# ---- design 1 ----
design_1/pdn.png
Bar = 50 um. Pins as bars on the die edge.
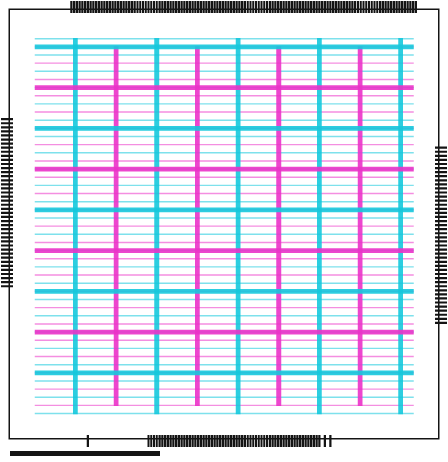
design_1/cell_classes.png
Bar = 50 um.
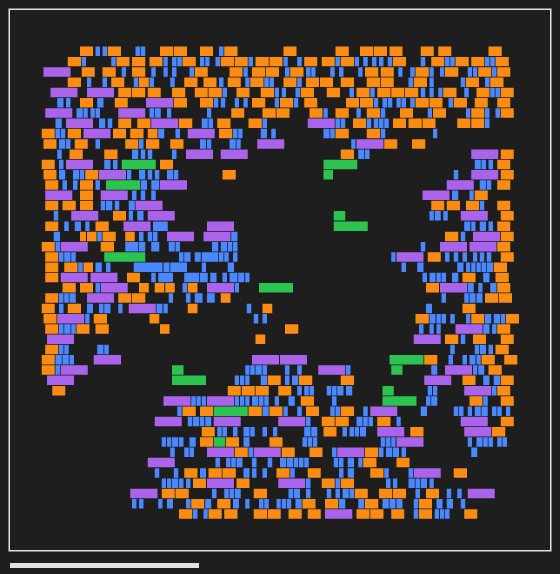
### config.mk
export PLATFORM = sky130hd
export DESIGN_NAME = zacore_mem_arbiter
export DESIGN_NICKNAME = d
export VERILOG_FILES = /design/src/rtl/zacore_mem_arbiter_pkg.sv /design/src/rtl/zacore_mem_arb_prio.sv /design/src/rtl/zacore_mem_arbiter.sv
export SDC_FILE = /design/constraint.sdc
export NUM_CORES = 1
export LEC_CHECK = 0
export ABC_AREA = 1
export CELL_PAD_IN_SITES_DETAIL_PLACEMENT = 0
export CELL_PAD_IN_SITES_GLOBAL_PLACEMENT = 1
export CORE_MARGIN = 8
export CORE_UTILIZATION = 24
export CTS_CLUSTER_SIZE = 10
export DETAILED_ROUTE_END_ITERATION = 8
export PLACE_DENSITY = 0.95
export SLEW_MARGIN = 20
export SYNTH_ARGS = -nofsm -noshare
export SYNTH_HDL_FRONTEND = slang
export SYNTH_SLANG_ARGS = --single-unit
export TNS_END_PERCENT = 50
### constraint.sdc
create_clock -name clk -period 2.5 [get_ports clk]
set_input_delay 0.25 -clock clk [delete_from_list [all_inputs] [get_ports clk]]
set_output_delay 0.25 -clock clk [all_outputs]
set_load 0.01 [all_outputs]
### src/rtl/zacore_mem_arbiter_pkg.sv
// Shared types for the memory-port arbiter: request payload, owner tag and FSM states.
package zacore_mem_arbiter_pkg;

  localparam int unsigned STREAK_W = 4;

  typedef logic [31:0] addr_t;

  typedef enum logic {
    MEM_OWNER_FETCH,
    MEM_OWNER_DATA
  } mem_owner_t;

  typedef struct packed {
    addr_t       addr;
    logic        we;
    logic [31:0] wdata;
    logic [3:0]  wstrb;
  } mem_req_t;

  typedef enum logic [1:0] {
    IDLE,
    REQ,
    WAIT
  } mem_arb_state_t;

endpackage

### src/rtl/zacore_mem_arb_prio.sv
// Grant logic for the memory arbiter: data has priority, bounded by a streak
// counter so a pending fetch is granted after MAX_DATA_STREAK data grants.
module zacore_mem_arb_prio
  import zacore_mem_arbiter_pkg::*;
#(
  parameter int unsigned MAX_DATA_STREAK = 4
) (
  input  logic clk,
  input  logic rst,
  input  logic in_idle,
  input  logic if_req_valid,
  input  logic dm_req_valid,
  output logic grant_fetch,
  output logic grant_data
);

  logic [STREAK_W-1:0] streak;
  logic                at_limit;

  assign at_limit = (streak == STREAK_W'(MAX_DATA_STREAK));

  always_comb begin
    grant_data  = in_idle && dm_req_valid && !(if_req_valid && at_limit);
    grant_fetch = in_idle && if_req_valid && !grant_data;
  end

  // Only IDLE cycles move the counter; REQ/WAIT cycles leave it untouched.
  always_ff @(posedge clk) begin
    if (rst) begin
      streak <= '0;
    end else if (in_idle) begin
      if (!if_req_valid || grant_fetch) begin
        streak <= '0;
      end else if (grant_data && !at_limit) begin
        streak <= streak + STREAK_W'(1);
      end
    end
  end

endmodule

### src/rtl/zacore_mem_arbiter.sv
// Shares the single external memory port between fetch and data requesters,
// one outstanding transaction, response routed to the issuing requester.
module zacore_mem_arbiter
  import zacore_mem_arbiter_pkg::*;
#(
  parameter int unsigned MAX_DATA_STREAK = 4
) (
  input  logic        clk,
  input  logic        rst,
  input  logic        if_req_valid,
  output logic        if_req_ready,
  input  logic [31:0] if_req_addr,
  input  logic        if_kill,
  output logic        if_rsp_valid,
  output logic [31:0] if_rsp_rdata,
  input  logic        dm_req_valid,
  output logic        dm_req_ready,
  input  logic [31:0] dm_req_addr,
  input  logic        dm_req_we,
  input  logic [31:0] dm_req_wdata,
  input  logic [3:0]  dm_req_wstrb,
  output logic        dm_rsp_valid,
  output logic [31:0] dm_rsp_rdata,
  output logic        bus_req_valid,
  input  logic        bus_req_ready,
  output logic [31:0] bus_req_addr,
  output logic        bus_req_we,
  output logic [31:0] bus_req_wdata,
  output logic [3:0]  bus_req_wstrb,
  input  logic        bus_rsp_valid,
  input  logic [31:0] bus_rsp_rdata
);

  mem_arb_state_t state, state_nxt;
  mem_owner_t     owner;
  mem_req_t       req_q;
  logic           killed;
  logic           in_idle;
  logic           grant_fetch;
  logic           grant_data;
  logic           rsp_fire;

  assign in_idle = (state == IDLE);

  zacore_mem_arb_prio #(
    .MAX_DATA_STREAK(MAX_DATA_STREAK)
  ) u_prio (
    .clk          (clk),
    .rst          (rst),
    .in_idle      (in_idle),
    .if_req_valid (if_req_valid),
    .dm_req_valid (dm_req_valid),
    .grant_fetch  (grant_fetch),
    .grant_data   (grant_data)
  );

  always_ff @(posedge clk) begin
    if (rst) begin
      state <= IDLE;
    end else begin
      state <= state_nxt;
    end
  end

  always_comb begin
    state_nxt     = state;
    if_req_ready  = grant_fetch;
    dm_req_ready  = grant_data;
    bus_req_valid = 1'b0;
    if_rsp_valid  = 1'b0;
    dm_rsp_valid  = 1'b0;
    rsp_fire      = 1'b0;
    unique case (state)
      IDLE: begin
        if (grant_fetch || grant_data) state_nxt = REQ;
      end
      REQ: begin
        bus_req_valid = 1'b1;
        if (bus_req_ready) state_nxt = WAIT;
      end
      WAIT: begin
        if (bus_rsp_valid) begin
          rsp_fire  = 1'b1;
          state_nxt = IDLE;
          if (owner == MEM_OWNER_DATA) begin
            dm_rsp_valid = 1'b1;
          end else if (!killed && !if_kill) begin
            if_rsp_valid = 1'b1;
          end
        end
      end
      default: state_nxt = IDLE;
    endcase
  end

  assign if_rsp_rdata  = if_rsp_valid ? bus_rsp_rdata : '0;
  assign dm_rsp_rdata  = dm_rsp_valid ? bus_rsp_rdata : '0;
  assign bus_req_addr  = req_q.addr;
  assign bus_req_we    = req_q.we;
  assign bus_req_wdata = req_q.wdata;
  assign bus_req_wstrb = req_q.wstrb;

  always_ff @(posedge clk) begin
    if (rst) begin
      owner  <= MEM_OWNER_FETCH;
      req_q  <= '0;
      killed <= 1'b0;
    end else begin
      if (grant_data) begin
        owner <= MEM_OWNER_DATA;
        req_q <= '{addr: dm_req_addr, we: dm_req_we, wdata: dm_req_wdata, wstrb: dm_req_wstrb};
      end else if (grant_fetch) begin
        owner <= MEM_OWNER_FETCH;
        req_q <= '{addr: if_req_addr, we: 1'b0, wdata: 32'd0, wstrb: 4'd0};
      end
      // A kill landing on the response cycle is handled combinationally above.
      if (rsp_fire) begin
        killed <= 1'b0;
      end else if (!in_idle && owner == MEM_OWNER_FETCH && if_kill) begin
        killed <= 1'b1;
      end
    end
  end

endmodule

==> tab_implementation.tex <==
% Generated from flow reports
\begin{tabular}{lr}
\hline
Metric & Value \\
\hline
\multicolumn{2}{l}{\textbf{Critical path}} \\
Critical path arrival & just over 2000 ps \\
Slack of the worst reg-to-reg path & 830 ps \\
Sort of element at the end of the critical path & output pin \\
\multicolumn{2}{l}{\textbf{Power}} \\
Power in combinational cells & 1.01 mW \\
Total power density per cell area & 527 nW/um2 \\
Internal power of the cells & 2.65 mW \\
\multicolumn{2}{l}{\textbf{Timing}} \\
Remaining max-slew budget at the tightest pin & 0.697 \\
Final Slew Violations & 0 \\
\multicolumn{2}{l}{\textbf{Worst hold path}} \\
Worst min path class & input pin to flop \\
\multicolumn{2}{l}{\textbf{Logic synthesis}} \\
Cell variety after synth & 23 \\
Number of synthesized register bits & approximately 77 \\
Average instance area after synthesis & slightly above 6 um2 \\
\multicolumn{2}{l}{\textbf{Global route}} \\
Met1 usage & 0.176 \\
First-pass GRT wire length & approximately 24 mm \\
\multicolumn{2}{l}{\textbf{Clock tree}} \\
Number of resized instances in the post-cts repair step & 0 \\
\multicolumn{2}{l}{\textbf{Final layout}} \\
Final standard cell utilization of the core & 0.452 \\
Antenna Cells & 0 \\
\multicolumn{2}{l}{\textbf{Outcome}} \\
Result of the run & completed \\
\hline
\end{tabular}
About design_1/pdn.png:
[cyan] VSS
[magenta] VDD
met5 straps: 9
met4 straps: 9
rows: 46
met1 rails: 47
signal pins: 278

About design_1/cell_classes.png:
[green] clock drivers and dummy loads | cells: 16 | share of their area: 4.5%
[blue] all other logic | cells: 510 | share of their area: 31%
[purple] flip-flops | cells: 77 | share of their area: 22%
[orange] other buffers and delay cells | cells: 292 | share of their area: 42%


# ---- design 2 ----
==> config.mk <==
export PLATFORM = sky130hd
export DESIGN_NAME = uc_param
export DESIGN_NICKNAME = d
export VERILOG_FILES = /design/src/rtl/uc_pkg.sv /design/src/rtl/uc_pila.sv /design/src/rtl/uc_param.sv
export SDC_FILE = /design/constraint.sdc
export NUM_CORES = 1
export LEC_CHECK = 0
export ABC_AREA = 1
export CAP_MARGIN = 25
export CORE_AREA = 2 2 39 41
export DETAILED_ROUTE_END_ITERATION = 8
export DIE_AREA = 0 0 41 43
export DONT_BUFFER_PORTS = 1
export MAX_ROUTING_LAYER = met4
export PLACE_DENSITY_LB_ADDON = 0.1
export SLEW_MARGIN = 5
export SYNTH_ARGS = -nofsm -noshare
export SYNTH_HDL_FRONTEND = slang
export SYNTH_SLANG_ARGS = --single-unit
==> constraint.sdc <==
create_clock -name clk -period 1.64 [get_ports clk]
set_clock_uncertainty 0.2 [all_clocks]
set_input_delay 0.492 -clock clk [delete_from_list [all_inputs] [get_ports clk]]
set_output_delay 0.492 -clock clk [all_outputs]
set_load 0.02 [all_outputs]
==> src/rtl/uc_pkg.sv <==
// Shared constants and types for the parametrised control unit (uc_param)
// and its return-address stack (uc_pila).
package uc_pkg;

  // opcode[3] selects the instruction class; opcode[2:0] selects the control op
  localparam logic       OPC_CLASS_ALU  = 1'b0;
  localparam logic       OPC_CLASS_CTRL = 1'b1;

  localparam logic [2:0] OPC_LOAD = 3'b000;
  localparam logic [2:0] OPC_JMP  = 3'b001;
  localparam logic [2:0] OPC_JZ   = 3'b010;
  localparam logic [2:0] OPC_JNZ  = 3'b011;
  localparam logic [2:0] OPC_JREL = 3'b100;
  localparam logic [2:0] OPC_CALL = 3'b101;
  localparam logic [2:0] OPC_RET  = 3'b110;
  localparam logic [2:0] OPC_HALT = 3'b111;

  localparam logic [1:0] PCS_INC = 2'b00;
  localparam logic [1:0] PCS_ABS = 2'b01;
  localparam logic [1:0] PCS_REL = 2'b10;
  localparam logic [1:0] PCS_RET = 2'b11;

  typedef enum logic {
    ST_RUN  = 1'b0,
    ST_HALT = 1'b1
  } state_t;

endpackage

==> src/rtl/uc_pila.sv <==
// Return-address LIFO for uc_param: DEPTH entries of W bits.
// Built only when UC_STACK_EN is defined.
`ifdef UC_STACK_EN
module uc_pila #(
  parameter int DEPTH = 4,
  parameter int W     = 10
) (
  input  logic         clk,
  input  logic         reset,
  input  logic         push,
  input  logic         pop,
  input  logic [W-1:0] din,
  output logic [W-1:0] top,
  output logic         full,
  output logic         empty
);

  localparam int SPW = $clog2(DEPTH + 1);
  localparam int AW  = (DEPTH > 1) ? $clog2(DEPTH) : 1;

  logic [SPW-1:0] r_sp;
  logic [W-1:0]   r_mem [DEPTH];
  logic [SPW-1:0] w_sp_dec;

  assign w_sp_dec = r_sp - SPW'(1);
  assign full     = (r_sp == SPW'(DEPTH));
  assign empty    = (r_sp == '0);
  assign top      = empty ? '0 : r_mem[AW'(w_sp_dec)];

  always_ff @(posedge clk or negedge reset) begin
    if (!reset) begin
      r_sp <= '0;
    end else if (push && !full) begin
      r_sp <= r_sp + SPW'(1);
    end else if (pop && !empty) begin
      r_sp <= w_sp_dec;
    end
  end

  // NOTE: entries carry no reset; r_sp alone decides which slots are valid,
  // so the array can map to plain storage without a reset network.
  always_ff @(posedge clk) begin
    if (push && !full) begin
      r_mem[AW'(r_sp)] <= din;
    end
  end

endmodule
`endif

==> src/rtl/uc_param.sv <==
// Parametrised single-cycle CPU control unit: opcode decode, registered zero
// flag, RUN/HALT FSM. CALL/RET and the return stack exist only under UC_STACK_EN.
module uc_param
  import uc_pkg::*;
#(
  parameter int OPW         = 6,
  parameter int ALUOPW      = 3,
  parameter int PCW         = 10,
  parameter int STACK_DEPTH = 4
) (
  input  logic              clk,
  input  logic              reset,
  input  logic [OPW-1:0]    opcode,
  input  logic              z,
  input  logic [PCW-1:0]    pc_cur,
  output logic [ALUOPW-1:0] op,
  output logic              we3,
  output logic              s_inm,
  output logic [1:0]        pc_sel,
  output logic              s_inc,
  output logic              pc_en,
  output logic [PCW-1:0]    pc_ret,
  output logic              fin,
  output logic              stack_err
);

  state_t     r_state;
  logic       r_zflag;
  logic       w_zflag_ld;
  logic       w_halt_req;
  logic       w_err;
  logic [2:0] w_sub;
  logic       w_unused_opc;

  assign w_sub        = opcode[2:0];
  assign w_unused_opc = ^opcode;
  assign op           = opcode[ALUOPW-1:0];
  assign s_inc        = (pc_sel == PCS_INC);
  assign fin          = (r_state == ST_HALT);

`ifdef UC_STACK_EN
  logic           w_push;
  logic           w_pop;
  logic           w_full;
  logic           w_empty;
  logic [PCW-1:0] w_top;
  logic [PCW-1:0] w_ret_addr;
  logic           r_stack_err;

  assign w_ret_addr = pc_cur + PCW'(1);
  assign pc_ret     = w_top;
  assign stack_err  = r_stack_err;

  uc_pila #(
    .DEPTH (STACK_DEPTH),
    .W     (PCW)
  ) u_pila (
    .clk   (clk),
    .reset (reset),
    .push  (w_push),
    .pop   (w_pop),
    .din   (w_ret_addr),
    .top   (w_top),
    .full  (w_full),
    .empty (w_empty)
  );

  always_ff @(posedge clk or negedge reset) begin
    if (!reset) begin
      r_stack_err <= 1'b0;
    end else if (w_err) begin
      r_stack_err <= 1'b1;
    end
  end
`else
  logic w_unused_pc;

  assign w_unused_pc = ^pc_cur;
  assign pc_ret      = '0;
  assign stack_err   = 1'b0;
`endif

  // NOTE: every output gets a default before the case so no path leaves a
  // signal unassigned, which would otherwise infer a latch.
  always_comb begin
    we3        = 1'b0;
    s_inm      = 1'b0;
    pc_sel     = PCS_INC;
    pc_en      = 1'b0;
    w_zflag_ld = 1'b0;
    w_halt_req = 1'b0;
    w_err      = 1'b0;
`ifdef UC_STACK_EN
    w_push     = 1'b0;
    w_pop      = 1'b0;
`endif
    // Reset low or HALT: everything stays at the quiet defaults
    if (reset && (r_state == ST_RUN)) begin
      pc_en = 1'b1;
      if (opcode[3] == OPC_CLASS_ALU) begin
        we3        = 1'b1;
        w_zflag_ld = 1'b1;
      end else begin
        case (w_sub)
          OPC_LOAD: begin
            we3   = 1'b1;
            s_inm = 1'b1;
          end
          OPC_JMP:  pc_sel = PCS_ABS;
          OPC_JZ:   pc_sel = r_zflag ? PCS_ABS : PCS_INC;
          OPC_JNZ:  pc_sel = r_zflag ? PCS_INC : PCS_ABS;
          OPC_JREL: pc_sel = PCS_REL;
`ifdef UC_STACK_EN
          OPC_CALL: begin
            if (w_full) begin
              w_err = 1'b1;
              pc_en = 1'b0;
            end else begin
              w_push = 1'b1;
              pc_sel = PCS_ABS;
            end
          end
          OPC_RET: begin
            if (w_empty) begin
              w_err = 1'b1;
              pc_en = 1'b0;
            end else begin
              w_pop  = 1'b1;
              pc_sel = PCS_RET;
            end
          end
`endif
          OPC_HALT: begin
            pc_en      = 1'b0;
            w_halt_req = 1'b1;
          end
          default: ;  // CALL/RET without the stack act as NOP
        endcase
      end
    end
  end

  always_ff @(posedge clk or negedge reset) begin
    if (!reset) begin
      r_state <= ST_RUN;
      r_zflag <= 1'b0;
    end else begin
      if (w_zflag_ld) begin
        r_zflag <= z;
      end
      if (w_halt_req || w_err) begin
        r_state <= ST_HALT;
      end
    end
  end

endmodule

==> tab_implementation.tex <==
% Generated from flow reports
\begin{tabular}{lr}
\hline
Metric & Value \\
\hline
\multicolumn{2}{l}{\textbf{Outcome}} \\
Result of the run & complete, but fails checks \\
Failing checks & negative setup slack \\
\multicolumn{2}{l}{\textbf{Global route}} \\
First-pass GRT wire length & 897 um \\
Global-route track usage on met3 & 0.0157 \\
Largest net degree at the start of global routing & 7 \\
\multicolumn{2}{l}{\textbf{Timing}} \\
Worst Setup Slack, final & -229 ps \\
Setup violators final & 6 \\
\multicolumn{2}{l}{\textbf{Clock tree}} \\
Number of clock sinks seen by CTS & 2 \\
\multicolumn{2}{l}{\textbf{Power}} \\
Internal power of the cells & 0.186 mW \\
Flop pwr share & 0.256 \\
\multicolumn{2}{l}{\textbf{Drt}} \\
Routed length per placed instance & 9.17 um \\
Vias after detailed routing & roughly 230 \\
\multicolumn{2}{l}{\textbf{Logic synthesis}} \\
YS chip area & roughly 280 um2 \\
Average instance area after synthesis & between 6 and 7 um2 \\
\multicolumn{2}{l}{\textbf{Floorplanning}} \\
Die width & 41 um \\
\multicolumn{2}{l}{\textbf{Critical path}} \\
Slowest cell on the critical path & dfrtp\_1 \\
\multicolumn{2}{l}{\textbf{Placed design}} \\
Estimated wirelength of the detail-placed design & 462 um \\
\hline
\end{tabular}
design_2/pdn.png
Bar = 10 um. Pins as bars on the die edge.
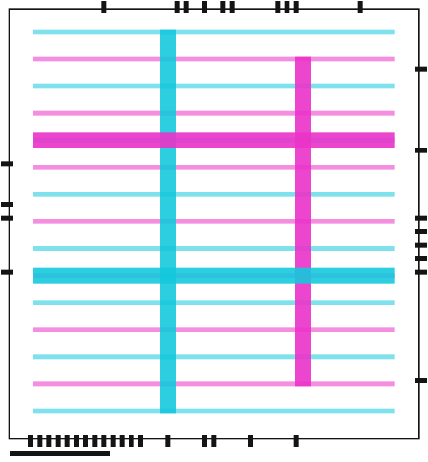
[cyan] VSS
[magenta] VDD
met1 rails: 15
signal pins: 40
rows: 14
met5 straps: 2
met4 straps: 2

design_2/cell_classes.png
Bar = 10 um.
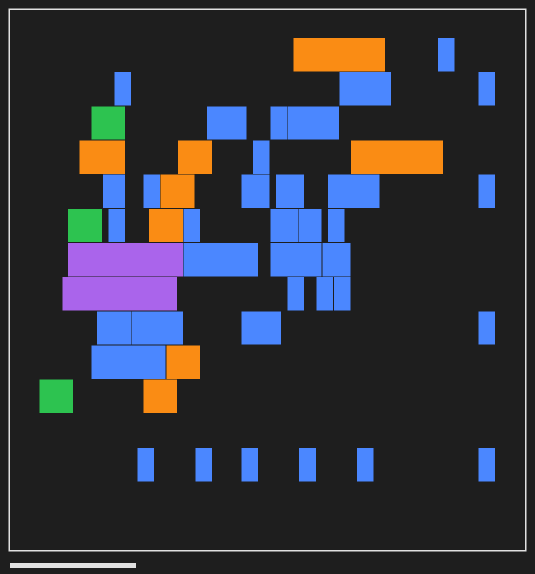
[orange] other buffers and delay cells | cells: 8 | share of their area: 23%
[green] cells driving clock nets | cells: 3 | share of their area: 5.9%
[blue] all other logic | cells: 36 | share of their area: 58%
[purple] flip-flops | cells: 2 | share of their area: 13%


# ---- design 3 ----
design_3/pdn.png
Bar = 20 um. Pins as bars on the die edge.
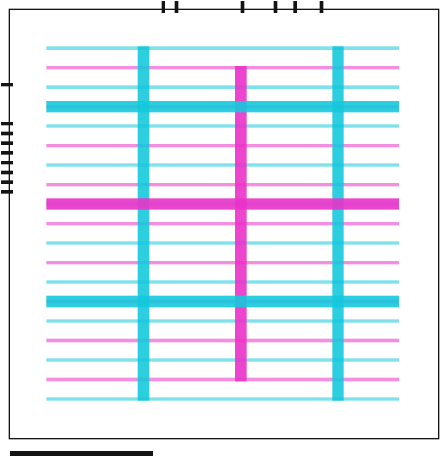
design_3/cell_classes.png
Bar = 20 um.
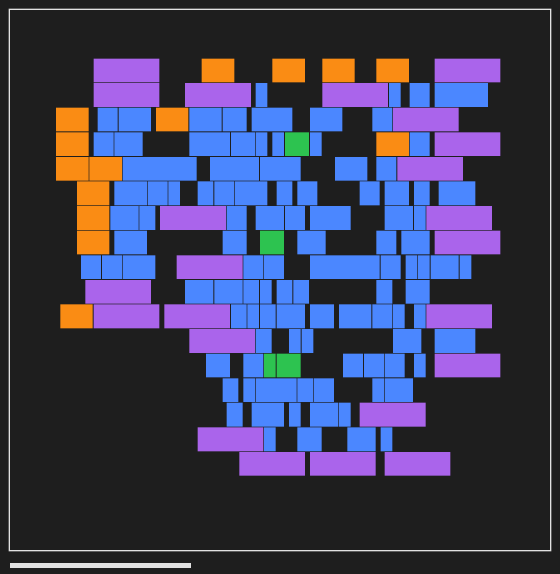
design_3/clock_map.png
Bar = 20 um.
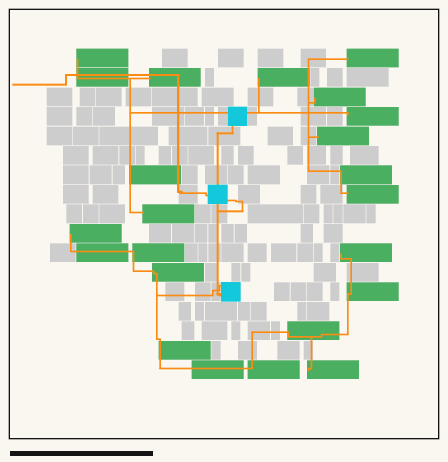
<file path="src/rtl/buzzer_pkg.sv">
// Shared definitions for the buzzer channel selector: FSM state encoding,
// counter width and a saturating increment helper.
package buzzer_pkg;

  localparam int CNT_W = 16;

  typedef enum logic [1:0] {
    PLAY     = 2'd0,
    WAIT_LOW = 2'd1,
    GAP      = 2'd2
  } state_t;

  // Counters stick at all-ones instead of wrapping back to zero
  function automatic logic [CNT_W-1:0] satInc(input logic [CNT_W-1:0] value);
    return (&value) ? value : value + 1'b1;
  endfunction

endpackage

</file>
<file path="src/rtl/sincronizador_2ff.sv">
// Two-flop synchroniser for a single asynchronous bit, cleared by the
// synchronous active-low reset.
module sincronizador_2ff
  import buzzer_pkg::*;
(
  input  logic clock_in,
  input  logic reset_n,
  input  logic d_i,
  output logic q_o
);

  logic meta_q;
  logic sync_q;

  // Shift the raw bit through two flops so the second one is safe to use
  always_ff @(posedge clock_in) begin
    if (!reset_n) begin
      meta_q <= 1'b0;
      sync_q <= 1'b0;
    end else begin
      meta_q <= d_i;
      sync_q <= meta_q;
    end
  end

  assign q_o = sync_q;

endmodule

</file>
<file path="src/rtl/seletor_buzzer_param.sv">
// Glitch-free buzzer source selector. Routes one of NUM_CH square-wave
// sources to the board buzzer; on a channel change it waits for the current
// tone to go low (or times out), forces GAP_CYCLES of silence, then switches.
// Optional build macro: BUZZER_SYNC_EN adds a 2-flop synchroniser per input bit.
module seletor_buzzer_param
  import buzzer_pkg::*;
#(
  parameter int NUM_CH         = 4,
  parameter int GAP_CYCLES     = 16,
  parameter int TIMEOUT_CYCLES = 1024,
  localparam int SW            = (NUM_CH > 2) ? $clog2(NUM_CH) : 1
) (
  input  logic              clock_in,
  input  logic              reset_n,
  input  logic [NUM_CH-1:0] buzzer_in,
  input  logic [SW-1:0]     sel_in,
  input  logic              sel_valid,
  output logic              sel_ready,
  input  logic              mute_in,
  output logic              buzzer_placa,
  output logic [SW-1:0]     sel_atual,
  output logic              trocando
);

  localparam logic [CNT_W-1:0] GAP_LAST     = CNT_W'(GAP_CYCLES - 1);
  localparam logic [CNT_W-1:0] TIMEOUT_LAST = CNT_W'(TIMEOUT_CYCLES - 1);

  logic [NUM_CH-1:0] src;

`ifdef BUZZER_SYNC_EN
  for (genvar i = 0; i < NUM_CH; i++) begin : g_sync
    sincronizador_2ff u_sync (
      .clock_in (clock_in),
      .reset_n  (reset_n),
      .d_i      (buzzer_in[i]),
      .q_o      (src[i])
    );
  end
`else
  assign src = buzzer_in;
`endif

  state_t         state_q,        state_d;
  logic [SW-1:0]  selAtual_q,     selAtual_d;
  logic [SW-1:0]  pend_q,         pend_d;
  logic [CNT_W-1:0] count_q,      count_d;
  logic           buzzerPlaca_q,  buzzerPlaca_d;

  logic curSrc;
  logic accept;
  logic reqInRange;

  assign curSrc     = src[selAtual_q];
  assign sel_ready  = (state_q == PLAY);
  assign accept     = sel_valid && sel_ready;
  assign reqInRange = (32'(sel_in) < NUM_CH);

  // Next-state logic: play, wait for the old tone to fall, then a silent gap
  always_comb begin
    state_d       = state_q;
    selAtual_d    = selAtual_q;
    pend_d        = pend_q;
    count_d       = count_q;
    buzzerPlaca_d = 1'b0;
    case (state_q)
      PLAY: begin
        buzzerPlaca_d = curSrc & ~mute_in;
        if (accept && reqInRange && (sel_in != selAtual_q)) begin
          pend_d  = sel_in;
          count_d = '0;
          state_d = WAIT_LOW;
        end
      end
      WAIT_LOW: begin
        buzzerPlaca_d = curSrc & ~mute_in;
        if (!curSrc || (count_q >= TIMEOUT_LAST)) begin
          count_d = '0;
          state_d = GAP;
        end else begin
          count_d = satInc(count_q);
        end
      end
      GAP: begin
        buzzerPlaca_d = 1'b0;
        if (count_q >= GAP_LAST) begin
          selAtual_d = pend_q;
          count_d    = '0;
          state_d    = PLAY;
        end else begin
          count_d = satInc(count_q);
        end
      end
      default: begin
        state_d = PLAY;
        count_d = '0;
      end
    endcase
  end

  // Register the whole FSM and the buzzer output; reset drops any pending switch
  always_ff @(posedge clock_in) begin
    if (!reset_n) begin
      state_q       <= PLAY;
      selAtual_q    <= '0;
      pend_q        <= '0;
      count_q       <= '0;
      buzzerPlaca_q <= 1'b0;
    end else begin
      state_q       <= state_d;
      selAtual_q    <= selAtual_d;
      pend_q        <= pend_d;
      count_q       <= count_d;
      buzzerPlaca_q <= buzzerPlaca_d;
    end
  end

  assign buzzer_placa = buzzerPlaca_q;
  assign sel_atual    = selAtual_q;
  assign trocando     = (state_q != PLAY);

endmodule

</file>
<file path="config.mk">
export PLATFORM = sky130hd
export DESIGN_NAME = seletor_buzzer_param
export DESIGN_NICKNAME = d
export VERILOG_FILES = /design/src/rtl/buzzer_pkg.sv /design/src/rtl/sincronizador_2ff.sv /design/src/rtl/seletor_buzzer_param.sv
export SDC_FILE = /design/constraint.sdc
export NUM_CORES = 1
export LEC_CHECK = 0
export CORE_MARGIN = 5
export CORE_UTILIZATION = 50
export DETAILED_ROUTE_END_ITERATION = 7
export MAX_ROUTING_LAYER = met4
export PLACE_DENSITY = 0.79
export SLEW_MARGIN = 5
export SYNTH_ARGS = -nofsm -noshare
export SYNTH_HDL_FRONTEND = slang
export SYNTH_SLANG_ARGS = --single-unit
export TNS_END_PERCENT = 30
</file>
<file path="constraint.sdc">
create_clock -name clock_in -period 5.5 [get_ports clock_in]
set_input_delay 1.65 -clock clock_in [delete_from_list [all_inputs] [get_ports clock_in]]
set_output_delay 1.65 -clock clock_in [all_outputs]
set_load 0.01 [all_outputs]
</file>
==> tab_implementation.tex <==
% Generated from flow reports
\begin{tabular}{lr}
\hline
Metric & Value \\
\hline
\multicolumn{2}{l}{\textbf{Critical path}} \\
Worst setup path endpoint & count\_q[3] \\
Required time of the critical path & 5740 ps \\
Destination of the worst register-to-register timing path & count\_q[4] \\
Critical path launch point type & input pin \\
Slowest cell on the critical path & and2\_0 \\
Startpoint of the most critical register-to-register path & count\_q[0] \\
\multicolumn{2}{l}{\textbf{Logic synthesis}} \\
Cell variety after synth & 45 \\
Prevailing logic family in the synthesized netlist & simple AND/OR/NAND/NOR gates \\
YS chip area & roughly 1200 um2 \\
Xor/xnor cell area share of the yosys netlist & 0.0638 \\
Synthesized area & 1240 um2 \\
Number of synthesized register bits & 23 \\
Synth Area in Simple Gates & 0.291 \\
\multicolumn{2}{l}{\textbf{Power}} \\
Total power density per cell area & between 200 and 250 nW/um2 \\
Power in combinational cells & around 0.064 mW \\
Switching Share & 0.275 \\
Max power group & registers \\
\multicolumn{2}{l}{\textbf{Clock tree}} \\
Number of clock sinks seen by CTS & 23 \\
Post-cts hold-fix buffer tally & 0 \\
Post-CTS clock slew at the launch and capture registers of the worst setup and hold paths & 120 ps \\
\# Post-CTS Setup Buffers & 0 \\
\multicolumn{2}{l}{\textbf{Floorplanning}} \\
Site row count & 18 \\
\multicolumn{2}{l}{\textbf{Worst hold path}} \\
Hold Crit Start & count\_q[13] \\
Worst min path class & flop to flop \\
\multicolumn{2}{l}{\textbf{Final layout}} \\
Clock buffer cells & 4 \\
Clock distribution area overhead in the final layout & 0.0186 \\
Final-layout non-clock buffer area share & 0.0990 \\
Register share of the cell area & 0.325 \\
Gate Area & $\sim$730 um2 \\
\multicolumn{2}{l}{\textbf{Placed design}} \\
Number of cells in the design after placement & 171 \\
Placed Instance Area & between 1000 and 1500 um2 \\
Final weighted congestion of routability-driven global placement & between 0.9 and 1 \\
Number of I/O port buffers & 14 \\
\multicolumn{2}{l}{\textbf{Timing}} \\
Worst hold margin & 507 ps \\
Post-route setup TNS & 0 ps \\
Unrepaired setup endpoints after global routing & no \\
\multicolumn{2}{l}{\textbf{Outcome}} \\
Result of the run & completed \\
\multicolumn{2}{l}{\textbf{Drt}} \\
Detailed Route WL & around 2.4 mm \\
Total DRC errors in the routed layout & 0 \\
Length of routed wiring on met1 & 1.15 mm \\
\hline
\end{tabular}
## Picture notes: design_3/pdn.png
[cyan] VSS
[magenta] VDD
rows: 18
met4 straps: 3
met1 rails: 19
met5 straps: 3
signal pins: 15

## Picture notes: design_3/cell_classes.png
[blue] all other logic | cells: 104 | share of their area: 54%
[orange] other buffers and delay cells | cells: 14 | share of their area: 10%
[purple] flip-flops | cells: 23 | share of their area: 33%
[green] clock drivers and dummy loads | cells: 4 | share of their area: 1.9%

## Picture notes: design_3/clock_map.png
[orange] clock wires | length: 277 um
[green] flip-flops | count: 23
[cyan] cells driving clock nets | count: 3
routed clock nets: 4
flops lie: widely spread


# ---- design 4 ----
design_4/pdn.png
Bar = 20 um. Pins as bars on the die edge.
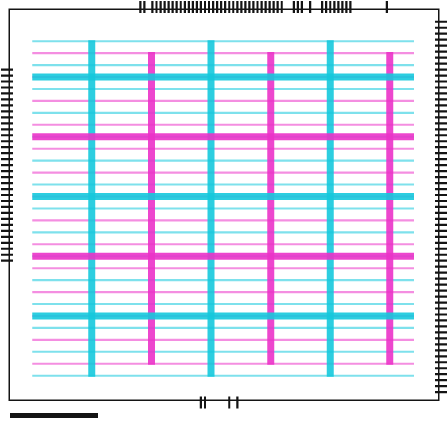
design_4/cell_classes.png
Bar = 20 um.
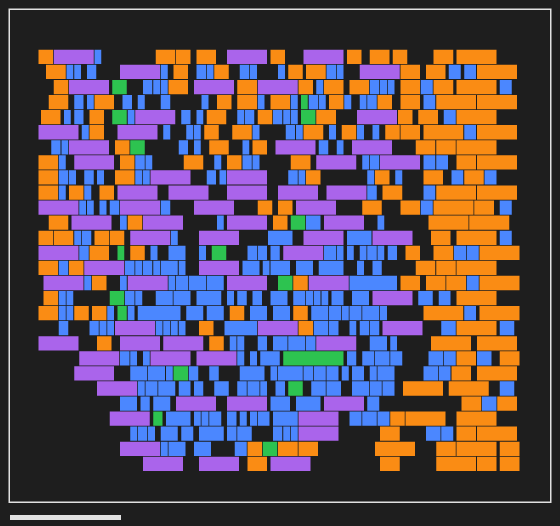
File: src/rtl/mult_seq_pkg.sv
// Shared definitions for the multiplier batch sequencer.
//   state_t          : sequencer FSM states
//   TIMEOUT_DEFAULT  : default handshake timeout in cycles
//   LOGDEPTH_DEFAULT : default log2 of batch depth
//   DEPTH            : batch depth for the default index width
package mult_seq_pkg;

   localparam int TIMEOUT_DEFAULT  = 1024;
   localparam int LOGDEPTH_DEFAULT = 6;
   localparam int DEPTH            = 1 << LOGDEPTH_DEFAULT;

   typedef enum logic [2:0] {
      S_IDLE,
      S_ARM,
      S_FEED,
      S_WAIT_RD,
      S_READ,
      S_DONE,
      S_ERR
   } state_t;

endpackage

File: src/rtl/seq_timeout_ctr.sv
// Saturating cycle counter used as the handshake watchdog.
//   clk       : clock
//   rst       : synchronous active-high reset
//   clr_i     : restart the count from zero this cycle
//   expired_o : count has reached MAX (stays high until cleared)
module seq_timeout_ctr
   import mult_seq_pkg::*;
#(
   parameter int MAX = TIMEOUT_DEFAULT
) (
   input  logic clk,
   input  logic rst,
   input  logic clr_i,
   output logic expired_o
);

   localparam int             CW    = $clog2(MAX + 1);
   localparam logic [CW-1:0]  MAX_C = CW'(MAX);

   logic [CW-1:0] cnt_q, cnt_d;

   always_comb begin
      cnt_d = cnt_q;
      if (clr_i) begin
         cnt_d = '0;
      end else if (cnt_q != MAX_C) begin
         cnt_d = cnt_q + 1'b1;
      end
   end

   always_ff @(posedge clk) begin
      if (rst) begin
         cnt_q <= '0;
      end else begin
         cnt_q <= cnt_d;
      end
   end

   assign expired_o = (cnt_q == MAX_C);

endmodule

File: src/rtl/mult_batch_sequencer.sv
// Sequences one batch through an external multiplier core: arms it, streams
// operand pairs while it is ready, requests block readback and forwards each
// product on an indexed result stream. Flags operand underrun and timeouts.
//   clk, rst                    : clock, synchronous active-high reset
//   start                       : begin a batch (IDLE only)
//   op_valid/op_a/op_b/op_ready : host operand stream
//   EN_mult/RDY_mult            : multiplier start / operand acceptance
//   mult_input0/mult_input1     : operands to the multiplier
//   EN_blockRead                : request multiplier readback
//   VALID_memVal/memVal_data    : read-back product beats
//   res_valid/res_data/res_idx  : result stream (registered, no backpressure)
//   busy/done                   : not idle / clean-finish pulse
//   err_underrun/err_timeout    : sticky error flags
module mult_batch_sequencer
   import mult_seq_pkg::*;
#(
   parameter int LOGDEPTH = LOGDEPTH_DEFAULT,
   parameter int WIDTH    = 32,
   parameter int OPW      = 16,
   parameter int TIMEOUT  = TIMEOUT_DEFAULT
) (
   input  logic                clk,
   input  logic                rst,
   input  logic                start,
   input  logic                op_valid,
   input  logic [OPW-1:0]      op_a,
   input  logic [OPW-1:0]      op_b,
   output logic                op_ready,
   output logic                EN_mult,
   input  logic                RDY_mult,
   output logic [OPW-1:0]      mult_input0,
   output logic [OPW-1:0]      mult_input1,
   output logic                EN_blockRead,
   input  logic                VALID_memVal,
   input  logic [WIDTH-1:0]    memVal_data,
   output logic                res_valid,
   output logic [WIDTH-1:0]    res_data,
   output logic [LOGDEPTH-1:0] res_idx,
   output logic                busy,
   output logic                done,
   output logic                err_underrun,
   output logic                err_timeout
);

   // Feed count only needs to tell "nothing fed yet" from "something fed",
   // so it saturates one bit above the index range instead of wrapping.
   localparam logic [LOGDEPTH:0] FEED_MAX = {1'b1, {LOGDEPTH{1'b0}}};

   state_t                state_q, state_d;
   logic [LOGDEPTH:0]     feed_cnt_q, feed_cnt_d;
   logic [LOGDEPTH-1:0]   rd_cnt_q, rd_cnt_d;
   logic                  err_underrun_q, err_underrun_d;
   logic                  err_timeout_q, err_timeout_d;
   logic                  res_valid_q, res_valid_d;
   logic [WIDTH-1:0]      res_data_q, res_data_d;
   logic [LOGDEPTH-1:0]   res_idx_q, res_idx_d;
   logic                  tmr_expired;

   // Watchdog restarts on every state change, so it measures time spent in
   // the current state only.
   seq_timeout_ctr #(
      .MAX(TIMEOUT)
   ) u_timeout (
      .clk      (clk),
      .rst      (rst),
      .clr_i    (state_d != state_q),
      .expired_o(tmr_expired)
   );

   always_comb begin
      state_d        = state_q;
      feed_cnt_d     = feed_cnt_q;
      rd_cnt_d       = rd_cnt_q;
      err_underrun_d = err_underrun_q;
      err_timeout_d  = err_timeout_q;
      res_valid_d    = 1'b0;
      res_data_d     = res_data_q;
      res_idx_d      = res_idx_q;
      EN_mult        = 1'b0;
      EN_blockRead   = 1'b0;
      op_ready       = 1'b0;
      mult_input0    = '0;
      mult_input1    = '0;
      done           = 1'b0;

      case (state_q)
         S_IDLE: begin
            if (start) begin
               err_underrun_d = 1'b0;
               err_timeout_d  = 1'b0;
               feed_cnt_d     = '0;
               rd_cnt_d       = '0;
               state_d        = S_ARM;
            end
         end
         S_ARM: begin
            EN_mult = 1'b1;
            state_d = S_FEED;
         end
         S_FEED: begin
            if (RDY_mult) begin
               if (feed_cnt_q != FEED_MAX) begin
                  feed_cnt_d = feed_cnt_q + 1'b1;
               end
               if (op_valid) begin
                  op_ready    = 1'b1;
                  mult_input0 = op_a;
                  mult_input1 = op_b;
               end else begin
                  // Starved slot: multiplier still consumes a zero pair.
                  err_underrun_d = 1'b1;
               end
            end else if (feed_cnt_q != '0) begin
               // Ready has dropped after at least one accepted slot.
               state_d = S_WAIT_RD;
            end else if (tmr_expired) begin
               state_d = S_ERR;
            end
         end
         S_WAIT_RD: begin
            EN_blockRead = 1'b1;
            if (VALID_memVal) begin
               res_valid_d = 1'b1;
               res_data_d  = memVal_data;
               res_idx_d   = rd_cnt_q;
               rd_cnt_d    = rd_cnt_q + 1'b1;
               state_d     = S_READ;
            end else if (tmr_expired) begin
               state_d = S_ERR;
            end
         end
         S_READ: begin
            if (VALID_memVal) begin
               res_valid_d = 1'b1;
               res_data_d  = memVal_data;
               res_idx_d   = rd_cnt_q;
               rd_cnt_d    = rd_cnt_q + 1'b1;
            end else begin
               state_d = S_DONE;
            end
         end
         S_DONE: begin
            done    = 1'b1;
            state_d = S_IDLE;
         end
         S_ERR: begin
            err_timeout_d = 1'b1;
            state_d       = S_IDLE;
         end
         default: begin
            state_d = S_IDLE;
         end
      endcase
   end

   always_ff @(posedge clk) begin
      if (rst) begin
         state_q        <= S_IDLE;
         feed_cnt_q     <= '0;
         rd_cnt_q       <= '0;
         err_underrun_q <= 1'b0;
         err_timeout_q  <= 1'b0;
         res_valid_q    <= 1'b0;
         res_data_q     <= '0;
         res_idx_q      <= '0;
      end else begin
         state_q        <= state_d;
         feed_cnt_q     <= feed_cnt_d;
         rd_cnt_q       <= rd_cnt_d;
         err_underrun_q <= err_underrun_d;
         err_timeout_q  <= err_timeout_d;
         res_valid_q    <= res_valid_d;
         res_data_q     <= res_data_d;
         res_idx_q      <= res_idx_d;
      end
   end

   assign busy         = (state_q != S_IDLE);
   assign err_underrun = err_underrun_q;
   assign err_timeout  = err_timeout_q;
   assign res_valid    = res_valid_q;
   assign res_data     = res_data_q;
   assign res_idx      = res_idx_q;

endmodule

File: config.mk
export PLATFORM = sky130hd
export DESIGN_NAME = mult_batch_sequencer
export DESIGN_NICKNAME = d
export VERILOG_FILES = /design/src/rtl/mult_seq_pkg.sv /design/src/rtl/seq_timeout_ctr.sv /design/src/rtl/mult_batch_sequencer.sv
export SDC_FILE = /design/constraint.sdc
export NUM_CORES = 1
export LEC_CHECK = 0
export CAP_MARGIN = 20
export CORE_ASPECT_RATIO = 0.9
export CORE_MARGIN = 5
export CORE_UTILIZATION = 45
export CTS_BUF_LIST = sky130_fd_sc_hd__clkbuf_4
export DETAILED_ROUTE_END_ITERATION = 8
export PLACE_DENSITY = 0.87
export SYNTH_ARGS = -nofsm -noshare
export SYNTH_HDL_FRONTEND = slang
export SYNTH_SLANG_ARGS = --single-unit
File: constraint.sdc
create_clock -name clk -period 2.7 [get_ports clk]
set_input_delay 0.54 -clock clk [delete_from_list [all_inputs] [get_ports clk]]
set_output_delay 0.54 -clock clk [all_outputs]
set_load 0.1 [all_outputs]
==> tab_implementation.tex <==
% Generated from flow reports
\begin{tabular}{lr}
\hline
Metric & Value \\
\hline
\multicolumn{2}{l}{\textbf{Logic synthesis}} \\
Part of the Yosys area used for sequential elements & 0.440 \\
Post-synthesis cell type with the largest instance count & nand2\_1 \\
Share of the synthesized area in the top cell type & 0.440 \\
Post-synth EDFFs & 0 \\
Synthesized area & a little over 3000 um2 \\
Yosys Warn Count & 0 \\
\multicolumn{2}{l}{\textbf{Global route}} \\
Met1 usage & 0.235 \\
Initial antenna violation count & 0 \\
Largest net degree at the start of global routing & between 40 and 50 \\
\multicolumn{2}{l}{\textbf{Final layout}} \\
Final layout net count & 598 \\
Total number of sequential cells & 68 \\
Antenna Cells & 0 \\
Finished layout cell area & 5000 um2 \\
Area-dominant cell class after layout & non-clock buffers \\
Filler-free cell count of the finished design & 618 \\
Max reg flops & 32 \\
Number of fillers in the final layout & 467 \\
Multi-input logic cell count & 282 \\
Gate Area & 1620 um2 \\
Layout inverter count without the clock tree & 8 \\
\multicolumn{2}{l}{\textbf{Timing}} \\
Remaining max-slew budget at the tightest pin & 0.630 \\
Final Hold Violation Tally & 0 \\
Final Slew Violations & 0 \\
Worst Setup Slack, final & 222 ps \\
Worst clock skew on the final layout & between 10 and 15 ps \\
\multicolumn{2}{l}{\textbf{Drt}} \\
Per-cell via count in the routed design & 5.02 \\
Antenna viol nets, final & 0 \\
Vias after detailed routing & 3102 \\
Routed met2 length & between 4 and 5 mm \\
Length of routed wiring on met1 & 3.72 mm \\
\multicolumn{2}{l}{\textbf{Critical path}} \\
Crit Path Class & input pin to output pin \\
Worst Reg-to-Reg Cells & 5 \\
Setup crit start & RDY\_mult \\
Sort of element at the end of the critical path & output pin \\
Largest stage delay, worst path & 480 ps \\
Destination of the worst register-to-register timing path & u\_timeout.cnt\_q[0] \\
Critical path arrival & $\sim$1900 ps \\
\multicolumn{2}{l}{\textbf{Power}} \\
Power, Total & 2.09 mW \\
Clock-net power & $\sim$0.64 mW \\
Total power density per cell area & 418 nW/um2 \\
Max power group & registers \\
\multicolumn{2}{l}{\textbf{Clock tree}} \\
Maximum count of clock buffers along a single path & 2 \\
Number of clock sinks seen by CTS & around 70 \\
\# Post-CTS Setup Buffers & 0 \\
\multicolumn{2}{l}{\textbf{Placed design}} \\
Final weighted congestion of routability-driven global placement & 0.835 \\
Number of cells in the design after placement & 602 \\
Number of I/O port buffers & roughly 150 \\
\multicolumn{2}{l}{\textbf{Job}} \\
Number of violations of the max-capacitance limit & 0 \\
Number of warnings in the stage logs & 28 \\
\multicolumn{2}{l}{\textbf{Outcome}} \\
Result of the run & completed \\
\multicolumn{2}{l}{\textbf{Worst hold path}} \\
Worst min path class & flop to flop \\
\hline
\end{tabular}
About design_4/pdn.png:
[cyan] VSS
[magenta] VDD
rows: 28
signal pins: 148
met1 rails: 29

About design_4/cell_classes.png:
[orange] other buffers and delay cells | cells: 154 | share of their area: 36%
[purple] flip-flops | cells: 68 | share of their area: 28%
[green] clock drivers and dummy loads | cells: 16 | share of their area: 2.7%
[blue] all other logic | cells: 290 | share of their area: 34%


# ---- design 5 ----
design_5/pdn.png
Bar = 20 um. Pins as bars on the die edge.
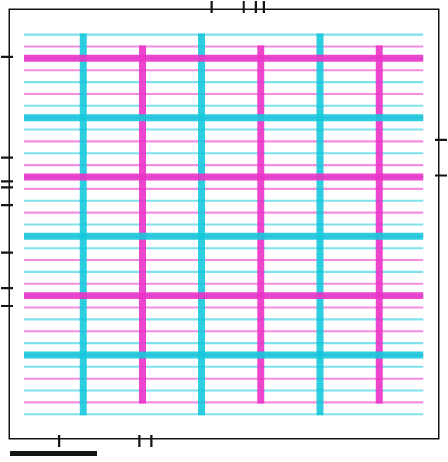
==> src/rtl/uart_write_if.sv <==
// rtl/uart_write_if.sv - byte push handshake between a producer and the uart_write FIFO
interface uart_write_if #(
  parameter int DATA_BITS = 8
);
  logic [DATA_BITS-1:0] data_in;
  logic                 data_valid;
  logic                 data_ready;

  modport master (
    output data_in,
    output data_valid,
    input  data_ready
  );

  modport slave (
    input  data_in,
    input  data_valid,
    output data_ready
  );
endinterface

==> src/rtl/uart_write.sv <==
// rtl/uart_write.sv - FIFO-fed UART transmitter with optional parity and 1/2 stop bits
module uart_write #(
  parameter int CLKS_PER_BIT = 16,
  parameter int DATA_BITS    = 8,
  parameter int PARITY_EN    = 0,
  parameter int PARITY_ODD   = 0,
  parameter int STOP_BITS    = 1,
  parameter int FIFO_DEPTH   = 4
) (
  input  logic                        clk,
  input  logic                        reset,
  uart_write_if.slave                 in_if,
  output logic                        uart_txd_out,
  output logic                        busy,
  output logic [$clog2(FIFO_DEPTH):0] fifo_count
);

  localparam int AW = $clog2(FIFO_DEPTH);
  localparam int CW = (CLKS_PER_BIT > 1) ? $clog2(CLKS_PER_BIT) : 1;
  localparam int IW = (DATA_BITS > 1) ? $clog2(DATA_BITS) : 1;

  localparam logic [2:0] S_IDLE   = 3'd0;
  localparam logic [2:0] S_START  = 3'd1;
  localparam logic [2:0] S_DATA   = 3'd2;
  localparam logic [2:0] S_PARITY = 3'd3;
  localparam logic [2:0] S_STOP   = 3'd4;

  // FIFO storage and bookkeeping
  logic [DATA_BITS-1:0] mem_q [FIFO_DEPTH];
  logic [AW-1:0]        wr_ptr_q, wr_ptr_d;
  logic [AW-1:0]        rd_ptr_q, rd_ptr_d;
  logic [AW:0]          count_q, count_d;
  logic                 push, pop;
  logic                 fifo_empty, fifo_full;
  logic [DATA_BITS-1:0] head;

  // Transmit state
  logic [2:0]           state_q, state_d;
  logic [CW-1:0]        cnt_q, cnt_d;
  logic [IW-1:0]        idx_q, idx_d;
  logic                 stop_q, stop_d;
  logic [DATA_BITS-1:0] shift_q, shift_d;
  logic                 par_q, par_d;
  logic                 txd_q;
  logic                 cnt_wrap;

  assign fifo_full          = (count_q == (AW+1)'(FIFO_DEPTH));
  assign fifo_empty         = (count_q == '0);
  assign in_if.data_ready   = !reset && !fifo_full;
  assign push               = in_if.data_valid && in_if.data_ready;
  assign head               = mem_q[rd_ptr_q];
  assign cnt_wrap           = (cnt_q == CW'(CLKS_PER_BIT - 1));

  assign uart_txd_out = txd_q;
  assign busy         = (state_q != S_IDLE) || !fifo_empty;
  assign fifo_count   = count_q;

  // FIFO pointer and occupancy next-state; push and pop together leave count unchanged
  always_comb begin
    wr_ptr_d = wr_ptr_q;
    rd_ptr_d = rd_ptr_q;
    count_d  = count_q;
    if (push) begin
      wr_ptr_d = wr_ptr_q + 1'b1;
    end
    if (pop) begin
      rd_ptr_d = rd_ptr_q + 1'b1;
    end
    case ({push, pop})
      2'b10:   count_d = count_q + 1'b1;
      2'b01:   count_d = count_q - 1'b1;
      default: count_d = count_q;
    endcase
  end

  // FIFO data array; contents need no reset because pointers gate every read
  always_ff @(posedge clk) begin
    if (push) begin
      mem_q[wr_ptr_q] <= in_if.data_in;
    end
  end

  // Frame sequencer: only a bit-counter wrap advances the state
  always_comb begin
    state_d = state_q;
    cnt_d   = cnt_q;
    idx_d   = idx_q;
    stop_d  = stop_q;
    shift_d = shift_q;
    par_d   = par_q;
    pop     = 1'b0;
    case (state_q)
      S_IDLE: begin
        cnt_d = '0;
        if (!fifo_empty) begin
          pop     = 1'b1;
          state_d = S_START;
        end
      end
      S_START: begin
        if (cnt_wrap) begin
          cnt_d   = '0;
          idx_d   = '0;
          state_d = S_DATA;
        end else begin
          cnt_d = cnt_q + 1'b1;
        end
      end
      S_DATA: begin
        if (cnt_wrap) begin
          cnt_d   = '0;
          shift_d = shift_q >> 1;
          if (idx_q == IW'(DATA_BITS - 1)) begin
            stop_d  = 1'b0;
            state_d = (PARITY_EN != 0) ? S_PARITY : S_STOP;
          end else begin
            idx_d = idx_q + 1'b1;
          end
        end else begin
          cnt_d = cnt_q + 1'b1;
        end
      end
      S_PARITY: begin
        if (cnt_wrap) begin
          cnt_d   = '0;
          stop_d  = 1'b0;
          state_d = S_STOP;
        end else begin
          cnt_d = cnt_q + 1'b1;
        end
      end
      S_STOP: begin
        if (cnt_wrap) begin
          cnt_d = '0;
          if ((STOP_BITS == 1) || stop_q) begin
            // Chain straight into the next start bit when data is waiting
            if (!fifo_empty) begin
              pop     = 1'b1;
              state_d = S_START;
            end else begin
              state_d = S_IDLE;
            end
          end else begin
            stop_d = 1'b1;
          end
        end else begin
          cnt_d = cnt_q + 1'b1;
        end
      end
      default: begin
        state_d = S_IDLE;
        cnt_d   = '0;
      end
    endcase
    if (pop) begin
      shift_d = head;
      par_d   = (^head) ^ (PARITY_ODD != 0);
      cnt_d   = '0;
    end
  end

  // State registers with synchronous reset; reset drops any queued bytes
  always_ff @(posedge clk) begin
    if (reset) begin
      wr_ptr_q <= '0;
      rd_ptr_q <= '0;
      count_q  <= '0;
      state_q  <= S_IDLE;
      cnt_q    <= '0;
      idx_q    <= '0;
      stop_q   <= 1'b0;
      shift_q  <= '0;
      par_q    <= 1'b0;
    end else begin
      wr_ptr_q <= wr_ptr_d;
      rd_ptr_q <= rd_ptr_d;
      count_q  <= count_d;
      state_q  <= state_d;
      cnt_q    <= cnt_d;
      idx_q    <= idx_d;
      stop_q   <= stop_d;
      shift_q  <= shift_d;
      par_q    <= par_d;
    end
  end

  // Line driver registered from current state only, so inputs never reach the pin combinationally
  always_ff @(posedge clk) begin
    if (reset) begin
      txd_q <= 1'b1;
    end else begin
      case (state_q)
        S_START:  txd_q <= 1'b0;
        S_DATA:   txd_q <= shift_q[0];
        S_PARITY: txd_q <= par_q;
        default:  txd_q <= 1'b1;
      endcase
    end
  end

endmodule

==> src/flat_wrapper.sv <==
// flat-port wrapper written by rule: the top's interface ports become plain ports
module uart_write_flat 
#(
  parameter int CLKS_PER_BIT = 16,
  parameter int DATA_BITS    = 8,
  parameter int PARITY_EN    = 0,
  parameter int PARITY_ODD   = 0,
  parameter int STOP_BITS    = 1,
  parameter int FIFO_DEPTH   = 4
)
  (clk, reset, uart_txd_out, busy, fifo_count, in_if_data_in, in_if_data_valid, in_if_data_ready);
  uart_write_if #(.DATA_BITS(DATA_BITS)) in_if_i ();
  input  logic clk;
  input  logic reset;
  output logic uart_txd_out;
  output logic busy;
  output logic [$clog2(FIFO_DEPTH):0] fifo_count;
  input wire logic [$bits(in_if_i.data_in)-1:0] in_if_data_in;
  input wire logic [$bits(in_if_i.data_valid)-1:0] in_if_data_valid;
  output wire logic [$bits(in_if_i.data_ready)-1:0] in_if_data_ready;
  assign in_if_i.data_in = in_if_data_in;
  assign in_if_i.data_valid = in_if_data_valid;
  assign in_if_data_ready = in_if_i.data_ready;
  uart_write #(.CLKS_PER_BIT(CLKS_PER_BIT), .DATA_BITS(DATA_BITS), .PARITY_EN(PARITY_EN), .PARITY_ODD(PARITY_ODD), .STOP_BITS(STOP_BITS), .FIFO_DEPTH(FIFO_DEPTH)) u_core (.clk(clk), .reset(reset), .in_if(in_if_i), .uart_txd_out(uart_txd_out), .busy(busy), .fifo_count(fifo_count));
endmodule
==> config.mk <==
export PLATFORM = sky130hd
export DESIGN_NAME = uart_write_flat
export DESIGN_NICKNAME = d
export VERILOG_FILES = /design/src/rtl/uart_write_if.sv /design/src/rtl/uart_write.sv /design/src/flat_wrapper.sv
export SDC_FILE = /design/constraint.sdc
export NUM_CORES = 1
export LEC_CHECK = 0
export CORE_MARGIN = 3
export CORE_UTILIZATION = 30
export CTS_CLUSTER_SIZE = 28
export DETAILED_ROUTE_END_ITERATION = 12
export PLACE_DENSITY = 0.46
export SYNTH_ARGS = -nofsm -noshare
export SYNTH_HDL_FRONTEND = slang
export SYNTH_SLANG_ARGS = --single-unit
==> constraint.sdc <==
create_clock -name clk -period 5.89 [get_ports clk]
set_input_delay 1.767 -clock clk [delete_from_list [all_inputs] [get_ports clk]]
set_output_delay 1.767 -clock clk [all_outputs]
set_load 0.05 [all_outputs]
==> tab_implementation.tex <==
% Generated from flow reports
\begin{tabular}{lr}
\hline
Metric & Value \\
\hline
\multicolumn{2}{l}{\textbf{Clock tree}} \\
\# Post-CTS Setup Buffers & 0 \\
Post-cts hold-fix buffer tally & 0 \\
Root Buffer & clkbuf\_8 \\
CTS H-tree lvls & 3 \\
Latency at later pin & 330 ps \\
\multicolumn{2}{l}{\textbf{Power}} \\
Flop pwr share & 0.419 \\
Power, Total & 1.37 mW \\
Logic gate share of total power & 0.319 \\
Total power density per cell area & $\sim$460 nW/um2 \\
Peak supply drop & 0.221 mV \\
\multicolumn{2}{l}{\textbf{Floorplanning}} \\
Die width & 98.1 um \\
\multicolumn{2}{l}{\textbf{Critical path}} \\
Slowest cell on the critical path & a21oi\_1 \\
CP cell instances & clkdlybuf4s50\_1 -> a21oi\_1 -> buf\_12 \\
\multicolumn{2}{l}{\textbf{Logic synthesis}} \\
Prevailing logic family in the synthesized netlist & simple AND/OR/NAND/NOR gates \\
Synth Area in Simple Gates & 0.108 \\
Complex Gates by Area & 0.0796 \\
MUX area fraction & 0.0865 \\
Average instance area after synthesis & about 13 um2 \\
Xor/xnor cell area share of the yosys netlist & 0.0482 \\
\multicolumn{2}{l}{\textbf{Final layout}} \\
Multi-input logic cell count & $\sim$120 \\
Share of cells above drive strength 1 & 0.134 \\
Number of fillers in the final layout & 770 \\
Logic share of the area & 0.314 \\
\multicolumn{2}{l}{\textbf{Placed design}} \\
Placed Instance Area & 2800 um2 \\
Number of cells in the design after placement & 303 \\
\multicolumn{2}{l}{\textbf{Drt}} \\
Detailed Route WL & 4.34 mm \\
Length of routed wiring on met1 & 2.13 mm \\
\multicolumn{2}{l}{\textbf{Timing}} \\
Worst clock skew on the final layout & 8.93 ps \\
\multicolumn{2}{l}{\textbf{Global route}} \\
Final global-route overflow total & 0 \\
\multicolumn{2}{l}{\textbf{Outcome}} \\
Result of the run & completed \\
\hline
\end{tabular}
About design_5/pdn.png:
[magenta] VDD
[cyan] VSS
met1 rails: 33
met4 straps: 6
met5 straps: 6
rows: 32


# ---- design 6 ----
design_6/pdn.png
Bar = 50 um. Pins as bars on the die edge.
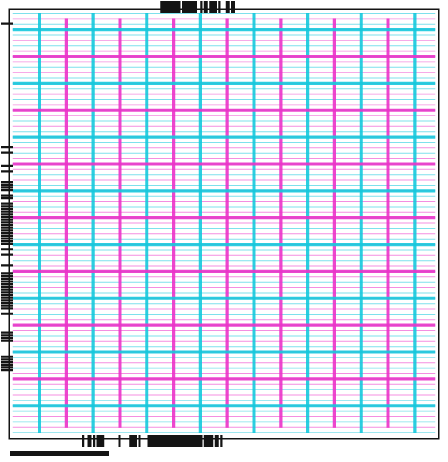
$ cat src/rtl/muldiv_unit_pkg.sv
// Shared op codes, FSM states and helpers for the HI/LO multiply/divide unit.
package muldiv_unit_pkg;

    typedef enum logic [2:0] {
        MD_MULT  = 3'd0,
        MD_MULTU = 3'd1,
        MD_DIV   = 3'd2,
        MD_DIVU  = 3'd3,
        MD_MTHI  = 3'd4,
        MD_MTLO  = 3'd5
    } md_op_e;

    // State names carry an ST_ prefix so they never collide with the MD_DIV op code.
    typedef enum logic [1:0] {
        ST_IDLE = 2'd0,
        ST_MUL  = 2'd1,
        ST_DIV  = 2'd2,
        ST_FIX  = 2'd3
    } md_state_e;

    function automatic logic md_op_signed(input logic [2:0] op);
        return (op == MD_MULT) || (op == MD_DIV);
    endfunction

endpackage

$ cat src/rtl/muldiv_unit_div_step.sv
// One restoring-division iteration: shift in the next dividend bit, subtract if it fits.
module div_step #(
    parameter int WIDTH = 32
) (
    input  logic [WIDTH-1:0] rem_i,
    input  logic [WIDTH-1:0] quot_i,
    input  logic [WIDTH:0]   divisor_i,
    output logic [WIDTH-1:0] rem_o,
    output logic [WIDTH-1:0] quot_o
);

    logic [WIDTH:0]   rem_sh;
    logic [WIDTH-1:0] diff;
    logic             fits;

    // The remainder stays below the divisor, so once the WIDTH+1-bit compare says it
    // fits, the low WIDTH bits of the difference are the exact new remainder.
    always_comb begin
        rem_sh = {rem_i, quot_i[WIDTH-1]};
        fits   = (rem_sh >= divisor_i);
        diff   = rem_sh[WIDTH-1:0] - divisor_i[WIDTH-1:0];
        rem_o  = fits ? diff : rem_sh[WIDTH-1:0];
        quot_o = {quot_i[WIDTH-2:0], fits};
    end

endmodule

$ cat src/rtl/muldiv_unit.sv
// Background multiply/divide unit owning HI/LO; iterative radix-2^MUL_BITS multiplier,
// restoring radix-2 divider, abortable by flush, flags divide-by-zero.
module muldiv_unit
    import muldiv_unit_pkg::*;
#(
    parameter int WIDTH    = 32,
    parameter int MUL_BITS = 4
) (
    input  logic             CLK,
    input  logic             RST,
    input  logic             start,
    input  logic [2:0]       op,
    input  logic [WIDTH-1:0] rs_val,
    input  logic [WIDTH-1:0] rt_val,
    input  logic             flush,
    output logic             busy,
    output logic             done,
    output logic             div0,
    output logic [WIDTH-1:0] hi,
    output logic [WIDTH-1:0] lo
);

    localparam int MUL_CYCLES = WIDTH / MUL_BITS;
    localparam int CNT_W      = $clog2(WIDTH);

    md_state_e          state_q;
    logic [CNT_W-1:0]   cnt_q;
    logic [WIDTH:0]     mag_a_q;
    logic [WIDTH:0]     mag_b_q;
    logic [2*WIDTH-1:0] acc_q;
    logic [WIDTH-1:0]   rem_q;
    logic [WIDTH-1:0]   quot_q;
    logic               is_mul_q;
    logic               neg_q;
    logic               rem_neg_q;
    logic               done_q;
    logic               div0_q;
    logic [WIDTH-1:0]   hi_q;
    logic [WIDTH-1:0]   lo_q;

    logic               signed_op;
    logic               a_neg;
    logic               b_neg;
    logic [WIDTH:0]     a_ext;
    logic [WIDTH:0]     b_ext;
    logic [WIDTH:0]     mag_a_w;
    logic [WIDTH:0]     mag_b_w;

    // Operand magnitudes are WIDTH+1 bits so that |MIN| is representable.
    always_comb begin
        signed_op = md_op_signed(op);
        a_neg     = signed_op & rs_val[WIDTH-1];
        b_neg     = signed_op & rt_val[WIDTH-1];
        a_ext     = {a_neg, rs_val};
        b_ext     = {b_neg, rt_val};
        mag_a_w   = a_neg ? -a_ext : a_ext;
        mag_b_w   = b_neg ? -b_ext : b_ext;
    end

    logic [MUL_BITS-1:0] digit;
    logic [2*WIDTH-1:0]  partial;
    logic [2*WIDTH-1:0]  acc_d;

    // Multiplier digits are consumed MSB-first, so the accumulator only ever shifts left.
    always_comb begin
        digit   = mag_b_q[WIDTH-1 -: MUL_BITS];
        partial = {{(WIDTH-1){1'b0}}, mag_a_q} * {{(2*WIDTH-MUL_BITS){1'b0}}, digit};
        acc_d   = (acc_q << MUL_BITS) + partial;
    end

    logic [WIDTH-1:0] rem_d;
    logic [WIDTH-1:0] quot_d;

    div_step #(.WIDTH(WIDTH)) u_div_step (
        .rem_i     (rem_q),
        .quot_i    (quot_q),
        .divisor_i (mag_b_q),
        .rem_o     (rem_d),
        .quot_o    (quot_d)
    );

    logic [2*WIDTH-1:0] prod_w;
    logic [WIDTH-1:0]   quot_w;
    logic [WIDTH-1:0]   rem_w;

    always_comb begin
        prod_w = neg_q     ? -acc_q  : acc_q;
        quot_w = neg_q     ? -quot_q : quot_q;
        rem_w  = rem_neg_q ? -rem_q  : rem_q;
    end

    always_ff @(posedge CLK) begin
        if (RST) begin
            state_q   <= ST_IDLE;
            cnt_q     <= '0;
            mag_a_q   <= '0;
            mag_b_q   <= '0;
            acc_q     <= '0;
            rem_q     <= '0;
            quot_q    <= '0;
            is_mul_q  <= 1'b0;
            neg_q     <= 1'b0;
            rem_neg_q <= 1'b0;
            done_q    <= 1'b0;
            div0_q    <= 1'b0;
            hi_q      <= '0;
            lo_q      <= '0;
        end else begin
            done_q <= 1'b0;
            div0_q <= 1'b0;
            case (state_q)
                ST_IDLE: begin
                    if (start && !flush) begin
                        case (op)
                            MD_MTHI: begin
                                hi_q   <= rs_val;
                                done_q <= 1'b1;
                            end
                            MD_MTLO: begin
                                lo_q   <= rs_val;
                                done_q <= 1'b1;
                            end
                            MD_MULT, MD_MULTU: begin
                                mag_a_q   <= mag_a_w;
                                mag_b_q   <= mag_b_w;
                                acc_q     <= '0;
                                is_mul_q  <= 1'b1;
                                neg_q     <= a_neg ^ b_neg;
                                rem_neg_q <= 1'b0;
                                cnt_q     <= CNT_W'(MUL_CYCLES - 1);
                                state_q   <= ST_MUL;
                            end
                            MD_DIV, MD_DIVU: begin
                                mag_a_q   <= mag_a_w;
                                mag_b_q   <= mag_b_w;
                                rem_q     <= '0;
                                quot_q    <= mag_a_w[WIDTH-1:0];
                                is_mul_q  <= 1'b0;
                                neg_q     <= a_neg ^ b_neg;
                                rem_neg_q <= a_neg;
                                cnt_q     <= CNT_W'(WIDTH - 1);
                                state_q   <= ST_DIV;
                            end
                            default: ;
                        endcase
                    end
                end
                ST_MUL: begin
                    if (flush) begin
                        state_q <= ST_IDLE;
                    end else begin
                        acc_q   <= acc_d;
                        mag_b_q <= mag_b_q << MUL_BITS;
                        if (cnt_q == '0) begin
                            state_q <= ST_FIX;
                        end else begin
                            cnt_q <= cnt_q - 1'b1;
                        end
                    end
                end
                ST_DIV: begin
                    if (flush) begin
                        state_q <= ST_IDLE;
                    end else begin
                        rem_q  <= rem_d;
                        quot_q <= quot_d;
                        if (cnt_q == '0) begin
                            state_q <= ST_FIX;
                        end else begin
                            cnt_q <= cnt_q - 1'b1;
                        end
                    end
                end
                ST_FIX: begin
                    state_q <= ST_IDLE;
                    // A divide by zero still completes, but leaves HI/LO untouched.
                    if (!flush) begin
                        done_q <= 1'b1;
                        if (is_mul_q) begin
                            hi_q <= prod_w[2*WIDTH-1:WIDTH];
                            lo_q <= prod_w[WIDTH-1:0];
                        end else if (mag_b_q == '0) begin
                            div0_q <= 1'b1;
                        end else begin
                            hi_q <= rem_w;
                            lo_q <= quot_w;
                        end
                    end
                end
                default: state_q <= ST_IDLE;
            endcase
        end
    end

    assign busy = (state_q != ST_IDLE);
    assign done = done_q;
    assign div0 = div0_q;
    assign hi   = hi_q;
    assign lo   = lo_q;

endmodule

$ cat config.mk
export PLATFORM = sky130hd
export DESIGN_NAME = muldiv_unit
export DESIGN_NICKNAME = d
export VERILOG_FILES = /design/src/rtl/muldiv_unit_pkg.sv /design/src/rtl/muldiv_unit_div_step.sv /design/src/rtl/muldiv_unit.sv
export SDC_FILE = /design/constraint.sdc
export NUM_CORES = 1
export LEC_CHECK = 0
export CAP_MARGIN = 20
export CORE_UTILIZATION = 50
export CTS_CLUSTER_SIZE = 24
export DETAILED_ROUTE_END_ITERATION = 8
export PLACE_DENSITY_LB_ADDON = 0.1
export SYNTH_ARGS = -nofsm -noshare
export SYNTH_HDL_FRONTEND = slang
export SYNTH_SLANG_ARGS = --single-unit
$ cat constraint.sdc
create_clock -name CLK -period 11.85 [get_ports CLK]
set_input_delay 2.37 -clock CLK [delete_from_list [all_inputs] [get_ports CLK]]
set_output_delay 2.37 -clock CLK [all_outputs]
set_load 0.02 [all_outputs]
==> tab_implementation.tex <==
% Generated from flow reports
\begin{tabular}{lr}
\hline
Metric & Value \\
\hline
\multicolumn{2}{l}{\textbf{Outcome}} \\
Result of the run & completed \\
\multicolumn{2}{l}{\textbf{Logic synthesis}} \\
Post-synthesis cell type with the largest instance count & nand2\_1 \\
Xor/xnor cell area share of the yosys netlist & 0.0950 \\
Cells after synthesis & about 3100 \\
Synthesized area & 23000 um2 \\
Synth async-reset ratio & 0 \\
Prevailing logic family in the synthesized netlist & AND-OR/OR-AND gates \\
Most numerous cell types in the synthesized netlist & nand2\_1, dfxtp\_1, o21ai\_0 \\
Yosys Warn Count & 0 \\
YS chip area & 23000 um2 \\
\multicolumn{2}{l}{\textbf{Power}} \\
Power, Total & roughly 3.7 mW \\
Power in combinational cells & between 1.5 and 2 mW \\
Switching Share & 0.401 \\
Max power group & combinational cells \\
\multicolumn{2}{l}{\textbf{Drt}} \\
1st-iter DRT viols & 1805 \\
Vias after detailed routing & 22000 \\
Length of routed wiring on met1 & 34.4 mm \\
Drt pass-1 iters & 6 \\
Highest signal layer in the routed design & met5 \\
Detailed Route WL & 77.2 mm \\
\multicolumn{2}{l}{\textbf{Timing}} \\
Final Hold Violation Tally & 0 \\
Worst Setup Slack, final & 6270 ps \\
Worst hold margin & 465 ps \\
Unrepaired setup endpoints after global routing & no \\
Post-layout period usage & 0.471 \\
Setup violators final & 0 \\
Final Slew Violations & 0 \\
\multicolumn{2}{l}{\textbf{Final layout}} \\
Non-CTS buffers & approximately 170 \\
Final layout net count & 3337 \\
Total number of sequential cells & around 270 \\
Most used logic cell in the final layout & nand2\_1 \\
Area occupied by registers & between 5000 and 6000 um2 \\
Final standard cell utilization of the core & 0.570 \\
Antenna Cells & 1 \\
Register share of the cell area & 0.209 \\
\multicolumn{2}{l}{\textbf{Global route}} \\
Met1 usage & 0.443 \\
Global route hottest layer & met2 \\
Final global-route overflow total & 0 \\
\multicolumn{2}{l}{\textbf{Critical path}} \\
Sort of element at the end of the critical path & flop \\
Cell occurring most often along the worst timing path & fa\_1 \\
Critical Path Fanout Max & 33 \\
Destination of the worst register-to-register timing path & acc\_q[48] \\
Setup crit start & mag\_b\_q[29] \\
Critical path arrival & just over 6000 ps \\
CP cell instances & buf\_4 -> and2\_1 -> fa\_1 -> fa\_1 -> inv\_1 -> fa\_1 -> inv\_1 -> ha\_1 -> and4\_1 -> and3\_1 -> a32oi\_1 -> a311oi\_1 -> o21ai\_1 -> a211oi\_1 -> buf\_4 -> nor2\_1 -> or4\_1 -> nand3\_1 \\
Critical path launch point type & flop \\
Number of stages on the worst setup path & 18 \\
\multicolumn{2}{l}{\textbf{Floorplanning}} \\
Die width & roughly 220 um \\
Placeable core region & 45400 um2 \\
\multicolumn{2}{l}{\textbf{Clock tree}} \\
Root Buffer & clkbuf\_16 \\
Latency at later pin & 550 ps \\
Post-CTS clock slew at the launch and capture registers of the worst setup and hold paths & 60 ps \\
Number of resized instances in the post-cts repair step & 0 \\
\multicolumn{2}{l}{\textbf{Worst hold path}} \\
Worst min path class & flop to flop \\
Endpoint of the worst hold-timing path & cnt\_q[3] \\
\multicolumn{2}{l}{\textbf{Placed design}} \\
Placed Instance Area & 24600 um2 \\
\hline
\end{tabular}
About design_6/pdn.png:
[magenta] VDD
[cyan] VSS
met1 rails: 79
signal pins: 138
met4 straps: 15
met5 straps: 15
rows: 78


# ---- design 7 ----
design_7/pdn.png
Bar = 50 um. Pins as bars on the die edge.
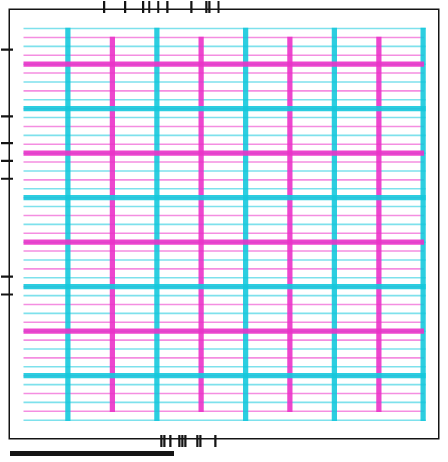
design_7/cell_classes.png
Bar = 50 um.
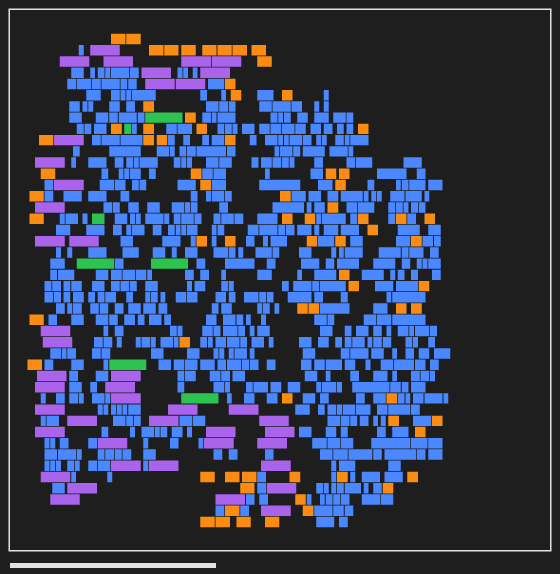
$ cat src/rtl/sevenseg_controller.sv
// Four-digit common-anode seven-segment scanner for a 12-bit value,
// shown as blanked-leading-zero decimal or three-digit hex.
module sevenseg_controller #(
    parameter int DIGIT_CYCLES = 100000
) (
    input  logic        clk,
    input  logic        rst,
    input  logic        SW7,
    input  logic [11:0] current_num,
    output logic [6:0]  SEG,
    output logic [3:0]  AN
);

    localparam int CNT_W = $clog2(DIGIT_CYCLES);
    localparam logic [CNT_W-1:0] CNT_LOAD = CNT_W'(DIGIT_CYCLES - 1);

    logic             sw7_q;
    logic [11:0]      num_q;
    logic [CNT_W-1:0] cnt;
    logic [1:0]       digit_idx;
    logic [15:0]      bcd;
    logic [3:0]       nibble;
    logic             blank;
    logic [6:0]       seg_next;
    logic [3:0]       an_next;

    function automatic logic [6:0] seg_decode(input logic [3:0] d);
        logic [6:0] s;
        case (d)
            4'h0: s = 7'b1000000;
            4'h1: s = 7'b1111001;
            4'h2: s = 7'b0100100;
            4'h3: s = 7'b0110000;
            4'h4: s = 7'b0011001;
            4'h5: s = 7'b0010010;
            4'h6: s = 7'b0000010;
            4'h7: s = 7'b1111000;
            4'h8: s = 7'b0000000;
            4'h9: s = 7'b0010000;
            4'hA: s = 7'b0001000;
            4'hB: s = 7'b0000011;
            4'hC: s = 7'b1000110;
            4'hD: s = 7'b0100001;
            4'hE: s = 7'b0000110;
            4'hF: s = 7'b0001110;
        endcase
        return s;
    endfunction

    // Double-dabble binary to BCD: thousands in bcd[15:12], ones in bcd[3:0].
    always_comb begin
        bcd = '0;
        for (int i = 11; i >= 0; i--) begin
            for (int j = 0; j < 4; j++) begin
                if (bcd[j*4 +: 4] >= 4'd5)
                    bcd[j*4 +: 4] = bcd[j*4 +: 4] + 4'd3;
            end
            bcd = {bcd[14:0], num_q[i]};
        end
    end

    always_comb begin
        nibble = '0;
        blank  = 1'b0;
        if (sw7_q) begin
            case (digit_idx)
                2'd0:    nibble = num_q[3:0];
                2'd1:    nibble = num_q[7:4];
                2'd2:    nibble = num_q[11:8];
                default: blank  = 1'b1;
            endcase
        end else begin
            // A digit is blank when it and every more significant digit are zero.
            case (digit_idx)
                2'd0: nibble = bcd[3:0];
                2'd1: begin
                    nibble = bcd[7:4];
                    blank  = (bcd[15:4] == 12'd0);
                end
                2'd2: begin
                    nibble = bcd[11:8];
                    blank  = (bcd[15:8] == 8'd0);
                end
                default: begin
                    nibble = bcd[15:12];
                    blank  = (bcd[15:12] == 4'd0);
                end
            endcase
        end
        seg_next = blank ? 7'b1111111 : seg_decode(nibble);
        an_next  = blank ? 4'b1111 : ~(4'b0001 << digit_idx);
    end

    always_ff @(posedge clk) begin
        if (rst) begin
            sw7_q     <= 1'b0;
            num_q     <= '0;
            cnt       <= CNT_LOAD;
            digit_idx <= 2'd0;
            SEG       <= 7'b1111111;
            AN        <= 4'b1111;
        end else begin
            sw7_q <= SW7;
            num_q <= current_num;
            if (cnt == '0) begin
                cnt       <= CNT_LOAD;
                digit_idx <= digit_idx + 2'd1;
            end else begin
                cnt <= cnt - CNT_W'(1);
            end
            SEG <= seg_next;
            AN  <= an_next;
        end
    end

endmodule

$ cat config.mk
export PLATFORM = sky130hd
export DESIGN_NAME = sevenseg_controller
export DESIGN_NICKNAME = d
export VERILOG_FILES = /design/src/rtl/sevenseg_controller.sv
export SDC_FILE = /design/constraint.sdc
export NUM_CORES = 1
export LEC_CHECK = 0
export ABC_CLOCK_PERIOD_IN_PS = 8100
export CORE_MARGIN = 4
export CORE_UTILIZATION = 35
export DETAILED_ROUTE_END_ITERATION = 12
export GPL_TIMING_DRIVEN = 1
export RECOVER_POWER = 25
export SYNTH_ARGS = -nofsm -noshare
export SYNTH_HDL_FRONTEND = slang
export SYNTH_SLANG_ARGS = --single-unit
$ cat constraint.sdc
create_clock -name clk -period 8.1 [get_ports clk]
set_input_delay 1.62 -clock clk [delete_from_list [all_inputs] [get_ports clk]]
set_output_delay 1.62 -clock clk [all_outputs]
set_load 0.01 [all_outputs]
==> tab_implementation.tex <==
% Generated from flow reports
\begin{tabular}{lr}
\hline
Metric & Value \\
\hline
\multicolumn{2}{l}{\textbf{Clock tree}} \\
\# Post-CTS Setup Buffers & 7 \\
Number of buffers added by the clock tree synthesis step & 5 \\
Number of resized instances in the post-cts repair step & 5 \\
\multicolumn{2}{l}{\textbf{Logic synthesis}} \\
Most numerous cell types in the synthesized netlist & nand2\_1, nor2\_1, dfxtp\_1 \\
YS chip area & roughly 5300 um2 \\
Number of synthesized register bits & 43 \\
Post-synthesis cell type with the largest instance count & nand2\_1 \\
Post-synth EDFFs & 0 \\
\multicolumn{2}{l}{\textbf{Power}} \\
Part of the total power dissipated in the clock network & 0.094 \\
Switching Share & 0.488 \\
Internal power of the cells & 1.05 mW \\
Total net switching power & approximately 1 mW \\
Max power group & combinational cells \\
Power dissipated in sequential cells & 0.257 mW \\
Flop pwr share & 0.125 \\
\multicolumn{2}{l}{\textbf{Worst hold path}} \\
Cell depth of the worst min-delay path & 1 \\
\multicolumn{2}{l}{\textbf{Final layout}} \\
Antenna Cells & 0 \\
Filler-free cell count of the finished design & 924 \\
Max reg flops & 17 \\
Total number of sequential cells & 43 \\
Largest registers & cnt x17, num\_q x12, SEG x7 \\
Logic share of the area & 0.684 \\
Register share of the cell area & 0.137 \\
Clock buffer cells & 5 \\
Highest-count cells in the layout ignoring fill and taps & nand2\_1, nor2\_1, buf\_4 \\
Final layout net count & 781 \\
Non-CTS buffers & 74 \\
\multicolumn{2}{l}{\textbf{Global route}} \\
Initial antenna violation count & 0 \\
Global Route met2 Usage & 0.267 \\
Global route hottest layer & met2 \\
\multicolumn{2}{l}{\textbf{Placed design}} \\
Post-placement setup slack & -151 ps \\
Number of I/O port buffers & 25 \\
\multicolumn{2}{l}{\textbf{Critical path}} \\
Startpoint of the most critical register-to-register path & num\_q[10] \\
Crit Path Class & flop to flop \\
Worst setup path endpoint & SEG[3] \\
Buffers and inverters on the worst path & 7 \\
Sort of element at the end of the critical path & flop \\
Critical path launch point type & flop \\
Setup crit start & num\_q[10] \\
Worst Reg-to-Reg Cells & approximately 40 \\
\multicolumn{2}{l}{\textbf{Timing}} \\
Worst hold margin & 408 ps \\
\multicolumn{2}{l}{\textbf{Job}} \\
Number of warnings in the stage logs & 38 \\
\multicolumn{2}{l}{\textbf{Drt}} \\
Highest signal layer in the routed design & met4 \\
Wire length on met3 & 669 um \\
Per-cell via count in the routed design & 6.09 \\
Antenna viol nets, final & 0 \\
Detailed Route WL & roughly 15 mm \\
\multicolumn{2}{l}{\textbf{Floorplanning}} \\
Die width & 131 um \\
\multicolumn{2}{l}{\textbf{Outcome}} \\
Result of the run & completed \\
\hline
\end{tabular}
Notes on design_7/pdn.png above:
[magenta] VDD
[cyan] VSS
met1 rails: 45
met4 straps: 9
signal pins: 26

Notes on design_7/cell_classes.png above:
[orange] other buffers and delay cells | cells: 74 | share of their area: 10%
[blue] all other logic | cells: 616 | share of their area: 73%
[purple] flip-flops | cells: 43 | share of their area: 14%
[green] clock drivers and dummy loads | cells: 7 | share of their area: 2.3%


# ---- design 8 ----
design_8/pdn.png
Bar = 20 um. Pins as bars on the die edge.
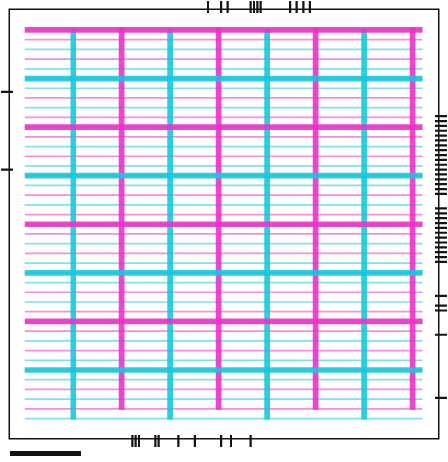
design_8/cell_classes.png
Bar = 20 um.
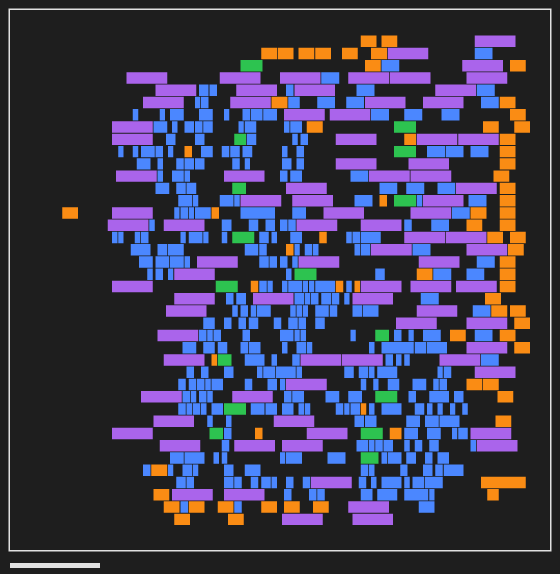
[src/rtl/leg_pkg.sv]
// Shared definitions for the LEG program loader and fetch unit.
// Both sides use these offsets so that they agree on the instruction-word layout.
package leg_pkg;

  typedef enum logic [2:0] {
    IDLE    = 3'd0,
    COUNT   = 3'd1,
    PAYLOAD = 3'd2,
    WRITE   = 3'd3,
    CHECK   = 3'd4
  } state_t;

  localparam logic [7:0] HEADER_DEF = 8'hA5;

  // Instruction word {dir, data_a, data_b, address}: top bit of each byte field
  localparam int DIR_HI  = 31;
  localparam int A_HI    = 23;
  localparam int B_HI    = 15;
  localparam int ADDR_HI = 7;

endpackage

[src/rtl/leg_byte_timeout.sv]
// Idle-cycle watchdog for the loader: counts cycles without an accepted byte.
// o_expired is high in the cycle that completes the TIMEOUT-th idle cycle.
module leg_byte_timeout #(
  parameter int TIMEOUT = 1000000
) (
  input  logic clk,
  input  logic rst_n,
  input  logic i_en,
  input  logic i_clr,
  output logic o_expired
);

  logic [19:0] r_cnt;

  assign o_expired = i_en && !i_clr && (r_cnt == 20'(TIMEOUT - 1));

  always_ff @(posedge clk or negedge rst_n) begin
    if (!rst_n) begin
      r_cnt <= '0;
    end else if (i_clr || !i_en || o_expired) begin
      r_cnt <= '0;
    end else begin
      r_cnt <= r_cnt + 20'd1;
    end
  end

endmodule

[src/rtl/leg_prog_loader.sv]
// Framed byte-stream loader for LEG program memory; holds the core in reset
// until a frame with a good checksum has been written.
//
//  state   | meaning
//  IDLE    | hunting for HEADER, other bytes dropped
//  COUNT   | next byte is the word count (0 = 256)
//  PAYLOAD | collecting the 4 bytes of one instruction word
//  WRITE   | one-cycle memory write, input stalled
//  CHECK   | next byte is the checksum
module leg_prog_loader
  import leg_pkg::*;
#(
  parameter int         TIMEOUT = 1000000,
  parameter logic [7:0] HEADER  = HEADER_DEF
) (
  input  logic        clk,
  input  logic        rst_n,
  input  logic        in_valid,
  input  logic [7:0]  in_data,
  output logic        in_ready,
  output logic        mem_we,
  output logic [7:0]  mem_addr,
  output logic [31:0] mem_data,
  output logic        cpu_rst_n,
  output logic        busy,
  output logic        done,
  output logic        err
);

  state_t      r_state;
  logic [8:0]  r_count;
  logic [1:0]  r_idx;
  logic [7:0]  r_sum;
  logic [31:0] r_word;
  logic [7:0]  r_addr;
  logic        r_we;
  logic        r_done;
  logic        r_err;
  logic        r_cpu_rst_n;

  logic        w_accept;
  logic        w_to_en;
  logic        w_expired;
  logic [7:0]  w_sum_chk;

  assign in_ready  = (r_state != WRITE);
  assign w_accept  = in_valid && in_ready;
  assign w_to_en   = (r_state == COUNT) || (r_state == PAYLOAD) || (r_state == CHECK);
  assign w_sum_chk = r_sum + in_data;

  assign mem_we    = r_we;
  assign mem_addr  = r_addr;
  assign mem_data  = r_word;
  assign cpu_rst_n = r_cpu_rst_n;
  assign busy      = (r_state != IDLE);
  assign done      = r_done;
  assign err       = r_err;

  leg_byte_timeout #(
    .TIMEOUT (TIMEOUT)
  ) u_timeout (
    .clk       (clk),
    .rst_n     (rst_n),
    .i_en      (w_to_en),
    .i_clr     (w_accept),
    .o_expired (w_expired)
  );

  always_ff @(posedge clk or negedge rst_n) begin
    if (!rst_n) begin
      r_state     <= IDLE;
      r_count     <= '0;
      r_idx       <= '0;
      r_sum       <= '0;
      r_word      <= '0;
      r_addr      <= '0;
      r_we        <= 1'b0;
      r_done      <= 1'b0;
      r_err       <= 1'b0;
      r_cpu_rst_n <= 1'b0;
    end else begin
      r_we   <= 1'b0;
      r_done <= 1'b0;
      r_err  <= 1'b0;
      // Release the core one cycle after the done pulse; a new HEADER below overrides
      if (r_done) r_cpu_rst_n <= 1'b1;

      case (r_state)
        IDLE: begin
          if (w_accept && (in_data == HEADER)) begin
            r_state     <= COUNT;
            r_cpu_rst_n <= 1'b0;
          end
        end
        COUNT: begin
          if (w_accept) begin
            r_count <= {(in_data == 8'd0), in_data};
            r_addr  <= '0;
            r_idx   <= '0;
            r_sum   <= in_data;
            r_state <= PAYLOAD;
          end else if (w_expired) begin
            r_err   <= 1'b1;
            r_state <= IDLE;
          end
        end
        PAYLOAD: begin
          if (w_accept) begin
            r_word[DIR_HI -: 8]  <= r_word[A_HI -: 8];
            r_word[A_HI -: 8]    <= r_word[B_HI -: 8];
            r_word[B_HI -: 8]    <= r_word[ADDR_HI -: 8];
            r_word[ADDR_HI -: 8] <= in_data;
            r_sum <= w_sum_chk;
            r_idx <= r_idx + 2'd1;
            if (r_idx == 2'd3) begin
              r_we    <= 1'b1;
              r_state <= WRITE;
            end
          end else if (w_expired) begin
            r_err   <= 1'b1;
            r_state <= IDLE;
          end
        end
        WRITE: begin
          r_addr  <= r_addr + 8'd1;
          r_count <= r_count - 9'd1;
          r_state <= (r_count == 9'd1) ? CHECK : PAYLOAD;
        end
        CHECK: begin
          if (w_accept) begin
            if (w_sum_chk == 8'd0) r_done <= 1'b1;
            else                   r_err  <= 1'b1;
            r_state <= IDLE;
          end else if (w_expired) begin
            r_err   <= 1'b1;
            r_state <= IDLE;
          end
        end
        default: r_state <= IDLE;
      endcase
    end
  end

endmodule

[config.mk]
export PLATFORM = sky130hd
export DESIGN_NAME = leg_prog_loader
export DESIGN_NICKNAME = d
export VERILOG_FILES = /design/src/rtl/leg_pkg.sv /design/src/rtl/leg_byte_timeout.sv /design/src/rtl/leg_prog_loader.sv
export SDC_FILE = /design/constraint.sdc
export NUM_CORES = 1
export LEC_CHECK = 0
export CAP_MARGIN = 10
export CORE_MARGIN = 4
export CORE_UTILIZATION = 35
export CTS_BUF_LIST = sky130_fd_sc_hd__clkbuf_8
export CTS_CLUSTER_SIZE = 20
export DETAILED_ROUTE_END_ITERATION = 8
export GPL_TIMING_DRIVEN = 0
export SYNTH_ARGS = -nofsm -noshare
export SYNTH_HDL_FRONTEND = slang
export SYNTH_HIERARCHICAL = 1
export SYNTH_SLANG_ARGS = --single-unit
export TNS_END_PERCENT = 10
[constraint.sdc]
create_clock -name clk -period 4.8 [get_ports clk]
set_input_delay 0.96 -clock clk [delete_from_list [all_inputs] [get_ports clk]]
set_output_delay 0.96 -clock clk [all_outputs]
set_load 0.1 [all_outputs]
==> tab_implementation.tex <==
% Generated from flow reports
\begin{tabular}{lr}
\hline
Metric & Value \\
\hline
\multicolumn{2}{l}{\textbf{Outcome}} \\
Result of the run & completed \\
\multicolumn{2}{l}{\textbf{Logic synthesis}} \\
Synth area leader & dfrtp\_1 \\
Cells after synthesis & 432 \\
Part of the Yosys area used for sequential elements & 0.492 \\
YS chip area & between 4000 and 5000 um2 \\
Share of the synthesized area in the top cell type & 0.492 \\
Cell variety after synth & between 50 and 60 \\
MUX area fraction & 0.0869 \\
Net count entering floorplan & 456 \\
Xor/xnor cell area share of the yosys netlist & 0.0380 \\
Most numerous cell types in the synthesized netlist & dfrtp\_1, nor2\_1, nand2\_1 \\
Synth Area in Simple Gates & 0.187 \\
\multicolumn{2}{l}{\textbf{Drt}} \\
Total DRC errors in the routed layout & 0 \\
Highest signal layer in the routed design & met4 \\
Vias after detailed routing & 3468 \\
Antenna viol nets, final & 0 \\
Routed length per placed instance & approximately 15 um \\
Routed met2 length & 4.85 mm \\
\multicolumn{2}{l}{\textbf{Critical path}} \\
Worst setup path endpoint & in\_ready \\
Largest stage delay, worst path & slightly below 1000 ps \\
Destination of the worst register-to-register timing path & r\_state[1] \\
Setup crit start & r\_state[0] \\
Critical path arrival & 2730 ps \\
Cell occurring most often along the worst timing path & buf\_2 \\
Required time of the critical path & 3840 ps \\
Number of stages on the worst setup path & 6 \\
\multicolumn{2}{l}{\textbf{Final layout}} \\
Number of fillers in the final layout & 1201 \\
Final standard cell utilization of the core & 0.443 \\
Share of cells above drive strength 1 & 0.137 \\
Clock buffer cells & 10 \\
Layout inverter count without the clock tree & 20 \\
Highest-count cells in the layout ignoring fill and taps & dfrtp\_1, clkdlybuf4s50\_1, nor2\_1 \\
Clock distribution area overhead in the final layout & 0.0357 \\
\multicolumn{2}{l}{\textbf{Global route}} \\
Vias in the first global route & 3483 \\
Initial antenna violation count & 0 \\
Met1 usage & 0.201 \\
Global route hottest layer & met2 \\
Global-route track usage on met3 & 0.0358 \\
Final global-route overflow total & 0 \\
\multicolumn{2}{l}{\textbf{Clock tree}} \\
Number of clock sinks seen by CTS & $\sim$86 \\
\multicolumn{2}{l}{\textbf{Placed design}} \\
Number of I/O port buffers & 56 \\
Final weighted congestion of routability-driven global placement & 0.836 \\
\multicolumn{2}{l}{\textbf{Timing}} \\
Final Hold Violation Tally & 0 \\
Setup violators final & 0 \\
Worst Setup Slack, final & 1110 ps \\
Transition time at the pin with the least slew margin & approximately 1000 ps \\
Worst clock skew on the final layout & $\sim$11 ps \\
\multicolumn{2}{l}{\textbf{Floorplanning}} \\
Tap Count & $\sim$170 \\
Top-Level Pins & roughly 57 \\
Site row count & roughly 40 \\
\hline
\end{tabular}
## Picture notes: design_8/pdn.png
[cyan] VSS
[magenta] VDD
met1 rails: 41
signal pins: 57

## Picture notes: design_8/cell_classes.png
[purple] flip-flops | cells: 86 | share of their area: 42%
[green] clock drivers and dummy loads | cells: 16 | share of their area: 3.7%
[blue] all other logic | cells: 333 | share of their area: 42%
[orange] other buffers and delay cells | cells: 70 | share of their area: 13%


# ---- design 9 ----
### config.mk
export PLATFORM = sky130hd
export DESIGN_NAME = lock_sequencer
export DESIGN_NICKNAME = d
export VERILOG_FILES = /design/src/rtl/lock_pkg.sv /design/src/rtl/code_entry_buf.sv /design/src/rtl/lock_sequencer.sv
export SDC_FILE = /design/constraint.sdc
export NUM_CORES = 1
export LEC_CHECK = 0
export CAP_MARGIN = 10
export CORE_UTILIZATION = 40
export DETAILED_ROUTE_END_ITERATION = 6
export HOLD_SLACK_MARGIN = 0.1
export SETUP_SLACK_MARGIN = 0.4
export SLEW_MARGIN = 20
export SYNTH_ARGS = -nofsm -noshare
export SYNTH_HDL_FRONTEND = slang
export SYNTH_HIERARCHICAL = 1
export SYNTH_SLANG_ARGS = --single-unit
### constraint.sdc
create_clock -name clk -period 1.87 [get_ports clk]
set_input_delay 0.561 -clock clk [delete_from_list [all_inputs] [get_ports clk]]
set_output_delay 0.561 -clock clk [all_outputs]
set_load 0.05 [all_outputs]
### src/rtl/lock_pkg.sv
// lock_pkg
// Shared definitions for the keypad lock controller: key code constants,
// the controller state encoding and a digit classification helper.
package lock_pkg;

  // Keypad function keys; codes 0000-1001 are the digits 0-9 and
  // 1100-1111 are treated as invalid presses.
  localparam logic [3:0] KEY_STAR = 4'b1010;
  localparam logic [3:0] KEY_HASH = 4'b1011;

  typedef enum logic [2:0] {
    S_LOCKED,
    S_OPEN,
    S_SAVE_NEW,
    S_SAVE_CONFIRM,
    S_ALARM
  } lock_state_t;

  function automatic logic is_digit(input logic [3:0] code);
    return (code <= 4'd9);
  endfunction

endpackage

### src/rtl/code_entry_buf.sv
// code_entry_buf
// Collects keypad digits into a shift buffer of PW_LEN nibbles. The first
// digit entered ends up in the most significant nibble once the buffer is
// full. Digits arriving while full are dropped and latch the overflow flag.
//
// Ports:
//   clk          system clock
//   reset_1      synchronous active-low reset
//   clear        empties the buffer, count and overflow (wins over shift_en)
//   shift_en     accept 'digit' this cycle
//   digit        4-bit digit value
//   buffer       collected digits, PW_LEN*4 bits
//   entry_count  number of digits currently held
//   overflow     set when a digit arrived while the buffer was full
module code_entry_buf
  import lock_pkg::*;
#(
  parameter int PW_LEN = 4
) (
  input  logic                clk,
  input  logic                reset_1,
  input  logic                clear,
  input  logic                shift_en,
  input  logic [3:0]          digit,
  output logic [PW_LEN*4-1:0] buffer,
  output logic [2:0]          entry_count,
  output logic                overflow
);

  localparam int W = PW_LEN * 4;

  // Zero-extended digit so the shift works for any PW_LEN, including 1.
  logic [W-1:0] digit_ext;
  assign digit_ext = W'(digit);

  always_ff @(posedge clk) begin
    if (!reset_1 || clear) begin
      buffer      <= '0;
      entry_count <= 3'd0;
      overflow    <= 1'b0;
    end else if (shift_en) begin
      if (entry_count < 3'(PW_LEN)) begin
        buffer      <= (buffer << 4) | digit_ext;
        entry_count <= entry_count + 3'd1;
      end else begin
        overflow    <= 1'b1;
      end
    end
  end

endmodule

### src/rtl/lock_sequencer.sv
// lock_sequencer
// Keypad-driven lock controller. Sequences LOCKED / OPEN / SAVE / ALARM
// modes, compares entered codes with the stored password, owns password
// storage and drives the lock indicator outputs (all registered).
//
// Ports:
//   clk          system clock
//   reset_1      synchronous active-low reset
//   Code_1       key code (0-9 digits, 1010 '*', 1011 '#', others invalid)
//   Valid_1      one-cycle strobe qualifying Code_1
//   OPEN         lock released
//   LOCK         lock engaged, always the inverse of OPEN
//   SAVE_LIGHT   password-change mode indicator
//   ALARM        lockout active
//   entry_count  digits currently buffered
//   tries_left   remaining wrong attempts before the alarm
module lock_sequencer
  import lock_pkg::*;
#(
  parameter int                   PW_LEN         = 4,
  parameter int                   MAX_TRIES      = 3,
  parameter int                   OPEN_CYCLES    = 1000,
  parameter int                   LOCKOUT_CYCLES = 5000,
  parameter logic [PW_LEN*4-1:0]  DEFAULT_PW     = 16'h1234
) (
  input  logic       clk,
  input  logic       reset_1,
  input  logic [3:0] Code_1,
  input  logic       Valid_1,
  output logic       OPEN,
  output logic       LOCK,
  output logic       SAVE_LIGHT,
  output logic       ALARM,
  output logic [2:0] entry_count,
  output logic [2:0] tries_left
);

  localparam int W    = PW_LEN * 4;
  localparam int TMAX = (OPEN_CYCLES > LOCKOUT_CYCLES) ? OPEN_CYCLES : LOCKOUT_CYCLES;
  localparam int TW   = $clog2(TMAX + 1);

  // Terminal timer values: the transition happens on the cycle the timer
  // already holds this value, giving exactly N cycles in the mode.
  localparam logic [TW-1:0] OPEN_LAST = TW'(OPEN_CYCLES - 1);
  localparam logic [TW-1:0] LOCK_LAST = TW'(LOCKOUT_CYCLES - 1);

  lock_state_t   state, next_state;
  logic [TW-1:0] timer_q, timer_d;
  logic [2:0]    tries_q, tries_d;
  logic [W-1:0]  pw_q;
  logic [W-1:0]  temp_q;

  logic          buf_clear, buf_shift, temp_load, pw_commit;
  logic [W-1:0]  buf_word;
  logic          buf_ovf;
  logic          key_digit, key_star, key_hash, key_any;
  logic          buf_full, match_pw, match_temp;

  code_entry_buf #(.PW_LEN(PW_LEN)) u_entry (
    .clk         (clk),
    .reset_1     (reset_1),
    .clear       (buf_clear),
    .shift_en    (buf_shift),
    .digit       (Code_1),
    .buffer      (buf_word),
    .entry_count (entry_count),
    .overflow    (buf_ovf)
  );

  assign key_digit = Valid_1 && is_digit(Code_1);
  assign key_star  = Valid_1 && (Code_1 == KEY_STAR);
  assign key_hash  = Valid_1 && (Code_1 == KEY_HASH);
  assign key_any   = key_digit || key_star || key_hash;

  // '#' judges the buffer as it stood before this cycle's update.
  assign buf_full   = (entry_count == 3'(PW_LEN)) && !buf_ovf;
  assign match_pw   = buf_full && (buf_word == pw_q);
  assign match_temp = buf_full && (buf_word == temp_q);

  assign tries_left = tries_q;

  always_ff @(posedge clk) begin
    if (!reset_1) begin
      state      <= S_LOCKED;
      timer_q    <= '0;
      tries_q    <= 3'(MAX_TRIES);
      pw_q       <= DEFAULT_PW;
      temp_q     <= '0;
      OPEN       <= 1'b0;
      LOCK       <= 1'b1;
      SAVE_LIGHT <= 1'b0;
      ALARM      <= 1'b0;
    end else begin
      state      <= next_state;
      timer_q    <= timer_d;
      tries_q    <= tries_d;
      if (temp_load) temp_q <= buf_word;
      if (pw_commit) pw_q   <= temp_q;
      OPEN       <= (next_state == S_OPEN);
      LOCK       <= (next_state != S_OPEN);
      SAVE_LIGHT <= (next_state == S_SAVE_NEW) || (next_state == S_SAVE_CONFIRM);
      ALARM      <= (next_state == S_ALARM);
    end
  end

  always_comb begin
    next_state = state;
    timer_d    = '0;
    tries_d    = tries_q;
    buf_clear  = 1'b0;
    buf_shift  = 1'b0;
    temp_load  = 1'b0;
    pw_commit  = 1'b0;

    unique case (state)
      S_LOCKED: begin
        buf_shift = key_digit;
        buf_clear = key_star || key_hash;
        if (key_hash) begin
          if (match_pw) begin
            next_state = S_OPEN;
            tries_d    = 3'(MAX_TRIES);
          end else if (tries_q <= 3'd1) begin
            next_state = S_ALARM;
            tries_d    = 3'd0;
          end else begin
            tries_d    = tries_q - 3'd1;
          end
        end
      end

      // Any valid key restarts the idle timer; a key also takes priority
      // over a timeout landing on the same cycle.
      S_OPEN: begin
        buf_clear = key_star || key_hash;
        if (key_hash) begin
          next_state = S_LOCKED;
        end else if (key_star) begin
          next_state = S_SAVE_NEW;
        end else if (!key_any) begin
          if (timer_q >= OPEN_LAST) begin
            next_state = S_LOCKED;
          end else begin
            timer_d    = timer_q + 1'b1;
          end
        end
      end

      S_SAVE_NEW: begin
        buf_shift = key_digit;
        buf_clear = key_star || key_hash;
        if (key_star) begin
          next_state = S_LOCKED;
        end else if (key_hash) begin
          if (buf_full) begin
            temp_load  = 1'b1;
            next_state = S_SAVE_CONFIRM;
          end else begin
            next_state = S_LOCKED;
          end
        end
      end

      S_SAVE_CONFIRM: begin
        buf_shift = key_digit;
        buf_clear = key_star || key_hash;
        if (key_star) begin
          next_state = S_LOCKED;
        end else if (key_hash) begin
          pw_commit  = match_temp;
          next_state = S_LOCKED;
        end
      end

      // Keys are ignored and the buffer is held empty for the whole lockout.
      S_ALARM: begin
        buf_clear = 1'b1;
        if (timer_q >= LOCK_LAST) begin
          next_state = S_LOCKED;
          tries_d    = 3'(MAX_TRIES);
        end else begin
          timer_d    = timer_q + 1'b1;
        end
      end

      default: begin
        next_state = S_LOCKED;
      end
    endcase
  end

endmodule

design_9/pdn.png
Bar = 20 um. Pins as bars on the die edge.
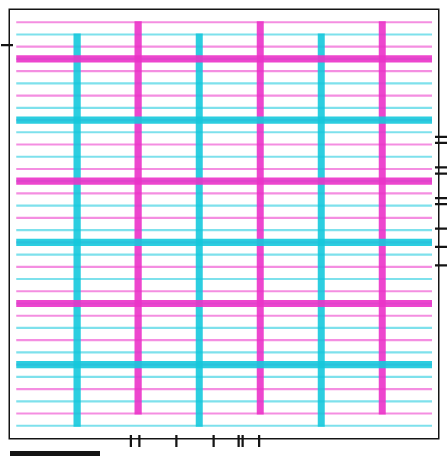
[magenta] VDD
[cyan] VSS
signal pins: 17
met1 rails: 34
met4 straps: 6
met5 straps: 6

==> tab_implementation.tex <==
% Generated from flow reports
\begin{tabular}{lr}
\hline
Metric & Value \\
\hline
\multicolumn{2}{l}{\textbf{Outcome}} \\
Result of the run & completed \\
\multicolumn{2}{l}{\textbf{Clock tree}} \\
Post-CTS clock slew at the launch and capture registers of the worst setup and hold paths & 90 ps \\
\# Post-CTS Setup Buffers & 11 \\
Post-cts hold-fix buffer tally & 0 \\
CTS H-tree lvls & 3 \\
Number of clock sinks seen by CTS & 75 \\
CTS tree & yes \\
\multicolumn{2}{l}{\textbf{Timing}} \\
Worst hold margin & 443 ps \\
Transition time at the pin with the least slew margin & slightly below 400 ps \\
Peak clock frequency supported by timing & 578 MHz \\
Final Hold Violation Tally & 0 \\
\multicolumn{2}{l}{\textbf{Job}} \\
Number of warnings in the stage logs & 30 \\
\multicolumn{2}{l}{\textbf{Logic synthesis}} \\
Prevailing logic family in the synthesized netlist & simple AND/OR/NAND/NOR gates \\
Synth area leader & dfxtp\_1 \\
Yosys Warn Count & 6 \\
MUX area fraction & 0.0461 \\
Cell variety after synth & roughly 44 \\
YS chip area & around 3500 um2 \\
Most common flop cell mapped by yosys & dfxtp\_1 \\
Xor/xnor cell area share of the yosys netlist & 0.111 \\
Synth Area in Simple Gates & 0.223 \\
Number of synthesized register bits & around 75 \\
Adder and majority cell fraction of the synthesized area & 0.0144 \\
\# Cells Yosys & 395 \\
\multicolumn{2}{l}{\textbf{Critical path}} \\
Destination of the worst register-to-register timing path & pw\_q[3] \\
Cell occurring most often along the worst timing path & buf\_4 \\
Crit Path Class & flop to flop \\
Sort of element at the end of the critical path & flop \\
CP delay by family, top & simple AND/OR/NAND/NOR gates \\
Slowest cell on the critical path & dfxtp\_4 \\
Required time of the critical path & 2110 ps \\
\multicolumn{2}{l}{\textbf{Final layout}} \\
Register share of the cell area & 0.315 \\
Clock distribution area overhead in the final layout & 0.0432 \\
Clock buffer cells & 11 \\
Non-CTS buffers & 84 \\
\multicolumn{2}{l}{\textbf{Worst hold path}} \\
Cell depth of the worst min-delay path & 1 \\
\multicolumn{2}{l}{\textbf{Placed design}} \\
Estimated wirelength of the detail-placed design & around 5.9 mm \\
Number of I/O port buffers & 16 \\
\multicolumn{2}{l}{\textbf{Global route}} \\
Global route hottest layer & met2 \\
Global-route track usage on met3 & 0.0478 \\
Met1 usage & 0.265 \\
Global-route total usage across every layer & 0.219 \\
\multicolumn{2}{l}{\textbf{Drt}} \\
Vias after detailed routing & around 3000 \\
Highest signal layer in the routed design & met4 \\
Antenna viol nets, final & 0 \\
1st-iter DRT viols & 114 \\
Detailed Route WL & approximately 9.5 mm \\
\multicolumn{2}{l}{\textbf{Power}} \\
Switching Share & 0.244 \\
Clock-net power & 1.33 mW \\
Flop pwr share & 0.503 \\
Power dissipated in sequential cells & 1.61 mW \\
\multicolumn{2}{l}{\textbf{Floorplanning}} \\
Site row count & 33 \\
Die width & 95.2 um \\
Tap Count & 105 \\
\hline
\end{tabular}

# ---- design 10 ----
design_10/pdn.png
Bar = 20 um. Pins as bars on the die edge.
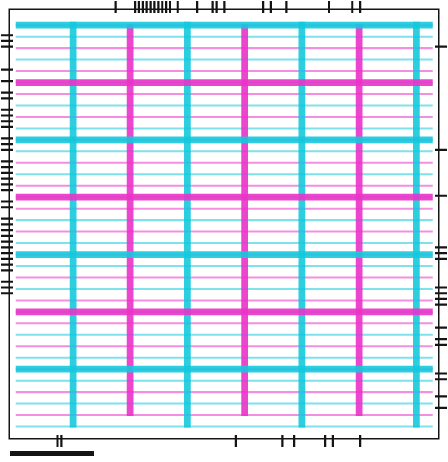
design_10/cell_classes.png
Bar = 20 um.
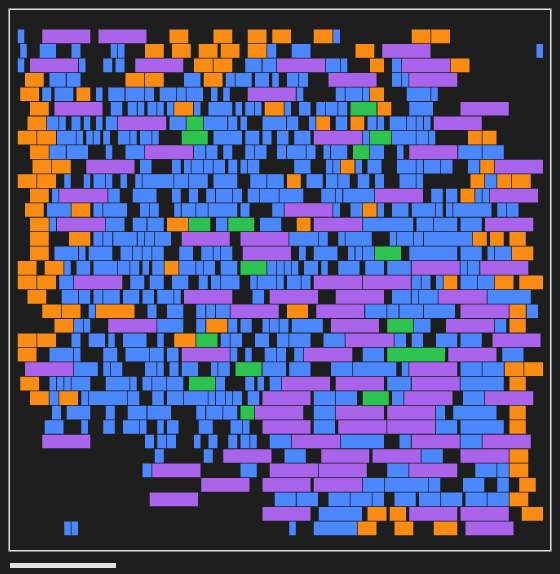
<file path="src/rtl/mem_dump_reader.sv">
// Streams a contiguous RAM range out over a valid/ready byte stream while the CPU is held off.
// Optional running checksum of streamed bytes: define MEM_DUMP_CHECKSUM_EN.
module mem_dump_reader #(
   parameter int unsigned ADDR_W     = 16,
   parameter int unsigned DATA_W     = 8,
   parameter int unsigned FIFO_DEPTH = 4
) (
   input  logic              clk_i,
   input  logic              rst_ni,
   input  logic              start_i,
   input  logic [ADDR_W-1:0] start_addr_i,
   input  logic [ADDR_W-1:0] end_addr_i,
   input  logic              abort_i,
   output logic [ADDR_W-1:0] mem_addr_o,
   output logic              mem_rd_en_o,
   input  logic [DATA_W-1:0] mem_data_i,
   output logic [DATA_W-1:0] out_data_o,
   output logic              out_valid_o,
   input  logic              out_ready_i,
   output logic              out_last_o,
   output logic              busy_o,
   output logic              done_o,
   output logic [DATA_W-1:0] checksum_o
);

   localparam int unsigned PTR_W = $clog2(FIFO_DEPTH);
   localparam int unsigned CNT_W = PTR_W + 1;
   localparam int unsigned OCC_W = CNT_W + 1;

   typedef enum logic [1:0] {IDLE, READ, DRAIN, DONE} state_e;

   state_e              state_q, state_d;
   logic [ADDR_W-1:0]   addr_q, addr_d;
   logic [ADDR_W-1:0]   remain_q, remain_d;   // reads still to issue after the current one
   logic                rd_en_q, rd_en_d;
   logic                rd_last_q, rd_last_d;
   logic                dv_q, dv_last_q;      // RAM data on the bus this cycle
   logic                busy_q, done_q;
   logic                flush;

   logic [DATA_W-1:0]   fifo_q [FIFO_DEPTH];
   logic [FIFO_DEPTH-1:0] last_q;
   logic [PTR_W-1:0]    wr_ptr_q, rd_ptr_q;
   logic [CNT_W-1:0]    count_q;
   logic                push, pop;
   logic [OCC_W-1:0]    occ;

   assign push        = dv_q;
   assign out_valid_o = (count_q != '0);
   assign pop         = out_valid_o & out_ready_i;
   assign out_data_o  = out_valid_o ? fifo_q[rd_ptr_q] : '0;
   assign out_last_o  = out_valid_o & last_q[rd_ptr_q];
   assign mem_addr_o  = addr_q;
   assign mem_rd_en_o = rd_en_q;
   assign busy_o      = busy_q;
   assign done_o      = done_q;

   // Slots committed after this edge: buffered + both pipeline stages, a same-cycle pop frees one
   assign occ = OCC_W'(count_q) + OCC_W'(rd_en_q) + OCC_W'(dv_q) - OCC_W'(pop);

   // Next-state and read issue
   always_comb begin
      state_d   = state_q;
      addr_d    = addr_q;
      remain_d  = remain_q;
      rd_en_d   = 1'b0;
      rd_last_d = 1'b0;
      flush     = 1'b0;
      case (state_q)
         IDLE: begin
            if (start_i) begin
               state_d   = READ;
               addr_d    = start_addr_i;
               remain_d  = ADDR_W'(end_addr_i - start_addr_i);
               rd_en_d   = 1'b1;
               rd_last_d = (end_addr_i == start_addr_i);
            end
         end
         READ: begin
            if (remain_q == '0) begin
               state_d = DRAIN;
            end else if (occ < OCC_W'(FIFO_DEPTH)) begin
               addr_d    = addr_q + ADDR_W'(1);
               remain_d  = remain_q - ADDR_W'(1);
               rd_en_d   = 1'b1;
               rd_last_d = (remain_q == ADDR_W'(1));
               if (remain_q == ADDR_W'(1)) state_d = DRAIN;
            end
         end
         DRAIN: begin
            if (!rd_en_q && !dv_q && (count_q - CNT_W'(pop)) == '0) state_d = DONE;
         end
         DONE:    state_d = IDLE;
         default: state_d = IDLE;
      endcase
      if (abort_i && (state_q == READ || state_q == DRAIN)) begin
         state_d   = IDLE;
         rd_en_d   = 1'b0;
         rd_last_d = 1'b0;
         flush     = 1'b1;
      end
   end

   always_ff @(posedge clk_i or negedge rst_ni) begin
      if (!rst_ni) begin
         state_q   <= IDLE;
         addr_q    <= '0;
         remain_q  <= '0;
         rd_en_q   <= 1'b0;
         rd_last_q <= 1'b0;
         dv_q      <= 1'b0;
         dv_last_q <= 1'b0;
         busy_q    <= 1'b0;
         done_q    <= 1'b0;
         wr_ptr_q  <= '0;
         rd_ptr_q  <= '0;
         count_q   <= '0;
         last_q    <= '0;
         for (int i = 0; i < FIFO_DEPTH; i++) fifo_q[i] <= '0;
      end else begin
         state_q   <= state_d;
         addr_q    <= addr_d;
         remain_q  <= remain_d;
         rd_en_q   <= rd_en_d;
         rd_last_q <= rd_last_d;
         dv_q      <= rd_en_q & ~flush;
         dv_last_q <= rd_last_q & ~flush;
         busy_q    <= (state_d != IDLE);
         done_q    <= (state_d == DONE);
         if (flush) begin
            wr_ptr_q <= '0;
            rd_ptr_q <= '0;
            count_q  <= '0;
         end else begin
            if (push) begin
               fifo_q[wr_ptr_q] <= mem_data_i;
               last_q[wr_ptr_q] <= dv_last_q;
               wr_ptr_q         <= wr_ptr_q + PTR_W'(1);
            end
            if (pop) rd_ptr_q <= rd_ptr_q + PTR_W'(1);
            count_q <= count_q + CNT_W'(push) - CNT_W'(pop);
         end
      end
   end

`ifdef MEM_DUMP_CHECKSUM_EN
   logic [DATA_W-1:0] sum_q;
   logic              start_acc;

   assign start_acc  = (state_q == IDLE) & start_i;
   assign checksum_o = sum_q;

   // Modulo-2^DATA_W sum of handshaken bytes since the last accepted start
   always_ff @(posedge clk_i or negedge rst_ni) begin
      if (!rst_ni)                 sum_q <= '0;
      else if (start_acc || flush) sum_q <= '0;
      else if (pop)                sum_q <= sum_q + out_data_o;
   end
`else
   assign checksum_o = '0;
`endif

endmodule
</file>
<file path="config.mk">
export PLATFORM = sky130hd
export DESIGN_NAME = mem_dump_reader
export DESIGN_NICKNAME = d
export VERILOG_FILES = /design/src/rtl/mem_dump_reader.sv
export SDC_FILE = /design/constraint.sdc
export NUM_CORES = 1
export LEC_CHECK = 0
export CORE_UTILIZATION = 55
export DETAILED_ROUTE_END_ITERATION = 10
export PLACE_DENSITY = 0.81
export REMOVE_ABC_BUFFERS = 1
export SETUP_SLACK_MARGIN = 0.5
export SLEW_MARGIN = 20
export SYNTH_ARGS = -nofsm -noshare
export SYNTH_HDL_FRONTEND = slang
export SYNTH_SLANG_ARGS = --single-unit
</file>
<file path="constraint.sdc">
create_clock -name clk_i -period 3.28 [get_ports clk_i]
set_input_delay 0.656 -clock clk_i [delete_from_list [all_inputs] [get_ports clk_i]]
set_output_delay 0.656 -clock clk_i [all_outputs]
set_load 0.02 [all_outputs]
</file>
==> tab_implementation.tex <==
% Generated from flow reports
\begin{tabular}{lr}
\hline
Metric & Value \\
\hline
\multicolumn{2}{l}{\textbf{Timing}} \\
Remaining max-slew budget at the tightest pin & 0.490 \\
Post-route setup TNS & 0 ps \\
Setup violators final & 0 \\
Worst Setup Slack, final & 450 ps \\
Peak clock frequency supported by timing & around 350 MHz \\
Period minus WS final & 2830 ps \\
\multicolumn{2}{l}{\textbf{Critical path}} \\
Critical path arrival & between 3000 and 4000 ps \\
Buffers and inverters on the worst path & 0 \\
Setup crit start & count\_q[2] \\
CP cell instances & or3\_4 -> nand2\_4 -> or2\_4 -> nand2\_2 -> ha\_4 -> nand3\_2 -> and2\_4 -> o311ai\_4 -> a21o\_4 -> nor4\_2 -> a2111o\_1 \\
Worst Reg-to-Reg Cells & 11 \\
Required time of the critical path & $\sim$3500 ps \\
Sort of element at the end of the critical path & flop \\
Worst setup path endpoint & remain\_q[13] \\
Slowest cell on the critical path & o311ai\_4 \\
Critical Path Fanout Max & 8 \\
Crit Path Class & flop to flop \\
\multicolumn{2}{l}{\textbf{Placed design}} \\
Placed Instance Area & 6320 um2 \\
Post-placement setup slack & -115 ps \\
Number of I/O port buffers & 73 \\
\multicolumn{2}{l}{\textbf{Power}} \\
Clock-net power & 0.821 mW \\
Internal power of the cells & around 3.6 mW \\
Power, Total & 6.48 mW \\
Power dissipated in sequential cells & 1.98 mW \\
Max power group & combinational cells \\
\multicolumn{2}{l}{\textbf{Clock tree}} \\
Maximum count of clock buffers along a single path & 2 \\
Number of clock sinks seen by CTS & between 80 and 90 \\
Post-cts hold-fix buffer tally & 0 \\
\# Post-CTS Setup Buffers & 3 \\
Number of buffers added by the clock tree synthesis step & 9 \\
Post-CTS clock slew at the launch and capture registers of the worst setup and hold paths & 100 ps \\
\multicolumn{2}{l}{\textbf{Logic synthesis}} \\
Number of synthesized register bits & slightly above 80 \\
Average instance area after synthesis & 9.69 um2 \\
Yosys Warn Count & 0 \\
Complex Gates by Area & 0.139 \\
\multicolumn{2}{l}{\textbf{Final layout}} \\
Area occupied by registers & 2080 um2 \\
Multi-input logic cell count & 431 \\
Layout inverter count without the clock tree & 26 \\
Filler-free cell count of the finished design & 785 \\
Final layout net count & 727 \\
Max reg flops & 32 \\
Most used logic cell in the final layout & dfrtp\_1 \\
Non-CTS buffers & roughly 100 \\
Share of cells above drive strength 1 & 0.184 \\
\multicolumn{2}{l}{\textbf{Floorplanning}} \\
Die width & about 100 um \\
Area enclosed by the die boundary & slightly above 10000 um2 \\
Top-Level Pins & 82 \\
Placeable core region & 9420 um2 \\
Tap Count & 129 \\
Site row count & 35 \\
\multicolumn{2}{l}{\textbf{Drt}} \\
Detailed Route WL & 14.5 mm \\
Total DRC errors in the routed layout & 0 \\
Per-cell via count in the routed design & around 6.2 \\
Antenna viol nets, final & 0 \\
Routed met2 length & 7.33 mm \\
\multicolumn{2}{l}{\textbf{Job}} \\
Number of warnings in the stage logs & 32 \\
\multicolumn{2}{l}{\textbf{Global route}} \\
First-pass GRT wire length & around 23 mm \\
Global-route total usage across every layer & 0.287 \\
Final global-route overflow total & 0 \\
Global-route track usage on met3 & 0.0614 \\
Global Route met2 Usage & 0.501 \\
\multicolumn{2}{l}{\textbf{Outcome}} \\
Result of the run & completed \\
\hline
\end{tabular}
## Picture notes: design_10/pdn.png
[magenta] VDD
[cyan] VSS
rows: 35
signal pins: 82

## Picture notes: design_10/cell_classes.png
[purple] flip-flops | cells: 83 | share of their area: 31%
[orange] other buffers and delay cells | cells: 100 | share of their area: 15%
[blue] all other logic | cells: 457 | share of their area: 51%
[green] clock drivers and dummy loads | cells: 16 | share of their area: 3.2%


# ---- design 11 ----
design_11/pdn.png
Bar = 20 um. Pins as bars on the die edge.
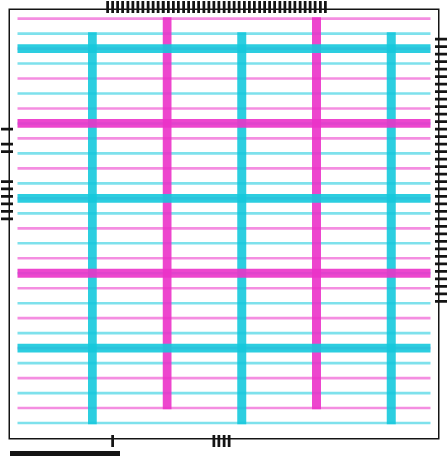
design_11/cell_classes.png
Bar = 20 um.
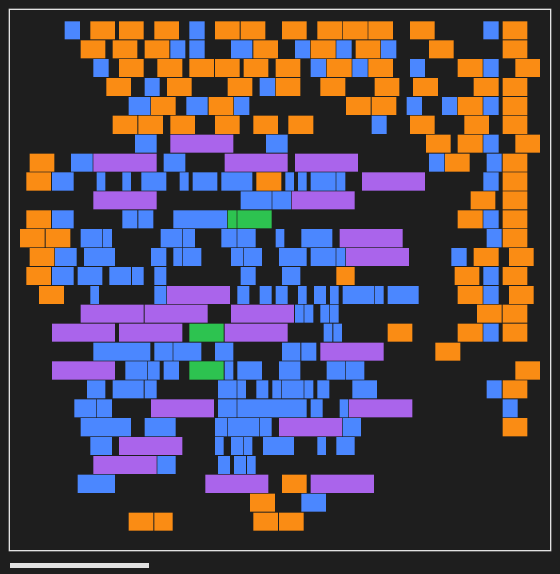
`src/rtl/m_weight_scheduler_pkg.sv`:
```
// Shared parameters and FSM state encoding for the M-weight scheduler.
package m_weight_scheduler_pkg;

    localparam int DATA_W_DEF   = 16;
    localparam int ROW_LEN_DEF  = 8;
    localparam int NUM_ROWS_DEF = 64;
    localparam int ADDR_W_DEF   = 9;
    localparam int PEND_MAX_DEF = 15;

    typedef enum logic [1:0] {
        ST_IDLE  = 2'd0,
        ST_ARMED = 2'd1,
        ST_BURST = 2'd2,
        ST_DONE  = 2'd3
    } sched_state_t;

endpackage

```
`src/rtl/m_weight_scheduler_credit.sv`:
```
// Saturating up/down counter of queued burst requests; flags a request lost at the limit.
module request_credit_counter #(
    parameter int MAX = 15,
    parameter int W   = 4
) (
    input  logic         clock,
    input  logic         clear_n,
    input  logic         i_inc,
    input  logic         i_dec,
    output logic [W-1:0] o_count,
    output logic         o_overflow
);

    localparam logic [W-1:0] MAX_V = W'(MAX);

    logic [W-1:0] r_count;

    // A simultaneous increment and decrement cancel, so only a lone increment can overflow.
    assign o_overflow = i_inc && !i_dec && (r_count == MAX_V);
    assign o_count    = r_count;

    always_ff @(posedge clock or negedge clear_n) begin
        if (!clear_n) begin
            r_count <= '0;
        end else if (i_inc && !i_dec && (r_count != MAX_V)) begin
            r_count <= r_count + W'(1);
        end else if (i_dec && !i_inc && (r_count != '0)) begin
            r_count <= r_count - W'(1);
        end
    end

endmodule

```
`src/rtl/m_weight_scheduler.sv`:
```
// Streams ROW_LEN-weight bursts from the weight RAM on request and lets the host preload the RAM when idle.
module m_weight_scheduler
    import m_weight_scheduler_pkg::*;
#(
    parameter int DATA_W   = DATA_W_DEF,
    parameter int ROW_LEN  = ROW_LEN_DEF,
    parameter int NUM_ROWS = NUM_ROWS_DEF,
    parameter int ADDR_W   = ADDR_W_DEF,
    parameter int PEND_MAX = PEND_MAX_DEF
) (
    input  logic              clock,
    input  logic              clear_n,
    input  logic              start,
    input  logic              m_element_requested,
    output logic [DATA_W-1:0] m_element,
    output logic              m_element_ready,
    output logic              last_m_element,
    output logic [ADDR_W-1:0] ram_address,
    output logic              ram_enable,
    output logic              ram_write,
    output logic [DATA_W-1:0] ram_wdata,
    input  logic [DATA_W-1:0] ram_rdata,
    input  logic              host_write,
    input  logic [ADDR_W-1:0] host_address,
    input  logic [DATA_W-1:0] host_data,
    output logic              busy,
    output logic              finished,
    output logic              error
);

    localparam int ROW_W   = (NUM_ROWS > 1) ? $clog2(NUM_ROWS) : 1;
    localparam int ELEM_W  = (ROW_LEN > 1) ? $clog2(ROW_LEN) : 1;
    localparam int PEND_W  = $clog2(PEND_MAX + 1);
    localparam int QUEUE_W = $clog2(NUM_ROWS + 1);

    localparam logic [ROW_W-1:0]   LAST_ROW  = ROW_W'(NUM_ROWS - 1);
    localparam logic [ELEM_W-1:0]  LAST_ELEM = ELEM_W'(ROW_LEN - 1);
    localparam logic [QUEUE_W-1:0] ALL_ROWS  = QUEUE_W'(NUM_ROWS);
    localparam logic [ADDR_W-1:0]  ROW_LEN_A = ADDR_W'(ROW_LEN);

    generate
        if (ROW_LEN * NUM_ROWS > 2 ** ADDR_W) begin : g_addrCheck
            $error("weight RAM address too narrow for ROW_LEN*NUM_ROWS");
        end
    endgenerate

    sched_state_t        r_state, w_nextState;
    logic [ROW_W-1:0]    r_row;
    logic [ELEM_W-1:0]   r_elem;
    logic [QUEUE_W-1:0]  r_queued;
    logic                r_valid, r_last, r_error;
    logic [PEND_W-1:0]   w_pendCount;
    logic                w_overflow, w_running, w_idleLike, w_lastIssue, w_lastRow;
    logic                w_reqAccept, w_reqStored, w_burstEnter, w_startRun, w_errEvent;

    assign w_running   = (r_state == ST_ARMED) || (r_state == ST_BURST);
    assign w_idleLike  = !w_running;
    assign w_lastIssue = (r_state == ST_BURST) && (r_elem == LAST_ELEM);
    assign w_lastRow   = (r_row == LAST_ROW);
    assign w_startRun  = start && w_idleLike;
    assign w_reqAccept = m_element_requested && w_running && (r_queued != ALL_ROWS);
    assign w_reqStored = w_reqAccept && !w_overflow;
    // A request arriving in the deciding cycle counts as pending so back-to-back bursts have no gap.
    assign w_burstEnter = ((r_state == ST_ARMED) || (w_lastIssue && !w_lastRow))
                          && ((w_pendCount != '0) || w_reqAccept);
    assign w_errEvent  = (m_element_requested && !w_reqAccept) || w_overflow
                         || (host_write && w_running);

    request_credit_counter #(
        .MAX (PEND_MAX),
        .W   (PEND_W)
    ) u_credit (
        .clock      (clock),
        .clear_n    (clear_n),
        .i_inc      (w_reqAccept),
        .i_dec      (w_burstEnter),
        .o_count    (w_pendCount),
        .o_overflow (w_overflow)
    );

    always_comb begin
        w_nextState = r_state;
        unique case (r_state)
            ST_IDLE:  if (start) w_nextState = ST_ARMED;
            ST_ARMED: if (w_burstEnter) w_nextState = ST_BURST;
            ST_BURST: begin
                if (w_lastIssue) begin
                    if (w_lastRow)         w_nextState = ST_DONE;
                    else if (w_burstEnter) w_nextState = ST_BURST;
                    else                   w_nextState = ST_ARMED;
                end
            end
            ST_DONE:  if (start) w_nextState = ST_ARMED;
            default:  w_nextState = ST_IDLE;
        endcase
    end

    always_ff @(posedge clock or negedge clear_n) begin
        if (!clear_n) begin
            r_state  <= ST_IDLE;
            r_row    <= '0;
            r_elem   <= '0;
            r_queued <= '0;
            r_valid  <= 1'b0;
            r_last   <= 1'b0;
            r_error  <= 1'b0;
        end else begin
            r_state <= w_nextState;
            r_valid <= (r_state == ST_BURST);
            r_last  <= w_lastIssue;
            r_error <= r_error | w_errEvent;
            if (w_startRun) begin
                r_row    <= '0;
                r_elem   <= '0;
                r_queued <= '0;
            end else begin
                if (r_state == ST_BURST) begin
                    if (w_lastIssue) begin
                        r_elem <= '0;
                        if (!w_lastRow) r_row <= r_row + ROW_W'(1);
                    end else begin
                        r_elem <= r_elem + ELEM_W'(1);
                    end
                end
                if (w_reqStored) r_queued <= r_queued + QUEUE_W'(1);
            end
        end
    end

    // The RAM port belongs to the burst reader while running and to the host otherwise.
    always_comb begin
        ram_enable  = 1'b0;
        ram_write   = 1'b0;
        ram_address = '0;
        ram_wdata   = '0;
        if (r_state == ST_BURST) begin
            ram_enable  = 1'b1;
            ram_address = ADDR_W'(r_row) * ROW_LEN_A + ADDR_W'(r_elem);
        end else if (w_idleLike && host_write) begin
            ram_enable  = 1'b1;
            ram_write   = 1'b1;
            ram_address = host_address;
            ram_wdata   = host_data;
        end
    end

    assign m_element       = r_valid ? ram_rdata : '0;
    assign m_element_ready = r_valid;
    assign last_m_element  = r_last;
    assign busy            = w_running;
    assign finished        = (r_state == ST_DONE);
    assign error           = r_error;

endmodule
```
`config.mk`:
```
export PLATFORM = sky130hd
export DESIGN_NAME = m_weight_scheduler
export DESIGN_NICKNAME = d
export VERILOG_FILES = /design/src/rtl/m_weight_scheduler_pkg.sv /design/src/rtl/m_weight_scheduler_credit.sv /design/src/rtl/m_weight_scheduler.sv
export SDC_FILE = /design/constraint.sdc
export NUM_CORES = 1
export LEC_CHECK = 0
export CELL_PAD_IN_SITES_DETAIL_PLACEMENT = 0
export CELL_PAD_IN_SITES_GLOBAL_PLACEMENT = 1
export CORE_UTILIZATION = 30
export CTS_CLUSTER_SIZE = 12
export DETAILED_ROUTE_END_ITERATION = 8
export PLACE_DENSITY = 0.9
export SYNTH_ARGS = -nofsm -noshare
export SYNTH_HDL_FRONTEND = slang
export SYNTH_SLANG_ARGS = --single-unit
export TNS_END_PERCENT = 5
```
`constraint.sdc`:
```
create_clock -name clock -period 6 [get_ports clock]
set_input_delay 1.2 -clock clock [delete_from_list [all_inputs] [get_ports clock]]
set_output_delay 1.2 -clock clock [all_outputs]
set_load 0.03 [all_outputs]
```
==> tab_implementation.tex <==
% Generated from flow reports
\begin{tabular}{lr}
\hline
Metric & Value \\
\hline
\multicolumn{2}{l}{\textbf{Outcome}} \\
Result of the run & completed \\
\multicolumn{2}{l}{\textbf{Final layout}} \\
Max reg flops & 7 \\
Register with the most flip-flops & r\_queued \\
\multicolumn{2}{l}{\textbf{Logic synthesis}} \\
Part of the Yosys area used for sequential elements & 0.364 \\
Largest cells by area after synthesis & dfrtp\_1, and2\_1, ha\_1 \\
Complex Gates by Area & 0.180 \\
Cell variety after synth & 43 \\
\multicolumn{2}{l}{\textbf{Power}} \\
Internal power of the cells & 0.641 mW \\
P\_leak & 1.13 nW \\
Flop pwr share & 0.212 \\
Power in combinational cells & 0.874 mW \\
\multicolumn{2}{l}{\textbf{Drt}} \\
Total DRC errors in the routed layout & 0 \\
\multicolumn{2}{l}{\textbf{Timing}} \\
Setup violators final & 0 \\
Transition time at the pin with the least slew margin & 643 ps \\
\multicolumn{2}{l}{\textbf{Critical path}} \\
Buffers and inverters on the worst path & 3 \\
Destination of the worst register-to-register timing path & u\_credit.o\_count[3] \\
\multicolumn{2}{l}{\textbf{Placed design}} \\
Number of cells in the design after placement & roughly 340 \\
Final weighted congestion of routability-driven global placement & 0.783 \\
\multicolumn{2}{l}{\textbf{Floorplanning}} \\
Height of the chip & 77.7 um \\
Tap Count & 72 \\
Placeable core region & 5510 um2 \\
\multicolumn{2}{l}{\textbf{Clock tree}} \\
Post-CTS clock slew at the launch and capture registers of the worst setup and hold paths & 90 ps \\
\hline
\end{tabular}
Notes on design_11/pdn.png above:
[cyan] VSS
[magenta] VDD
rows: 27
met1 rails: 28
met5 straps: 5
signal pins: 94
met4 straps: 5

Notes on design_11/cell_classes.png above:
[green] clock drivers and dummy loads | cells: 4 | share of their area: 1.7%
[orange] other buffers and delay cells | cells: 95 | share of their area: 35%
[blue] all other logic | cells: 148 | share of their area: 40%
[purple] flip-flops | cells: 25 | share of their area: 23%


# ---- design 12 ----
design_12/final_congestion.png
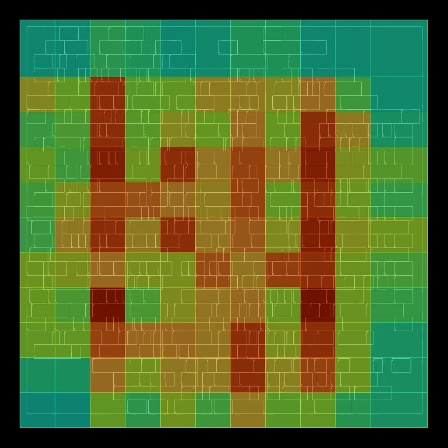
design_12/pdn.png
Bar = 20 um. Pins as bars on the die edge.
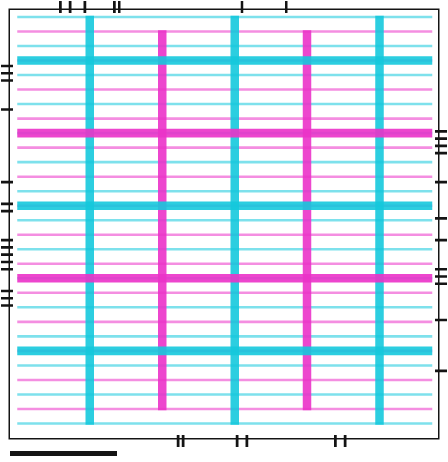
File: src/rtl/gpc_pkg.sv
// Shared constants and helpers for the gpc215 bit-heap compressor stages.
// The saturating adder is width-generic so later heap stages can reuse it.
package gpc_pkg;

    localparam int GPC215_SRC0_W = 5;
    localparam int GPC215_SRC1_W = 1;
    localparam int GPC215_SRC2_W = 2;
    localparam int GPC215_DST_W  = 4;
    localparam int GPC215_MAX    = 15;

    typedef struct packed {
        logic        sat;
        logic [31:0] val;
    } sat_res_t;

    // Adds two values and clamps the result to the all-ones value of a w-bit field.
    function automatic sat_res_t sat_add(input logic [31:0] a, input logic [31:0] b, input int w);
        sat_res_t    res;
        logic [32:0] sum;
        logic [32:0] max;
        max = (w >= 32) ? {1'b0, {32{1'b1}}} : ((33'd1 << w) - 33'd1);
        sum = {1'b0, a} + {1'b0, b};
        if (sum > max) begin
            res.sat = 1'b1;
            res.val = max[31:0];
        end else begin
            res.sat = 1'b0;
            res.val = sum[31:0];
        end
        return res;
    endfunction

endpackage

File: src/rtl/gpc215_stream_accum_if.sv
// Beat input and packet-result output of the gpc215 stream accumulator.
// master = beat producer / result consumer, slave = accumulator.
interface gpc215_stream_accum_if
    import gpc_pkg::*;
#(
    parameter int ACC_W = 16,
    parameter int CNT_W = 8
) ();

    logic                     in_valid;
    logic                     in_ready;
    logic [GPC215_SRC0_W-1:0] src0;
    logic [GPC215_SRC1_W-1:0] src1;
    logic [GPC215_SRC2_W-1:0] src2;
    logic                     in_last;
    logic                     out_valid;
    logic                     out_ready;
    logic [ACC_W-1:0]         out_sum;
    logic [CNT_W-1:0]         out_count;
    logic                     out_ovf;

    modport master (
        output in_valid, src0, src1, src2, in_last, out_ready,
        input  in_ready, out_valid, out_sum, out_count, out_ovf
    );

    modport slave (
        input  in_valid, src0, src1, src2, in_last, out_ready,
        output in_ready, out_valid, out_sum, out_count, out_ovf
    );

endinterface

File: src/rtl/gpc215_4.sv
// (5,1,2 -> 4) generalised parallel counter: dst = popcount(src0) + 2*src1 + 4*popcount(src2).
module gpc215_4
    import gpc_pkg::*;
(
    input  logic [GPC215_SRC0_W-1:0] src0,
    input  logic [GPC215_SRC1_W-1:0] src1,
    input  logic [GPC215_SRC2_W-1:0] src2,
    output logic [GPC215_DST_W-1:0]  dst
);

    logic [GPC215_DST_W-1:0] w1_sum;
    logic [GPC215_DST_W-1:0] w4_sum;

    assign w1_sum = 4'(src0[0]) + 4'(src0[1]) + 4'(src0[2]) + 4'(src0[3]) + 4'(src0[4]);
    assign w4_sum = 4'(src2[0]) + 4'(src2[1]);
    assign dst    = w1_sum + {2'b00, src1, 1'b0} + {w4_sum[1:0], 2'b00};

endmodule

File: src/rtl/gpc215_stream_accum.sv
// Compresses each 5:1:2 heap slice to 0..15 and sums it over a packet, emitting
// a saturated total, beat count and overflow flag per packet.
module gpc215_stream_accum
    import gpc_pkg::*;
#(
    parameter int ACC_W = 16,
    parameter int CNT_W = 8
) (
    input logic                    clk,
    input logic                    rst_n,
    gpc215_stream_accum_if.slave   bus
);

    logic [GPC215_DST_W-1:0] gpc_dst;

    logic                    en_q;
    logic                    s1_valid_q, s1_valid_d;
    logic [GPC215_DST_W-1:0] s1_d_q, s1_d_d;
    logic                    s1_last_q, s1_last_d;
    logic [ACC_W-1:0]        acc_q, acc_d;
    logic [CNT_W-1:0]        cnt_q, cnt_d;
    logic                    ovf_q, ovf_d;
    logic                    out_valid_q, out_valid_d;
    logic [ACC_W-1:0]        out_sum_q, out_sum_d;
    logic [CNT_W-1:0]        out_count_q, out_count_d;
    logic                    out_ovf_q, out_ovf_d;

    logic     in_ready;
    logic     in_fire;
    logic     out_fire;
    logic     s1_adv;
    logic     new_sat;
    sat_res_t sum_r;
    sat_res_t cnt_r;
    logic     sat_unused;

    gpc215_4 u_gpc (
        .src0 (bus.src0),
        .src1 (bus.src1),
        .src2 (bus.src2),
        .dst  (gpc_dst)
    );

    // Only a last beat waits for the result register; body beats always drain.
    assign out_fire = out_valid_q && bus.out_ready;
    assign s1_adv   = s1_valid_q && !(s1_last_q && out_valid_q && !bus.out_ready);
    assign in_ready = en_q && (!s1_valid_q || s1_adv);
    assign in_fire  = bus.in_valid && in_ready;

    assign sum_r      = sat_add(32'(acc_q), 32'(s1_d_q), ACC_W);
    assign cnt_r      = sat_add(32'(cnt_q), 32'd1, CNT_W);
    assign new_sat    = sum_r.sat | cnt_r.sat;
    assign sat_unused = ^{sum_r.val, cnt_r.val};

    // NOTE: every always_comb output gets a default first, so no path can infer a latch.
    always_comb begin
        s1_valid_d  = s1_valid_q;
        s1_d_d      = s1_d_q;
        s1_last_d   = s1_last_q;
        acc_d       = acc_q;
        cnt_d       = cnt_q;
        ovf_d       = ovf_q;
        out_valid_d = out_valid_q;
        out_sum_d   = out_sum_q;
        out_count_d = out_count_q;
        out_ovf_d   = out_ovf_q;

        if (in_fire) begin
            s1_valid_d = 1'b1;
            s1_d_d     = gpc_dst;
            s1_last_d  = bus.in_last;
        end else if (s1_adv) begin
            s1_valid_d = 1'b0;
        end

        if (out_fire) begin
            out_valid_d = 1'b0;
        end

        if (s1_adv) begin
            if (s1_last_q) begin
                out_valid_d = 1'b1;
                out_sum_d   = sum_r.val[ACC_W-1:0];
                out_count_d = cnt_r.val[CNT_W-1:0];
                out_ovf_d   = ovf_q | new_sat;
                acc_d       = '0;
                cnt_d       = '0;
                ovf_d       = 1'b0;
            end else begin
                acc_d = sum_r.val[ACC_W-1:0];
                cnt_d = cnt_r.val[CNT_W-1:0];
                ovf_d = ovf_q | new_sat;
            end
        end
    end

    // NOTE: sequential state uses non-blocking assignments so every flop samples pre-edge values.
    always_ff @(posedge clk) begin
        if (!rst_n) begin
            en_q        <= 1'b0;
            s1_valid_q  <= 1'b0;
            s1_d_q      <= '0;
            s1_last_q   <= 1'b0;
            acc_q       <= '0;
            cnt_q       <= '0;
            ovf_q       <= 1'b0;
            out_valid_q <= 1'b0;
            out_sum_q   <= '0;
            out_count_q <= '0;
            out_ovf_q   <= 1'b0;
        end else begin
            en_q        <= 1'b1;
            s1_valid_q  <= s1_valid_d;
            s1_d_q      <= s1_d_d;
            s1_last_q   <= s1_last_d;
            acc_q       <= acc_d;
            cnt_q       <= cnt_d;
            ovf_q       <= ovf_d;
            out_valid_q <= out_valid_d;
            out_sum_q   <= out_sum_d;
            out_count_q <= out_count_d;
            out_ovf_q   <= out_ovf_d;
        end
    end

    assign bus.in_ready  = in_ready;
    assign bus.out_valid = out_valid_q;
    assign bus.out_sum   = out_sum_q;
    assign bus.out_count = out_count_q;
    assign bus.out_ovf   = out_ovf_q;

endmodule

File: src/flat_wrapper.sv
// flat-port wrapper written by rule: the top's interface ports become plain ports
module gpc215_stream_accum_flat import gpc_pkg::*;
#(
    parameter int ACC_W = 16,
    parameter int CNT_W = 8
)
  (clk, rst_n, bus_in_valid, bus_src0, bus_src1, bus_src2, bus_in_last, bus_out_ready, bus_in_ready, bus_out_valid, bus_out_sum, bus_out_count, bus_out_ovf);
  gpc215_stream_accum_if #(.ACC_W(ACC_W), .CNT_W(CNT_W)) bus_i ();
  input logic clk;
  input logic rst_n;
  input wire logic [$bits(bus_i.in_valid)-1:0] bus_in_valid;
  input wire logic [$bits(bus_i.src0)-1:0] bus_src0;
  input wire logic [$bits(bus_i.src1)-1:0] bus_src1;
  input wire logic [$bits(bus_i.src2)-1:0] bus_src2;
  input wire logic [$bits(bus_i.in_last)-1:0] bus_in_last;
  input wire logic [$bits(bus_i.out_ready)-1:0] bus_out_ready;
  output wire logic [$bits(bus_i.in_ready)-1:0] bus_in_ready;
  output wire logic [$bits(bus_i.out_valid)-1:0] bus_out_valid;
  output wire logic [$bits(bus_i.out_sum)-1:0] bus_out_sum;
  output wire logic [$bits(bus_i.out_count)-1:0] bus_out_count;
  output wire logic [$bits(bus_i.out_ovf)-1:0] bus_out_ovf;
  assign bus_i.in_valid = bus_in_valid;
  assign bus_i.src0 = bus_src0;
  assign bus_i.src1 = bus_src1;
  assign bus_i.src2 = bus_src2;
  assign bus_i.in_last = bus_in_last;
  assign bus_i.out_ready = bus_out_ready;
  assign bus_in_ready = bus_i.in_ready;
  assign bus_out_valid = bus_i.out_valid;
  assign bus_out_sum = bus_i.out_sum;
  assign bus_out_count = bus_i.out_count;
  assign bus_out_ovf = bus_i.out_ovf;
  gpc215_stream_accum #(.ACC_W(ACC_W), .CNT_W(CNT_W)) u_core (.clk(clk), .rst_n(rst_n), .bus(bus_i));
endmodule
File: config.mk
export PLATFORM = sky130hd
export DESIGN_NAME = gpc215_stream_accum_flat
export DESIGN_NICKNAME = d
export VERILOG_FILES = /design/src/rtl/gpc_pkg.sv /design/src/rtl/gpc215_stream_accum_if.sv /design/src/rtl/gpc215_4.sv /design/src/rtl/gpc215_stream_accum.sv /design/src/flat_wrapper.sv
export SDC_FILE = /design/constraint.sdc
export NUM_CORES = 1
export LEC_CHECK = 0
export ABC_CLOCK_PERIOD_IN_PS = 2330
export CORE_UTILIZATION = 49
export DETAILED_ROUTE_END_ITERATION = 16
export PLACE_DENSITY_LB_ADDON = 0.3
export SYNTH_ARGS = -nofsm -noshare
export SYNTH_HDL_FRONTEND = slang
export SYNTH_SLANG_ARGS = --single-unit
File: constraint.sdc
create_clock -name clk -period 2.33 [get_ports clk]
set_clock_uncertainty 0.05 [all_clocks]
set_input_delay 0.466 -clock clk [delete_from_list [all_inputs] [get_ports clk]]
set_output_delay 0.466 -clock clk [all_outputs]
set_load 0.03 [all_outputs]
==> tab_implementation.tex <==
% Generated from flow reports
\begin{tabular}{lr}
\hline
Metric & Value \\
\hline
\multicolumn{2}{l}{\textbf{Power}} \\
Max power group & registers \\
P\_leak & 1.42 nW \\
\multicolumn{2}{l}{\textbf{Logic synthesis}} \\
Net count entering floorplan & 387 \\
Most common flop cell mapped by yosys & dfxtp\_1 \\
Post-synth EDFFs & 0 \\
\multicolumn{2}{l}{\textbf{Clock tree}} \\
\# Post-CTS Setup Buffers & 0 \\
Post-cts hold-fix buffer tally & 0 \\
\multicolumn{2}{l}{\textbf{Global route}} \\
Final global-route overflow total & 0 \\
Vias in the first global route & 2521 \\
\multicolumn{2}{l}{\textbf{Drt}} \\
Vias after detailed routing & 2724 \\
1st-iter DRT viols & 183 \\
\multicolumn{2}{l}{\textbf{Final layout}} \\
Clock buffer cells & 15 \\
Final-layout non-clock buffer area share & 0.146 \\
\multicolumn{2}{l}{\textbf{Outcome}} \\
Result of the run & completed \\
\multicolumn{2}{l}{\textbf{Worst hold path}} \\
Cell depth of the worst min-delay path & 2 \\
\hline
\end{tabular}
About design_12/final_congestion.png:
global-route total usage across every layer: 0.247
global route hottest layer: met2
final standard cell utilization of the core: 0.652
routed length per placed instance: 14.8 um

About design_12/pdn.png:
[magenta] VDD
[cyan] VSS
signal pins: 40
met4 straps: 5
rows: 28
met5 straps: 5


# ---- design 13 ----
design_13/pdn.png
Bar = 20 um. Pins as bars on the die edge.
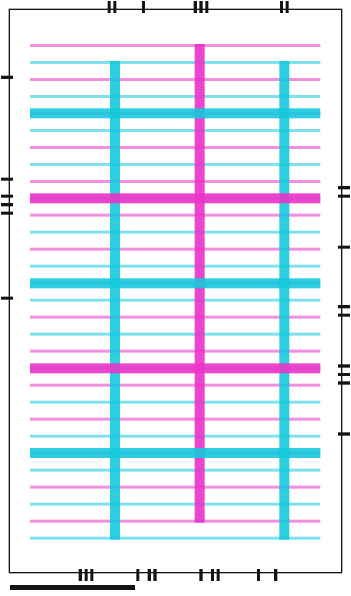
## config.mk

```make
export PLATFORM = sky130hd
export DESIGN_NAME = camo_keyed_array
export DESIGN_NICKNAME = d
export VERILOG_FILES = /design/src/rtl/camo_keyed_array.sv
export SDC_FILE = /design/constraint.sdc
export NUM_CORES = 1
export LEC_CHECK = 0
export ABC_CLOCK_PERIOD_IN_PS = 1680
export CORE_AREA = 3 3 50 87
export DETAILED_ROUTE_END_ITERATION = 16
export DIE_AREA = 0 0 53 90
export PLACE_DENSITY = 0.78
export SYNTH_ARGS = -nofsm -noshare
export SYNTH_HDL_FRONTEND = slang
export SYNTH_SLANG_ARGS = --single-unit
```

## constraint.sdc

```tcl
create_clock -name clk -period 1.68 [get_ports clk]
set_input_delay 0.336 -clock clk [delete_from_list [all_inputs] [get_ports clk]]
set_output_delay 0.336 -clock clk [all_outputs]
set_load 0.02 [all_outputs]
```

## src/rtl/camo_keyed_array.sv

```systemverilog
// camo_keyed_array
//   Bank of N_CELLS keyed 2-input cells (NAND / NOR / XOR) whose functions
//   are set by a serially loaded key, followed by a registered datapath of
//   PIPE_STAGES (1 or 2) output registers. Data is only evaluated once a
//   complete key has been accepted.
//
//   Optional feature macro: CAMO_KEY_PARITY_EN
//     When defined, one extra parity bit follows the key and must equal the
//     XOR of all key bits; otherwise the block parks in ERR with key_err=1.
//
// Ports
//   clk, rst_n         clock, asynchronous active-low reset
//   key_start          one-cycle pulse: (re)start a key load, flush datapath
//   key_valid/key_bit  serial key bit, accepted when key_ready is high
//   key_ready          loader is accepting a bit this cycle
//   in_valid/in_a/in_b operands, one bit per cell, used only while armed
//   out_valid/out_y    result, PIPE_STAGES cycles after in_valid
//   armed              full key loaded, datapath live
//   key_err            last load failed its parity check (0 without parity)
module camo_keyed_array #(
    parameter int N_CELLS     = 8,
    parameter int PIPE_STAGES = 1
) (
    input  logic               clk,
    input  logic               rst_n,
    input  logic               key_start,
    input  logic               key_valid,
    input  logic               key_bit,
    output logic               key_ready,
    input  logic               in_valid,
    input  logic [N_CELLS-1:0] in_a,
    input  logic [N_CELLS-1:0] in_b,
    output logic               out_valid,
    output logic [N_CELLS-1:0] out_y,
    output logic               armed,
    output logic               key_err
);

    localparam int KEY_W = 2 * N_CELLS;
    localparam int CW    = $clog2(KEY_W);
    localparam logic [CW-1:0] LAST = CW'(KEY_W - 1);

    typedef enum logic [2:0] {
        IDLE,
        LOAD,
`ifdef CAMO_KEY_PARITY_EN
        CHECK,
        ERR,
`endif
        ARMED
    } state_e;

    state_e            state_q, state_d;
    logic [CW-1:0]     cnt_q, cnt_d;
    logic [KEY_W-1:0]  key_q, key_d;
    logic              accept;

    assign accept = key_valid & key_ready;

    // ---------------- key loader FSM ----------------
    always_ff @(posedge clk or negedge rst_n) begin
        if (!rst_n) begin
            state_q <= IDLE;
            cnt_q   <= '0;
            key_q   <= '0;
        end else begin
            state_q <= state_d;
            cnt_q   <= cnt_d;
            key_q   <= key_d;
        end
    end

    always_comb begin
        state_d = state_q;
        cnt_d   = cnt_q;
        key_d   = key_q;
        if (key_start) begin
            // restart wins over a bit offered in the same cycle
            state_d = LOAD;
            cnt_d   = '0;
            key_d   = '0;
        end else begin
            case (state_q)
                LOAD: begin
                    if (accept) begin
                        key_d[cnt_q] = key_bit;
                        cnt_d        = cnt_q + 1'b1;
                        if (cnt_q == LAST) begin
                            cnt_d = '0;
`ifdef CAMO_KEY_PARITY_EN
                            state_d = CHECK;
`else
                            state_d = ARMED;
`endif
                        end
                    end
                end
`ifdef CAMO_KEY_PARITY_EN
                CHECK: begin
                    // key_q is complete here, so its reduction is the parity
                    if (accept) state_d = (key_bit == ^key_q) ? ARMED : ERR;
                end
`endif
                default: ;
            endcase
        end
    end

    // Pure decodes of the state register; no input feeds these outputs.
`ifdef CAMO_KEY_PARITY_EN
    assign key_ready = (state_q == LOAD) || (state_q == CHECK);
    assign key_err   = (state_q == ERR);
`else
    assign key_ready = (state_q == LOAD);
    assign key_err   = 1'b0;
`endif
    assign armed = (state_q == ARMED);

    // ---------------- keyed cells ----------------
    logic [N_CELLS-1:0] cell_y;

    for (genvar i = 0; i < N_CELLS; i++) begin : g_cell
        // s0 selects XOR outright; otherwise s1 picks NOR over NAND
        assign cell_y[i] = key_q[2*i]   ? (in_a[i] ^ in_b[i])    :
                           key_q[2*i+1] ? ~(in_a[i] | in_b[i]) :
                                          ~(in_a[i] & in_b[i]);
    end

    // ---------------- output pipeline ----------------
    logic                              fire;
    logic [PIPE_STAGES-1:0]            vld_q;
    logic [PIPE_STAGES-1:0][N_CELLS-1:0] data_q;

    assign fire = in_valid & armed;

    // Data registers only load on a valid beat so out_y holds between results.
    always_ff @(posedge clk or negedge rst_n) begin
        if (!rst_n) begin
            vld_q  <= '0;
            data_q <= '0;
        end else if (key_start) begin
            vld_q  <= '0;
            data_q <= '0;
        end else begin
            vld_q[0] <= fire;
            if (fire) data_q[0] <= cell_y;
            for (int s = 1; s < PIPE_STAGES; s++) begin
                vld_q[s] <= vld_q[s-1];
                if (vld_q[s-1]) data_q[s] <= data_q[s-1];
            end
        end
    end

    assign out_valid = vld_q[PIPE_STAGES-1];
    assign out_y     = data_q[PIPE_STAGES-1];

endmodule

```

==> tab_implementation.tex <==
% Generated from flow reports
\begin{tabular}{lr}
\hline
Metric & Value \\
\hline
\multicolumn{2}{l}{\textbf{Critical path}} \\
Sort of element at the end of the critical path & output pin \\
Slowest cell on the critical path & dfrtp\_1 \\
Largest stage delay, worst path & 430 ps \\
CP cell instances & nor2b\_2 -> dlygate4sd2\_1 \\
Crit Path Class & flop to output pin \\
Critical path launch point type & flop \\
Startpoint of the most critical register-to-register path & cnt\_q[0] \\
Critical Path Fanout Max & 5 \\
Required time of the critical path & $\sim$1300 ps \\
\multicolumn{2}{l}{\textbf{Final layout}} \\
Total number of sequential cells & 31 \\
Area-dominant cell class after layout & logic gates \\
Multi-input logic cell count & 131 \\
Final layout net count & 268 \\
Filler-free cell count of the finished design & 272 \\
Final-layout non-clock buffer area share & 0.158 \\
\multicolumn{2}{l}{\textbf{Logic synthesis}} \\
Post-synthesis cell type with the largest instance count & dfrtp\_1 \\
Cell variety after synth & 31 \\
Part of the Yosys area used for sequential elements & 0.399 \\
\# Cells Yosys & 192 \\
YS chip area & just under 2000 um2 \\
Share of the synthesized area in the top cell type & 0.399 \\
Net count entering floorplan & 234 \\
MUX area fraction & 0.0927 \\
Synth Area in Simple Gates & 0.209 \\
Synthesized area & 1940 um2 \\
\multicolumn{2}{l}{\textbf{Placed design}} \\
Number of cells in the design after placement & 265 \\
Final weighted congestion of routability-driven global placement & 0.776 \\
Post-placement setup slack & -32.0 ps \\
\multicolumn{2}{l}{\textbf{Clock tree}} \\
Root Buffer & clkbuf\_8 \\
CTS H-tree lvls & 2 \\
Latency at later pin & around 280 ps \\
Number of clock sinks seen by CTS & 31 \\
Post-CTS clock slew at the launch and capture registers of the worst setup and hold paths & approximately 60 ps \\
Number of resized instances in the post-cts repair step & 2 \\
Maximum count of clock buffers along a single path & 2 \\
\multicolumn{2}{l}{\textbf{Global route}} \\
Global route hottest layer & met2 \\
Global-route total usage across every layer & 0.187 \\
Largest net degree at the start of global routing & 32 \\
Initial antenna violation count & 0 \\
Vias in the first global route & between 1500 and 2000 \\
\multicolumn{2}{l}{\textbf{Timing}} \\
Final Hold Violation Tally & 0 \\
Peak clock frequency supported by timing & 623 MHz \\
Post-layout period usage & 0.955 \\
Final Slew Violations & 0 \\
\multicolumn{2}{l}{\textbf{Job}} \\
Number of violations of the max-capacitance limit & 0 \\
Number of warnings in the stage logs & 37 \\
\multicolumn{2}{l}{\textbf{Floorplanning}} \\
Tap Count & $\sim$46 \\
Die width & 53 um \\
Top-Level Pins & 34 \\
Area enclosed by the die boundary & 4770 um2 \\
Pre-Place Util & 0.531 \\
\multicolumn{2}{l}{\textbf{Power}} \\
Max power group & registers \\
Total net switching power & 0.389 mW \\
Internal power of the cells & 1.18 mW \\
Clock-net power & 0.593 mW \\
Power dissipated in sequential cells & roughly 0.77 mW \\
Total power density per cell area & 653 nW/um2 \\
Part of the total power dissipated in the clock network & 0.377 \\
Peak supply drop & between 0.5 and 0.6 mV \\
Flop pwr share & 0.487 \\
Power, Total & 1.57 mW \\
\multicolumn{2}{l}{\textbf{Drt}} \\
1st-iter DRT viols & 31 \\
Per-cell via count in the routed design & 5.44 \\
Vias after detailed routing & 1480 \\
Routed met2 length & around 2.2 mm \\
Antenna viol nets, final & 0 \\
Wire length on met3 & 136 um \\
\multicolumn{2}{l}{\textbf{Outcome}} \\
Result of the run & completed \\
\multicolumn{2}{l}{\textbf{Worst hold path}} \\
Worst min path class & input pin to asynchronous set/reset pin \\
\hline
\end{tabular}
About design_13/pdn.png:
[magenta] VDD
[cyan] VSS
met4 straps: 3
rows: 29
signal pins: 34
met5 straps: 5
met1 rails: 30


# ---- design 14 ----
File: src/rtl/sha1_engine.sv
// Multi-block SHA-1 compression engine: valid/ready block input, chained 160-bit state,
// ROUNDS_PER_CYCLE rounds per clock from a rolling 16-word message schedule.
module sha1_engine #(
    parameter int          ROUNDS_PER_CYCLE = 1,
    parameter logic [159:0] IV = 160'h67452301_EFCDAB89_98BADCFE_10325476_C3D2E1F0
) (
    input  logic         clk,
    input  logic         reset_n,
    input  logic         blk_valid,
    output logic         blk_ready,
    input  logic [511:0] blk_data,
    input  logic         blk_first,
    output logic [159:0] hash_out,
    output logic         hash_valid,
    output logic         busy
);

    localparam int         RPC      = ROUNDS_PER_CYCLE;
    localparam int         EXT      = 16 + RPC;
    localparam logic [6:0] LAST_RND = 7'(80 - RPC);

    generate
        if (!(RPC == 1 || RPC == 2 || RPC == 4 || RPC == 5 ||
              RPC == 8 || RPC == 10 || RPC == 16 || RPC == 20)) begin : g_bad_rpc
            $error("sha1_engine: ROUNDS_PER_CYCLE must be 1, 2, 4, 5, 8, 10, 16 or 20");
        end
    endgenerate

    typedef enum logic [1:0] {IDLE, ROUND, FINAL} state_t;

    state_t      state;
    logic [31:0] win [16];
    logic [31:0] ext [EXT];
    logic [31:0] h [5];
    logic [31:0] a, b, c, d, e;
    logic [31:0] na, nb, nc, nd, ne, tmp;
    logic [6:0]  rnd;

    function automatic logic [31:0] rotl(input logic [31:0] x, input int n);
        return (x << n) | (x >> (32 - n));
    endfunction

    // Boolean function plus round constant for absolute round index r.
    function automatic logic [31:0] round_fk(input logic [6:0] r, input logic [31:0] x,
                                             input logic [31:0] y, input logic [31:0] z);
        if (r < 7'd20)      return ((x & y) | (~x & z)) + 32'h5A827999;
        else if (r < 7'd40) return (x ^ y ^ z) + 32'h6ED9EBA1;
        else if (r < 7'd60) return ((x & y) | (x & z) | (y & z)) + 32'h8F1BBCDC;
        else                return (x ^ y ^ z) + 32'hCA62C1D6;
    endfunction

    // Extend the window by RPC words so up to 20 chained rounds see their W[t] this cycle.
    always_comb begin
        for (int i = 0; i < 16; i++) ext[i] = win[i];
        for (int i = 16; i < EXT; i++)
            ext[i] = rotl(ext[i-3] ^ ext[i-8] ^ ext[i-14] ^ ext[i-16], 1);
        na  = a;
        nb  = b;
        nc  = c;
        nd  = d;
        ne  = e;
        tmp = '0;
        for (int j = 0; j < RPC; j++) begin
            tmp = rotl(na, 5) + round_fk(rnd + 7'(j), nb, nc, nd) + ne + ext[j];
            ne  = nd;
            nd  = nc;
            nc  = rotl(nb, 30);
            nb  = na;
            na  = tmp;
        end
    end

    assign blk_ready = reset_n && (state == IDLE);

    always_ff @(posedge clk) begin
        if (!reset_n) begin
            state      <= IDLE;
            hash_out   <= '0;
            hash_valid <= 1'b0;
            busy       <= 1'b0;
            rnd        <= '0;
            a          <= '0;
            b          <= '0;
            c          <= '0;
            d          <= '0;
            e          <= '0;
            for (int i = 0; i < 5; i++)  h[i]   <= IV[159-32*i -: 32];
            for (int i = 0; i < 16; i++) win[i] <= '0;
        end else begin
            hash_valid <= 1'b0;
            case (state)
                IDLE: begin
                    if (blk_valid) begin
                        for (int i = 0; i < 16; i++) win[i] <= blk_data[511-32*i -: 32];
                        if (blk_first) begin
                            {a, b, c, d, e} <= IV;
                            for (int i = 0; i < 5; i++) h[i] <= IV[159-32*i -: 32];
                        end else begin
                            {a, b, c, d, e} <= {h[0], h[1], h[2], h[3], h[4]};
                        end
                        rnd   <= '0;
                        busy  <= 1'b1;
                        state <= ROUND;
                    end
                end
                ROUND: begin
                    {a, b, c, d, e} <= {na, nb, nc, nd, ne};
                    for (int i = 0; i < 16; i++) win[i] <= ext[i+RPC];
                    rnd <= rnd + 7'(RPC);
                    if (rnd == LAST_RND) state <= FINAL;
                end
                FINAL: begin
                    h[0]       <= h[0] + a;
                    h[1]       <= h[1] + b;
                    h[2]       <= h[2] + c;
                    h[3]       <= h[3] + d;
                    h[4]       <= h[4] + e;
                    hash_out   <= {h[0] + a, h[1] + b, h[2] + c, h[3] + d, h[4] + e};
                    hash_valid <= 1'b1;
                    busy       <= 1'b0;
                    state      <= IDLE;
                end
                default: state <= IDLE;
            endcase
        end
    end

endmodule
File: config.mk
export PLATFORM = sky130hd
export DESIGN_NAME = sha1_engine
export DESIGN_NICKNAME = d
export VERILOG_FILES = /design/src/rtl/sha1_engine.sv
export SDC_FILE = /design/constraint.sdc
export NUM_CORES = 2
export LEC_CHECK = 0
export ABC_CLOCK_PERIOD_IN_PS = 6050
export CORE_MARGIN = 4
export CORE_UTILIZATION = 50
export CTS_CLUSTER_SIZE = 30
export DETAILED_ROUTE_END_ITERATION = 6
export PLACE_DENSITY = 0.83
export SLEW_MARGIN = 20
export SYNTH_ARGS = -nofsm -noshare
export SYNTH_HDL_FRONTEND = slang
export SYNTH_SLANG_ARGS = --single-unit
File: constraint.sdc
create_clock -name clk -period 6.05 [get_ports clk]
set_input_delay 0.605 -clock clk [delete_from_list [all_inputs] [get_ports clk]]
set_output_delay 0.605 -clock clk [all_outputs]
set_load 0.005 [all_outputs]
design_14/pdn.png
Bar = 100 um. Pins as bars on the die edge.
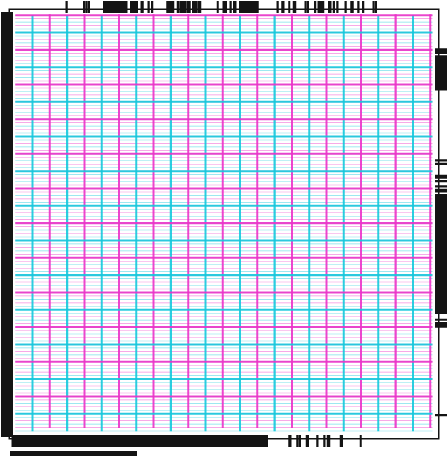
[cyan] VSS
[magenta] VDD
met4 straps: 24
met1 rails: 121
rows: 120

design_14/cell_classes.png
Bar = 100 um.
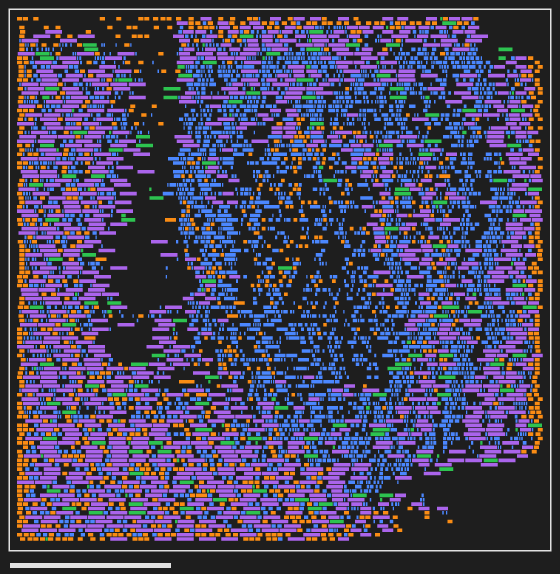
[blue] all other logic | cells: 3944 | share of their area: 40%
[orange] other buffers and delay cells | cells: 983 | share of their area: 14%
[green] clock drivers and dummy loads | cells: 193 | share of their area: 5.3%
[purple] flip-flops | cells: 1003 | share of their area: 41%

==> tab_implementation.tex <==
% Generated from flow reports
\begin{tabular}{lr}
\hline
Metric & Value \\
\hline
\multicolumn{2}{l}{\textbf{Final layout}} \\
Highest-count cells in the layout ignoring fill and taps & nand2\_1, clkdlybuf4s50\_1, edfxtp\_1 \\
Layout inverter count without the clock tree & 239 \\
Register share of the cell area & 0.395 \\
Antenna Cells & 35 \\
\multicolumn{2}{l}{\textbf{Timing}} \\
Worst clock skew on the final layout & around 55 ps \\
Remaining max-slew budget at the tightest pin & 0.231 \\
Worst Setup Slack, final & 99.9 ps \\
\multicolumn{2}{l}{\textbf{Global route}} \\
Global route hottest layer & met2 \\
\multicolumn{2}{l}{\textbf{Power}} \\
Total net switching power & 8.25 mW \\
\multicolumn{2}{l}{\textbf{Critical path}} \\
Critical path arrival & between 6000 and 7000 ps \\
\multicolumn{2}{l}{\textbf{Logic synthesis}} \\
Adder and majority cell fraction of the synthesized area & 0.0815 \\
Synth async-reset ratio & 0 \\
\# Cells Yosys & $\sim$5200 \\
\multicolumn{2}{l}{\textbf{Drt}} \\
Length of routed wiring on met1 & 79.4 mm \\
\multicolumn{2}{l}{\textbf{Outcome}} \\
Result of the run & completed \\
\multicolumn{2}{l}{\textbf{Clock tree}} \\
Latency at later pin & 750 ps \\
Number of buffers added by the clock tree synthesis step & 105 \\
\hline
\end{tabular}

# ---- design 15 ----
design_15/pdn.png
Bar = 100 um. Pins as bars on the die edge.
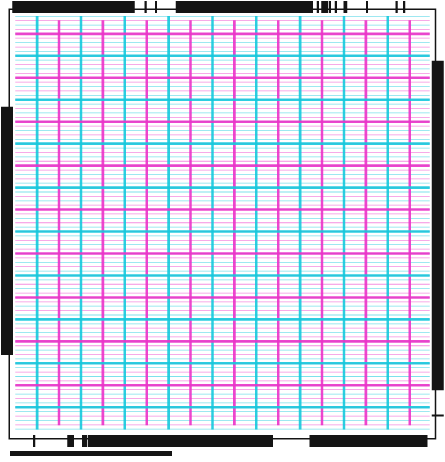
design_15/cell_classes.png
Bar = 100 um.
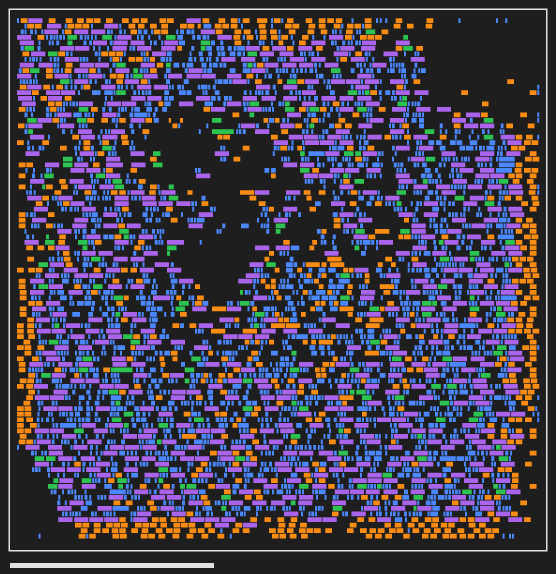
design_15/clock_map.png
Bar = 100 um.
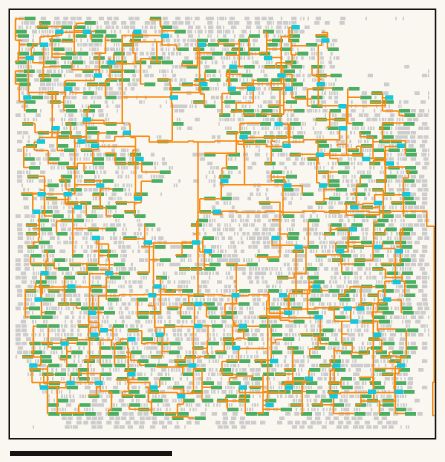
$ cat src/rtl/mmi64_reg_pkg.sv
// Shared definitions for the MMI64 register responder: opcodes, status codes,
// command/response word layout, FSM state encoding and word pack/unpack helpers.
package mmi64_reg_pkg;

    localparam logic [3:0] OP_NOP   = 4'h0;
    localparam logic [3:0] OP_WRITE = 4'h1;
    localparam logic [3:0] OP_READ  = 4'h2;

    localparam logic [3:0] ST_OK       = 4'h0;
    localparam logic [3:0] ST_ADDR_ERR = 4'h1;
    localparam logic [3:0] ST_OP_ERR   = 4'h2;

    localparam int CODE_LSB = 60;
    localparam int TAG_LSB  = 48;
    localparam int ADDR_LSB = 32;
    localparam int DATA_LSB = 0;
    localparam int CODE_W   = 4;
    localparam int TAG_W    = 12;
    localparam int ADDR_W   = 16;
    localparam int DATA_W   = 32;

    typedef enum logic [1:0] {
        S_IDLE = 2'd0,
        S_EXEC = 2'd1,
        S_RESP = 2'd2
    } state_t;

    // Opcode or status in code, then tag, address and data.
    typedef struct packed {
        logic [CODE_W-1:0] code;
        logic [TAG_W-1:0]  tag;
        logic [ADDR_W-1:0] addr;
        logic [DATA_W-1:0] data;
    } mmi64_word_t;

    function automatic mmi64_word_t unpack_word(input logic [63:0] w);
        mmi64_word_t f;
        f.code = w[CODE_LSB +: CODE_W];
        f.tag  = w[TAG_LSB  +: TAG_W];
        f.addr = w[ADDR_LSB +: ADDR_W];
        f.data = w[DATA_LSB +: DATA_W];
        return f;
    endfunction

    function automatic logic [63:0] pack_word(input mmi64_word_t f);
        logic [63:0] w;
        w = '0;
        w[CODE_LSB +: CODE_W] = f.code;
        w[TAG_LSB  +: TAG_W]  = f.tag;
        w[ADDR_LSB +: ADDR_W] = f.addr;
        w[DATA_LSB +: DATA_W] = f.data;
        return w;
    endfunction

endpackage

$ cat src/rtl/mmi64_reg_bank.sv
// Register bank for the MMI64 responder. Register 0 is a read-only ID word,
// registers 1..NREGS-1 are writable. One write port, one combinational read
// port, and the whole bank exported flat (reg k at [32k+31:32k]).
module mmi64_reg_bank
    import mmi64_reg_pkg::*;
#(
    parameter int          NREGS    = 16,
    parameter logic [31:0] ID_VALUE = 32'h50540001,
    localparam int         AW       = $clog2(NREGS)
)(
    input  logic                  clock,
    input  logic                  reset,
    input  logic                  wr_en,
    input  logic [AW-1:0]         wr_addr,
    input  logic [DATA_W-1:0]     wr_data,
    input  logic [AW-1:0]         rd_addr,
    output logic [DATA_W-1:0]     rd_data,
    output logic [32*NREGS-1:0]   regs_flat
);

    logic [NREGS-1:1][31:0] regs_q;

    // Writable registers start at index 1, so a write to address 0 never lands anywhere.
    always_ff @(posedge clock) begin
        if (reset) begin
            for (int k = 1; k < NREGS; k++) regs_q[k] <= '0;
        end else if (wr_en) begin
            for (int k = 1; k < NREGS; k++) begin
                if (wr_addr == AW'(k)) regs_q[k] <= wr_data;
            end
        end
    end

    // Read mux: address 0 and anything unmatched return the ID word.
    always_comb begin
        rd_data = ID_VALUE;
        for (int k = 1; k < NREGS; k++) begin
            if (rd_addr == AW'(k)) rd_data = regs_q[k];
        end
    end

    assign regs_flat[31:0] = ID_VALUE;

    for (genvar g = 1; g < NREGS; g++) begin : g_flat
        assign regs_flat[32*g +: 32] = regs_q[g];
    end

endmodule

$ cat src/rtl/mmi64_reg_responder.sv
// MMI64 register-access responder: accepts one 64-bit command, executes it
// against the local register bank and returns exactly one 64-bit response.
// Optional macro MMI64_RSP_TIMEOUT_EN drops a response that has been stalled
// for TIMEOUT consecutive cycles and counts it as an error.
module mmi64_reg_responder
    import mmi64_reg_pkg::*;
#(
    parameter int          NREGS    = 16,
    parameter logic [31:0] ID_VALUE = 32'h50540001
`ifdef MMI64_RSP_TIMEOUT_EN
    ,
    parameter int          TIMEOUT  = 1024
`endif
)(
    input  logic                 mmi64_clk_i,
    input  logic                 mmi64_reset_i,
    input  logic                 cmd_valid_i,
    output logic                 cmd_ready_o,
    input  logic [63:0]          cmd_data_i,
    output logic                 rsp_valid_o,
    input  logic                 rsp_ready_i,
    output logic [63:0]          rsp_data_o,
    output logic [32*NREGS-1:0]  regs_o,
    output logic [15:0]          err_cnt_o,
    output logic                 busy_o
);

    localparam int          AW         = $clog2(NREGS);
    localparam logic [15:0] NREGS_ADDR = 16'(NREGS);

    state_t       state_q;
    state_t       state_d;
    logic [63:0]  cmd_q;
    logic [63:0]  rsp_q;
    logic [15:0]  err_cnt_q;
    mmi64_word_t  cmd_f;
    mmi64_word_t  rsp_f;
    logic         addr_ok;
    logic         wr_request;
    logic         bank_wr_en;
    logic [31:0]  bank_rd_data;
    logic [3:0]   exec_status;
    logic [31:0]  exec_data;
    logic         rsp_drop;

    assign cmd_f = unpack_word(cmd_q);

    mmi64_reg_bank #(
        .NREGS    (NREGS),
        .ID_VALUE (ID_VALUE)
    ) u_bank (
        .clock     (mmi64_clk_i),
        .reset     (mmi64_reset_i),
        .wr_en     (bank_wr_en),
        .wr_addr   (cmd_f.addr[AW-1:0]),
        .wr_data   (cmd_f.data),
        .rd_addr   (cmd_f.addr[AW-1:0]),
        .rd_data   (bank_rd_data),
        .regs_flat (regs_o)
    );

    // Decode the captured command; an illegal opcode wins over a bad address, and a nop never touches an address.
    always_comb begin
        addr_ok     = (cmd_f.addr < NREGS_ADDR);
        exec_status = ST_OK;
        exec_data   = '0;
        wr_request  = 1'b0;
        case (cmd_f.code)
            OP_NOP: begin
                exec_data = '0;
            end
            OP_WRITE: begin
                if (!addr_ok) begin
                    exec_status = ST_ADDR_ERR;
                end else begin
                    wr_request = 1'b1;
                    exec_data  = (cmd_f.addr == 16'd0) ? ID_VALUE : cmd_f.data;
                end
            end
            OP_READ: begin
                if (!addr_ok) exec_status = ST_ADDR_ERR;
                else          exec_data   = bank_rd_data;
            end
            default: begin
                exec_status = ST_OP_ERR;
            end
        endcase
        rsp_f.code = exec_status;
        rsp_f.tag  = cmd_f.tag;
        rsp_f.addr = cmd_f.addr;
        rsp_f.data = exec_data;
    end

    assign bank_wr_en = wr_request && (state_q == S_EXEC);

`ifdef MMI64_RSP_TIMEOUT_EN
    localparam int TW = $clog2(TIMEOUT + 1);
    logic [TW-1:0] tmo_cnt_q;

    // Count consecutive stalled response cycles; any way out of RESP clears it.
    always_ff @(posedge mmi64_clk_i) begin
        if (mmi64_reset_i || state_q != S_RESP || rsp_ready_i || rsp_drop) tmo_cnt_q <= '0;
        else                                                               tmo_cnt_q <= tmo_cnt_q + 1'b1;
    end

    assign rsp_drop = (state_q == S_RESP) && !rsp_ready_i && (tmo_cnt_q == TW'(TIMEOUT - 1));
`else
    assign rsp_drop = 1'b0;
`endif

    // State register.
    always_ff @(posedge mmi64_clk_i) begin
        if (mmi64_reset_i) state_q <= S_IDLE;
        else               state_q <= state_d;
    end

    // Next state and handshake outputs; exactly one transaction is in flight at a time.
    always_comb begin
        state_d     = state_q;
        cmd_ready_o = 1'b0;
        rsp_valid_o = 1'b0;
        busy_o      = 1'b1;
        case (state_q)
            S_IDLE: begin
                cmd_ready_o = 1'b1;
                busy_o      = 1'b0;
                if (cmd_valid_i) state_d = S_EXEC;
            end
            S_EXEC: begin
                state_d = S_RESP;
            end
            S_RESP: begin
                rsp_valid_o = 1'b1;
                if (rsp_ready_i || rsp_drop) state_d = S_IDLE;
            end
            default: begin
                state_d = S_IDLE;
            end
        endcase
    end

    // Capture the command word on the accept handshake.
    always_ff @(posedge mmi64_clk_i) begin
        if (mmi64_reset_i)                            cmd_q <= '0;
        else if (state_q == S_IDLE && cmd_valid_i)    cmd_q <= cmd_data_i;
    end

    // Register the response in EXEC so it holds steady for the whole of RESP.
    always_ff @(posedge mmi64_clk_i) begin
        if (mmi64_reset_i)              rsp_q <= '0;
        else if (state_q == S_EXEC)     rsp_q <= pack_word(rsp_f);
    end

    // Saturating count of error responses and dropped responses.
    always_ff @(posedge mmi64_clk_i) begin
        if (mmi64_reset_i) begin
            err_cnt_q <= '0;
        end else if (((state_q == S_EXEC) && (exec_status != ST_OK)) || rsp_drop) begin
            if (err_cnt_q != 16'hFFFF) err_cnt_q <= err_cnt_q + 16'd1;
        end
    end

    assign rsp_data_o = rsp_q;
    assign err_cnt_o  = err_cnt_q;

endmodule
$ cat config.mk
export PLATFORM = sky130hd
export DESIGN_NAME = mmi64_reg_responder
export DESIGN_NICKNAME = d
export VERILOG_FILES = /design/src/rtl/mmi64_reg_pkg.sv /design/src/rtl/mmi64_reg_bank.sv /design/src/rtl/mmi64_reg_responder.sv
export SDC_FILE = /design/constraint.sdc
export NUM_CORES = 2
export LEC_CHECK = 0
export CORE_AREA = 3 3 260 262
export CTS_BUF_LIST = sky130_fd_sc_hd__clkbuf_2 sky130_fd_sc_hd__clkbuf_4 sky130_fd_sc_hd__clkbuf_8
export DETAILED_ROUTE_END_ITERATION = 12
export DIE_AREA = 0 0 263 265
export PLACE_DENSITY = 0.69
export RECOVER_POWER = 50
export SLEW_MARGIN = 20
export SYNTH_ARGS = -nofsm -noshare
export SYNTH_HDL_FRONTEND = slang
export SYNTH_HIERARCHICAL = 1
export SYNTH_SLANG_ARGS = --single-unit
$ cat constraint.sdc
create_clock -name mmi64_clk_i -period 3.8 [get_ports mmi64_clk_i]
set_clock_uncertainty 0.05 [all_clocks]
set_input_delay 0.57 -clock mmi64_clk_i [delete_from_list [all_inputs] [get_ports mmi64_clk_i]]
set_output_delay 0.57 -clock mmi64_clk_i [all_outputs]
set_load 0.01 [all_outputs]
==> tab_implementation.tex <==
% Generated from flow reports
\begin{tabular}{lr}
\hline
Metric & Value \\
\hline
\multicolumn{2}{l}{\textbf{Placed design}} \\
Post-placement setup slack & approximately 660 ps \\
Estimated wirelength of the detail-placed design & 100 mm \\
Placed Instance Area & 34400 um2 \\
\multicolumn{2}{l}{\textbf{Critical path}} \\
Startpoint of the most critical register-to-register path & cmd\_f[36] \\
Slowest cell on the critical path & or3b\_1 \\
CP cell instances & nor4\_2 -> nand4\_1 -> nor2\_1 -> or3b\_1 -> nor2\_4 -> buf\_12 -> nand2\_1 -> a21oi\_1 \\
Worst Reg-to-Reg Cells & 8 \\
Setup crit start & cmd\_f[36] \\
Slack of the worst reg-to-reg path & 590 ps \\
Buffers and inverters on the worst path & 1 \\
Number of stages on the worst setup path & 8 \\
\multicolumn{2}{l}{\textbf{Final layout}} \\
Final layout net count & 4242 \\
Area occupied by registers & 12500 um2 \\
Area growth syn-to-layout & 34.1\% \\
Logic share of the area & 0.364 \\
Most used logic cell in the final layout & nand2\_1 \\
Number of fillers in the final layout & just over 6000 \\
Finished layout cell area & about 37000 um2 \\
Clock distribution area overhead in the final layout & 0.0609 \\
Non-CTS buffers & 748 \\
\multicolumn{2}{l}{\textbf{Drt}} \\
1st-iter DRT viols & about 4600 \\
\multicolumn{2}{l}{\textbf{Logic synthesis}} \\
Average instance area after synthesis & 7.52 um2 \\
Synth Area in Simple Gates & 0.228 \\
Post-synth EDFFs & 0 \\
Yosys Warn Count & 6 \\
Most common flop cell mapped by yosys & dfxtp\_1 \\
Post-synthesis cell type with the largest instance count & nand2\_1 \\
Synthesized area & 27300 um2 \\
\# Cells Yosys & 3627 \\
\multicolumn{2}{l}{\textbf{Job}} \\
Number of warnings in the stage logs & 30 \\
Number of violations of the max-capacitance limit & 2 \\
\multicolumn{2}{l}{\textbf{Clock tree}} \\
CTS tree & yes \\
Number of resized instances in the post-cts repair step & 0 \\
Maximum count of clock buffers along a single path & 3 \\
Post-cts hold-fix buffer tally & 0 \\
Number of buffers added by the clock tree synthesis step & 107 \\
\multicolumn{2}{l}{\textbf{Timing}} \\
Period minus WS final & 3210 ps \\
Final Slew Violations & roughly 95 \\
Final Hold Violation Tally & 0 \\
\multicolumn{2}{l}{\textbf{Outcome}} \\
Failing checks & max-capacitance violations, max-slew violations \\
Result of the run & complete, but fails checks \\
\multicolumn{2}{l}{\textbf{Power}} \\
Total power density per cell area & a little under 400 nW/um2 \\
Peak supply drop & 0.282 mV \\
Power in combinational cells & 1.05 mW \\
Total net switching power & 3.77 mW \\
Switching Share & 0.264 \\
Flop pwr share & 0.477 \\
Power, Total & 14.3 mW \\
\multicolumn{2}{l}{\textbf{Floorplanning}} \\
Top-Level Pins & about 660 \\
Height of the chip & 265 um \\
\multicolumn{2}{l}{\textbf{Worst hold path}} \\
Cell depth of the worst min-delay path & 2 \\
Hold Crit Start & mmi64\_reset\_i \\
\hline
\end{tabular}
Notes on design_15/pdn.png above:
[cyan] VSS
[magenta] VDD
met5 straps: 18
met1 rails: 95
rows: 94

Notes on design_15/cell_classes.png above:
[green] clock drivers and dummy loads | cells: 185 | share of their area: 6.3%
[orange] other buffers and delay cells | cells: 748 | share of their area: 21%
[purple] flip-flops | cells: 624 | share of their area: 35%
[blue] all other logic | cells: 2692 | share of their area: 38%

Notes on design_15/clock_map.png above:
[cyan] cells driving clock nets | count: 107
[orange] clock wires | length: 8570 um
[green] flip-flops | count: 624
flops lie: widely spread
routed clock nets: 108


# ---- design 16 ----
$ cat config.mk
export PLATFORM = sky130hd
export DESIGN_NAME = booth
export DESIGN_NICKNAME = d
export VERILOG_FILES = /design/src/rtl/booth_pkg.sv /design/src/rtl/booth_step.sv /design/src/rtl/booth.sv
export SDC_FILE = /design/constraint.sdc
export NUM_CORES = 1
export LEC_CHECK = 0
export CORE_MARGIN = 2
export CORE_UTILIZATION = 45
export DETAILED_ROUTE_END_ITERATION = 10
export PLACE_DENSITY = 0.69
export REMOVE_ABC_BUFFERS = 1
export SYNTH_ARGS = -nofsm -noshare
export SYNTH_HDL_FRONTEND = slang
export SYNTH_HIERARCHICAL = 1
export SYNTH_SLANG_ARGS = --single-unit
$ cat constraint.sdc
create_clock -name clk -period 5.6 [get_ports clk]
set_input_delay 1.68 -clock clk [delete_from_list [all_inputs] [get_ports clk]]
set_output_delay 1.68 -clock clk [all_outputs]
set_load 0.01 [all_outputs]
$ cat src/rtl/booth_pkg.sv
// Shared definitions for the sequential radix-2 Booth multiplier.
package booth_pkg;
  localparam int N     = 4;
  localparam int CNT_W = $clog2(N + 1);

  typedef enum logic [1:0] {
    LOAD = 2'd0,
    RUN  = 2'd1,
    DONE = 2'd2
  } state_t;
endpackage

$ cat src/rtl/booth_step.sv
// One radix-2 Booth step: conditional add/subtract of m, then arithmetic
// shift right of {acc,q,q_m1} by one bit.
module booth_step #(
  parameter int N = 4
) (
  input  logic [N:0]   acc,
  input  logic [N-1:0] q,
  input  logic         q_m1,
  input  logic [N:0]   m,
  output logic [N:0]   acc_n,
  output logic [N-1:0] q_n,
  output logic         q_m1_n
);
  logic [N:0] sum;

  always_comb begin
    sum = acc;
    case ({q[0], q_m1})
      2'b10:   sum = acc - m;
      2'b01:   sum = acc + m;
      default: sum = acc;
    endcase
  end

  // acc MSB is replicated; the bit leaving acc enters the top of q.
  assign acc_n  = {sum[N], sum[N:1]};
  assign q_n    = {sum[0], q[N-1:1]};
  assign q_m1_n = q[0];
endmodule

$ cat src/rtl/booth.sv
// Sequential signed Booth multiplier: loads a/b on the first edge after
// reset, runs N steps, then holds the 2N-bit product on c until next reset.
module booth
  import booth_pkg::*;
#(
  parameter int N = booth_pkg::N
) (
  input  logic             clk,
  input  logic             rst,
  input  logic [N-1:0]     a,
  input  logic [N-1:0]     b,
  output logic [2*N-1:0]   c
);
  localparam int CW = $clog2(N + 1);

  state_t        state, state_nx;
  logic [CW-1:0] count;
  logic [N:0]    acc, m;
  logic [N-1:0]  q;
  logic          q_m1;

  logic [N:0]    acc_n;
  logic [N-1:0]  q_n;
  logic          q_m1_n;

  booth_step #(.N(N)) u_step (
    .acc    (acc),
    .q      (q),
    .q_m1   (q_m1),
    .m      (m),
    .acc_n  (acc_n),
    .q_n    (q_n),
    .q_m1_n (q_m1_n)
  );

  always_ff @(posedge clk or posedge rst) begin
    if (rst) state <= LOAD;
    else     state <= state_nx;
  end

  always_comb begin
    state_nx = state;
    case (state)
      LOAD:    state_nx = RUN;
      RUN:     if (count == CW'(1)) state_nx = DONE;
      DONE:    state_nx = DONE;
      default: state_nx = LOAD;
    endcase
  end

  always_ff @(posedge clk or posedge rst) begin
    if (rst) begin
      count <= '0;
      acc   <= '0;
      q     <= '0;
      q_m1  <= 1'b0;
      m     <= '0;
      c     <= '0;
    end else begin
      case (state)
        LOAD: begin
          m     <= {a[N-1], a};
          q     <= b;
          acc   <= '0;
          q_m1  <= 1'b0;
          count <= CW'(N);
        end
        RUN: begin
          acc   <= acc_n;
          q     <= q_n;
          q_m1  <= q_m1_n;
          count <= count - CW'(1);
          // Product only appears once the last step lands.
          if (count == CW'(1)) c <= {acc_n[N-1:0], q_n};
        end
        default: ;
      endcase
    end
  end
endmodule

design_16/pdn.png
Bar = 20 um. Pins as bars on the die edge.
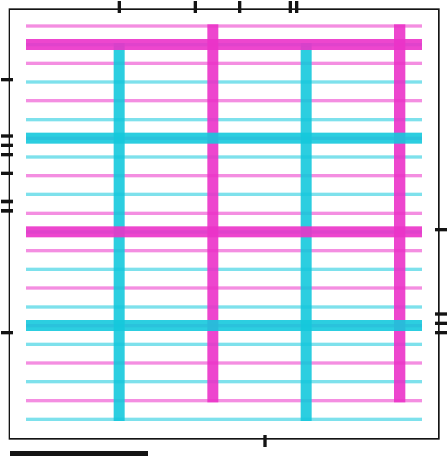
[cyan] VSS
[magenta] VDD
signal pins: 18
met5 straps: 4
met1 rails: 22
met4 straps: 4
rows: 21

==> tab_implementation.tex <==
% Generated from flow reports
\begin{tabular}{lr}
\hline
Metric & Value \\
\hline
\multicolumn{2}{l}{\textbf{Logic synthesis}} \\
Prevailing logic family in the synthesized netlist & multiplexers \\
Complex Gates by Area & 0.0839 \\
Most common flop cell mapped by yosys & dfrtp\_1 \\
Cell variety after synth & 30 \\
Yosys Warn Count & 6 \\
Cells after synthesis & roughly 130 \\
Synth Area in Simple Gates & 0.0938 \\
Xor/xnor cell area share of the yosys netlist & 0.0288 \\
Synth async-reset ratio & 1.00 \\
MUX area fraction & 0.166 \\
\multicolumn{2}{l}{\textbf{Final layout}} \\
Final layout net count & 170 \\
Most used logic cell in the final layout & dfrtp\_1 \\
Area occupied by registers & 676 um2 \\
Antenna Cells & 0 \\
Area growth syn-to-layout & 12.6\% \\
Non-CTS buffers & 17 \\
Layout inverter count without the clock tree & 9 \\
Number of fillers in the final layout & 313 \\
\multicolumn{2}{l}{\textbf{Floorplanning}} \\
Height of the chip & 62.1 um \\
Area enclosed by the die boundary & 3860 um2 \\
Top-Level Pins & 18 \\
\multicolumn{2}{l}{\textbf{Clock tree}} \\
Number of clock sinks seen by CTS & 27 \\
CTS tree & yes \\
Maximum count of clock buffers along a single path & 2 \\
Root Buffer & clkbuf\_4 \\
\# Post-CTS Setup Buffers & 0 \\
\multicolumn{2}{l}{\textbf{Critical path}} \\
Slack of the worst reg-to-reg path & 3140 ps \\
Critical Path Fanout Max & 2 \\
Critical path launch point type & flop \\
Largest stage delay, worst path & 540 ps \\
Required time of the critical path & 3920 ps \\
Startpoint of the most critical register-to-register path & q[0] \\
Buffers and inverters on the worst path & 1 \\
Setup crit start & c[6] \\
Crit Path Class & flop to output pin \\
\multicolumn{2}{l}{\textbf{Drt}} \\
Antenna viol nets, final & 0 \\
Detailed Route WL & 2.42 mm \\
Total DRC errors in the routed layout & 0 \\
Routed length per placed instance & about 13 um \\
Routed met2 length & 1.19 mm \\
Per-cell via count in the routed design & between 4 and 5 \\
Wire length on met3 & 63 um \\
\multicolumn{2}{l}{\textbf{Timing}} \\
Worst Setup Slack, final & 2690 ps \\
Setup violators final & 0 \\
Worst hold margin & 499 ps \\
Final Hold Violation Tally & 0 \\
Transition time at the pin with the least slew margin & 973 ps \\
\multicolumn{2}{l}{\textbf{Global route}} \\
Final global-route overflow total & 0 \\
\multicolumn{2}{l}{\textbf{Power}} \\
Logic gate share of total power & 0.372 \\
Total power density per cell area & 334 nW/um2 \\
Flop pwr share & 0.490 \\
Part of the total power dissipated in the clock network & 0.138 \\
\multicolumn{2}{l}{\textbf{Outcome}} \\
Result of the run & completed \\
\multicolumn{2}{l}{\textbf{Placed design}} \\
Final weighted congestion of routability-driven global placement & around 0.7 \\
Number of I/O port buffers & 17 \\
\multicolumn{2}{l}{\textbf{Job}} \\
Number of warnings in the stage logs & 30 \\
\hline
\end{tabular}
design_16/cell_classes.png
Bar = 20 um.
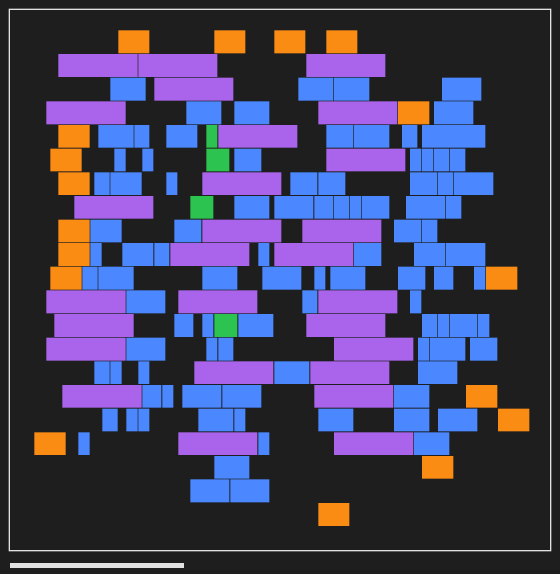
[blue] all other logic | cells: 97 | share of their area: 47%
[purple] flip-flops | cells: 27 | share of their area: 41%
[orange] other buffers and delay cells | cells: 17 | share of their area: 10%
[green] clock drivers and dummy loads | cells: 4 | share of their area: 1.6%


# ---- design 17 ----
**config.mk**
```make
export PLATFORM = sky130hd
export DESIGN_NAME = program_counter
export DESIGN_NICKNAME = d
export VERILOG_FILES = /design/src/rtl/program_counter.sv
export SDC_FILE = /design/constraint.sdc
export NUM_CORES = 1
export LEC_CHECK = 0
export CAP_MARGIN = 25
export CORE_MARGIN = 4
export CORE_UTILIZATION = 51
export CTS_BUF_LIST = sky130_fd_sc_hd__clkbuf_4 sky130_fd_sc_hd__clkbuf_8
export CTS_CLUSTER_DIAMETER = 40
export DETAILED_ROUTE_END_ITERATION = 6
export GPL_TIMING_DRIVEN = 0
export PLACE_DENSITY = 0.88
export SYNTH_ARGS = -nofsm -noshare
export SYNTH_HDL_FRONTEND = slang
export SYNTH_SLANG_ARGS = --single-unit
```
**constraint.sdc**
```tcl
create_clock -name clk -period 5.3 [get_ports clk]
set_input_delay 1.06 -clock clk [delete_from_list [all_inputs] [get_ports clk]]
set_output_delay 1.06 -clock clk [all_outputs]
set_load 0.01 [all_outputs]
```
**src/rtl/program_counter.sv**
```systemverilog
// program_counter -- fetch-stage PC register with programmable step, stall,
// branch load and an optional circular return-address stack (RAS).
//
// Build option: define PC_RAS_EN to build the RAS. Without it, `call` acts
// as a plain branch, `ret` is ignored and the RAS status outputs are constant.
//
// Ports:
//   clk            rising-edge clock
//   reset          synchronous active-high reset (overrides enable)
//   enable         1 = advance, 0 = stall (PC and RAS hold)
//   branch_valid   load branch_target as next PC
//   branch_target  jump / call destination
//   call           push pc_out+STEP, jump to branch_target
//   ret            pop top of RAS, jump to popped address
//   pc_out         current PC (registered)
//   ras_count      number of valid RAS entries
//   ras_empty      ras_count == 0
//   ras_full       ras_count == RAS_DEPTH
//   ras_ovf        sticky: push while full
//   ras_unf        sticky: pop while empty
module program_counter #(
  parameter int               WIDTH        = 32,
  parameter logic [WIDTH-1:0] RESET_VECTOR = '0,
  parameter int               STEP         = 4,
  parameter int               RAS_DEPTH    = 4
) (
  input  logic                           clk,
  input  logic                           reset,
  input  logic                           enable,
  input  logic                           branch_valid,
  input  logic [WIDTH-1:0]               branch_target,
  input  logic                           call,
  input  logic                           ret,
  output logic [WIDTH-1:0]               pc_out,
  output logic [$clog2(RAS_DEPTH+1)-1:0] ras_count,
  output logic                           ras_empty,
  output logic                           ras_full,
  output logic                           ras_ovf,
  output logic                           ras_unf
);

  localparam int CW = $clog2(RAS_DEPTH+1);

  // Sequential increment; wraps silently modulo 2^WIDTH.
  function automatic logic [WIDTH-1:0] add_step(input logic [WIDTH-1:0] pc);
    return pc + WIDTH'(STEP);
  endfunction

  logic [WIDTH-1:0] pc_q, pc_d;
  logic [WIDTH-1:0] pc_plus;

  assign pc_plus = add_step(pc_q);
  assign pc_out  = pc_q;

  always_ff @(posedge clk) begin
    if (reset) pc_q <= RESET_VECTOR;
    else       pc_q <= pc_d;
  end

`ifdef PC_RAS_EN
  localparam int PW = (RAS_DEPTH > 1) ? $clog2(RAS_DEPTH) : 1;

  // sp_q points at the next free slot; it wraps, so a push while full
  // overwrites the oldest entry and later pops still come out LIFO.
  logic [WIDTH-1:0] ras_mem_q [RAS_DEPTH];
  logic [PW-1:0]    sp_q, sp_d;
  logic [PW-1:0]    top_idx;
  logic [CW-1:0]    cnt_q, cnt_d;
  logic             ovf_q, ovf_d;
  logic             unf_q, unf_d;
  logic             push;

  assign top_idx = sp_q - PW'(1);

  always_comb begin
    pc_d  = pc_q;
    sp_d  = sp_q;
    cnt_d = cnt_q;
    ovf_d = ovf_q;
    unf_d = unf_q;
    push  = 1'b0;
    if (enable) begin
      if (ret) begin
        if (cnt_q != '0) begin
          pc_d  = ras_mem_q[top_idx];
          sp_d  = top_idx;
          cnt_d = cnt_q - CW'(1);
        end else begin
          pc_d  = pc_plus;
          unf_d = 1'b1;
        end
      end else if (call) begin
        push = 1'b1;
        pc_d = branch_target;
        sp_d = sp_q + PW'(1);
        if (cnt_q == CW'(RAS_DEPTH)) ovf_d = 1'b1;
        else                         cnt_d = cnt_q + CW'(1);
      end else if (branch_valid) begin
        pc_d = branch_target;
      end else begin
        pc_d = pc_plus;
      end
    end
  end

  always_ff @(posedge clk) begin
    if (reset) begin
      sp_q  <= '0;
      cnt_q <= '0;
      ovf_q <= 1'b0;
      unf_q <= 1'b0;
    end else begin
      sp_q  <= sp_d;
      cnt_q <= cnt_d;
      ovf_q <= ovf_d;
      unf_q <= unf_d;
    end
  end

  // Stack contents are data only; a reset simply makes them unreachable.
  always_ff @(posedge clk) begin
    if (!reset && push) ras_mem_q[sp_q] <= pc_plus;
  end

  assign ras_count = cnt_q;
  assign ras_empty = (cnt_q == '0);
  assign ras_full  = (cnt_q == CW'(RAS_DEPTH));
  assign ras_ovf   = ovf_q;
  assign ras_unf   = unf_q;
`else
  // No stack: call is a plain jump, ret falls through to lower priorities.
  logic unused_ret;
  assign unused_ret = ret;

  always_comb begin
    pc_d = pc_q;
    if (enable) begin
      if (call || branch_valid) pc_d = branch_target;
      else                      pc_d = pc_plus;
    end
  end

  assign ras_count = '0;
  assign ras_empty = 1'b1;
  assign ras_full  = 1'b0;
  assign ras_ovf   = 1'b0;
  assign ras_unf   = 1'b0;
`endif

endmodule

```
design_17/metal_stack.png
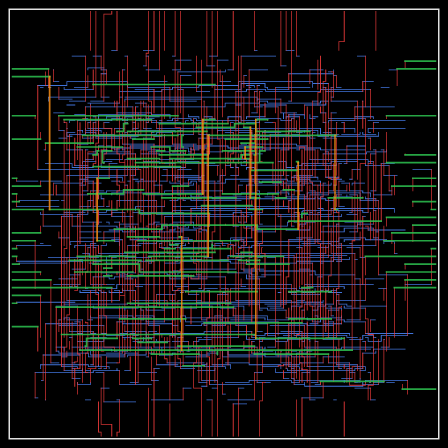
[green] met3 | wire length: 1090 um
[orange] met4 | wire length: 165 um
[blue] met1 | wire length: 3180 um
[red] met2 | wire length: 3710 um

==> tab_implementation.tex <==
% Generated from flow reports
\begin{tabular}{lr}
\hline
Metric & Value \\
\hline
\multicolumn{2}{l}{\textbf{Outcome}} \\
Result of the run & completed \\
\multicolumn{2}{l}{\textbf{Critical path}} \\
CP delay by family, top & buffers and inverters \\
Critical Path Fanout Max & 10 \\
Sort of element at the end of the critical path & flop \\
Worst Reg-to-Reg Cells & 5 \\
Critical path launch point type & input pin \\
\multicolumn{2}{l}{\textbf{Final layout}} \\
Clock distribution area overhead in the final layout & 0.0264 \\
Total number of sequential cells & 32 \\
Highest-count cells in the layout ignoring fill and taps & clkdlybuf4s50\_1, dfxtp\_1, nand2\_1 \\
Register share of the cell area & 0.208 \\
Antenna Cells & 0 \\
\multicolumn{2}{l}{\textbf{Drt}} \\
Detailed Route WL & 8.14 mm \\
Length of routed wiring on met1 & about 3.2 mm \\
Drt pass-1 iters & 5 \\
Highest signal layer in the routed design & met4 \\
\multicolumn{2}{l}{\textbf{Logic synthesis}} \\
MUX area fraction & 0.0322 \\
Synth Area in Simple Gates & 0.308 \\
\# Cells Yosys & just over 300 \\
Complex Gates by Area & 0.286 \\
Post-synthesis cell type with the largest instance count & dfxtp\_1 \\
\multicolumn{2}{l}{\textbf{Global route}} \\
Global-route track usage on met3 & 0.0824 \\
Global-route total usage across every layer & 0.297 \\
Initial antenna violation count & 0 \\
Vias in the first global route & $\sim$2600 \\
Final global-route overflow total & 0 \\
\multicolumn{2}{l}{\textbf{Power}} \\
Total net switching power & 0.193 mW \\
Internal power of the cells & 0.434 mW \\
Power, Total & about 0.63 mW \\
\multicolumn{2}{l}{\textbf{Job}} \\
Number of violations of the max-capacitance limit & 0 \\
\multicolumn{2}{l}{\textbf{Timing}} \\
Worst clock skew on the final layout & 8.17 ps \\
Transition time at the pin with the least slew margin & 893 ps \\
Final Hold Violation Tally & 0 \\
\multicolumn{2}{l}{\textbf{Floorplanning}} \\
Die width & 74.5 um \\
Site row count & 23 \\
Placeable core region & 4140 um2 \\
\multicolumn{2}{l}{\textbf{Placed design}} \\
Post-placement setup slack & 2300 ps \\
Placed Instance Area & $\sim$3000 um2 \\
\hline
\end{tabular}

# ---- design 18 ----
design_18/final_congestion.png
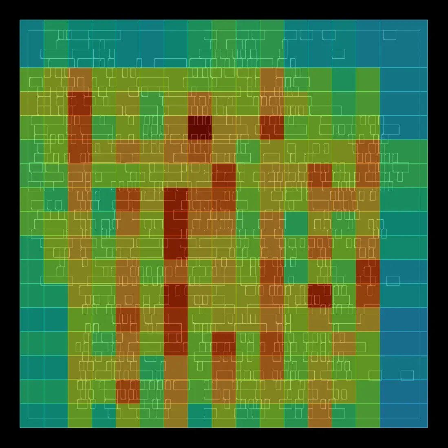
--- config.mk ---
export PLATFORM = sky130hd
export DESIGN_NAME = perceptron_trainer
export DESIGN_NICKNAME = d
export VERILOG_FILES = /design/src/rtl/nn_pkg.sv /design/src/rtl/perceptron_eval.sv /design/src/rtl/perceptron_trainer.sv
export SDC_FILE = /design/constraint.sdc
export NUM_CORES = 1
export LEC_CHECK = 0
export ABC_AREA = 1
export ABC_CLOCK_PERIOD_IN_PS = 4140
export CAP_MARGIN = 20
export CELL_PAD_IN_SITES_DETAIL_PLACEMENT = 1
export CELL_PAD_IN_SITES_GLOBAL_PLACEMENT = 2
export CORE_MARGIN = 2
export CORE_UTILIZATION = 32
export DETAILED_ROUTE_END_ITERATION = 12
export PLACE_DENSITY = 0.86
export SETUP_SLACK_MARGIN = 0.02
export SYNTH_ARGS = -nofsm -noshare
export SYNTH_HDL_FRONTEND = slang
export SYNTH_HIERARCHICAL = 1
export SYNTH_SLANG_ARGS = --single-unit
--- constraint.sdc ---
create_clock -name Clk -period 4.14 [get_ports Clk]
set_input_delay 0.828 -clock Clk [delete_from_list [all_inputs] [get_ports Clk]]
set_output_delay 0.828 -clock Clk [all_outputs]
set_load 0.005 [all_outputs]
--- src/rtl/nn_pkg.sv ---
// Shared types, widths and saturating arithmetic for the perceptron trainer and its inference users.
package nn_pkg;

  localparam int unsigned WEIGHT_W    = 8;
  localparam int unsigned SUM_W       = 10;
  localparam int unsigned NUM_SAMPLES = 4;
  localparam int unsigned IDX_W       = 2;
  localparam int unsigned EPOCH_W     = 6;
  localparam int unsigned ERR_W       = 3;
  localparam int unsigned ACC_W       = SUM_W + 1;

  localparam int W_MAX = 127;
  localparam int W_MIN = -128;

  typedef enum logic [2:0] {
    IDLE,
    EVAL,
    UPDATE,
    EPOCH_END,
    DONE
  } state_e;

  // Adds a signed step to a weight and clamps the result to the weight range.
  function automatic logic signed [WEIGHT_W-1:0] sat_add(
    input logic signed [WEIGHT_W-1:0] a,
    input logic signed [SUM_W-1:0]    b
  );
    logic signed [ACC_W-1:0] s;
    s = ACC_W'(a) + ACC_W'(b);
    if (s > ACC_W'(W_MAX)) begin
      return WEIGHT_W'(W_MAX);
    end else if (s < ACC_W'(W_MIN)) begin
      return WEIGHT_W'(W_MIN);
    end else begin
      return WEIGHT_W'(s);
    end
  endfunction

endpackage

--- src/rtl/perceptron_eval.sv ---
// Combinational forward step of a 2-input perceptron: sum = w0*x0 + w1*x1 + bias, y = (sum > 0).
module perceptron_eval
  import nn_pkg::*;
(
  input  logic                       x0,
  input  logic                       x1,
  input  logic signed [WEIGHT_W-1:0] w0,
  input  logic signed [WEIGHT_W-1:0] w1,
  input  logic signed [WEIGHT_W-1:0] bias,
  output logic signed [SUM_W-1:0]    sum,
  output logic                       y
);

  // Inputs are single bits, so multiplication reduces to conditional adds.
  always_comb begin
    sum = SUM_W'(bias);
    if (x0) sum = sum + SUM_W'(w0);
    if (x1) sum = sum + SUM_W'(w1);
    y = !sum[SUM_W-1] && (sum != '0);
  end

endmodule

--- src/rtl/perceptron_trainer.sv ---
// Trains a 2-input perceptron on a 4-entry truth table with the perceptron rule until an epoch is error-free.
module perceptron_trainer
  import nn_pkg::*;
#(
  parameter int          LR         = 4,
  parameter int unsigned MAX_EPOCHS = 32,
  parameter int          INIT_W0    = 0,
  parameter int          INIT_W1    = 0,
  parameter int          INIT_BIAS  = 0
) (
  input  logic                       Clk,
  input  logic                       Reset_n,
  input  logic                       start,
  input  logic [NUM_SAMPLES-1:0]     target,
  output logic signed [WEIGHT_W-1:0] w0,
  output logic signed [WEIGHT_W-1:0] w1,
  output logic signed [WEIGHT_W-1:0] bias,
  output logic                       busy,
  output logic                       done,
  output logic                       converged,
  output logic [EPOCH_W-1:0]         epoch
);

  state_e                     state_q, state_d;
  logic [NUM_SAMPLES-1:0]     target_q, target_d;
  logic signed [WEIGHT_W-1:0] w0_q, w0_d;
  logic signed [WEIGHT_W-1:0] w1_q, w1_d;
  logic signed [WEIGHT_W-1:0] bias_q, bias_d;
  logic [IDX_W-1:0]           idx_q, idx_d;
  logic [ERR_W-1:0]           err_q, err_d;
  logic [EPOCH_W-1:0]         epoch_q, epoch_d;
  logic                       y_q, y_d;
  logic                       busy_q, busy_d;
  logic                       done_q, done_d;
  logic                       conv_q, conv_d;

  logic                       y_c;
  logic signed [SUM_W-1:0]    eval_sum_unused;
  logic signed [SUM_W-1:0]    step_c;

  perceptron_eval u_eval (
    .x0   (idx_q[0]),
    .x1   (idx_q[1]),
    .w0   (w0_q),
    .w1   (w1_q),
    .bias (bias_q),
    .sum  (eval_sum_unused),
    .y    (y_c)
  );

  // d = t - y is only nonzero on a misclassification, so its sign follows the target bit.
  assign step_c = target_q[idx_q] ? SUM_W'(LR) : -SUM_W'(LR);

  always_ff @(posedge Clk or negedge Reset_n) begin
    if (!Reset_n) begin
      state_q  <= IDLE;
      target_q <= '0;
      w0_q     <= WEIGHT_W'(INIT_W0);
      w1_q     <= WEIGHT_W'(INIT_W1);
      bias_q   <= WEIGHT_W'(INIT_BIAS);
      idx_q    <= '0;
      err_q    <= '0;
      epoch_q  <= '0;
      y_q      <= 1'b0;
      busy_q   <= 1'b0;
      done_q   <= 1'b0;
      conv_q   <= 1'b0;
    end else begin
      state_q  <= state_d;
      target_q <= target_d;
      w0_q     <= w0_d;
      w1_q     <= w1_d;
      bias_q   <= bias_d;
      idx_q    <= idx_d;
      err_q    <= err_d;
      epoch_q  <= epoch_d;
      y_q      <= y_d;
      busy_q   <= busy_d;
      done_q   <= done_d;
      conv_q   <= conv_d;
    end
  end

  always_comb begin
    state_d  = state_q;
    target_d = target_q;
    w0_d     = w0_q;
    w1_d     = w1_q;
    bias_d   = bias_q;
    idx_d    = idx_q;
    err_d    = err_q;
    epoch_d  = epoch_q;
    y_d      = y_q;
    busy_d   = busy_q;
    done_d   = done_q;
    conv_d   = conv_q;

    unique case (state_q)
      IDLE, DONE: begin
        if (start) begin
          target_d = target;
          w0_d     = WEIGHT_W'(INIT_W0);
          w1_d     = WEIGHT_W'(INIT_W1);
          bias_d   = WEIGHT_W'(INIT_BIAS);
          idx_d    = '0;
          err_d    = '0;
          epoch_d  = '0;
          busy_d   = 1'b1;
          done_d   = 1'b0;
          conv_d   = 1'b0;
          state_d  = EVAL;
        end
      end
      EVAL: begin
        y_d     = y_c;
        state_d = UPDATE;
      end
      UPDATE: begin
        if (y_q != target_q[idx_q]) begin
          bias_d = sat_add(bias_q, step_c);
          if (idx_q[0]) w0_d = sat_add(w0_q, step_c);
          if (idx_q[1]) w1_d = sat_add(w1_q, step_c);
          err_d = err_q + ERR_W'(1);
        end
        // Index wraps to sample 0 after the last sample, ready for the next epoch.
        idx_d   = idx_q + IDX_W'(1);
        state_d = (idx_q == IDX_W'(NUM_SAMPLES - 1)) ? EPOCH_END : EVAL;
      end
      EPOCH_END: begin
        epoch_d = epoch_q + EPOCH_W'(1);
        if (err_q == '0) begin
          conv_d  = 1'b1;
          done_d  = 1'b1;
          busy_d  = 1'b0;
          state_d = DONE;
        end else if (epoch_d == EPOCH_W'(MAX_EPOCHS)) begin
          conv_d  = 1'b0;
          done_d  = 1'b1;
          busy_d  = 1'b0;
          state_d = DONE;
        end else begin
          err_d   = '0;
          idx_d   = '0;
          state_d = EVAL;
        end
      end
      default: state_d = IDLE;
    endcase
  end

  assign w0        = w0_q;
  assign w1        = w1_q;
  assign bias      = bias_q;
  assign busy      = busy_q;
  assign done      = done_q;
  assign converged = conv_q;
  assign epoch     = epoch_q;

endmodule

==> tab_implementation.tex <==
% Generated from flow reports
\begin{tabular}{lr}
\hline
Metric & Value \\
\hline
\multicolumn{2}{l}{\textbf{Outcome}} \\
Result of the run & completed \\
\multicolumn{2}{l}{\textbf{Floorplanning}} \\
Top-Level Pins & 40 \\
Pre-Place Util & 0.326 \\
Height of the chip & 117 um \\
Die width & around 120 um \\
Site row count & between 40 and 50 \\
Area enclosed by the die boundary & 13700 um2 \\
\multicolumn{2}{l}{\textbf{Clock tree}} \\
\# Post-CTS Setup Buffers & 0 \\
Number of buffers added by the clock tree synthesis step & 5 \\
CTS tree & yes \\
Maximum count of clock buffers along a single path & 2 \\
Post-cts hold-fix buffer tally & 0 \\
\multicolumn{2}{l}{\textbf{Drt}} \\
Routed length per placed instance & roughly 15 um \\
Routed met2 length & between 5 and 6 mm \\
Vias after detailed routing & 4055 \\
Detailed Route WL & 12.1 mm \\
Length of routed wiring on met1 & 5.87 mm \\
Antenna viol nets, final & 0 \\
\multicolumn{2}{l}{\textbf{Final layout}} \\
Antenna Cells & 0 \\
Filler-free cell count of the finished design & 835 \\
Logic share of the area & 0.538 \\
Final layout net count & 714 \\
Final-layout non-clock buffer area share & 0.0855 \\
Share of cells above drive strength 1 & 0.0558 \\
\multicolumn{2}{l}{\textbf{Global route}} \\
Global-route track usage on met3 & 0.0216 \\
Vias in the first global route & 4396 \\
Final global-route overflow total & 0 \\
\multicolumn{2}{l}{\textbf{Critical path}} \\
Worst Reg-to-Reg Cells & 20 \\
Critical Path Fanout Max & 10 \\
Buffers and inverters on the worst path & 1 \\
\multicolumn{2}{l}{\textbf{Placed design}} \\
Placed Instance Area & 4640 um2 \\
Post-placement setup slack & 910 ps \\
Number of I/O port buffers & 39 \\
Final weighted congestion of routability-driven global placement & $\sim$0.8 \\
\multicolumn{2}{l}{\textbf{Timing}} \\
Transition time at the pin with the least slew margin & 590 ps \\
Setup violators final & 0 \\
Post-route setup TNS & 0 ps \\
\multicolumn{2}{l}{\textbf{Logic synthesis}} \\
Cells after synthesis & 623 \\
\hline
\end{tabular}
About design_18/final_congestion.png:
global-route total usage across every layer: 0.195
global route hottest layer: met2
met1 usage: 0.256


# ---- design 19 ----
$ cat src/rtl/processor_pkg.sv
// Shared processor definitions: opcode map, halt word, loader state encoding
// and the opcode legality check used by both the loader and the decoder.
package processor_pkg;

    localparam int DATA_W = 8;

    localparam logic [3:0] OP_ADD   = 4'b0000;
    localparam logic [3:0] OP_SUB   = 4'b0001;
    localparam logic [3:0] OP_AND   = 4'b0010;
    localparam logic [3:0] OP_OR    = 4'b0011;
    localparam logic [3:0] OP_XOR   = 4'b0100;
    localparam logic [3:0] OP_NOT   = 4'b0101;
    localparam logic [3:0] OP_SHL   = 4'b0110;
    localparam logic [3:0] OP_SHR   = 4'b0111;
    localparam logic [3:0] OP_STORE = 4'b1000;
    localparam logic [3:0] OP_LOAD  = 4'b1001;
    localparam logic [3:0] OP_LDI   = 4'b1010;
    localparam logic [3:0] OP_OUT   = 4'b1011;
    localparam logic [3:0] OP_HALT  = 4'b1111;

    localparam logic [DATA_W-1:0] HALT_WORD = 8'hF0;

    typedef enum logic [1:0] {
        ST_IDLE = 2'd0,
        ST_LOAD = 2'd1,
        ST_DONE = 2'd2
    } loader_state_t;

    // Opcodes 1100..1110 are unassigned and must never reach the executor.
    function automatic logic opcode_valid(input logic [3:0] op);
        return (op <= OP_OUT) || (op == OP_HALT);
    endfunction

endpackage

$ cat src/rtl/program_ram.sv
// Program store: one synchronous write port and two asynchronous read ports
// (executor fetch and operator review). The array is deliberately not reset.
module program_ram
    import processor_pkg::*;
#(
    parameter int DEPTH  = 16,
    parameter int ADDR_W = 4
) (
    input  logic              clk,
    input  logic              wr_en,
    input  logic [ADDR_W-1:0] wr_addr,
    input  logic [DATA_W-1:0] wr_data,
    input  logic [ADDR_W-1:0] fetch_addr,
    output logic [DATA_W-1:0] fetch_data,
    input  logic [ADDR_W-1:0] review_addr,
    output logic [DATA_W-1:0] review_data
);

    logic [DATA_W-1:0] mem [DEPTH];

    always_ff @(posedge clk) begin
        if (wr_en) begin
            mem[wr_addr] <= wr_data;
        end
    end

    assign fetch_data  = mem[fetch_addr];
    assign review_data = mem[review_addr];

endmodule

$ cat src/rtl/program_loader.sv
// Operator-driven program loader: validates and stores instruction bytes,
// tracks length and checksum, and serves the stored program to the fetch path.
module program_loader
    import processor_pkg::*;
#(
    parameter int DEPTH  = 16,
    parameter int ADDR_W = 4
) (
    input  logic              clk,
    input  logic              reset,
    input  logic              start,
    input  logic              step,
    input  logic [7:0]        data_in,
    input  logic              review,
    input  logic [ADDR_W-1:0] fetch_addr,
    output logic [7:0]        fetch_instr,
    output logic [7:0]        review_data,
    output logic [ADDR_W-1:0] wr_ptr,
    output logic [ADDR_W:0]   prog_len,
    output logic [7:0]        checksum,
    output logic [1:0]        state,
    output logic              full,
    output logic              err,
    output logic              ready
);

    loader_state_t     state_q, state_d;
    logic [ADDR_W-1:0] rev_ptr;
    logic [ADDR_W:0]   rev_next;
    logic              op_ok, is_halt, last_slot;
    logic              commit, reject, rev_step;
    logic [7:0]        ram_fetch;

    assign op_ok     = opcode_valid(data_in[7:4]);
    assign is_halt   = (data_in[7:4] == OP_HALT);
    assign last_slot = (wr_ptr == ADDR_W'(DEPTH - 1));

    // start always takes priority over a coincident step
    assign commit   = (state_q == ST_LOAD) && step && !start && op_ok;
    assign reject   = (state_q == ST_LOAD) && step && !start && !op_ok;
    assign rev_step = (state_q == ST_DONE) && step && !start && review;
    assign rev_next = {1'b0, rev_ptr} + 1'b1;

    always_ff @(posedge clk) begin
        if (reset) begin
            state_q <= ST_IDLE;
        end else begin
            state_q <= state_d;
        end
    end

    always_comb begin
        state_d = state_q;
        case (state_q)
            ST_IDLE: if (start) state_d = ST_LOAD;
            ST_LOAD: begin
                if (start) begin
                    state_d = ST_LOAD;
                end else if (commit && (is_halt || last_slot)) begin
                    state_d = ST_DONE;
                end
            end
            ST_DONE: if (start) state_d = ST_LOAD;
            default: state_d = ST_IDLE;
        endcase
    end

    always_comb begin
        state = state_q;
        ready = (state_q == ST_DONE);
    end

    always_ff @(posedge clk) begin
        if (reset) begin
            wr_ptr   <= '0;
            prog_len <= '0;
            checksum <= '0;
            full     <= 1'b0;
            err      <= 1'b0;
            rev_ptr  <= '0;
        end else begin
            err <= reject;
            if (start) begin
                wr_ptr   <= '0;
                prog_len <= '0;
                checksum <= '0;
                full     <= 1'b0;
                rev_ptr  <= '0;
            end else if (commit) begin
                wr_ptr   <= wr_ptr + 1'b1;
                prog_len <= prog_len + 1'b1;
                checksum <= checksum + data_in;
                if (!is_halt && last_slot) begin
                    full <= 1'b1;
                end
            end else if (rev_step) begin
                rev_ptr <= (rev_next == prog_len) ? '0 : rev_next[ADDR_W-1:0];
            end
        end
    end

    program_ram #(
        .DEPTH  (DEPTH),
        .ADDR_W (ADDR_W)
    ) u_ram (
        .clk         (clk),
        .wr_en       (commit),
        .wr_addr     (wr_ptr),
        .wr_data     (data_in),
        .fetch_addr  (fetch_addr),
        .fetch_data  (ram_fetch),
        .review_addr (rev_ptr),
        .review_data (review_data)
    );

    // Stale words beyond the current length read back as HALT.
    assign fetch_instr = ({1'b0, fetch_addr} < prog_len) ? ram_fetch : HALT_WORD;

endmodule

$ cat config.mk
export PLATFORM = sky130hd
export DESIGN_NAME = program_loader
export DESIGN_NICKNAME = d
export VERILOG_FILES = /design/src/rtl/processor_pkg.sv /design/src/rtl/program_ram.sv /design/src/rtl/program_loader.sv
export SDC_FILE = /design/constraint.sdc
export NUM_CORES = 1
export LEC_CHECK = 0
export CAP_MARGIN = 10
export CELL_PAD_IN_SITES_DETAIL_PLACEMENT = 0
export CELL_PAD_IN_SITES_GLOBAL_PLACEMENT = 1
export CORE_MARGIN = 2
export CORE_UTILIZATION = 45
export DETAILED_ROUTE_END_ITERATION = 10
export PLACE_DENSITY = 0.7
export SETUP_SLACK_MARGIN = 0.05
export SLEW_MARGIN = 20
export SYNTH_ARGS = -nofsm -noshare
export SYNTH_HDL_FRONTEND = slang
export SYNTH_SLANG_ARGS = --single-unit
$ cat constraint.sdc
create_clock -name clk -period 5.3 [get_ports clk]
set_clock_uncertainty 0.15 [all_clocks]
set_input_delay 0.53 -clock clk [delete_from_list [all_inputs] [get_ports clk]]
set_output_delay 0.53 -clock clk [all_outputs]
set_load 0.01 [all_outputs]
design_19/pdn.png
Bar = 50 um. Pins as bars on the die edge.
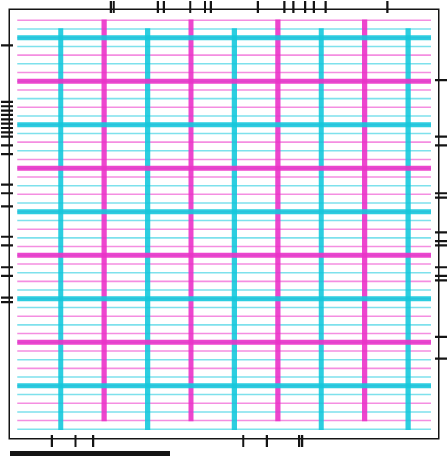
[magenta] VDD
[cyan] VSS
met4 straps: 9
rows: 47

==> tab_implementation.tex <==
% Generated from flow reports
\begin{tabular}{lr}
\hline
Metric & Value \\
\hline
\multicolumn{2}{l}{\textbf{Final layout}} \\
Filler-free cell count of the finished design & 742 \\
Finished layout cell area & between 8000 and 9000 um2 \\
Final layout net count & 543 \\
Clock distribution area overhead in the final layout & 0.0690 \\
Number of fillers in the final layout & 1304 \\
Non-CTS buffers & 72 \\
Max reg flops & 128 \\
Final standard cell utilization of the core & 0.544 \\
Largest registers & u\_ram.mem x128, checksum x8, prog\_len x5 \\
\multicolumn{2}{l}{\textbf{Critical path}} \\
Slack of the worst reg-to-reg path & approximately 2700 ps \\
Critical Path Fanout Max & 24 \\
Critical path launch point type & input pin \\
Buffers and inverters on the worst path & 3 \\
CP delay by family, top & buffers and inverters \\
Required time of the critical path & about 4600 ps \\
Sort of element at the end of the critical path & output pin \\
\multicolumn{2}{l}{\textbf{Logic synthesis}} \\
Cells after synthesis & about 440 \\
Synth area leader & edfxtp\_1 \\
Synth Area in Simple Gates & 0.0581 \\
Most common flop cell mapped by yosys & edfxtp\_1 \\
YS chip area & about 7600 um2 \\
Yosys Warn Count & 0 \\
Post-synthesis cell type with the largest instance count & edfxtp\_1 \\
Cell variety after synth & between 50 and 60 \\
MUX area fraction & 0.242 \\
\multicolumn{2}{l}{\textbf{Power}} \\
Internal power of the cells & approximately 2.2 mW \\
Switching Share & 0.202 \\
P\_leak & 2.89 nW \\
Logic gate share of total power & 0.052 \\
Power dissipated in sequential cells & 1.34 mW \\
\multicolumn{2}{l}{\textbf{Timing}} \\
Unrepaired setup endpoints after global routing & no \\
Setup violators final & 0 \\
Period minus WS final & between 4000 and 5000 ps \\
Final Slew Violations & 0 \\
Transition time at the pin with the least slew margin & 1110 ps \\
\multicolumn{2}{l}{\textbf{Global route}} \\
Global-route track usage on met3 & 0.0416 \\
Global route hottest layer & met2 \\
Vias in the first global route & $\sim$4500 \\
Final global-route overflow total & 0 \\
\multicolumn{2}{l}{\textbf{Drt}} \\
Antenna viol nets, final & 0 \\
Length of routed wiring on met1 & 7.70 mm \\
Highest signal layer in the routed design & met4 \\
Routed met2 length & 8.75 mm \\
\multicolumn{2}{l}{\textbf{Clock tree}} \\
CTS H-tree lvls & 4 \\
Latency at later pin & between 400 and 500 ps \\
Post-CTS clock slew at the launch and capture registers of the worst setup and hold paths & about 60 ps \\
Number of clock sinks seen by CTS & approximately 160 \\
Root Buffer & clkbuf\_16 \\
\multicolumn{2}{l}{\textbf{Floorplanning}} \\
Top-Level Pins & around 55 \\
Site row count & around 47 \\
Die width & between 100 and 150 um \\
\multicolumn{2}{l}{\textbf{Job}} \\
Number of warnings in the stage logs & 29 \\
\multicolumn{2}{l}{\textbf{Placed design}} \\
Number of cells in the design after placement & roughly 710 \\
\multicolumn{2}{l}{\textbf{Outcome}} \\
Result of the run & completed \\
\hline
\end{tabular}

# ---- design 20 ----
design_20/pdn.png
Bar = 20 um. Pins as bars on the die edge.
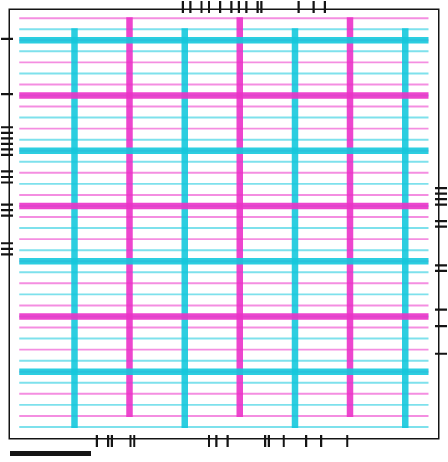
design_20/cell_classes.png
Bar = 20 um.
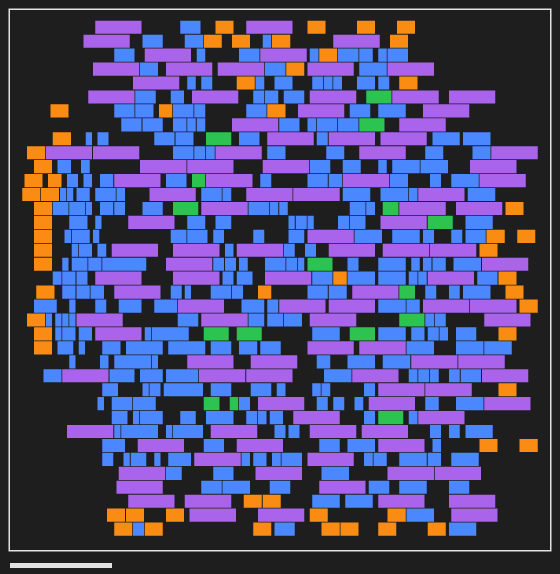
<file path="src/rtl/cips_pkg.sv">
// Shared CIPS datapath types and width constants.
package cips_pkg;

  localparam int unsigned ADDR_W  = 8;
  localparam int unsigned INSTR_W = 11;

  typedef struct packed {
    logic [2:0] ctrl;
    logic [3:0] x;
    logic [3:0] y;
  } instr_t;

  typedef struct packed {
    logic [ADDR_W-1:0] pc;
    instr_t            instr;
  } fq_entry_t;

endpackage

</file>
<file path="src/rtl/fq_ring.sv">
// Circular buffer with registered head entry that holds its last value when empty.
module fq_ring #(
  parameter int unsigned DEPTH = 4,
  parameter int unsigned W     = 19
) (
  input  logic                   clk,
  input  logic                   rst,
  input  logic                   push,
  input  logic                   pop,
  input  logic                   clear,
  input  logic [W-1:0]           wr_data,
  output logic [W-1:0]           rd_data,
  output logic                   rd_valid,
  output logic [$clog2(DEPTH):0] count
);

  localparam int unsigned PTR_W = $clog2(DEPTH);
  localparam int unsigned CNT_W = PTR_W + 1;

  logic [W-1:0]     mem_q [DEPTH];
  logic [W-1:0]     mem_d [DEPTH];
  logic [PTR_W-1:0] head_q, head_d, tail_q, tail_d;
  logic [CNT_W-1:0] count_q, count_d, remain_c;
  logic [W-1:0]     rd_q, rd_d;
  logic             valid_q, valid_d;

  // Head register is preloaded with the entry that will sit at the head after this edge.
  always_comb begin
    mem_d    = mem_q;
    head_d   = head_q;
    tail_d   = tail_q;
    count_d  = count_q;
    rd_d     = rd_q;
    remain_c = count_q - CNT_W'(pop);
    if (clear) begin
      head_d  = '0;
      tail_d  = '0;
      count_d = '0;
    end else begin
      if (push) begin
        mem_d[tail_q] = wr_data;
        tail_d        = tail_q + PTR_W'(1);
      end
      if (pop) head_d = head_q + PTR_W'(1);
      count_d = count_q + CNT_W'(push) - CNT_W'(pop);
      if (remain_c != '0) rd_d = mem_q[head_d];
      else if (push)      rd_d = wr_data;
    end
    valid_d = (count_d != '0);
  end

  always_ff @(posedge clk or posedge rst) begin
    if (rst) begin
      for (int i = 0; i < int'(DEPTH); i++) mem_q[i] <= '0;
      head_q  <= '0;
      tail_q  <= '0;
      count_q <= '0;
      rd_q    <= '0;
      valid_q <= 1'b0;
    end else begin
      mem_q   <= mem_d;
      head_q  <= head_d;
      tail_q  <= tail_d;
      count_q <= count_d;
      rd_q    <= rd_d;
      valid_q <= valid_d;
    end
  end

  assign rd_data  = rd_q;
  assign rd_valid = valid_q;
  assign count    = count_q;

endmodule

</file>
<file path="src/rtl/instr_fetch_queue.sv">
// Fetch stage: PC, instruction memory drive and fetch queue toward decode.
// Optional FETCH_QUEUE_STATS_EN adds saturating fetch/stall counters.
module instr_fetch_queue #(
  parameter int unsigned DEPTH   = 4,
  parameter int unsigned ADDR_W  = cips_pkg::ADDR_W,
  parameter int unsigned INSTR_W = cips_pkg::INSTR_W
) (
  input  logic                   clk,
  input  logic                   R,
  output logic [ADDR_W-1:0]      mem_addr,
  input  logic [INSTR_W-1:0]     mem_data,
  input  logic                   halt,
  input  logic                   flush,
  input  logic [ADDR_W-1:0]      flush_pc,
  output logic                   out_valid,
  input  logic                   out_ready,
  output logic [INSTR_W-1:0]     out_instr,
  output logic [ADDR_W-1:0]      out_pc,
  output logic [$clog2(DEPTH):0] count
`ifdef FETCH_QUEUE_STATS_EN
  ,
  output logic [15:0]            stat_fetched,
  output logic [15:0]            stat_stalls
`endif
);

  import cips_pkg::*;

  localparam int unsigned CNT_W   = $clog2(DEPTH) + 1;
  localparam int unsigned ENTRY_W = ADDR_W + INSTR_W;

  logic [ADDR_W-1:0]  pc_q, pc_d;
  logic               push_c, pop_c, valid_c;
  logic [CNT_W-1:0]   count_c;
  logic [ENTRY_W-1:0] head_c;

  assign pop_c  = valid_c & out_ready;
  assign push_c = !halt && !flush && ((count_c < CNT_W'(DEPTH)) || pop_c);

  always_comb begin
    pc_d = pc_q;
    if (flush)       pc_d = flush_pc;
    else if (push_c) pc_d = pc_q + ADDR_W'(1);
  end

  always_ff @(posedge clk or posedge R) begin
    if (R) pc_q <= '0;
    else   pc_q <= pc_d;
  end

  fq_ring #(
    .DEPTH (DEPTH),
    .W     (ENTRY_W)
  ) u_ring (
    .clk      (clk),
    .rst      (R),
    .push     (push_c),
    .pop      (pop_c),
    .clear    (flush),
    .wr_data  ({pc_q, mem_data}),
    .rd_data  (head_c),
    .rd_valid (valid_c),
    .count    (count_c)
  );

  assign mem_addr            = pc_q;
  assign out_valid           = valid_c;
  assign count               = count_c;
  assign {out_pc, out_instr} = head_c;

`ifdef FETCH_QUEUE_STATS_EN
  logic [15:0] stat_fetched_q, stat_fetched_d, stat_stalls_q, stat_stalls_d;

  // Counters saturate; flush leaves them untouched.
  always_comb begin
    stat_fetched_d = stat_fetched_q;
    stat_stalls_d  = stat_stalls_q;
    if (push_c && stat_fetched_q != 16'hFFFF) stat_fetched_d = stat_fetched_q + 16'd1;
    if (valid_c && !out_ready && stat_stalls_q != 16'hFFFF) stat_stalls_d = stat_stalls_q + 16'd1;
  end

  always_ff @(posedge clk or posedge R) begin
    if (R) begin
      stat_fetched_q <= '0;
      stat_stalls_q  <= '0;
    end else begin
      stat_fetched_q <= stat_fetched_d;
      stat_stalls_q  <= stat_stalls_d;
    end
  end

  assign stat_fetched = stat_fetched_q;
  assign stat_stalls  = stat_stalls_q;
`endif

endmodule

</file>
<file path="config.mk">
export PLATFORM = sky130hd
export DESIGN_NAME = instr_fetch_queue
export DESIGN_NICKNAME = d
export VERILOG_FILES = /design/src/rtl/cips_pkg.sv /design/src/rtl/fq_ring.sv /design/src/rtl/instr_fetch_queue.sv
export SDC_FILE = /design/constraint.sdc
export NUM_CORES = 1
export LEC_CHECK = 0
export CORE_MARGIN = 2
export CORE_UTILIZATION = 55
export DETAILED_ROUTE_END_ITERATION = 12
export HOLD_SLACK_MARGIN = 0.05
export MAX_ROUTING_LAYER = met4
export PLACE_DENSITY_LB_ADDON = 0.3
export SYNTH_ARGS = -nofsm -noshare
export SYNTH_HDL_FRONTEND = slang
export SYNTH_HIERARCHICAL = 1
export SYNTH_SLANG_ARGS = --single-unit
</file>
<file path="constraint.sdc">
create_clock -name clk -period 8.5 [get_ports clk]
set_clock_uncertainty 0.05 [all_clocks]
set_input_delay 1.7 -clock clk [delete_from_list [all_inputs] [get_ports clk]]
set_output_delay 1.7 -clock clk [all_outputs]
set_load 0.01 [all_outputs]
</file>
==> tab_implementation.tex <==
% Generated from flow reports
\begin{tabular}{lr}
\hline
Metric & Value \\
\hline
\multicolumn{2}{l}{\textbf{Final layout}} \\
Gate Area & 2630 um2 \\
Highest-count cells in the layout ignoring fill and taps & dfrtp\_1, clkdlybuf4s50\_1, mux2\_2 \\
Register with the most flip-flops & u\_ring/mem\_q \\
Final-layout non-clock buffer area share & 0.0894 \\
Finished layout cell area & 6380 um2 \\
Max reg flops & 76 \\
\multicolumn{2}{l}{\textbf{Critical path}} \\
Cell occurring most often along the worst timing path & inv\_1 \\
Critical Path Fanout Max & 16 \\
Required time of the critical path & 8710 ps \\
Destination of the worst register-to-register timing path & u\_ring/rd\_valid \\
Worst setup path endpoint & u\_ring/rd\_valid \\
Slowest cell on the critical path & clkdlybuf4s50\_1 \\
Slack of the worst reg-to-reg path & 5450 ps \\
\multicolumn{2}{l}{\textbf{Logic synthesis}} \\
Number of synthesized register bits & 111 \\
Adder and majority cell fraction of the synthesized area & 0.0213 \\
Average instance area after synthesis & 13.1 um2 \\
MUX area fraction & 0.234 \\
Cells after synthesis & 432 \\
Net count entering floorplan & 465 \\
Complex Gates by Area & 0.116 \\
Most numerous cell types in the synthesized netlist & dfrtp\_1, mux2\_2, mux2\_4 \\
Synth async-reset ratio & 1.00 \\
Most common flop cell mapped by yosys & dfrtp\_1 \\
\multicolumn{2}{l}{\textbf{Timing}} \\
Final Hold Violation Tally & 0 \\
Final Slew Violations & 0 \\
Post-layout period usage & 0.506 \\
Post-route setup TNS & 0 ps \\
Worst hold margin & 462 ps \\
Setup violators final & 0 \\
\multicolumn{2}{l}{\textbf{Power}} \\
Internal power of the cells & 1.24 mW \\
Peak supply drop & around 0.14 mV \\
Max power group & registers \\
P\_leak & between 2 and 3 nW \\
Switching Share & 0.349 \\
\multicolumn{2}{l}{\textbf{Clock tree}} \\
Latency at later pin & 380 ps \\
CTS tree & yes \\
CTS H-tree lvls & 3 \\
\multicolumn{2}{l}{\textbf{Global route}} \\
Global-route track usage on met3 & 0.0439 \\
First-pass GRT wire length & between 20 and 25 mm \\
Global route hottest layer & met2 \\
Largest net degree at the start of global routing & 88 \\
\multicolumn{2}{l}{\textbf{Drt}} \\
Antenna viol nets, final & 0 \\
Length of routed wiring on met1 & 5.51 mm \\
1st-iter DRT viols & approximately 180 \\
Per-cell via count in the routed design & 5.98 \\
\multicolumn{2}{l}{\textbf{Placed design}} \\
Number of cells in the design after placement & between 600 and 700 \\
\multicolumn{2}{l}{\textbf{Outcome}} \\
Result of the run & completed \\
\multicolumn{2}{l}{\textbf{Job}} \\
Number of violations of the max-capacitance limit & 0 \\
\multicolumn{2}{l}{\textbf{Floorplanning}} \\
Tap Count & 136 \\
\multicolumn{2}{l}{\textbf{Worst hold path}} \\
Hold Crit Start & u\_ring/mem\_q[51] \\
\hline
\end{tabular}
## Picture notes: design_20/pdn.png
[cyan] VSS
[magenta] VDD
met1 rails: 38
signal pins: 55

## Picture notes: design_20/cell_classes.png
[orange] other buffers and delay cells | cells: 58 | share of their area: 9.2%
[blue] all other logic | cells: 297 | share of their area: 43%
[green] clock drivers and dummy loads | cells: 16 | share of their area: 3.1%
[purple] flip-flops | cells: 111 | share of their area: 45%


# ---- design 21 ----
design_21/pdn.png
Bar = 20 um. Pins as bars on the die edge.
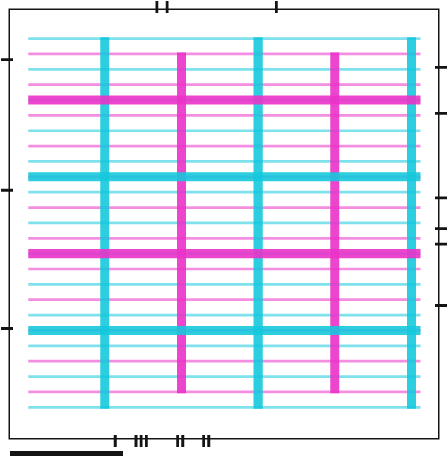
`src/rtl/rng_word_buffer.sv`:
```
// Packs qualified corrector bits LSB-first into words, buffers them in a
// first-word-fall-through FIFO and guards the stream with a repetition-count test.
module rng_word_buffer #(
  parameter int unsigned WORD_W    = 8,
  parameter int unsigned DEPTH     = 4,
  parameter int unsigned RCT_LIMIT = 32
) (
  input  logic                         clk,
  input  logic                         rst_b,
  input  logic                         bit_in,
  input  logic                         bit_valid,
  input  logic                         clr,
  output logic [WORD_W-1:0]            word_out,
  output logic                         word_valid,
  input  logic                         word_ready,
  output logic [$clog2(DEPTH+1)-1:0]   count,
  output logic                         overflow,
  output logic                         alarm
);

  localparam int unsigned PtrW = $clog2(DEPTH);
  localparam int unsigned CntW = $clog2(DEPTH + 1);
  localparam int unsigned BitW = $clog2(WORD_W);
  localparam int unsigned RunW = $clog2(RCT_LIMIT + 1);

  localparam logic [BitW-1:0] LastBit  = BitW'(WORD_W - 1);
  localparam logic [CntW-1:0] FullCnt  = CntW'(DEPTH);
  localparam logic [RunW-1:0] RunLimit = RunW'(RCT_LIMIT);

  logic [BitW-1:0]   bit_cnt_q, bit_cnt_d;
  logic [WORD_W-1:0] shift_q, shift_d;
  logic [PtrW-1:0]   wptr_q, wptr_d;
  logic [PtrW-1:0]   rptr_q, rptr_d;
  logic [CntW-1:0]   cnt_q, cnt_d;
  logic [RunW-1:0]   run_q, run_d;
  logic              last_q, last_d;
  logic              ovf_q, ovf_d;
  logic              alarm_q, alarm_d;

  logic [WORD_W-1:0] mem_q [DEPTH];

  logic              accept;
  logic              pop;
  logic              push;
  logic              push_ok;
  logic              trip;
  logic              same_bit;
  logic [RunW-1:0]   run_next;
  logic [WORD_W-1:0] word_next;

  always_comb begin
    bit_cnt_d = bit_cnt_q;
    shift_d   = shift_q;
    wptr_d    = wptr_q;
    rptr_d    = rptr_q;
    cnt_d     = cnt_q;
    run_d     = run_q;
    last_d    = last_q;
    ovf_d     = ovf_q;
    alarm_d   = alarm_q;
    push      = 1'b0;
    push_ok   = 1'b0;

    accept   = bit_valid && !alarm_q;
    pop      = word_valid && word_ready;
    // run_q == 0 marks "no bit seen yet since reset/clr"
    same_bit = (run_q != '0) && (bit_in == last_q);
    if (!same_bit) begin
      run_next = RunW'(1);
    end else if (run_q == '1) begin
      run_next = run_q;
    end else begin
      run_next = run_q + 1'b1;
    end
    trip = accept && (run_next == RunLimit);

    word_next            = shift_q;
    word_next[bit_cnt_q] = bit_in;

    if (trip) begin
      // Tripping bit, partial word and all queued words are discarded.
      alarm_d   = 1'b1;
      bit_cnt_d = '0;
      shift_d   = '0;
      wptr_d    = '0;
      rptr_d    = '0;
      cnt_d     = '0;
    end else begin
      if (accept) begin
        run_d  = run_next;
        last_d = bit_in;
        if (bit_cnt_q == LastBit) begin
          bit_cnt_d = '0;
          shift_d   = '0;
          push      = 1'b1;
        end else begin
          bit_cnt_d = bit_cnt_q + 1'b1;
          shift_d   = word_next;
        end
      end

      if (push) begin
        if ((cnt_q == FullCnt) && !pop) begin
          ovf_d = 1'b1;
        end else begin
          push_ok = 1'b1;
          wptr_d  = wptr_q + 1'b1;
        end
      end

      if (pop) begin
        rptr_d = rptr_q + 1'b1;
      end

      cnt_d = cnt_q + CntW'(push_ok) - CntW'(pop);
    end
  end

  always_ff @(posedge clk) begin
    if (!rst_b || clr) begin
      bit_cnt_q <= '0;
      shift_q   <= '0;
      wptr_q    <= '0;
      rptr_q    <= '0;
      cnt_q     <= '0;
      run_q     <= '0;
      last_q    <= 1'b0;
      ovf_q     <= 1'b0;
      alarm_q   <= 1'b0;
    end else begin
      bit_cnt_q <= bit_cnt_d;
      shift_q   <= shift_d;
      wptr_q    <= wptr_d;
      rptr_q    <= rptr_d;
      cnt_q     <= cnt_d;
      run_q     <= run_d;
      last_q    <= last_d;
      ovf_q     <= ovf_d;
      alarm_q   <= alarm_d;
    end
  end

  // Storage needs no reset: word_out is masked whenever the FIFO is empty.
  always_ff @(posedge clk) begin
    if (rst_b && !clr && push_ok) begin
      mem_q[wptr_q] <= word_next;
    end
  end

  always_comb begin
    word_valid = (cnt_q != '0) && !alarm_q;
    word_out   = word_valid ? mem_q[rptr_q] : '0;
    count      = cnt_q;
    overflow   = ovf_q;
    alarm      = alarm_q;
  end

endmodule

```
`config.mk`:
```
export PLATFORM = sky130hd
export DESIGN_NAME = rng_word_buffer
export DESIGN_NICKNAME = d
export VERILOG_FILES = /design/src/rtl/rng_word_buffer.sv
export SDC_FILE = /design/constraint.sdc
export NUM_CORES = 1
export LEC_CHECK = 0
export ABC_AREA = 0
export CAP_MARGIN = 0
export CORE_MARGIN = 3
export CORE_UTILIZATION = 58
export DETAILED_ROUTE_END_ITERATION = 12
export HOLD_SLACK_MARGIN = 0.08
export PLACE_DENSITY = 0.79
export SLEW_MARGIN = 20
export SYNTH_ARGS = -nofsm -noshare
export SYNTH_HDL_FRONTEND = slang
export SYNTH_SLANG_ARGS = --single-unit
```
`constraint.sdc`:
```
create_clock -name clk -period 3.6 [get_ports clk]
set_input_delay 1.08 -clock clk [delete_from_list [all_inputs] [get_ports clk]]
set_output_delay 1.08 -clock clk [all_outputs]
set_load 0.02 [all_outputs]
```
==> tab_implementation.tex <==
% Generated from flow reports
\begin{tabular}{lr}
\hline
Metric & Value \\
\hline
\multicolumn{2}{l}{\textbf{Outcome}} \\
Result of the run & completed \\
\multicolumn{2}{l}{\textbf{Job}} \\
Number of warnings in the stage logs & 30 \\
\multicolumn{2}{l}{\textbf{Power}} \\
Power in combinational cells & 0.0441 mW \\
Max power group & registers \\
Flop pwr share & 0.539 \\
Peak supply drop & 0.316 mV \\
Internal power of the cells & 1.06 mW \\
Switching Share & 0.216 \\
Total net switching power & 0.293 mW \\
\multicolumn{2}{l}{\textbf{Final layout}} \\
Multi-input logic cell count & 153 \\
Logic share of the area & 0.362 \\
Largest registers & mem\_q x32, shift\_q x8, run\_q x6 \\
Share of cells above drive strength 1 & 0.167 \\
Register with the most flip-flops & mem\_q \\
Most used logic cell in the final layout & edfxtp\_1 \\
Final layout net count & 276 \\
Highest-count cells in the layout ignoring fill and taps & edfxtp\_1, dfxtp\_1, nor2\_1 \\
Area occupied by registers & 1540 um2 \\
Clock buffer cells & 10 \\
Final-layout non-clock buffer area share & 0.0721 \\
Gate Area & $\sim$1200 um2 \\
Clock distribution area overhead in the final layout & 0.0587 \\
Register share of the cell area & 0.472 \\
\multicolumn{2}{l}{\textbf{Floorplanning}} \\
Tap Count & 65 \\
Placeable core region & $\sim$4500 um2 \\
Top-Level Pins & 20 \\
Die width & 75.8 um \\
Height of the chip & approximately 76 um \\
Pre-Place Util & 0.623 \\
\multicolumn{2}{l}{\textbf{Critical path}} \\
Sort of element at the end of the critical path & output pin \\
Number of stages on the worst setup path & 3 \\
Destination of the worst register-to-register timing path & mem\_q[3][1] \\
CP cell instances & mux4\_2 -> and2\_1 -> clkdlybuf4s50\_1 \\
Critical path launch point type & flop \\
Worst setup path endpoint & word\_out[0] \\
Critical path arrival & 2330 ps \\
\multicolumn{2}{l}{\textbf{Global route}} \\
Largest net degree at the start of global routing & 20 \\
Vias in the first global route & 1610 \\
Global route hottest layer & met1 \\
Final global-route overflow total & 0 \\
Initial antenna violation count & 0 \\
\multicolumn{2}{l}{\textbf{Clock tree}} \\
CTS tree & yes \\
Number of clock sinks seen by CTS & 61 \\
Post-cts hold-fix buffer tally & 0 \\
Number of resized instances in the post-cts repair step & 0 \\
\multicolumn{2}{l}{\textbf{Timing}} \\
Setup violators final & 0 \\
Final Slew Violations & 0 \\
Period minus WS final & 3410 ps \\
Post-route setup TNS & 0 ps \\
\multicolumn{2}{l}{\textbf{Worst hold path}} \\
Endpoint of the worst hold-timing path & overflow \\
Hold Crit Start & overflow \\
\multicolumn{2}{l}{\textbf{Logic synthesis}} \\
Most common flop cell mapped by yosys & edfxtp\_1 \\
Cell variety after synth & around 46 \\
Synth area leader & edfxtp\_1 \\
Prevailing logic family in the synthesized netlist & simple AND/OR/NAND/NOR gates \\
MUX area fraction & 0.103 \\
\multicolumn{2}{l}{\textbf{Drt}} \\
Length of routed wiring on met1 & roughly 2.4 mm \\
Per-cell via count in the routed design & 5.40 \\
Total DRC errors in the routed layout & 0 \\
Highest signal layer in the routed design & met4 \\
Routed length per placed instance & 15.0 um \\
\hline
\end{tabular}
Notes on design_21/pdn.png above:
[magenta] VDD
[cyan] VSS
met1 rails: 25
rows: 24
met4 straps: 5
met5 straps: 4


# ---- design 22 ----
### src/rtl/trap_sequencer.sv
// Trap controller: arbitrates exception sources, writes mepc/mcause/mtval one per cycle,
// then flushes and redirects fetch to the trap vector (or to mepc on mret).
module trap_sequencer #(
  parameter logic [31:0] TRAP_VECTOR = 32'h0000_0000
) (
  input  logic        clk,
  input  logic        reset,
  input  logic        xb_illegal,
  input  logic [31:0] xb_pc,
  input  logic [31:0] xb_inst,
  input  logic        fd_unsupported,
  input  logic        fd_illegal,
  input  logic        fd_inst_misaligned,
  input  logic        fd_mem_misaligned,
  input  logic        fd_mem_store,
  input  logic [31:0] fd_pc,
  input  logic [31:0] fd_inst,
  input  logic [31:0] fd_target,
  input  logic [31:0] fd_mem_addr,
  input  logic        mret,
  input  logic [31:0] csr_mepc,
  output logic        stall,
  output logic        flush,
  output logic        redirect_valid,
  output logic [31:0] redirect_pc,
  output logic        csr_we,
  output logic [11:0] csr_addr,
  output logic [31:0] csr_wdata
);

  typedef enum logic [2:0] {
    IDLE       = 3'd0,
    SAVE_EPC   = 3'd1,
    SAVE_CAUSE = 3'd2,
    SAVE_TVAL  = 3'd3,
    REDIRECT   = 3'd4
  } state_t;

  state_t      state_r;
  state_t      next_s;
  logic        exc_s;
  logic [31:0] sel_epc_s;
  logic [4:0]  sel_cause_s;
  logic [31:0] sel_tval_s;
  logic [31:0] epc_r;
  logic [4:0]  cause_r;
  logic [31:0] tval_r;
  logic        csr_we_s;
  logic [11:0] csr_addr_s;
  logic [31:0] csr_wdata_s;
  logic        redirect_valid_s;
  logic [31:0] redirect_pc_s;
  logic        csr_we_r;
  logic [11:0] csr_addr_r;
  logic [31:0] csr_wdata_r;
  logic        redirect_valid_r;
  logic [31:0] redirect_pc_r;

  assign exc_s = xb_illegal | fd_unsupported | fd_illegal | fd_inst_misaligned | fd_mem_misaligned;

  // Fixed-priority source selection: XB stage first, then FD categories in order.
  always_comb begin
    sel_epc_s   = fd_pc;
    sel_cause_s = 5'd0;
    sel_tval_s  = 32'h0000_0000;
    if (xb_illegal) begin
      sel_epc_s   = xb_pc;
      sel_cause_s = 5'd2;
      sel_tval_s  = xb_inst;
    end else if (fd_unsupported | fd_illegal) begin
      sel_cause_s = 5'd2;
      sel_tval_s  = fd_inst;
    end else if (fd_inst_misaligned) begin
      sel_cause_s = 5'd0;
      sel_tval_s  = fd_target;
    end else if (fd_mem_misaligned) begin
      sel_cause_s = fd_mem_store ? 5'd6 : 5'd4;
      sel_tval_s  = fd_mem_addr;
    end else begin
      sel_cause_s = 5'd0;
      sel_tval_s  = 32'h0000_0000;
    end
  end

  // Next-state logic; requests are only looked at while idle.
  always_comb begin
    next_s = IDLE;
    case (state_r)
      IDLE: begin
        if (exc_s) begin
          next_s = SAVE_EPC;
        end else if (mret) begin
          next_s = REDIRECT;
        end else begin
          next_s = IDLE;
        end
      end
      SAVE_EPC:   next_s = SAVE_CAUSE;
      SAVE_CAUSE: next_s = SAVE_TVAL;
      SAVE_TVAL:  next_s = REDIRECT;
      REDIRECT:   next_s = IDLE;
      default:    next_s = IDLE;
    endcase
  end

  // Output decode from the next state so the registered outputs line up with it.
  always_comb begin
    csr_we_s         = 1'b0;
    csr_addr_s       = 12'h000;
    csr_wdata_s      = 32'h0000_0000;
    redirect_valid_s = 1'b0;
    redirect_pc_s    = 32'h0000_0000;
    case (next_s)
      SAVE_EPC: begin
        // Latch is not loaded yet on the accept edge, so use the live selection.
        csr_we_s    = 1'b1;
        csr_addr_s  = 12'h341;
        csr_wdata_s = {sel_epc_s[31:1], 1'b0};
      end
      SAVE_CAUSE: begin
        csr_we_s    = 1'b1;
        csr_addr_s  = 12'h342;
        csr_wdata_s = {27'd0, cause_r};
      end
      SAVE_TVAL: begin
        csr_we_s    = 1'b1;
        csr_addr_s  = 12'h343;
        csr_wdata_s = tval_r;
      end
      REDIRECT: begin
        redirect_valid_s = 1'b1;
        if (state_r == IDLE) begin
          redirect_pc_s = csr_mepc;
        end else begin
          redirect_pc_s = TRAP_VECTOR;
        end
      end
      default: begin
        csr_we_s         = 1'b0;
        redirect_valid_s = 1'b0;
      end
    endcase
  end

  // State register.
  always_ff @(posedge clk) begin
    if (reset) begin
      state_r <= IDLE;
    end else begin
      state_r <= next_s;
    end
  end

  // Trap information captured on the accept edge.
  always_ff @(posedge clk) begin
    if (reset) begin
      epc_r   <= 32'h0000_0000;
      cause_r <= 5'd0;
      tval_r  <= 32'h0000_0000;
    end else if ((state_r == IDLE) && exc_s) begin
      epc_r   <= sel_epc_s;
      cause_r <= sel_cause_s;
      tval_r  <= sel_tval_s;
    end
  end

  // Registered CSR-write and redirect outputs.
  always_ff @(posedge clk) begin
    if (reset) begin
      csr_we_r         <= 1'b0;
      csr_addr_r       <= 12'h000;
      csr_wdata_r      <= 32'h0000_0000;
      redirect_valid_r <= 1'b0;
      redirect_pc_r    <= 32'h0000_0000;
    end else begin
      csr_we_r         <= csr_we_s;
      csr_addr_r       <= csr_addr_s;
      csr_wdata_r      <= csr_wdata_s;
      redirect_valid_r <= redirect_valid_s;
      redirect_pc_r    <= redirect_pc_s;
    end
  end

  assign stall          = (state_r != IDLE) | ((state_r == IDLE) & (exc_s | mret));
  assign csr_we         = csr_we_r;
  assign csr_addr       = csr_addr_r;
  assign csr_wdata      = csr_wdata_r;
  assign redirect_valid = redirect_valid_r;
  assign flush          = redirect_valid_r;
  assign redirect_pc    = redirect_pc_r;

endmodule

### config.mk
export PLATFORM = sky130hd
export DESIGN_NAME = trap_sequencer
export DESIGN_NICKNAME = d
export VERILOG_FILES = /design/src/rtl/trap_sequencer.sv
export SDC_FILE = /design/constraint.sdc
export NUM_CORES = 1
export LEC_CHECK = 0
export ABC_AREA = 0
export CAP_MARGIN = 0
export CELL_PAD_IN_SITES_DETAIL_PLACEMENT = 1
export CELL_PAD_IN_SITES_GLOBAL_PLACEMENT = 2
export CORE_UTILIZATION = 21
export DETAILED_ROUTE_END_ITERATION = 8
export PLACE_DENSITY_LB_ADDON = 0.12
export SYNTH_ARGS = -nofsm -noshare
export SYNTH_HDL_FRONTEND = slang
export SYNTH_SLANG_ARGS = --single-unit
### constraint.sdc
create_clock -name clk -period 5 [get_ports clk]
set_input_delay 1 -clock clk [delete_from_list [all_inputs] [get_ports clk]]
set_output_delay 1 -clock clk [all_outputs]
set_load 0.01 [all_outputs]
design_22/pdn.png
Bar = 50 um. Pins as bars on the die edge.
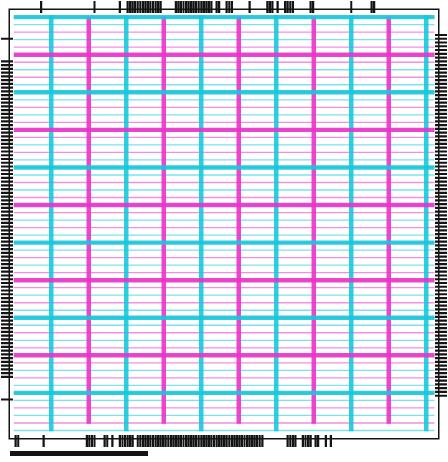
[cyan] VSS
[magenta] VDD
met5 straps: 11
signal pins: 313
rows: 55
met4 straps: 11
met1 rails: 56

==> tab_implementation.tex <==
% Generated from flow reports
\begin{tabular}{lr}
\hline
Metric & Value \\
\hline
\multicolumn{2}{l}{\textbf{Outcome}} \\
Result of the run & completed \\
\multicolumn{2}{l}{\textbf{Timing}} \\
Post-route setup TNS & 0 ps \\
Final Slew Violations & 0 \\
\multicolumn{2}{l}{\textbf{Critical path}} \\
Number of stages on the worst setup path & 5 \\
Worst Reg-to-Reg Cells & 5 \\
Setup crit start & fd\_illegal \\
\multicolumn{2}{l}{\textbf{Final layout}} \\
Highest-count cells in the layout ignoring fill and taps & clkdlybuf4s50\_1, dfxtp\_1, nor2\_1 \\
Share of cells above drive strength 1 & 0.121 \\
Gate Area & 2490 um2 \\
\multicolumn{2}{l}{\textbf{Worst hold path}} \\
Hold Crit Start & tval\_r[0] \\
\multicolumn{2}{l}{\textbf{Floorplanning}} \\
Placeable core region & approximately 23000 um2 \\
Area enclosed by the die boundary & 24000 um2 \\
\multicolumn{2}{l}{\textbf{Drt}} \\
1st-iter DRT viols & 126 \\
Drt pass-1 iters & 4 \\
\multicolumn{2}{l}{\textbf{Clock tree}} \\
Root Buffer & clkbuf\_16 \\
Maximum count of clock buffers along a single path & 2 \\
Number of buffers added by the clock tree synthesis step & 9 \\
Number of clock sinks seen by CTS & 105 \\
\multicolumn{2}{l}{\textbf{Global route}} \\
Global-route total usage across every layer & 0.164 \\
\multicolumn{2}{l}{\textbf{Logic synthesis}} \\
Prevailing logic family in the synthesized netlist & AND-OR/OR-AND gates \\
Synth async-reset ratio & 0 \\
\multicolumn{2}{l}{\textbf{Placed design}} \\
Number of cells in the design after placement & between 1000 and 1500 \\
\hline
\end{tabular}

# ---- design 23 ----
design_23/pdn.png
Bar = 20 um. Pins as bars on the die edge.
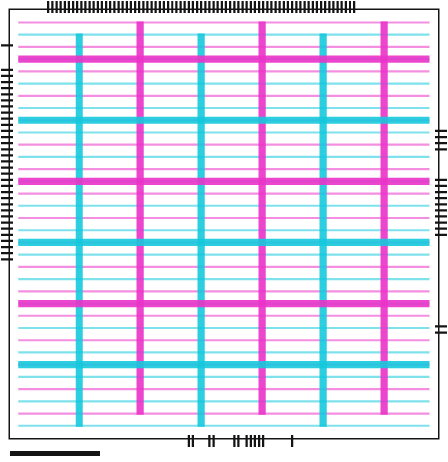
design_23/cell_classes.png
Bar = 20 um.
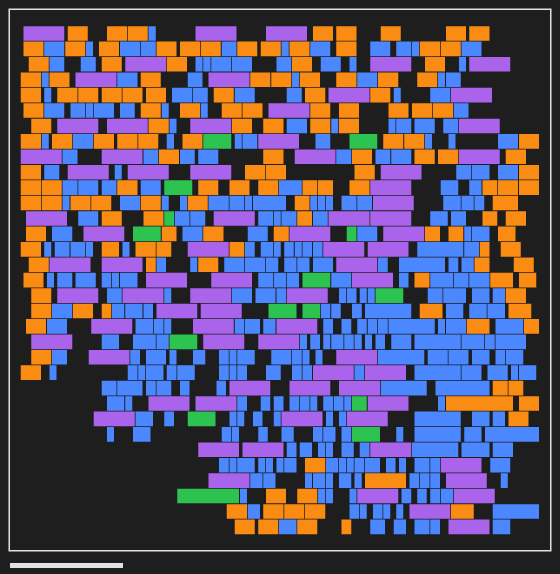
$ cat config.mk
export PLATFORM = sky130hd
export DESIGN_NAME = regfile_wb_arbiter
export DESIGN_NICKNAME = d
export VERILOG_FILES = /design/src/rtl/regfile_pkg.sv /design/src/rtl/regfile_scoreboard.sv /design/src/rtl/regfile_wb_arbiter.sv
export SDC_FILE = /design/constraint.sdc
export NUM_CORES = 1
export LEC_CHECK = 0
export CAP_MARGIN = 5
export CORE_MARGIN = 1.5
export CORE_UTILIZATION = 48
export CTS_BUF_LIST = sky130_fd_sc_hd__clkbuf_4 sky130_fd_sc_hd__clkbuf_8
export DETAILED_ROUTE_END_ITERATION = 16
export PLACE_DENSITY = 0.84
export SLEW_MARGIN = 10
export SYNTH_ARGS = -nofsm -noshare
export SYNTH_HDL_FRONTEND = slang
export SYNTH_SLANG_ARGS = --single-unit
$ cat constraint.sdc
create_clock -name clock -period 3.8 [get_ports clock]
set_clock_uncertainty 0.1 [all_clocks]
set_input_delay 0.95 -clock clock [delete_from_list [all_inputs] [get_ports clock]]
set_output_delay 0.95 -clock clock [all_outputs]
set_load 0.02 [all_outputs]
$ cat src/rtl/regfile_pkg.sv
// Shared types for the register-file writeback arbiter slice.
package regfile_pkg;

  localparam int unsigned NREG   = 32;
  localparam int unsigned REG_W  = 5;
  localparam int unsigned WORD_W = 32;

  typedef logic [REG_W-1:0]  reg_idx_t;
  typedef logic [WORD_W-1:0] word_t;

  localparam reg_idx_t REG_ZERO = 5'd0;

  typedef enum logic [1:0] {
    IDLE,
    WAIT,
    FORCE
  } arb_state_e;

endpackage

$ cat src/rtl/regfile_scoreboard.sv
// Pending-writeback scoreboard for long-latency destinations plus rs/rt hazard lookup.
module regfile_scoreboard
  import regfile_pkg::*;
(
  input  logic     clock,
  input  logic     reset,
  input  logic     setValid,
  input  reg_idx_t setReg,
  input  logic     clrValid,
  input  reg_idx_t clrReg,
  input  logic     wbValid,
  input  reg_idx_t wbReg,
  input  reg_idx_t rs,
  input  reg_idx_t rt,
  output logic     rsBusy,
  output logic     rtBusy
);

  logic [NREG-1:0] pending;
  logic [NREG-1:0] pendingNext;

  // Clear first so a same-cycle issue to the completing register keeps it pending.
  always_comb begin
    pendingNext = pending;
    if (clrValid) begin
      pendingNext[clrReg] = 1'b0;
    end
    if (setValid && (setReg != REG_ZERO)) begin
      pendingNext[setReg] = 1'b1;
    end
  end

  always_ff @(posedge clock) begin
    if (reset) begin
      pending <= '0;
    end else begin
      pending <= pendingNext;
    end
  end

  // The write sitting in the output stage is not yet readable from the file.
  assign rsBusy = (rs != REG_ZERO) && (pending[rs] || (wbValid && (wbReg == rs)));
  assign rtBusy = (rt != REG_ZERO) && (pending[rt] || (wbValid && (wbReg == rt)));

endmodule

$ cat src/rtl/regfile_wb_arbiter.sv
// Arbitrates the single register-file write port between pipeline (A) and long-latency (B) writeback.
module regfile_wb_arbiter
  import regfile_pkg::*;
#(
  parameter int unsigned DATA_W   = 32,
  parameter int unsigned MAX_WAIT = 4
) (
  input  logic              clock,
  input  logic              reset,
  input  logic              a_valid,
  input  reg_idx_t          a_reg,
  input  logic [DATA_W-1:0] a_data,
  input  logic              b_valid,
  output logic              b_ready,
  input  reg_idx_t          b_reg,
  input  logic [DATA_W-1:0] b_data,
  input  logic              issue_valid,
  input  reg_idx_t          issue_reg,
  input  reg_idx_t          rs,
  input  reg_idx_t          rt,
  output logic              rs_busy,
  output logic              rt_busy,
  output logic              stall_pipe,
  output logic              regWrite,
  output reg_idx_t          writeReg,
  output logic [DATA_W-1:0] writeData
);

  localparam int unsigned CNT_W = 4;

  arb_state_e       state;
  arb_state_e       stateNext;
  logic [CNT_W-1:0] waitCnt;
  logic [CNT_W-1:0] waitCntNext;
  logic             stallNext;
  logic             aEff;
  logic             bFire;

  assign aEff    = a_valid && (a_reg != REG_ZERO);
  assign b_ready = !aEff && !reset;
  assign bFire   = b_valid && b_ready;

  always_ff @(posedge clock) begin
    if (reset) begin
      state      <= IDLE;
      waitCnt    <= '0;
      stall_pipe <= 1'b0;
    end else begin
      state      <= stateNext;
      waitCnt    <= waitCntNext;
      stall_pipe <= stallNext;
    end
  end

  // Starvation tracking: count consecutive refusals of a held B request.
  always_comb begin
    stateNext   = state;
    waitCntNext = waitCnt;
    stallNext   = (state == FORCE);
    case (state)
      IDLE: begin
        if (b_valid && !b_ready) begin
          waitCntNext = CNT_W'(1);
          stateNext   = (CNT_W'(1) >= CNT_W'(MAX_WAIT)) ? FORCE : WAIT;
        end
      end
      WAIT: begin
        if (!b_valid || bFire) begin
          stateNext   = IDLE;
          waitCntNext = '0;
        end else begin
          waitCntNext = waitCnt + CNT_W'(1);
          if (waitCntNext >= CNT_W'(MAX_WAIT)) begin
            stateNext = FORCE;
          end
        end
      end
      FORCE: begin
        if (!b_valid || bFire) begin
          stateNext   = IDLE;
          waitCntNext = '0;
        end
      end
      default: begin
        stateNext   = IDLE;
        waitCntNext = '0;
      end
    endcase
  end

  // Single output stage towards the register-file write port; A always wins.
  always_ff @(posedge clock) begin
    if (reset) begin
      regWrite  <= 1'b0;
      writeReg  <= REG_ZERO;
      writeData <= '0;
    end else if (aEff) begin
      regWrite  <= 1'b1;
      writeReg  <= a_reg;
      writeData <= a_data;
    end else if (bFire) begin
      regWrite  <= (b_reg != REG_ZERO);
      writeReg  <= b_reg;
      writeData <= b_data;
    end else begin
      regWrite  <= 1'b0;
    end
  end

  regfile_scoreboard uScoreboard (
    .clock    (clock),
    .reset    (reset),
    .setValid (issue_valid),
    .setReg   (issue_reg),
    .clrValid (bFire),
    .clrReg   (b_reg),
    .wbValid  (regWrite),
    .wbReg    (writeReg),
    .rs       (rs),
    .rt       (rt),
    .rsBusy   (rs_busy),
    .rtBusy   (rt_busy)
  );

endmodule

==> tab_implementation.tex <==
% Generated from flow reports
\begin{tabular}{lr}
\hline
Metric & Value \\
\hline
\multicolumn{2}{l}{\textbf{Outcome}} \\
Result of the run & completed \\
\multicolumn{2}{l}{\textbf{Placed design}} \\
Final weighted congestion of routability-driven global placement & 0.996 \\
Estimated wirelength of the detail-placed design & 9.19 mm \\
Number of I/O port buffers & 135 \\
\multicolumn{2}{l}{\textbf{Floorplanning}} \\
Die width & 95.3 um \\
Tap Count & 105 \\
\multicolumn{2}{l}{\textbf{Logic synthesis}} \\
Most common flop cell mapped by yosys & dfxtp\_1 \\
Net count entering floorplan & 552 \\
Part of the Yosys area used for sequential elements & 0.377 \\
YS chip area & 4090 um2 \\
Yosys Warn Count & 0 \\
Post-synthesis cell type with the largest instance count & dfxtp\_1 \\
\multicolumn{2}{l}{\textbf{Power}} \\
Total net switching power & 0.532 mW \\
Flop pwr share & 0.454 \\
\multicolumn{2}{l}{\textbf{Timing}} \\
Peak clock frequency supported by timing & between 200 and 300 MHz \\
Post-layout period usage & 0.973 \\
Setup violators final & 0 \\
Unrepaired setup endpoints after global routing & no \\
Period minus WS final & about 3700 ps \\
Final Slew Violations & 0 \\
\multicolumn{2}{l}{\textbf{Final layout}} \\
Register share of the cell area & 0.262 \\
Filler-free cell count of the finished design & 698 \\
Gate Area & around 2400 um2 \\
Clock buffer cells & 11 \\
\multicolumn{2}{l}{\textbf{Critical path}} \\
Slowest cell on the critical path & clkdlybuf4s50\_1 \\
Worst Reg-to-Reg Cells & 3 \\
Startpoint of the most critical register-to-register path & state[1] \\
Slack of the worst reg-to-reg path & 2340 ps \\
Critical Path Fanout Max & 4 \\
\multicolumn{2}{l}{\textbf{Drt}} \\
Vias after detailed routing & 4183 \\
Length of routed wiring on met1 & between 5 and 6 mm \\
\multicolumn{2}{l}{\textbf{Global route}} \\
Largest net degree at the start of global routing & 75 \\
Global Route met2 Usage & 0.473 \\
\multicolumn{2}{l}{\textbf{Worst hold path}} \\
Cell depth of the worst min-delay path & 2 \\
\multicolumn{2}{l}{\textbf{Job}} \\
Number of violations of the max-capacitance limit & 0 \\
\hline
\end{tabular}
About design_23/pdn.png:
[magenta] VDD
[cyan] VSS
signal pins: 136
rows: 33
met1 rails: 34
met5 straps: 6

About design_23/cell_classes.png:
[purple] flip-flops | cells: 77 | share of their area: 27%
[orange] other buffers and delay cells | cells: 157 | share of their area: 27%
[blue] all other logic | cells: 344 | share of their area: 43%
[green] clock drivers and dummy loads | cells: 15 | share of their area: 3.4%


# ---- design 24 ----
design_24/pdn.png
Bar = 20 um. Pins as bars on the die edge.
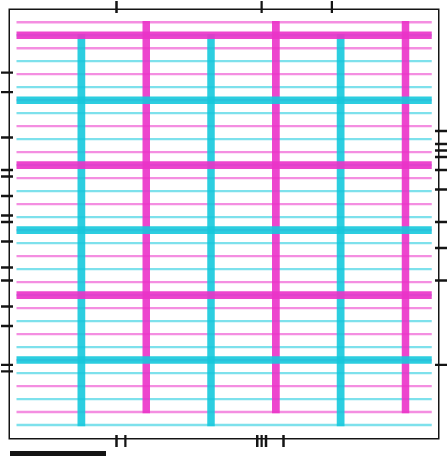
`src/rtl/imu_pwm_controller.sv`:
```
// Accelerometer-to-PWM controller: averages signed AccelZ samples over 2^AVG_LOG2 reads,
// maps the mean to a saturated duty, and drives a prescaled PWM with period-aligned updates.
module imu_pwm_controller #(
  parameter int DATA_WIDTH = 16,
  parameter int AVG_LOG2   = 3,
  parameter int PWM_WIDTH  = 10,
  parameter int PRESCALE   = 4,
  parameter int OFFSET     = 256
) (
  input  logic                  Clock,
  input  logic                  Resetn,
  input  logic                  ReadDone,
  input  logic [DATA_WIDTH-1:0] AccelZ,
  input  logic                  Enable,
  input  logic                  Invert,
  output logic [PWM_WIDTH-1:0]  Duty,
  output logic                  DutyValid,
  output logic                  PeriodStart,
  output logic                  PWMsignal
);

  localparam int ACC_W = DATA_WIDTH + AVG_LOG2;
  localparam int RAW_W = DATA_WIDTH + 2;
  localparam int PS_W  = (PRESCALE > 1) ? $clog2(PRESCALE) : 1;

  localparam logic [AVG_LOG2-1:0]   COUNT_LAST = '1;
  localparam logic [PWM_WIDTH-1:0]  PWM_MAX    = '1;
  localparam logic [PS_W-1:0]       PS_LAST    = PS_W'(PRESCALE - 1);
  localparam logic signed [RAW_W-1:0] OFFSET_EXT = RAW_W'(OFFSET);
  localparam logic signed [RAW_W-1:0] RAW_MAX    = RAW_W'((1 << PWM_WIDTH) - 1);

  typedef enum logic {S_ACCUM, S_CALC} state_t;

  state_t                       state_reg, state_next;
  logic                         readdone_prev_reg;
  logic signed [ACC_W-1:0]      accum_reg, accum_next;
  logic [AVG_LOG2-1:0]          count_reg, count_next;
  logic signed [DATA_WIDTH-1:0] mean_reg, mean_next;
  logic [PWM_WIDTH-1:0]         duty_reg, duty_next;
  logic                         dutyvalid_reg, dutyvalid_next;

  logic                         enable_prev_reg;
  logic [PS_W-1:0]              presc_reg, presc_next;
  logic [PWM_WIDTH-1:0]         cnt_reg, cnt_next;
  logic [PWM_WIDTH-1:0]         active_reg, active_next;
  logic                         periodstart_reg, periodstart_next;
  logic                         pwm_reg, pwm_next;

  logic                         sample_event;
  logic signed [ACC_W-1:0]      accel_ext;
  logic signed [ACC_W-1:0]      sum_full;
  logic signed [RAW_W-1:0]      mean_ext;
  logic signed [RAW_W-1:0]      raw;
  logic [PWM_WIDTH-1:0]         duty_sat;
  logic                         tick;

  assign sample_event = readdone_prev_reg & ~ReadDone;
  assign accel_ext    = ACC_W'($signed(AccelZ));
  assign sum_full     = accum_reg + accel_ext;
  assign mean_ext     = RAW_W'(mean_reg);
  assign raw          = Invert ? (OFFSET_EXT + mean_ext) : (OFFSET_EXT - mean_ext);
  assign tick         = Enable && (presc_reg == PS_LAST);

  always_comb begin
    if (raw[RAW_W-1])
      duty_sat = '0;
    else if (raw > RAW_MAX)
      duty_sat = PWM_MAX;
    else
      duty_sat = raw[PWM_WIDTH-1:0];
  end

  // Averaging datapath runs in both states so an event during CALC starts the next window.
  always_comb begin
    state_next     = state_reg;
    accum_next     = accum_reg;
    count_next     = count_reg;
    mean_next      = mean_reg;
    duty_next      = duty_reg;
    dutyvalid_next = 1'b0;

    case (state_reg)
      S_ACCUM: if (sample_event && count_reg == COUNT_LAST) state_next = S_CALC;
      S_CALC: begin
        state_next     = S_ACCUM;
        duty_next      = duty_sat;
        dutyvalid_next = 1'b1;
      end
      default: state_next = S_ACCUM;
    endcase

    if (sample_event) begin
      if (count_reg == COUNT_LAST) begin
        mean_next  = DATA_WIDTH'(sum_full >>> AVG_LOG2);
        accum_next = '0;
        count_next = '0;
      end else begin
        accum_next = sum_full;
        count_next = count_reg + 1'b1;
      end
    end
  end

  // First enabled cycle restarts the period at count 0 with the current duty.
  always_comb begin
    presc_next       = '0;
    cnt_next         = '0;
    active_next      = active_reg;
    periodstart_next = 1'b0;
    pwm_next         = Enable && (cnt_reg < active_reg);

    if (Enable) begin
      if (!enable_prev_reg) begin
        active_next      = duty_reg;
        periodstart_next = 1'b1;
      end else begin
        presc_next = tick ? '0 : presc_reg + 1'b1;
        cnt_next   = tick ? cnt_reg + 1'b1 : cnt_reg;
        if (tick && cnt_reg == PWM_MAX) begin
          active_next      = duty_reg;
          periodstart_next = 1'b1;
        end
      end
    end
  end

  always_ff @(posedge Clock or negedge Resetn) begin
    if (!Resetn) begin
      state_reg         <= S_ACCUM;
      readdone_prev_reg <= 1'b0;
      accum_reg         <= '0;
      count_reg         <= '0;
      mean_reg          <= '0;
      duty_reg          <= '0;
      dutyvalid_reg     <= 1'b0;
      enable_prev_reg   <= 1'b0;
      presc_reg         <= '0;
      cnt_reg           <= '0;
      active_reg        <= '0;
      periodstart_reg   <= 1'b0;
      pwm_reg           <= 1'b0;
    end else begin
      state_reg         <= state_next;
      readdone_prev_reg <= ReadDone;
      accum_reg         <= accum_next;
      count_reg         <= count_next;
      mean_reg          <= mean_next;
      duty_reg          <= duty_next;
      dutyvalid_reg     <= dutyvalid_next;
      enable_prev_reg   <= Enable;
      presc_reg         <= presc_next;
      cnt_reg           <= cnt_next;
      active_reg        <= active_next;
      periodstart_reg   <= periodstart_next;
      pwm_reg           <= pwm_next;
    end
  end

  assign Duty        = duty_reg;
  assign DutyValid   = dutyvalid_reg;
  assign PeriodStart = periodstart_reg;
  assign PWMsignal   = pwm_reg;

endmodule

```
`config.mk`:
```
export PLATFORM = sky130hd
export DESIGN_NAME = imu_pwm_controller
export DESIGN_NICKNAME = d
export VERILOG_FILES = /design/src/rtl/imu_pwm_controller.sv
export SDC_FILE = /design/constraint.sdc
export NUM_CORES = 1
export LEC_CHECK = 0
export ABC_AREA = 0
export CAP_MARGIN = 0
export CORE_UTILIZATION = 59
export CTS_CLUSTER_DIAMETER = 60
export DETAILED_ROUTE_END_ITERATION = 16
export GPL_ROUTABILITY_DRIVEN = 0
export PLACE_DENSITY = 0.92
export SLEW_MARGIN = 15
export SYNTH_ARGS = -nofsm -noshare
export SYNTH_HDL_FRONTEND = slang
export SYNTH_SLANG_ARGS = --single-unit
```
`constraint.sdc`:
```
create_clock -name Clock -period 3.16 [get_ports Clock]
set_clock_uncertainty 0.1 [all_clocks]
set_input_delay 0.316 -clock Clock [delete_from_list [all_inputs] [get_ports Clock]]
set_output_delay 0.316 -clock Clock [all_outputs]
set_load 0.05 [all_outputs]
```
==> tab_implementation.tex <==
% Generated from flow reports
\begin{tabular}{lr}
\hline
Metric & Value \\
\hline
\multicolumn{2}{l}{\textbf{Global route}} \\
Global-route track usage on met3 & 0.0612 \\
\multicolumn{2}{l}{\textbf{Clock tree}} \\
CTS tree & yes \\
Post-cts hold-fix buffer tally & 0 \\
Number of clock sinks seen by CTS & 76 \\
\multicolumn{2}{l}{\textbf{Drt}} \\
Highest signal layer in the routed design & met4 \\
Wire length on met3 & approximately 480 um \\
1st-iter DRT viols & 243 \\
Per-cell via count in the routed design & approximately 6.0 \\
Antenna viol nets, final & 0 \\
\multicolumn{2}{l}{\textbf{Final layout}} \\
Clock buffer cells & 13 \\
\multicolumn{2}{l}{\textbf{Floorplanning}} \\
Site row count & 31 \\
Placeable core region & 7330 um2 \\
Pre-Place Util & 0.618 \\
Die width & roughly 90 um \\
\multicolumn{2}{l}{\textbf{Power}} \\
Power, Total & around 4.8 mW \\
Flop pwr share & 0.347 \\
Max power group & combinational cells \\
\multicolumn{2}{l}{\textbf{Timing}} \\
Final Slew Violations & 0 \\
Post-layout period usage & 0.911 \\
\multicolumn{2}{l}{\textbf{Critical path}} \\
Crit Path Class & input pin to flop \\
Startpoint of the most critical register-to-register path & accum\_reg[11] \\
\multicolumn{2}{l}{\textbf{Worst hold path}} \\
Worst min path class & input pin to asynchronous set/reset pin \\
\multicolumn{2}{l}{\textbf{Logic synthesis}} \\
Share of the synthesized area in the top cell type & 0.420 \\
Prevailing logic family in the synthesized netlist & AND-OR/OR-AND gates \\
\multicolumn{2}{l}{\textbf{Outcome}} \\
Result of the run & completed \\
\hline
\end{tabular}
## Picture notes: design_24/pdn.png
[magenta] VDD
[cyan] VSS
signal pins: 34
met1 rails: 32
met5 straps: 6
rows: 31



==> layout pictures side by side <==
Routing congestion.
(a)
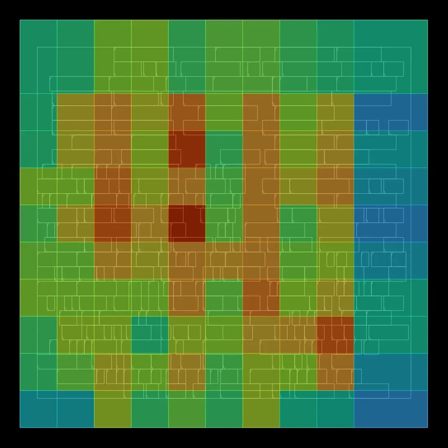
(b)
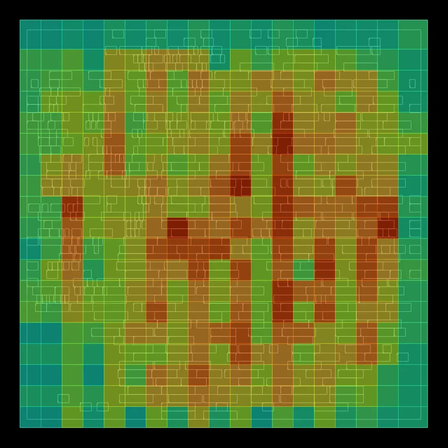
(c)
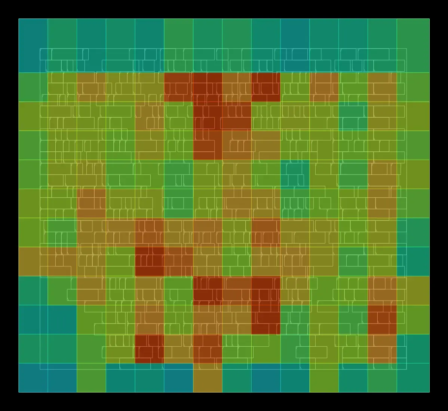
(d)
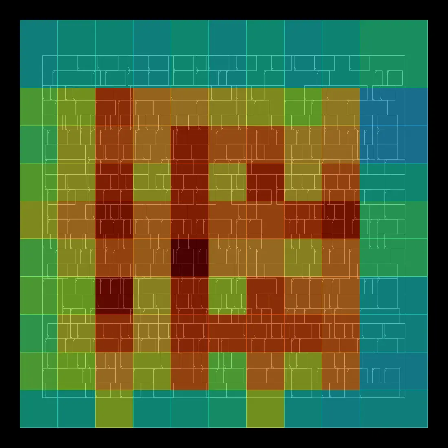
(e)
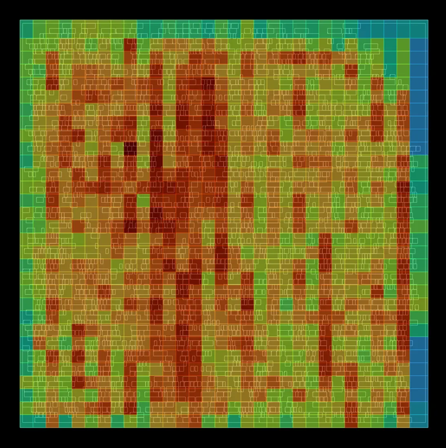
(f)
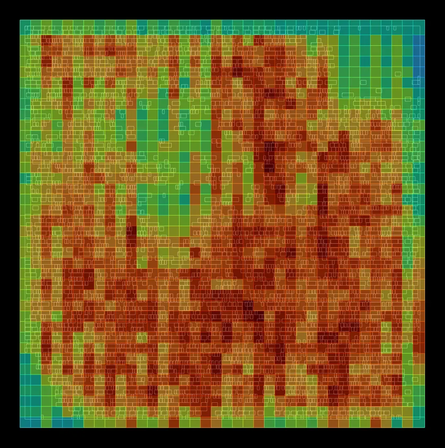
Design 15 is (f).
Design 6 is (e).
Design 19 is (b).
Design 4 is (c).
Design 21 is (a).
Design 17 is (d).


==> notes/layouts.md <==
Pictures saved along the way, in no particular order.

Clock distribution.
panel A
Bar = 100 um.
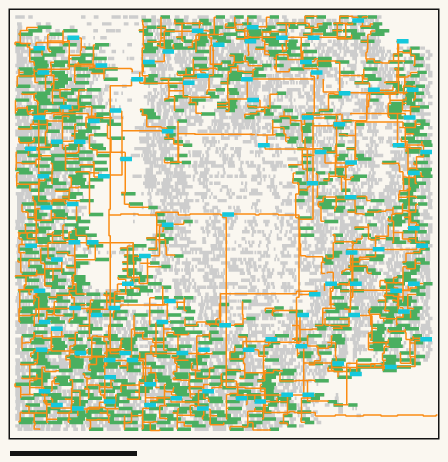
panel B
Bar = 20 um.
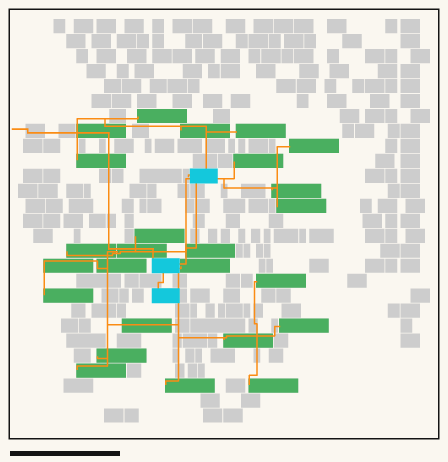
panel C
Bar = 20 um.
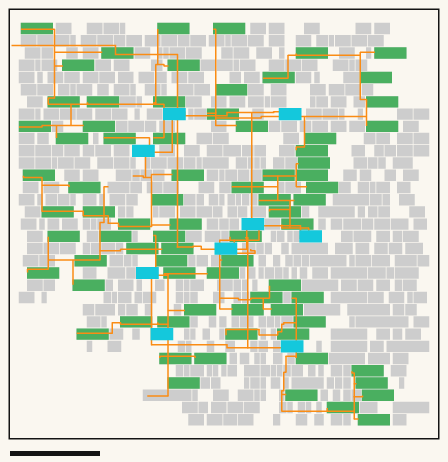
panel D
Bar = 50 um.
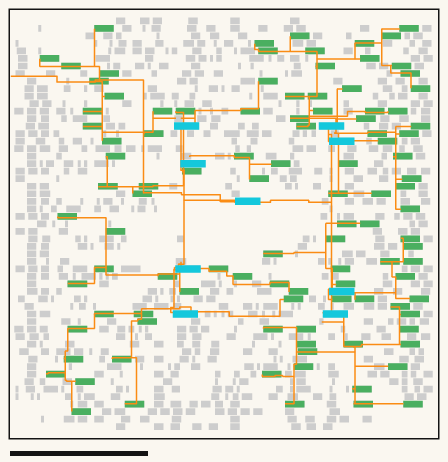
panel E
Bar = 20 um.
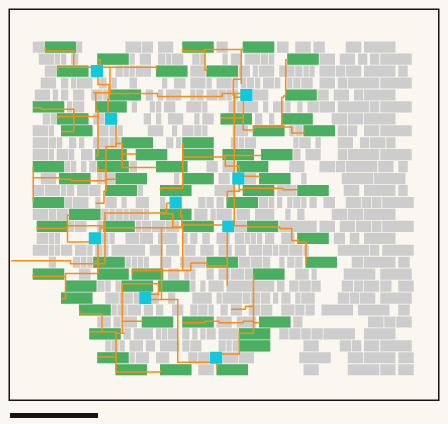
panel F
Bar = 20 um.
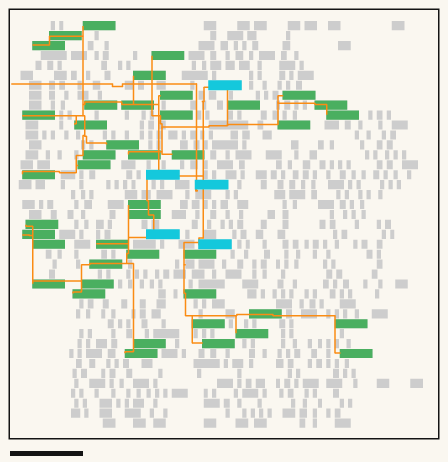
Of these, largest die: panel A
design 18: panel F
design 4: panel E
design 22: panel D
design 11: panel B
design 23: panel C
design 14: panel A

Key to panel C:
[cyan] cells driving clock nets | count: 9
[green] flip-flops | count: 77
[orange] clock wires | length: 948 um
flops lie: widely spread

No activity file was given, so power comes from the tool's default toggle rates.
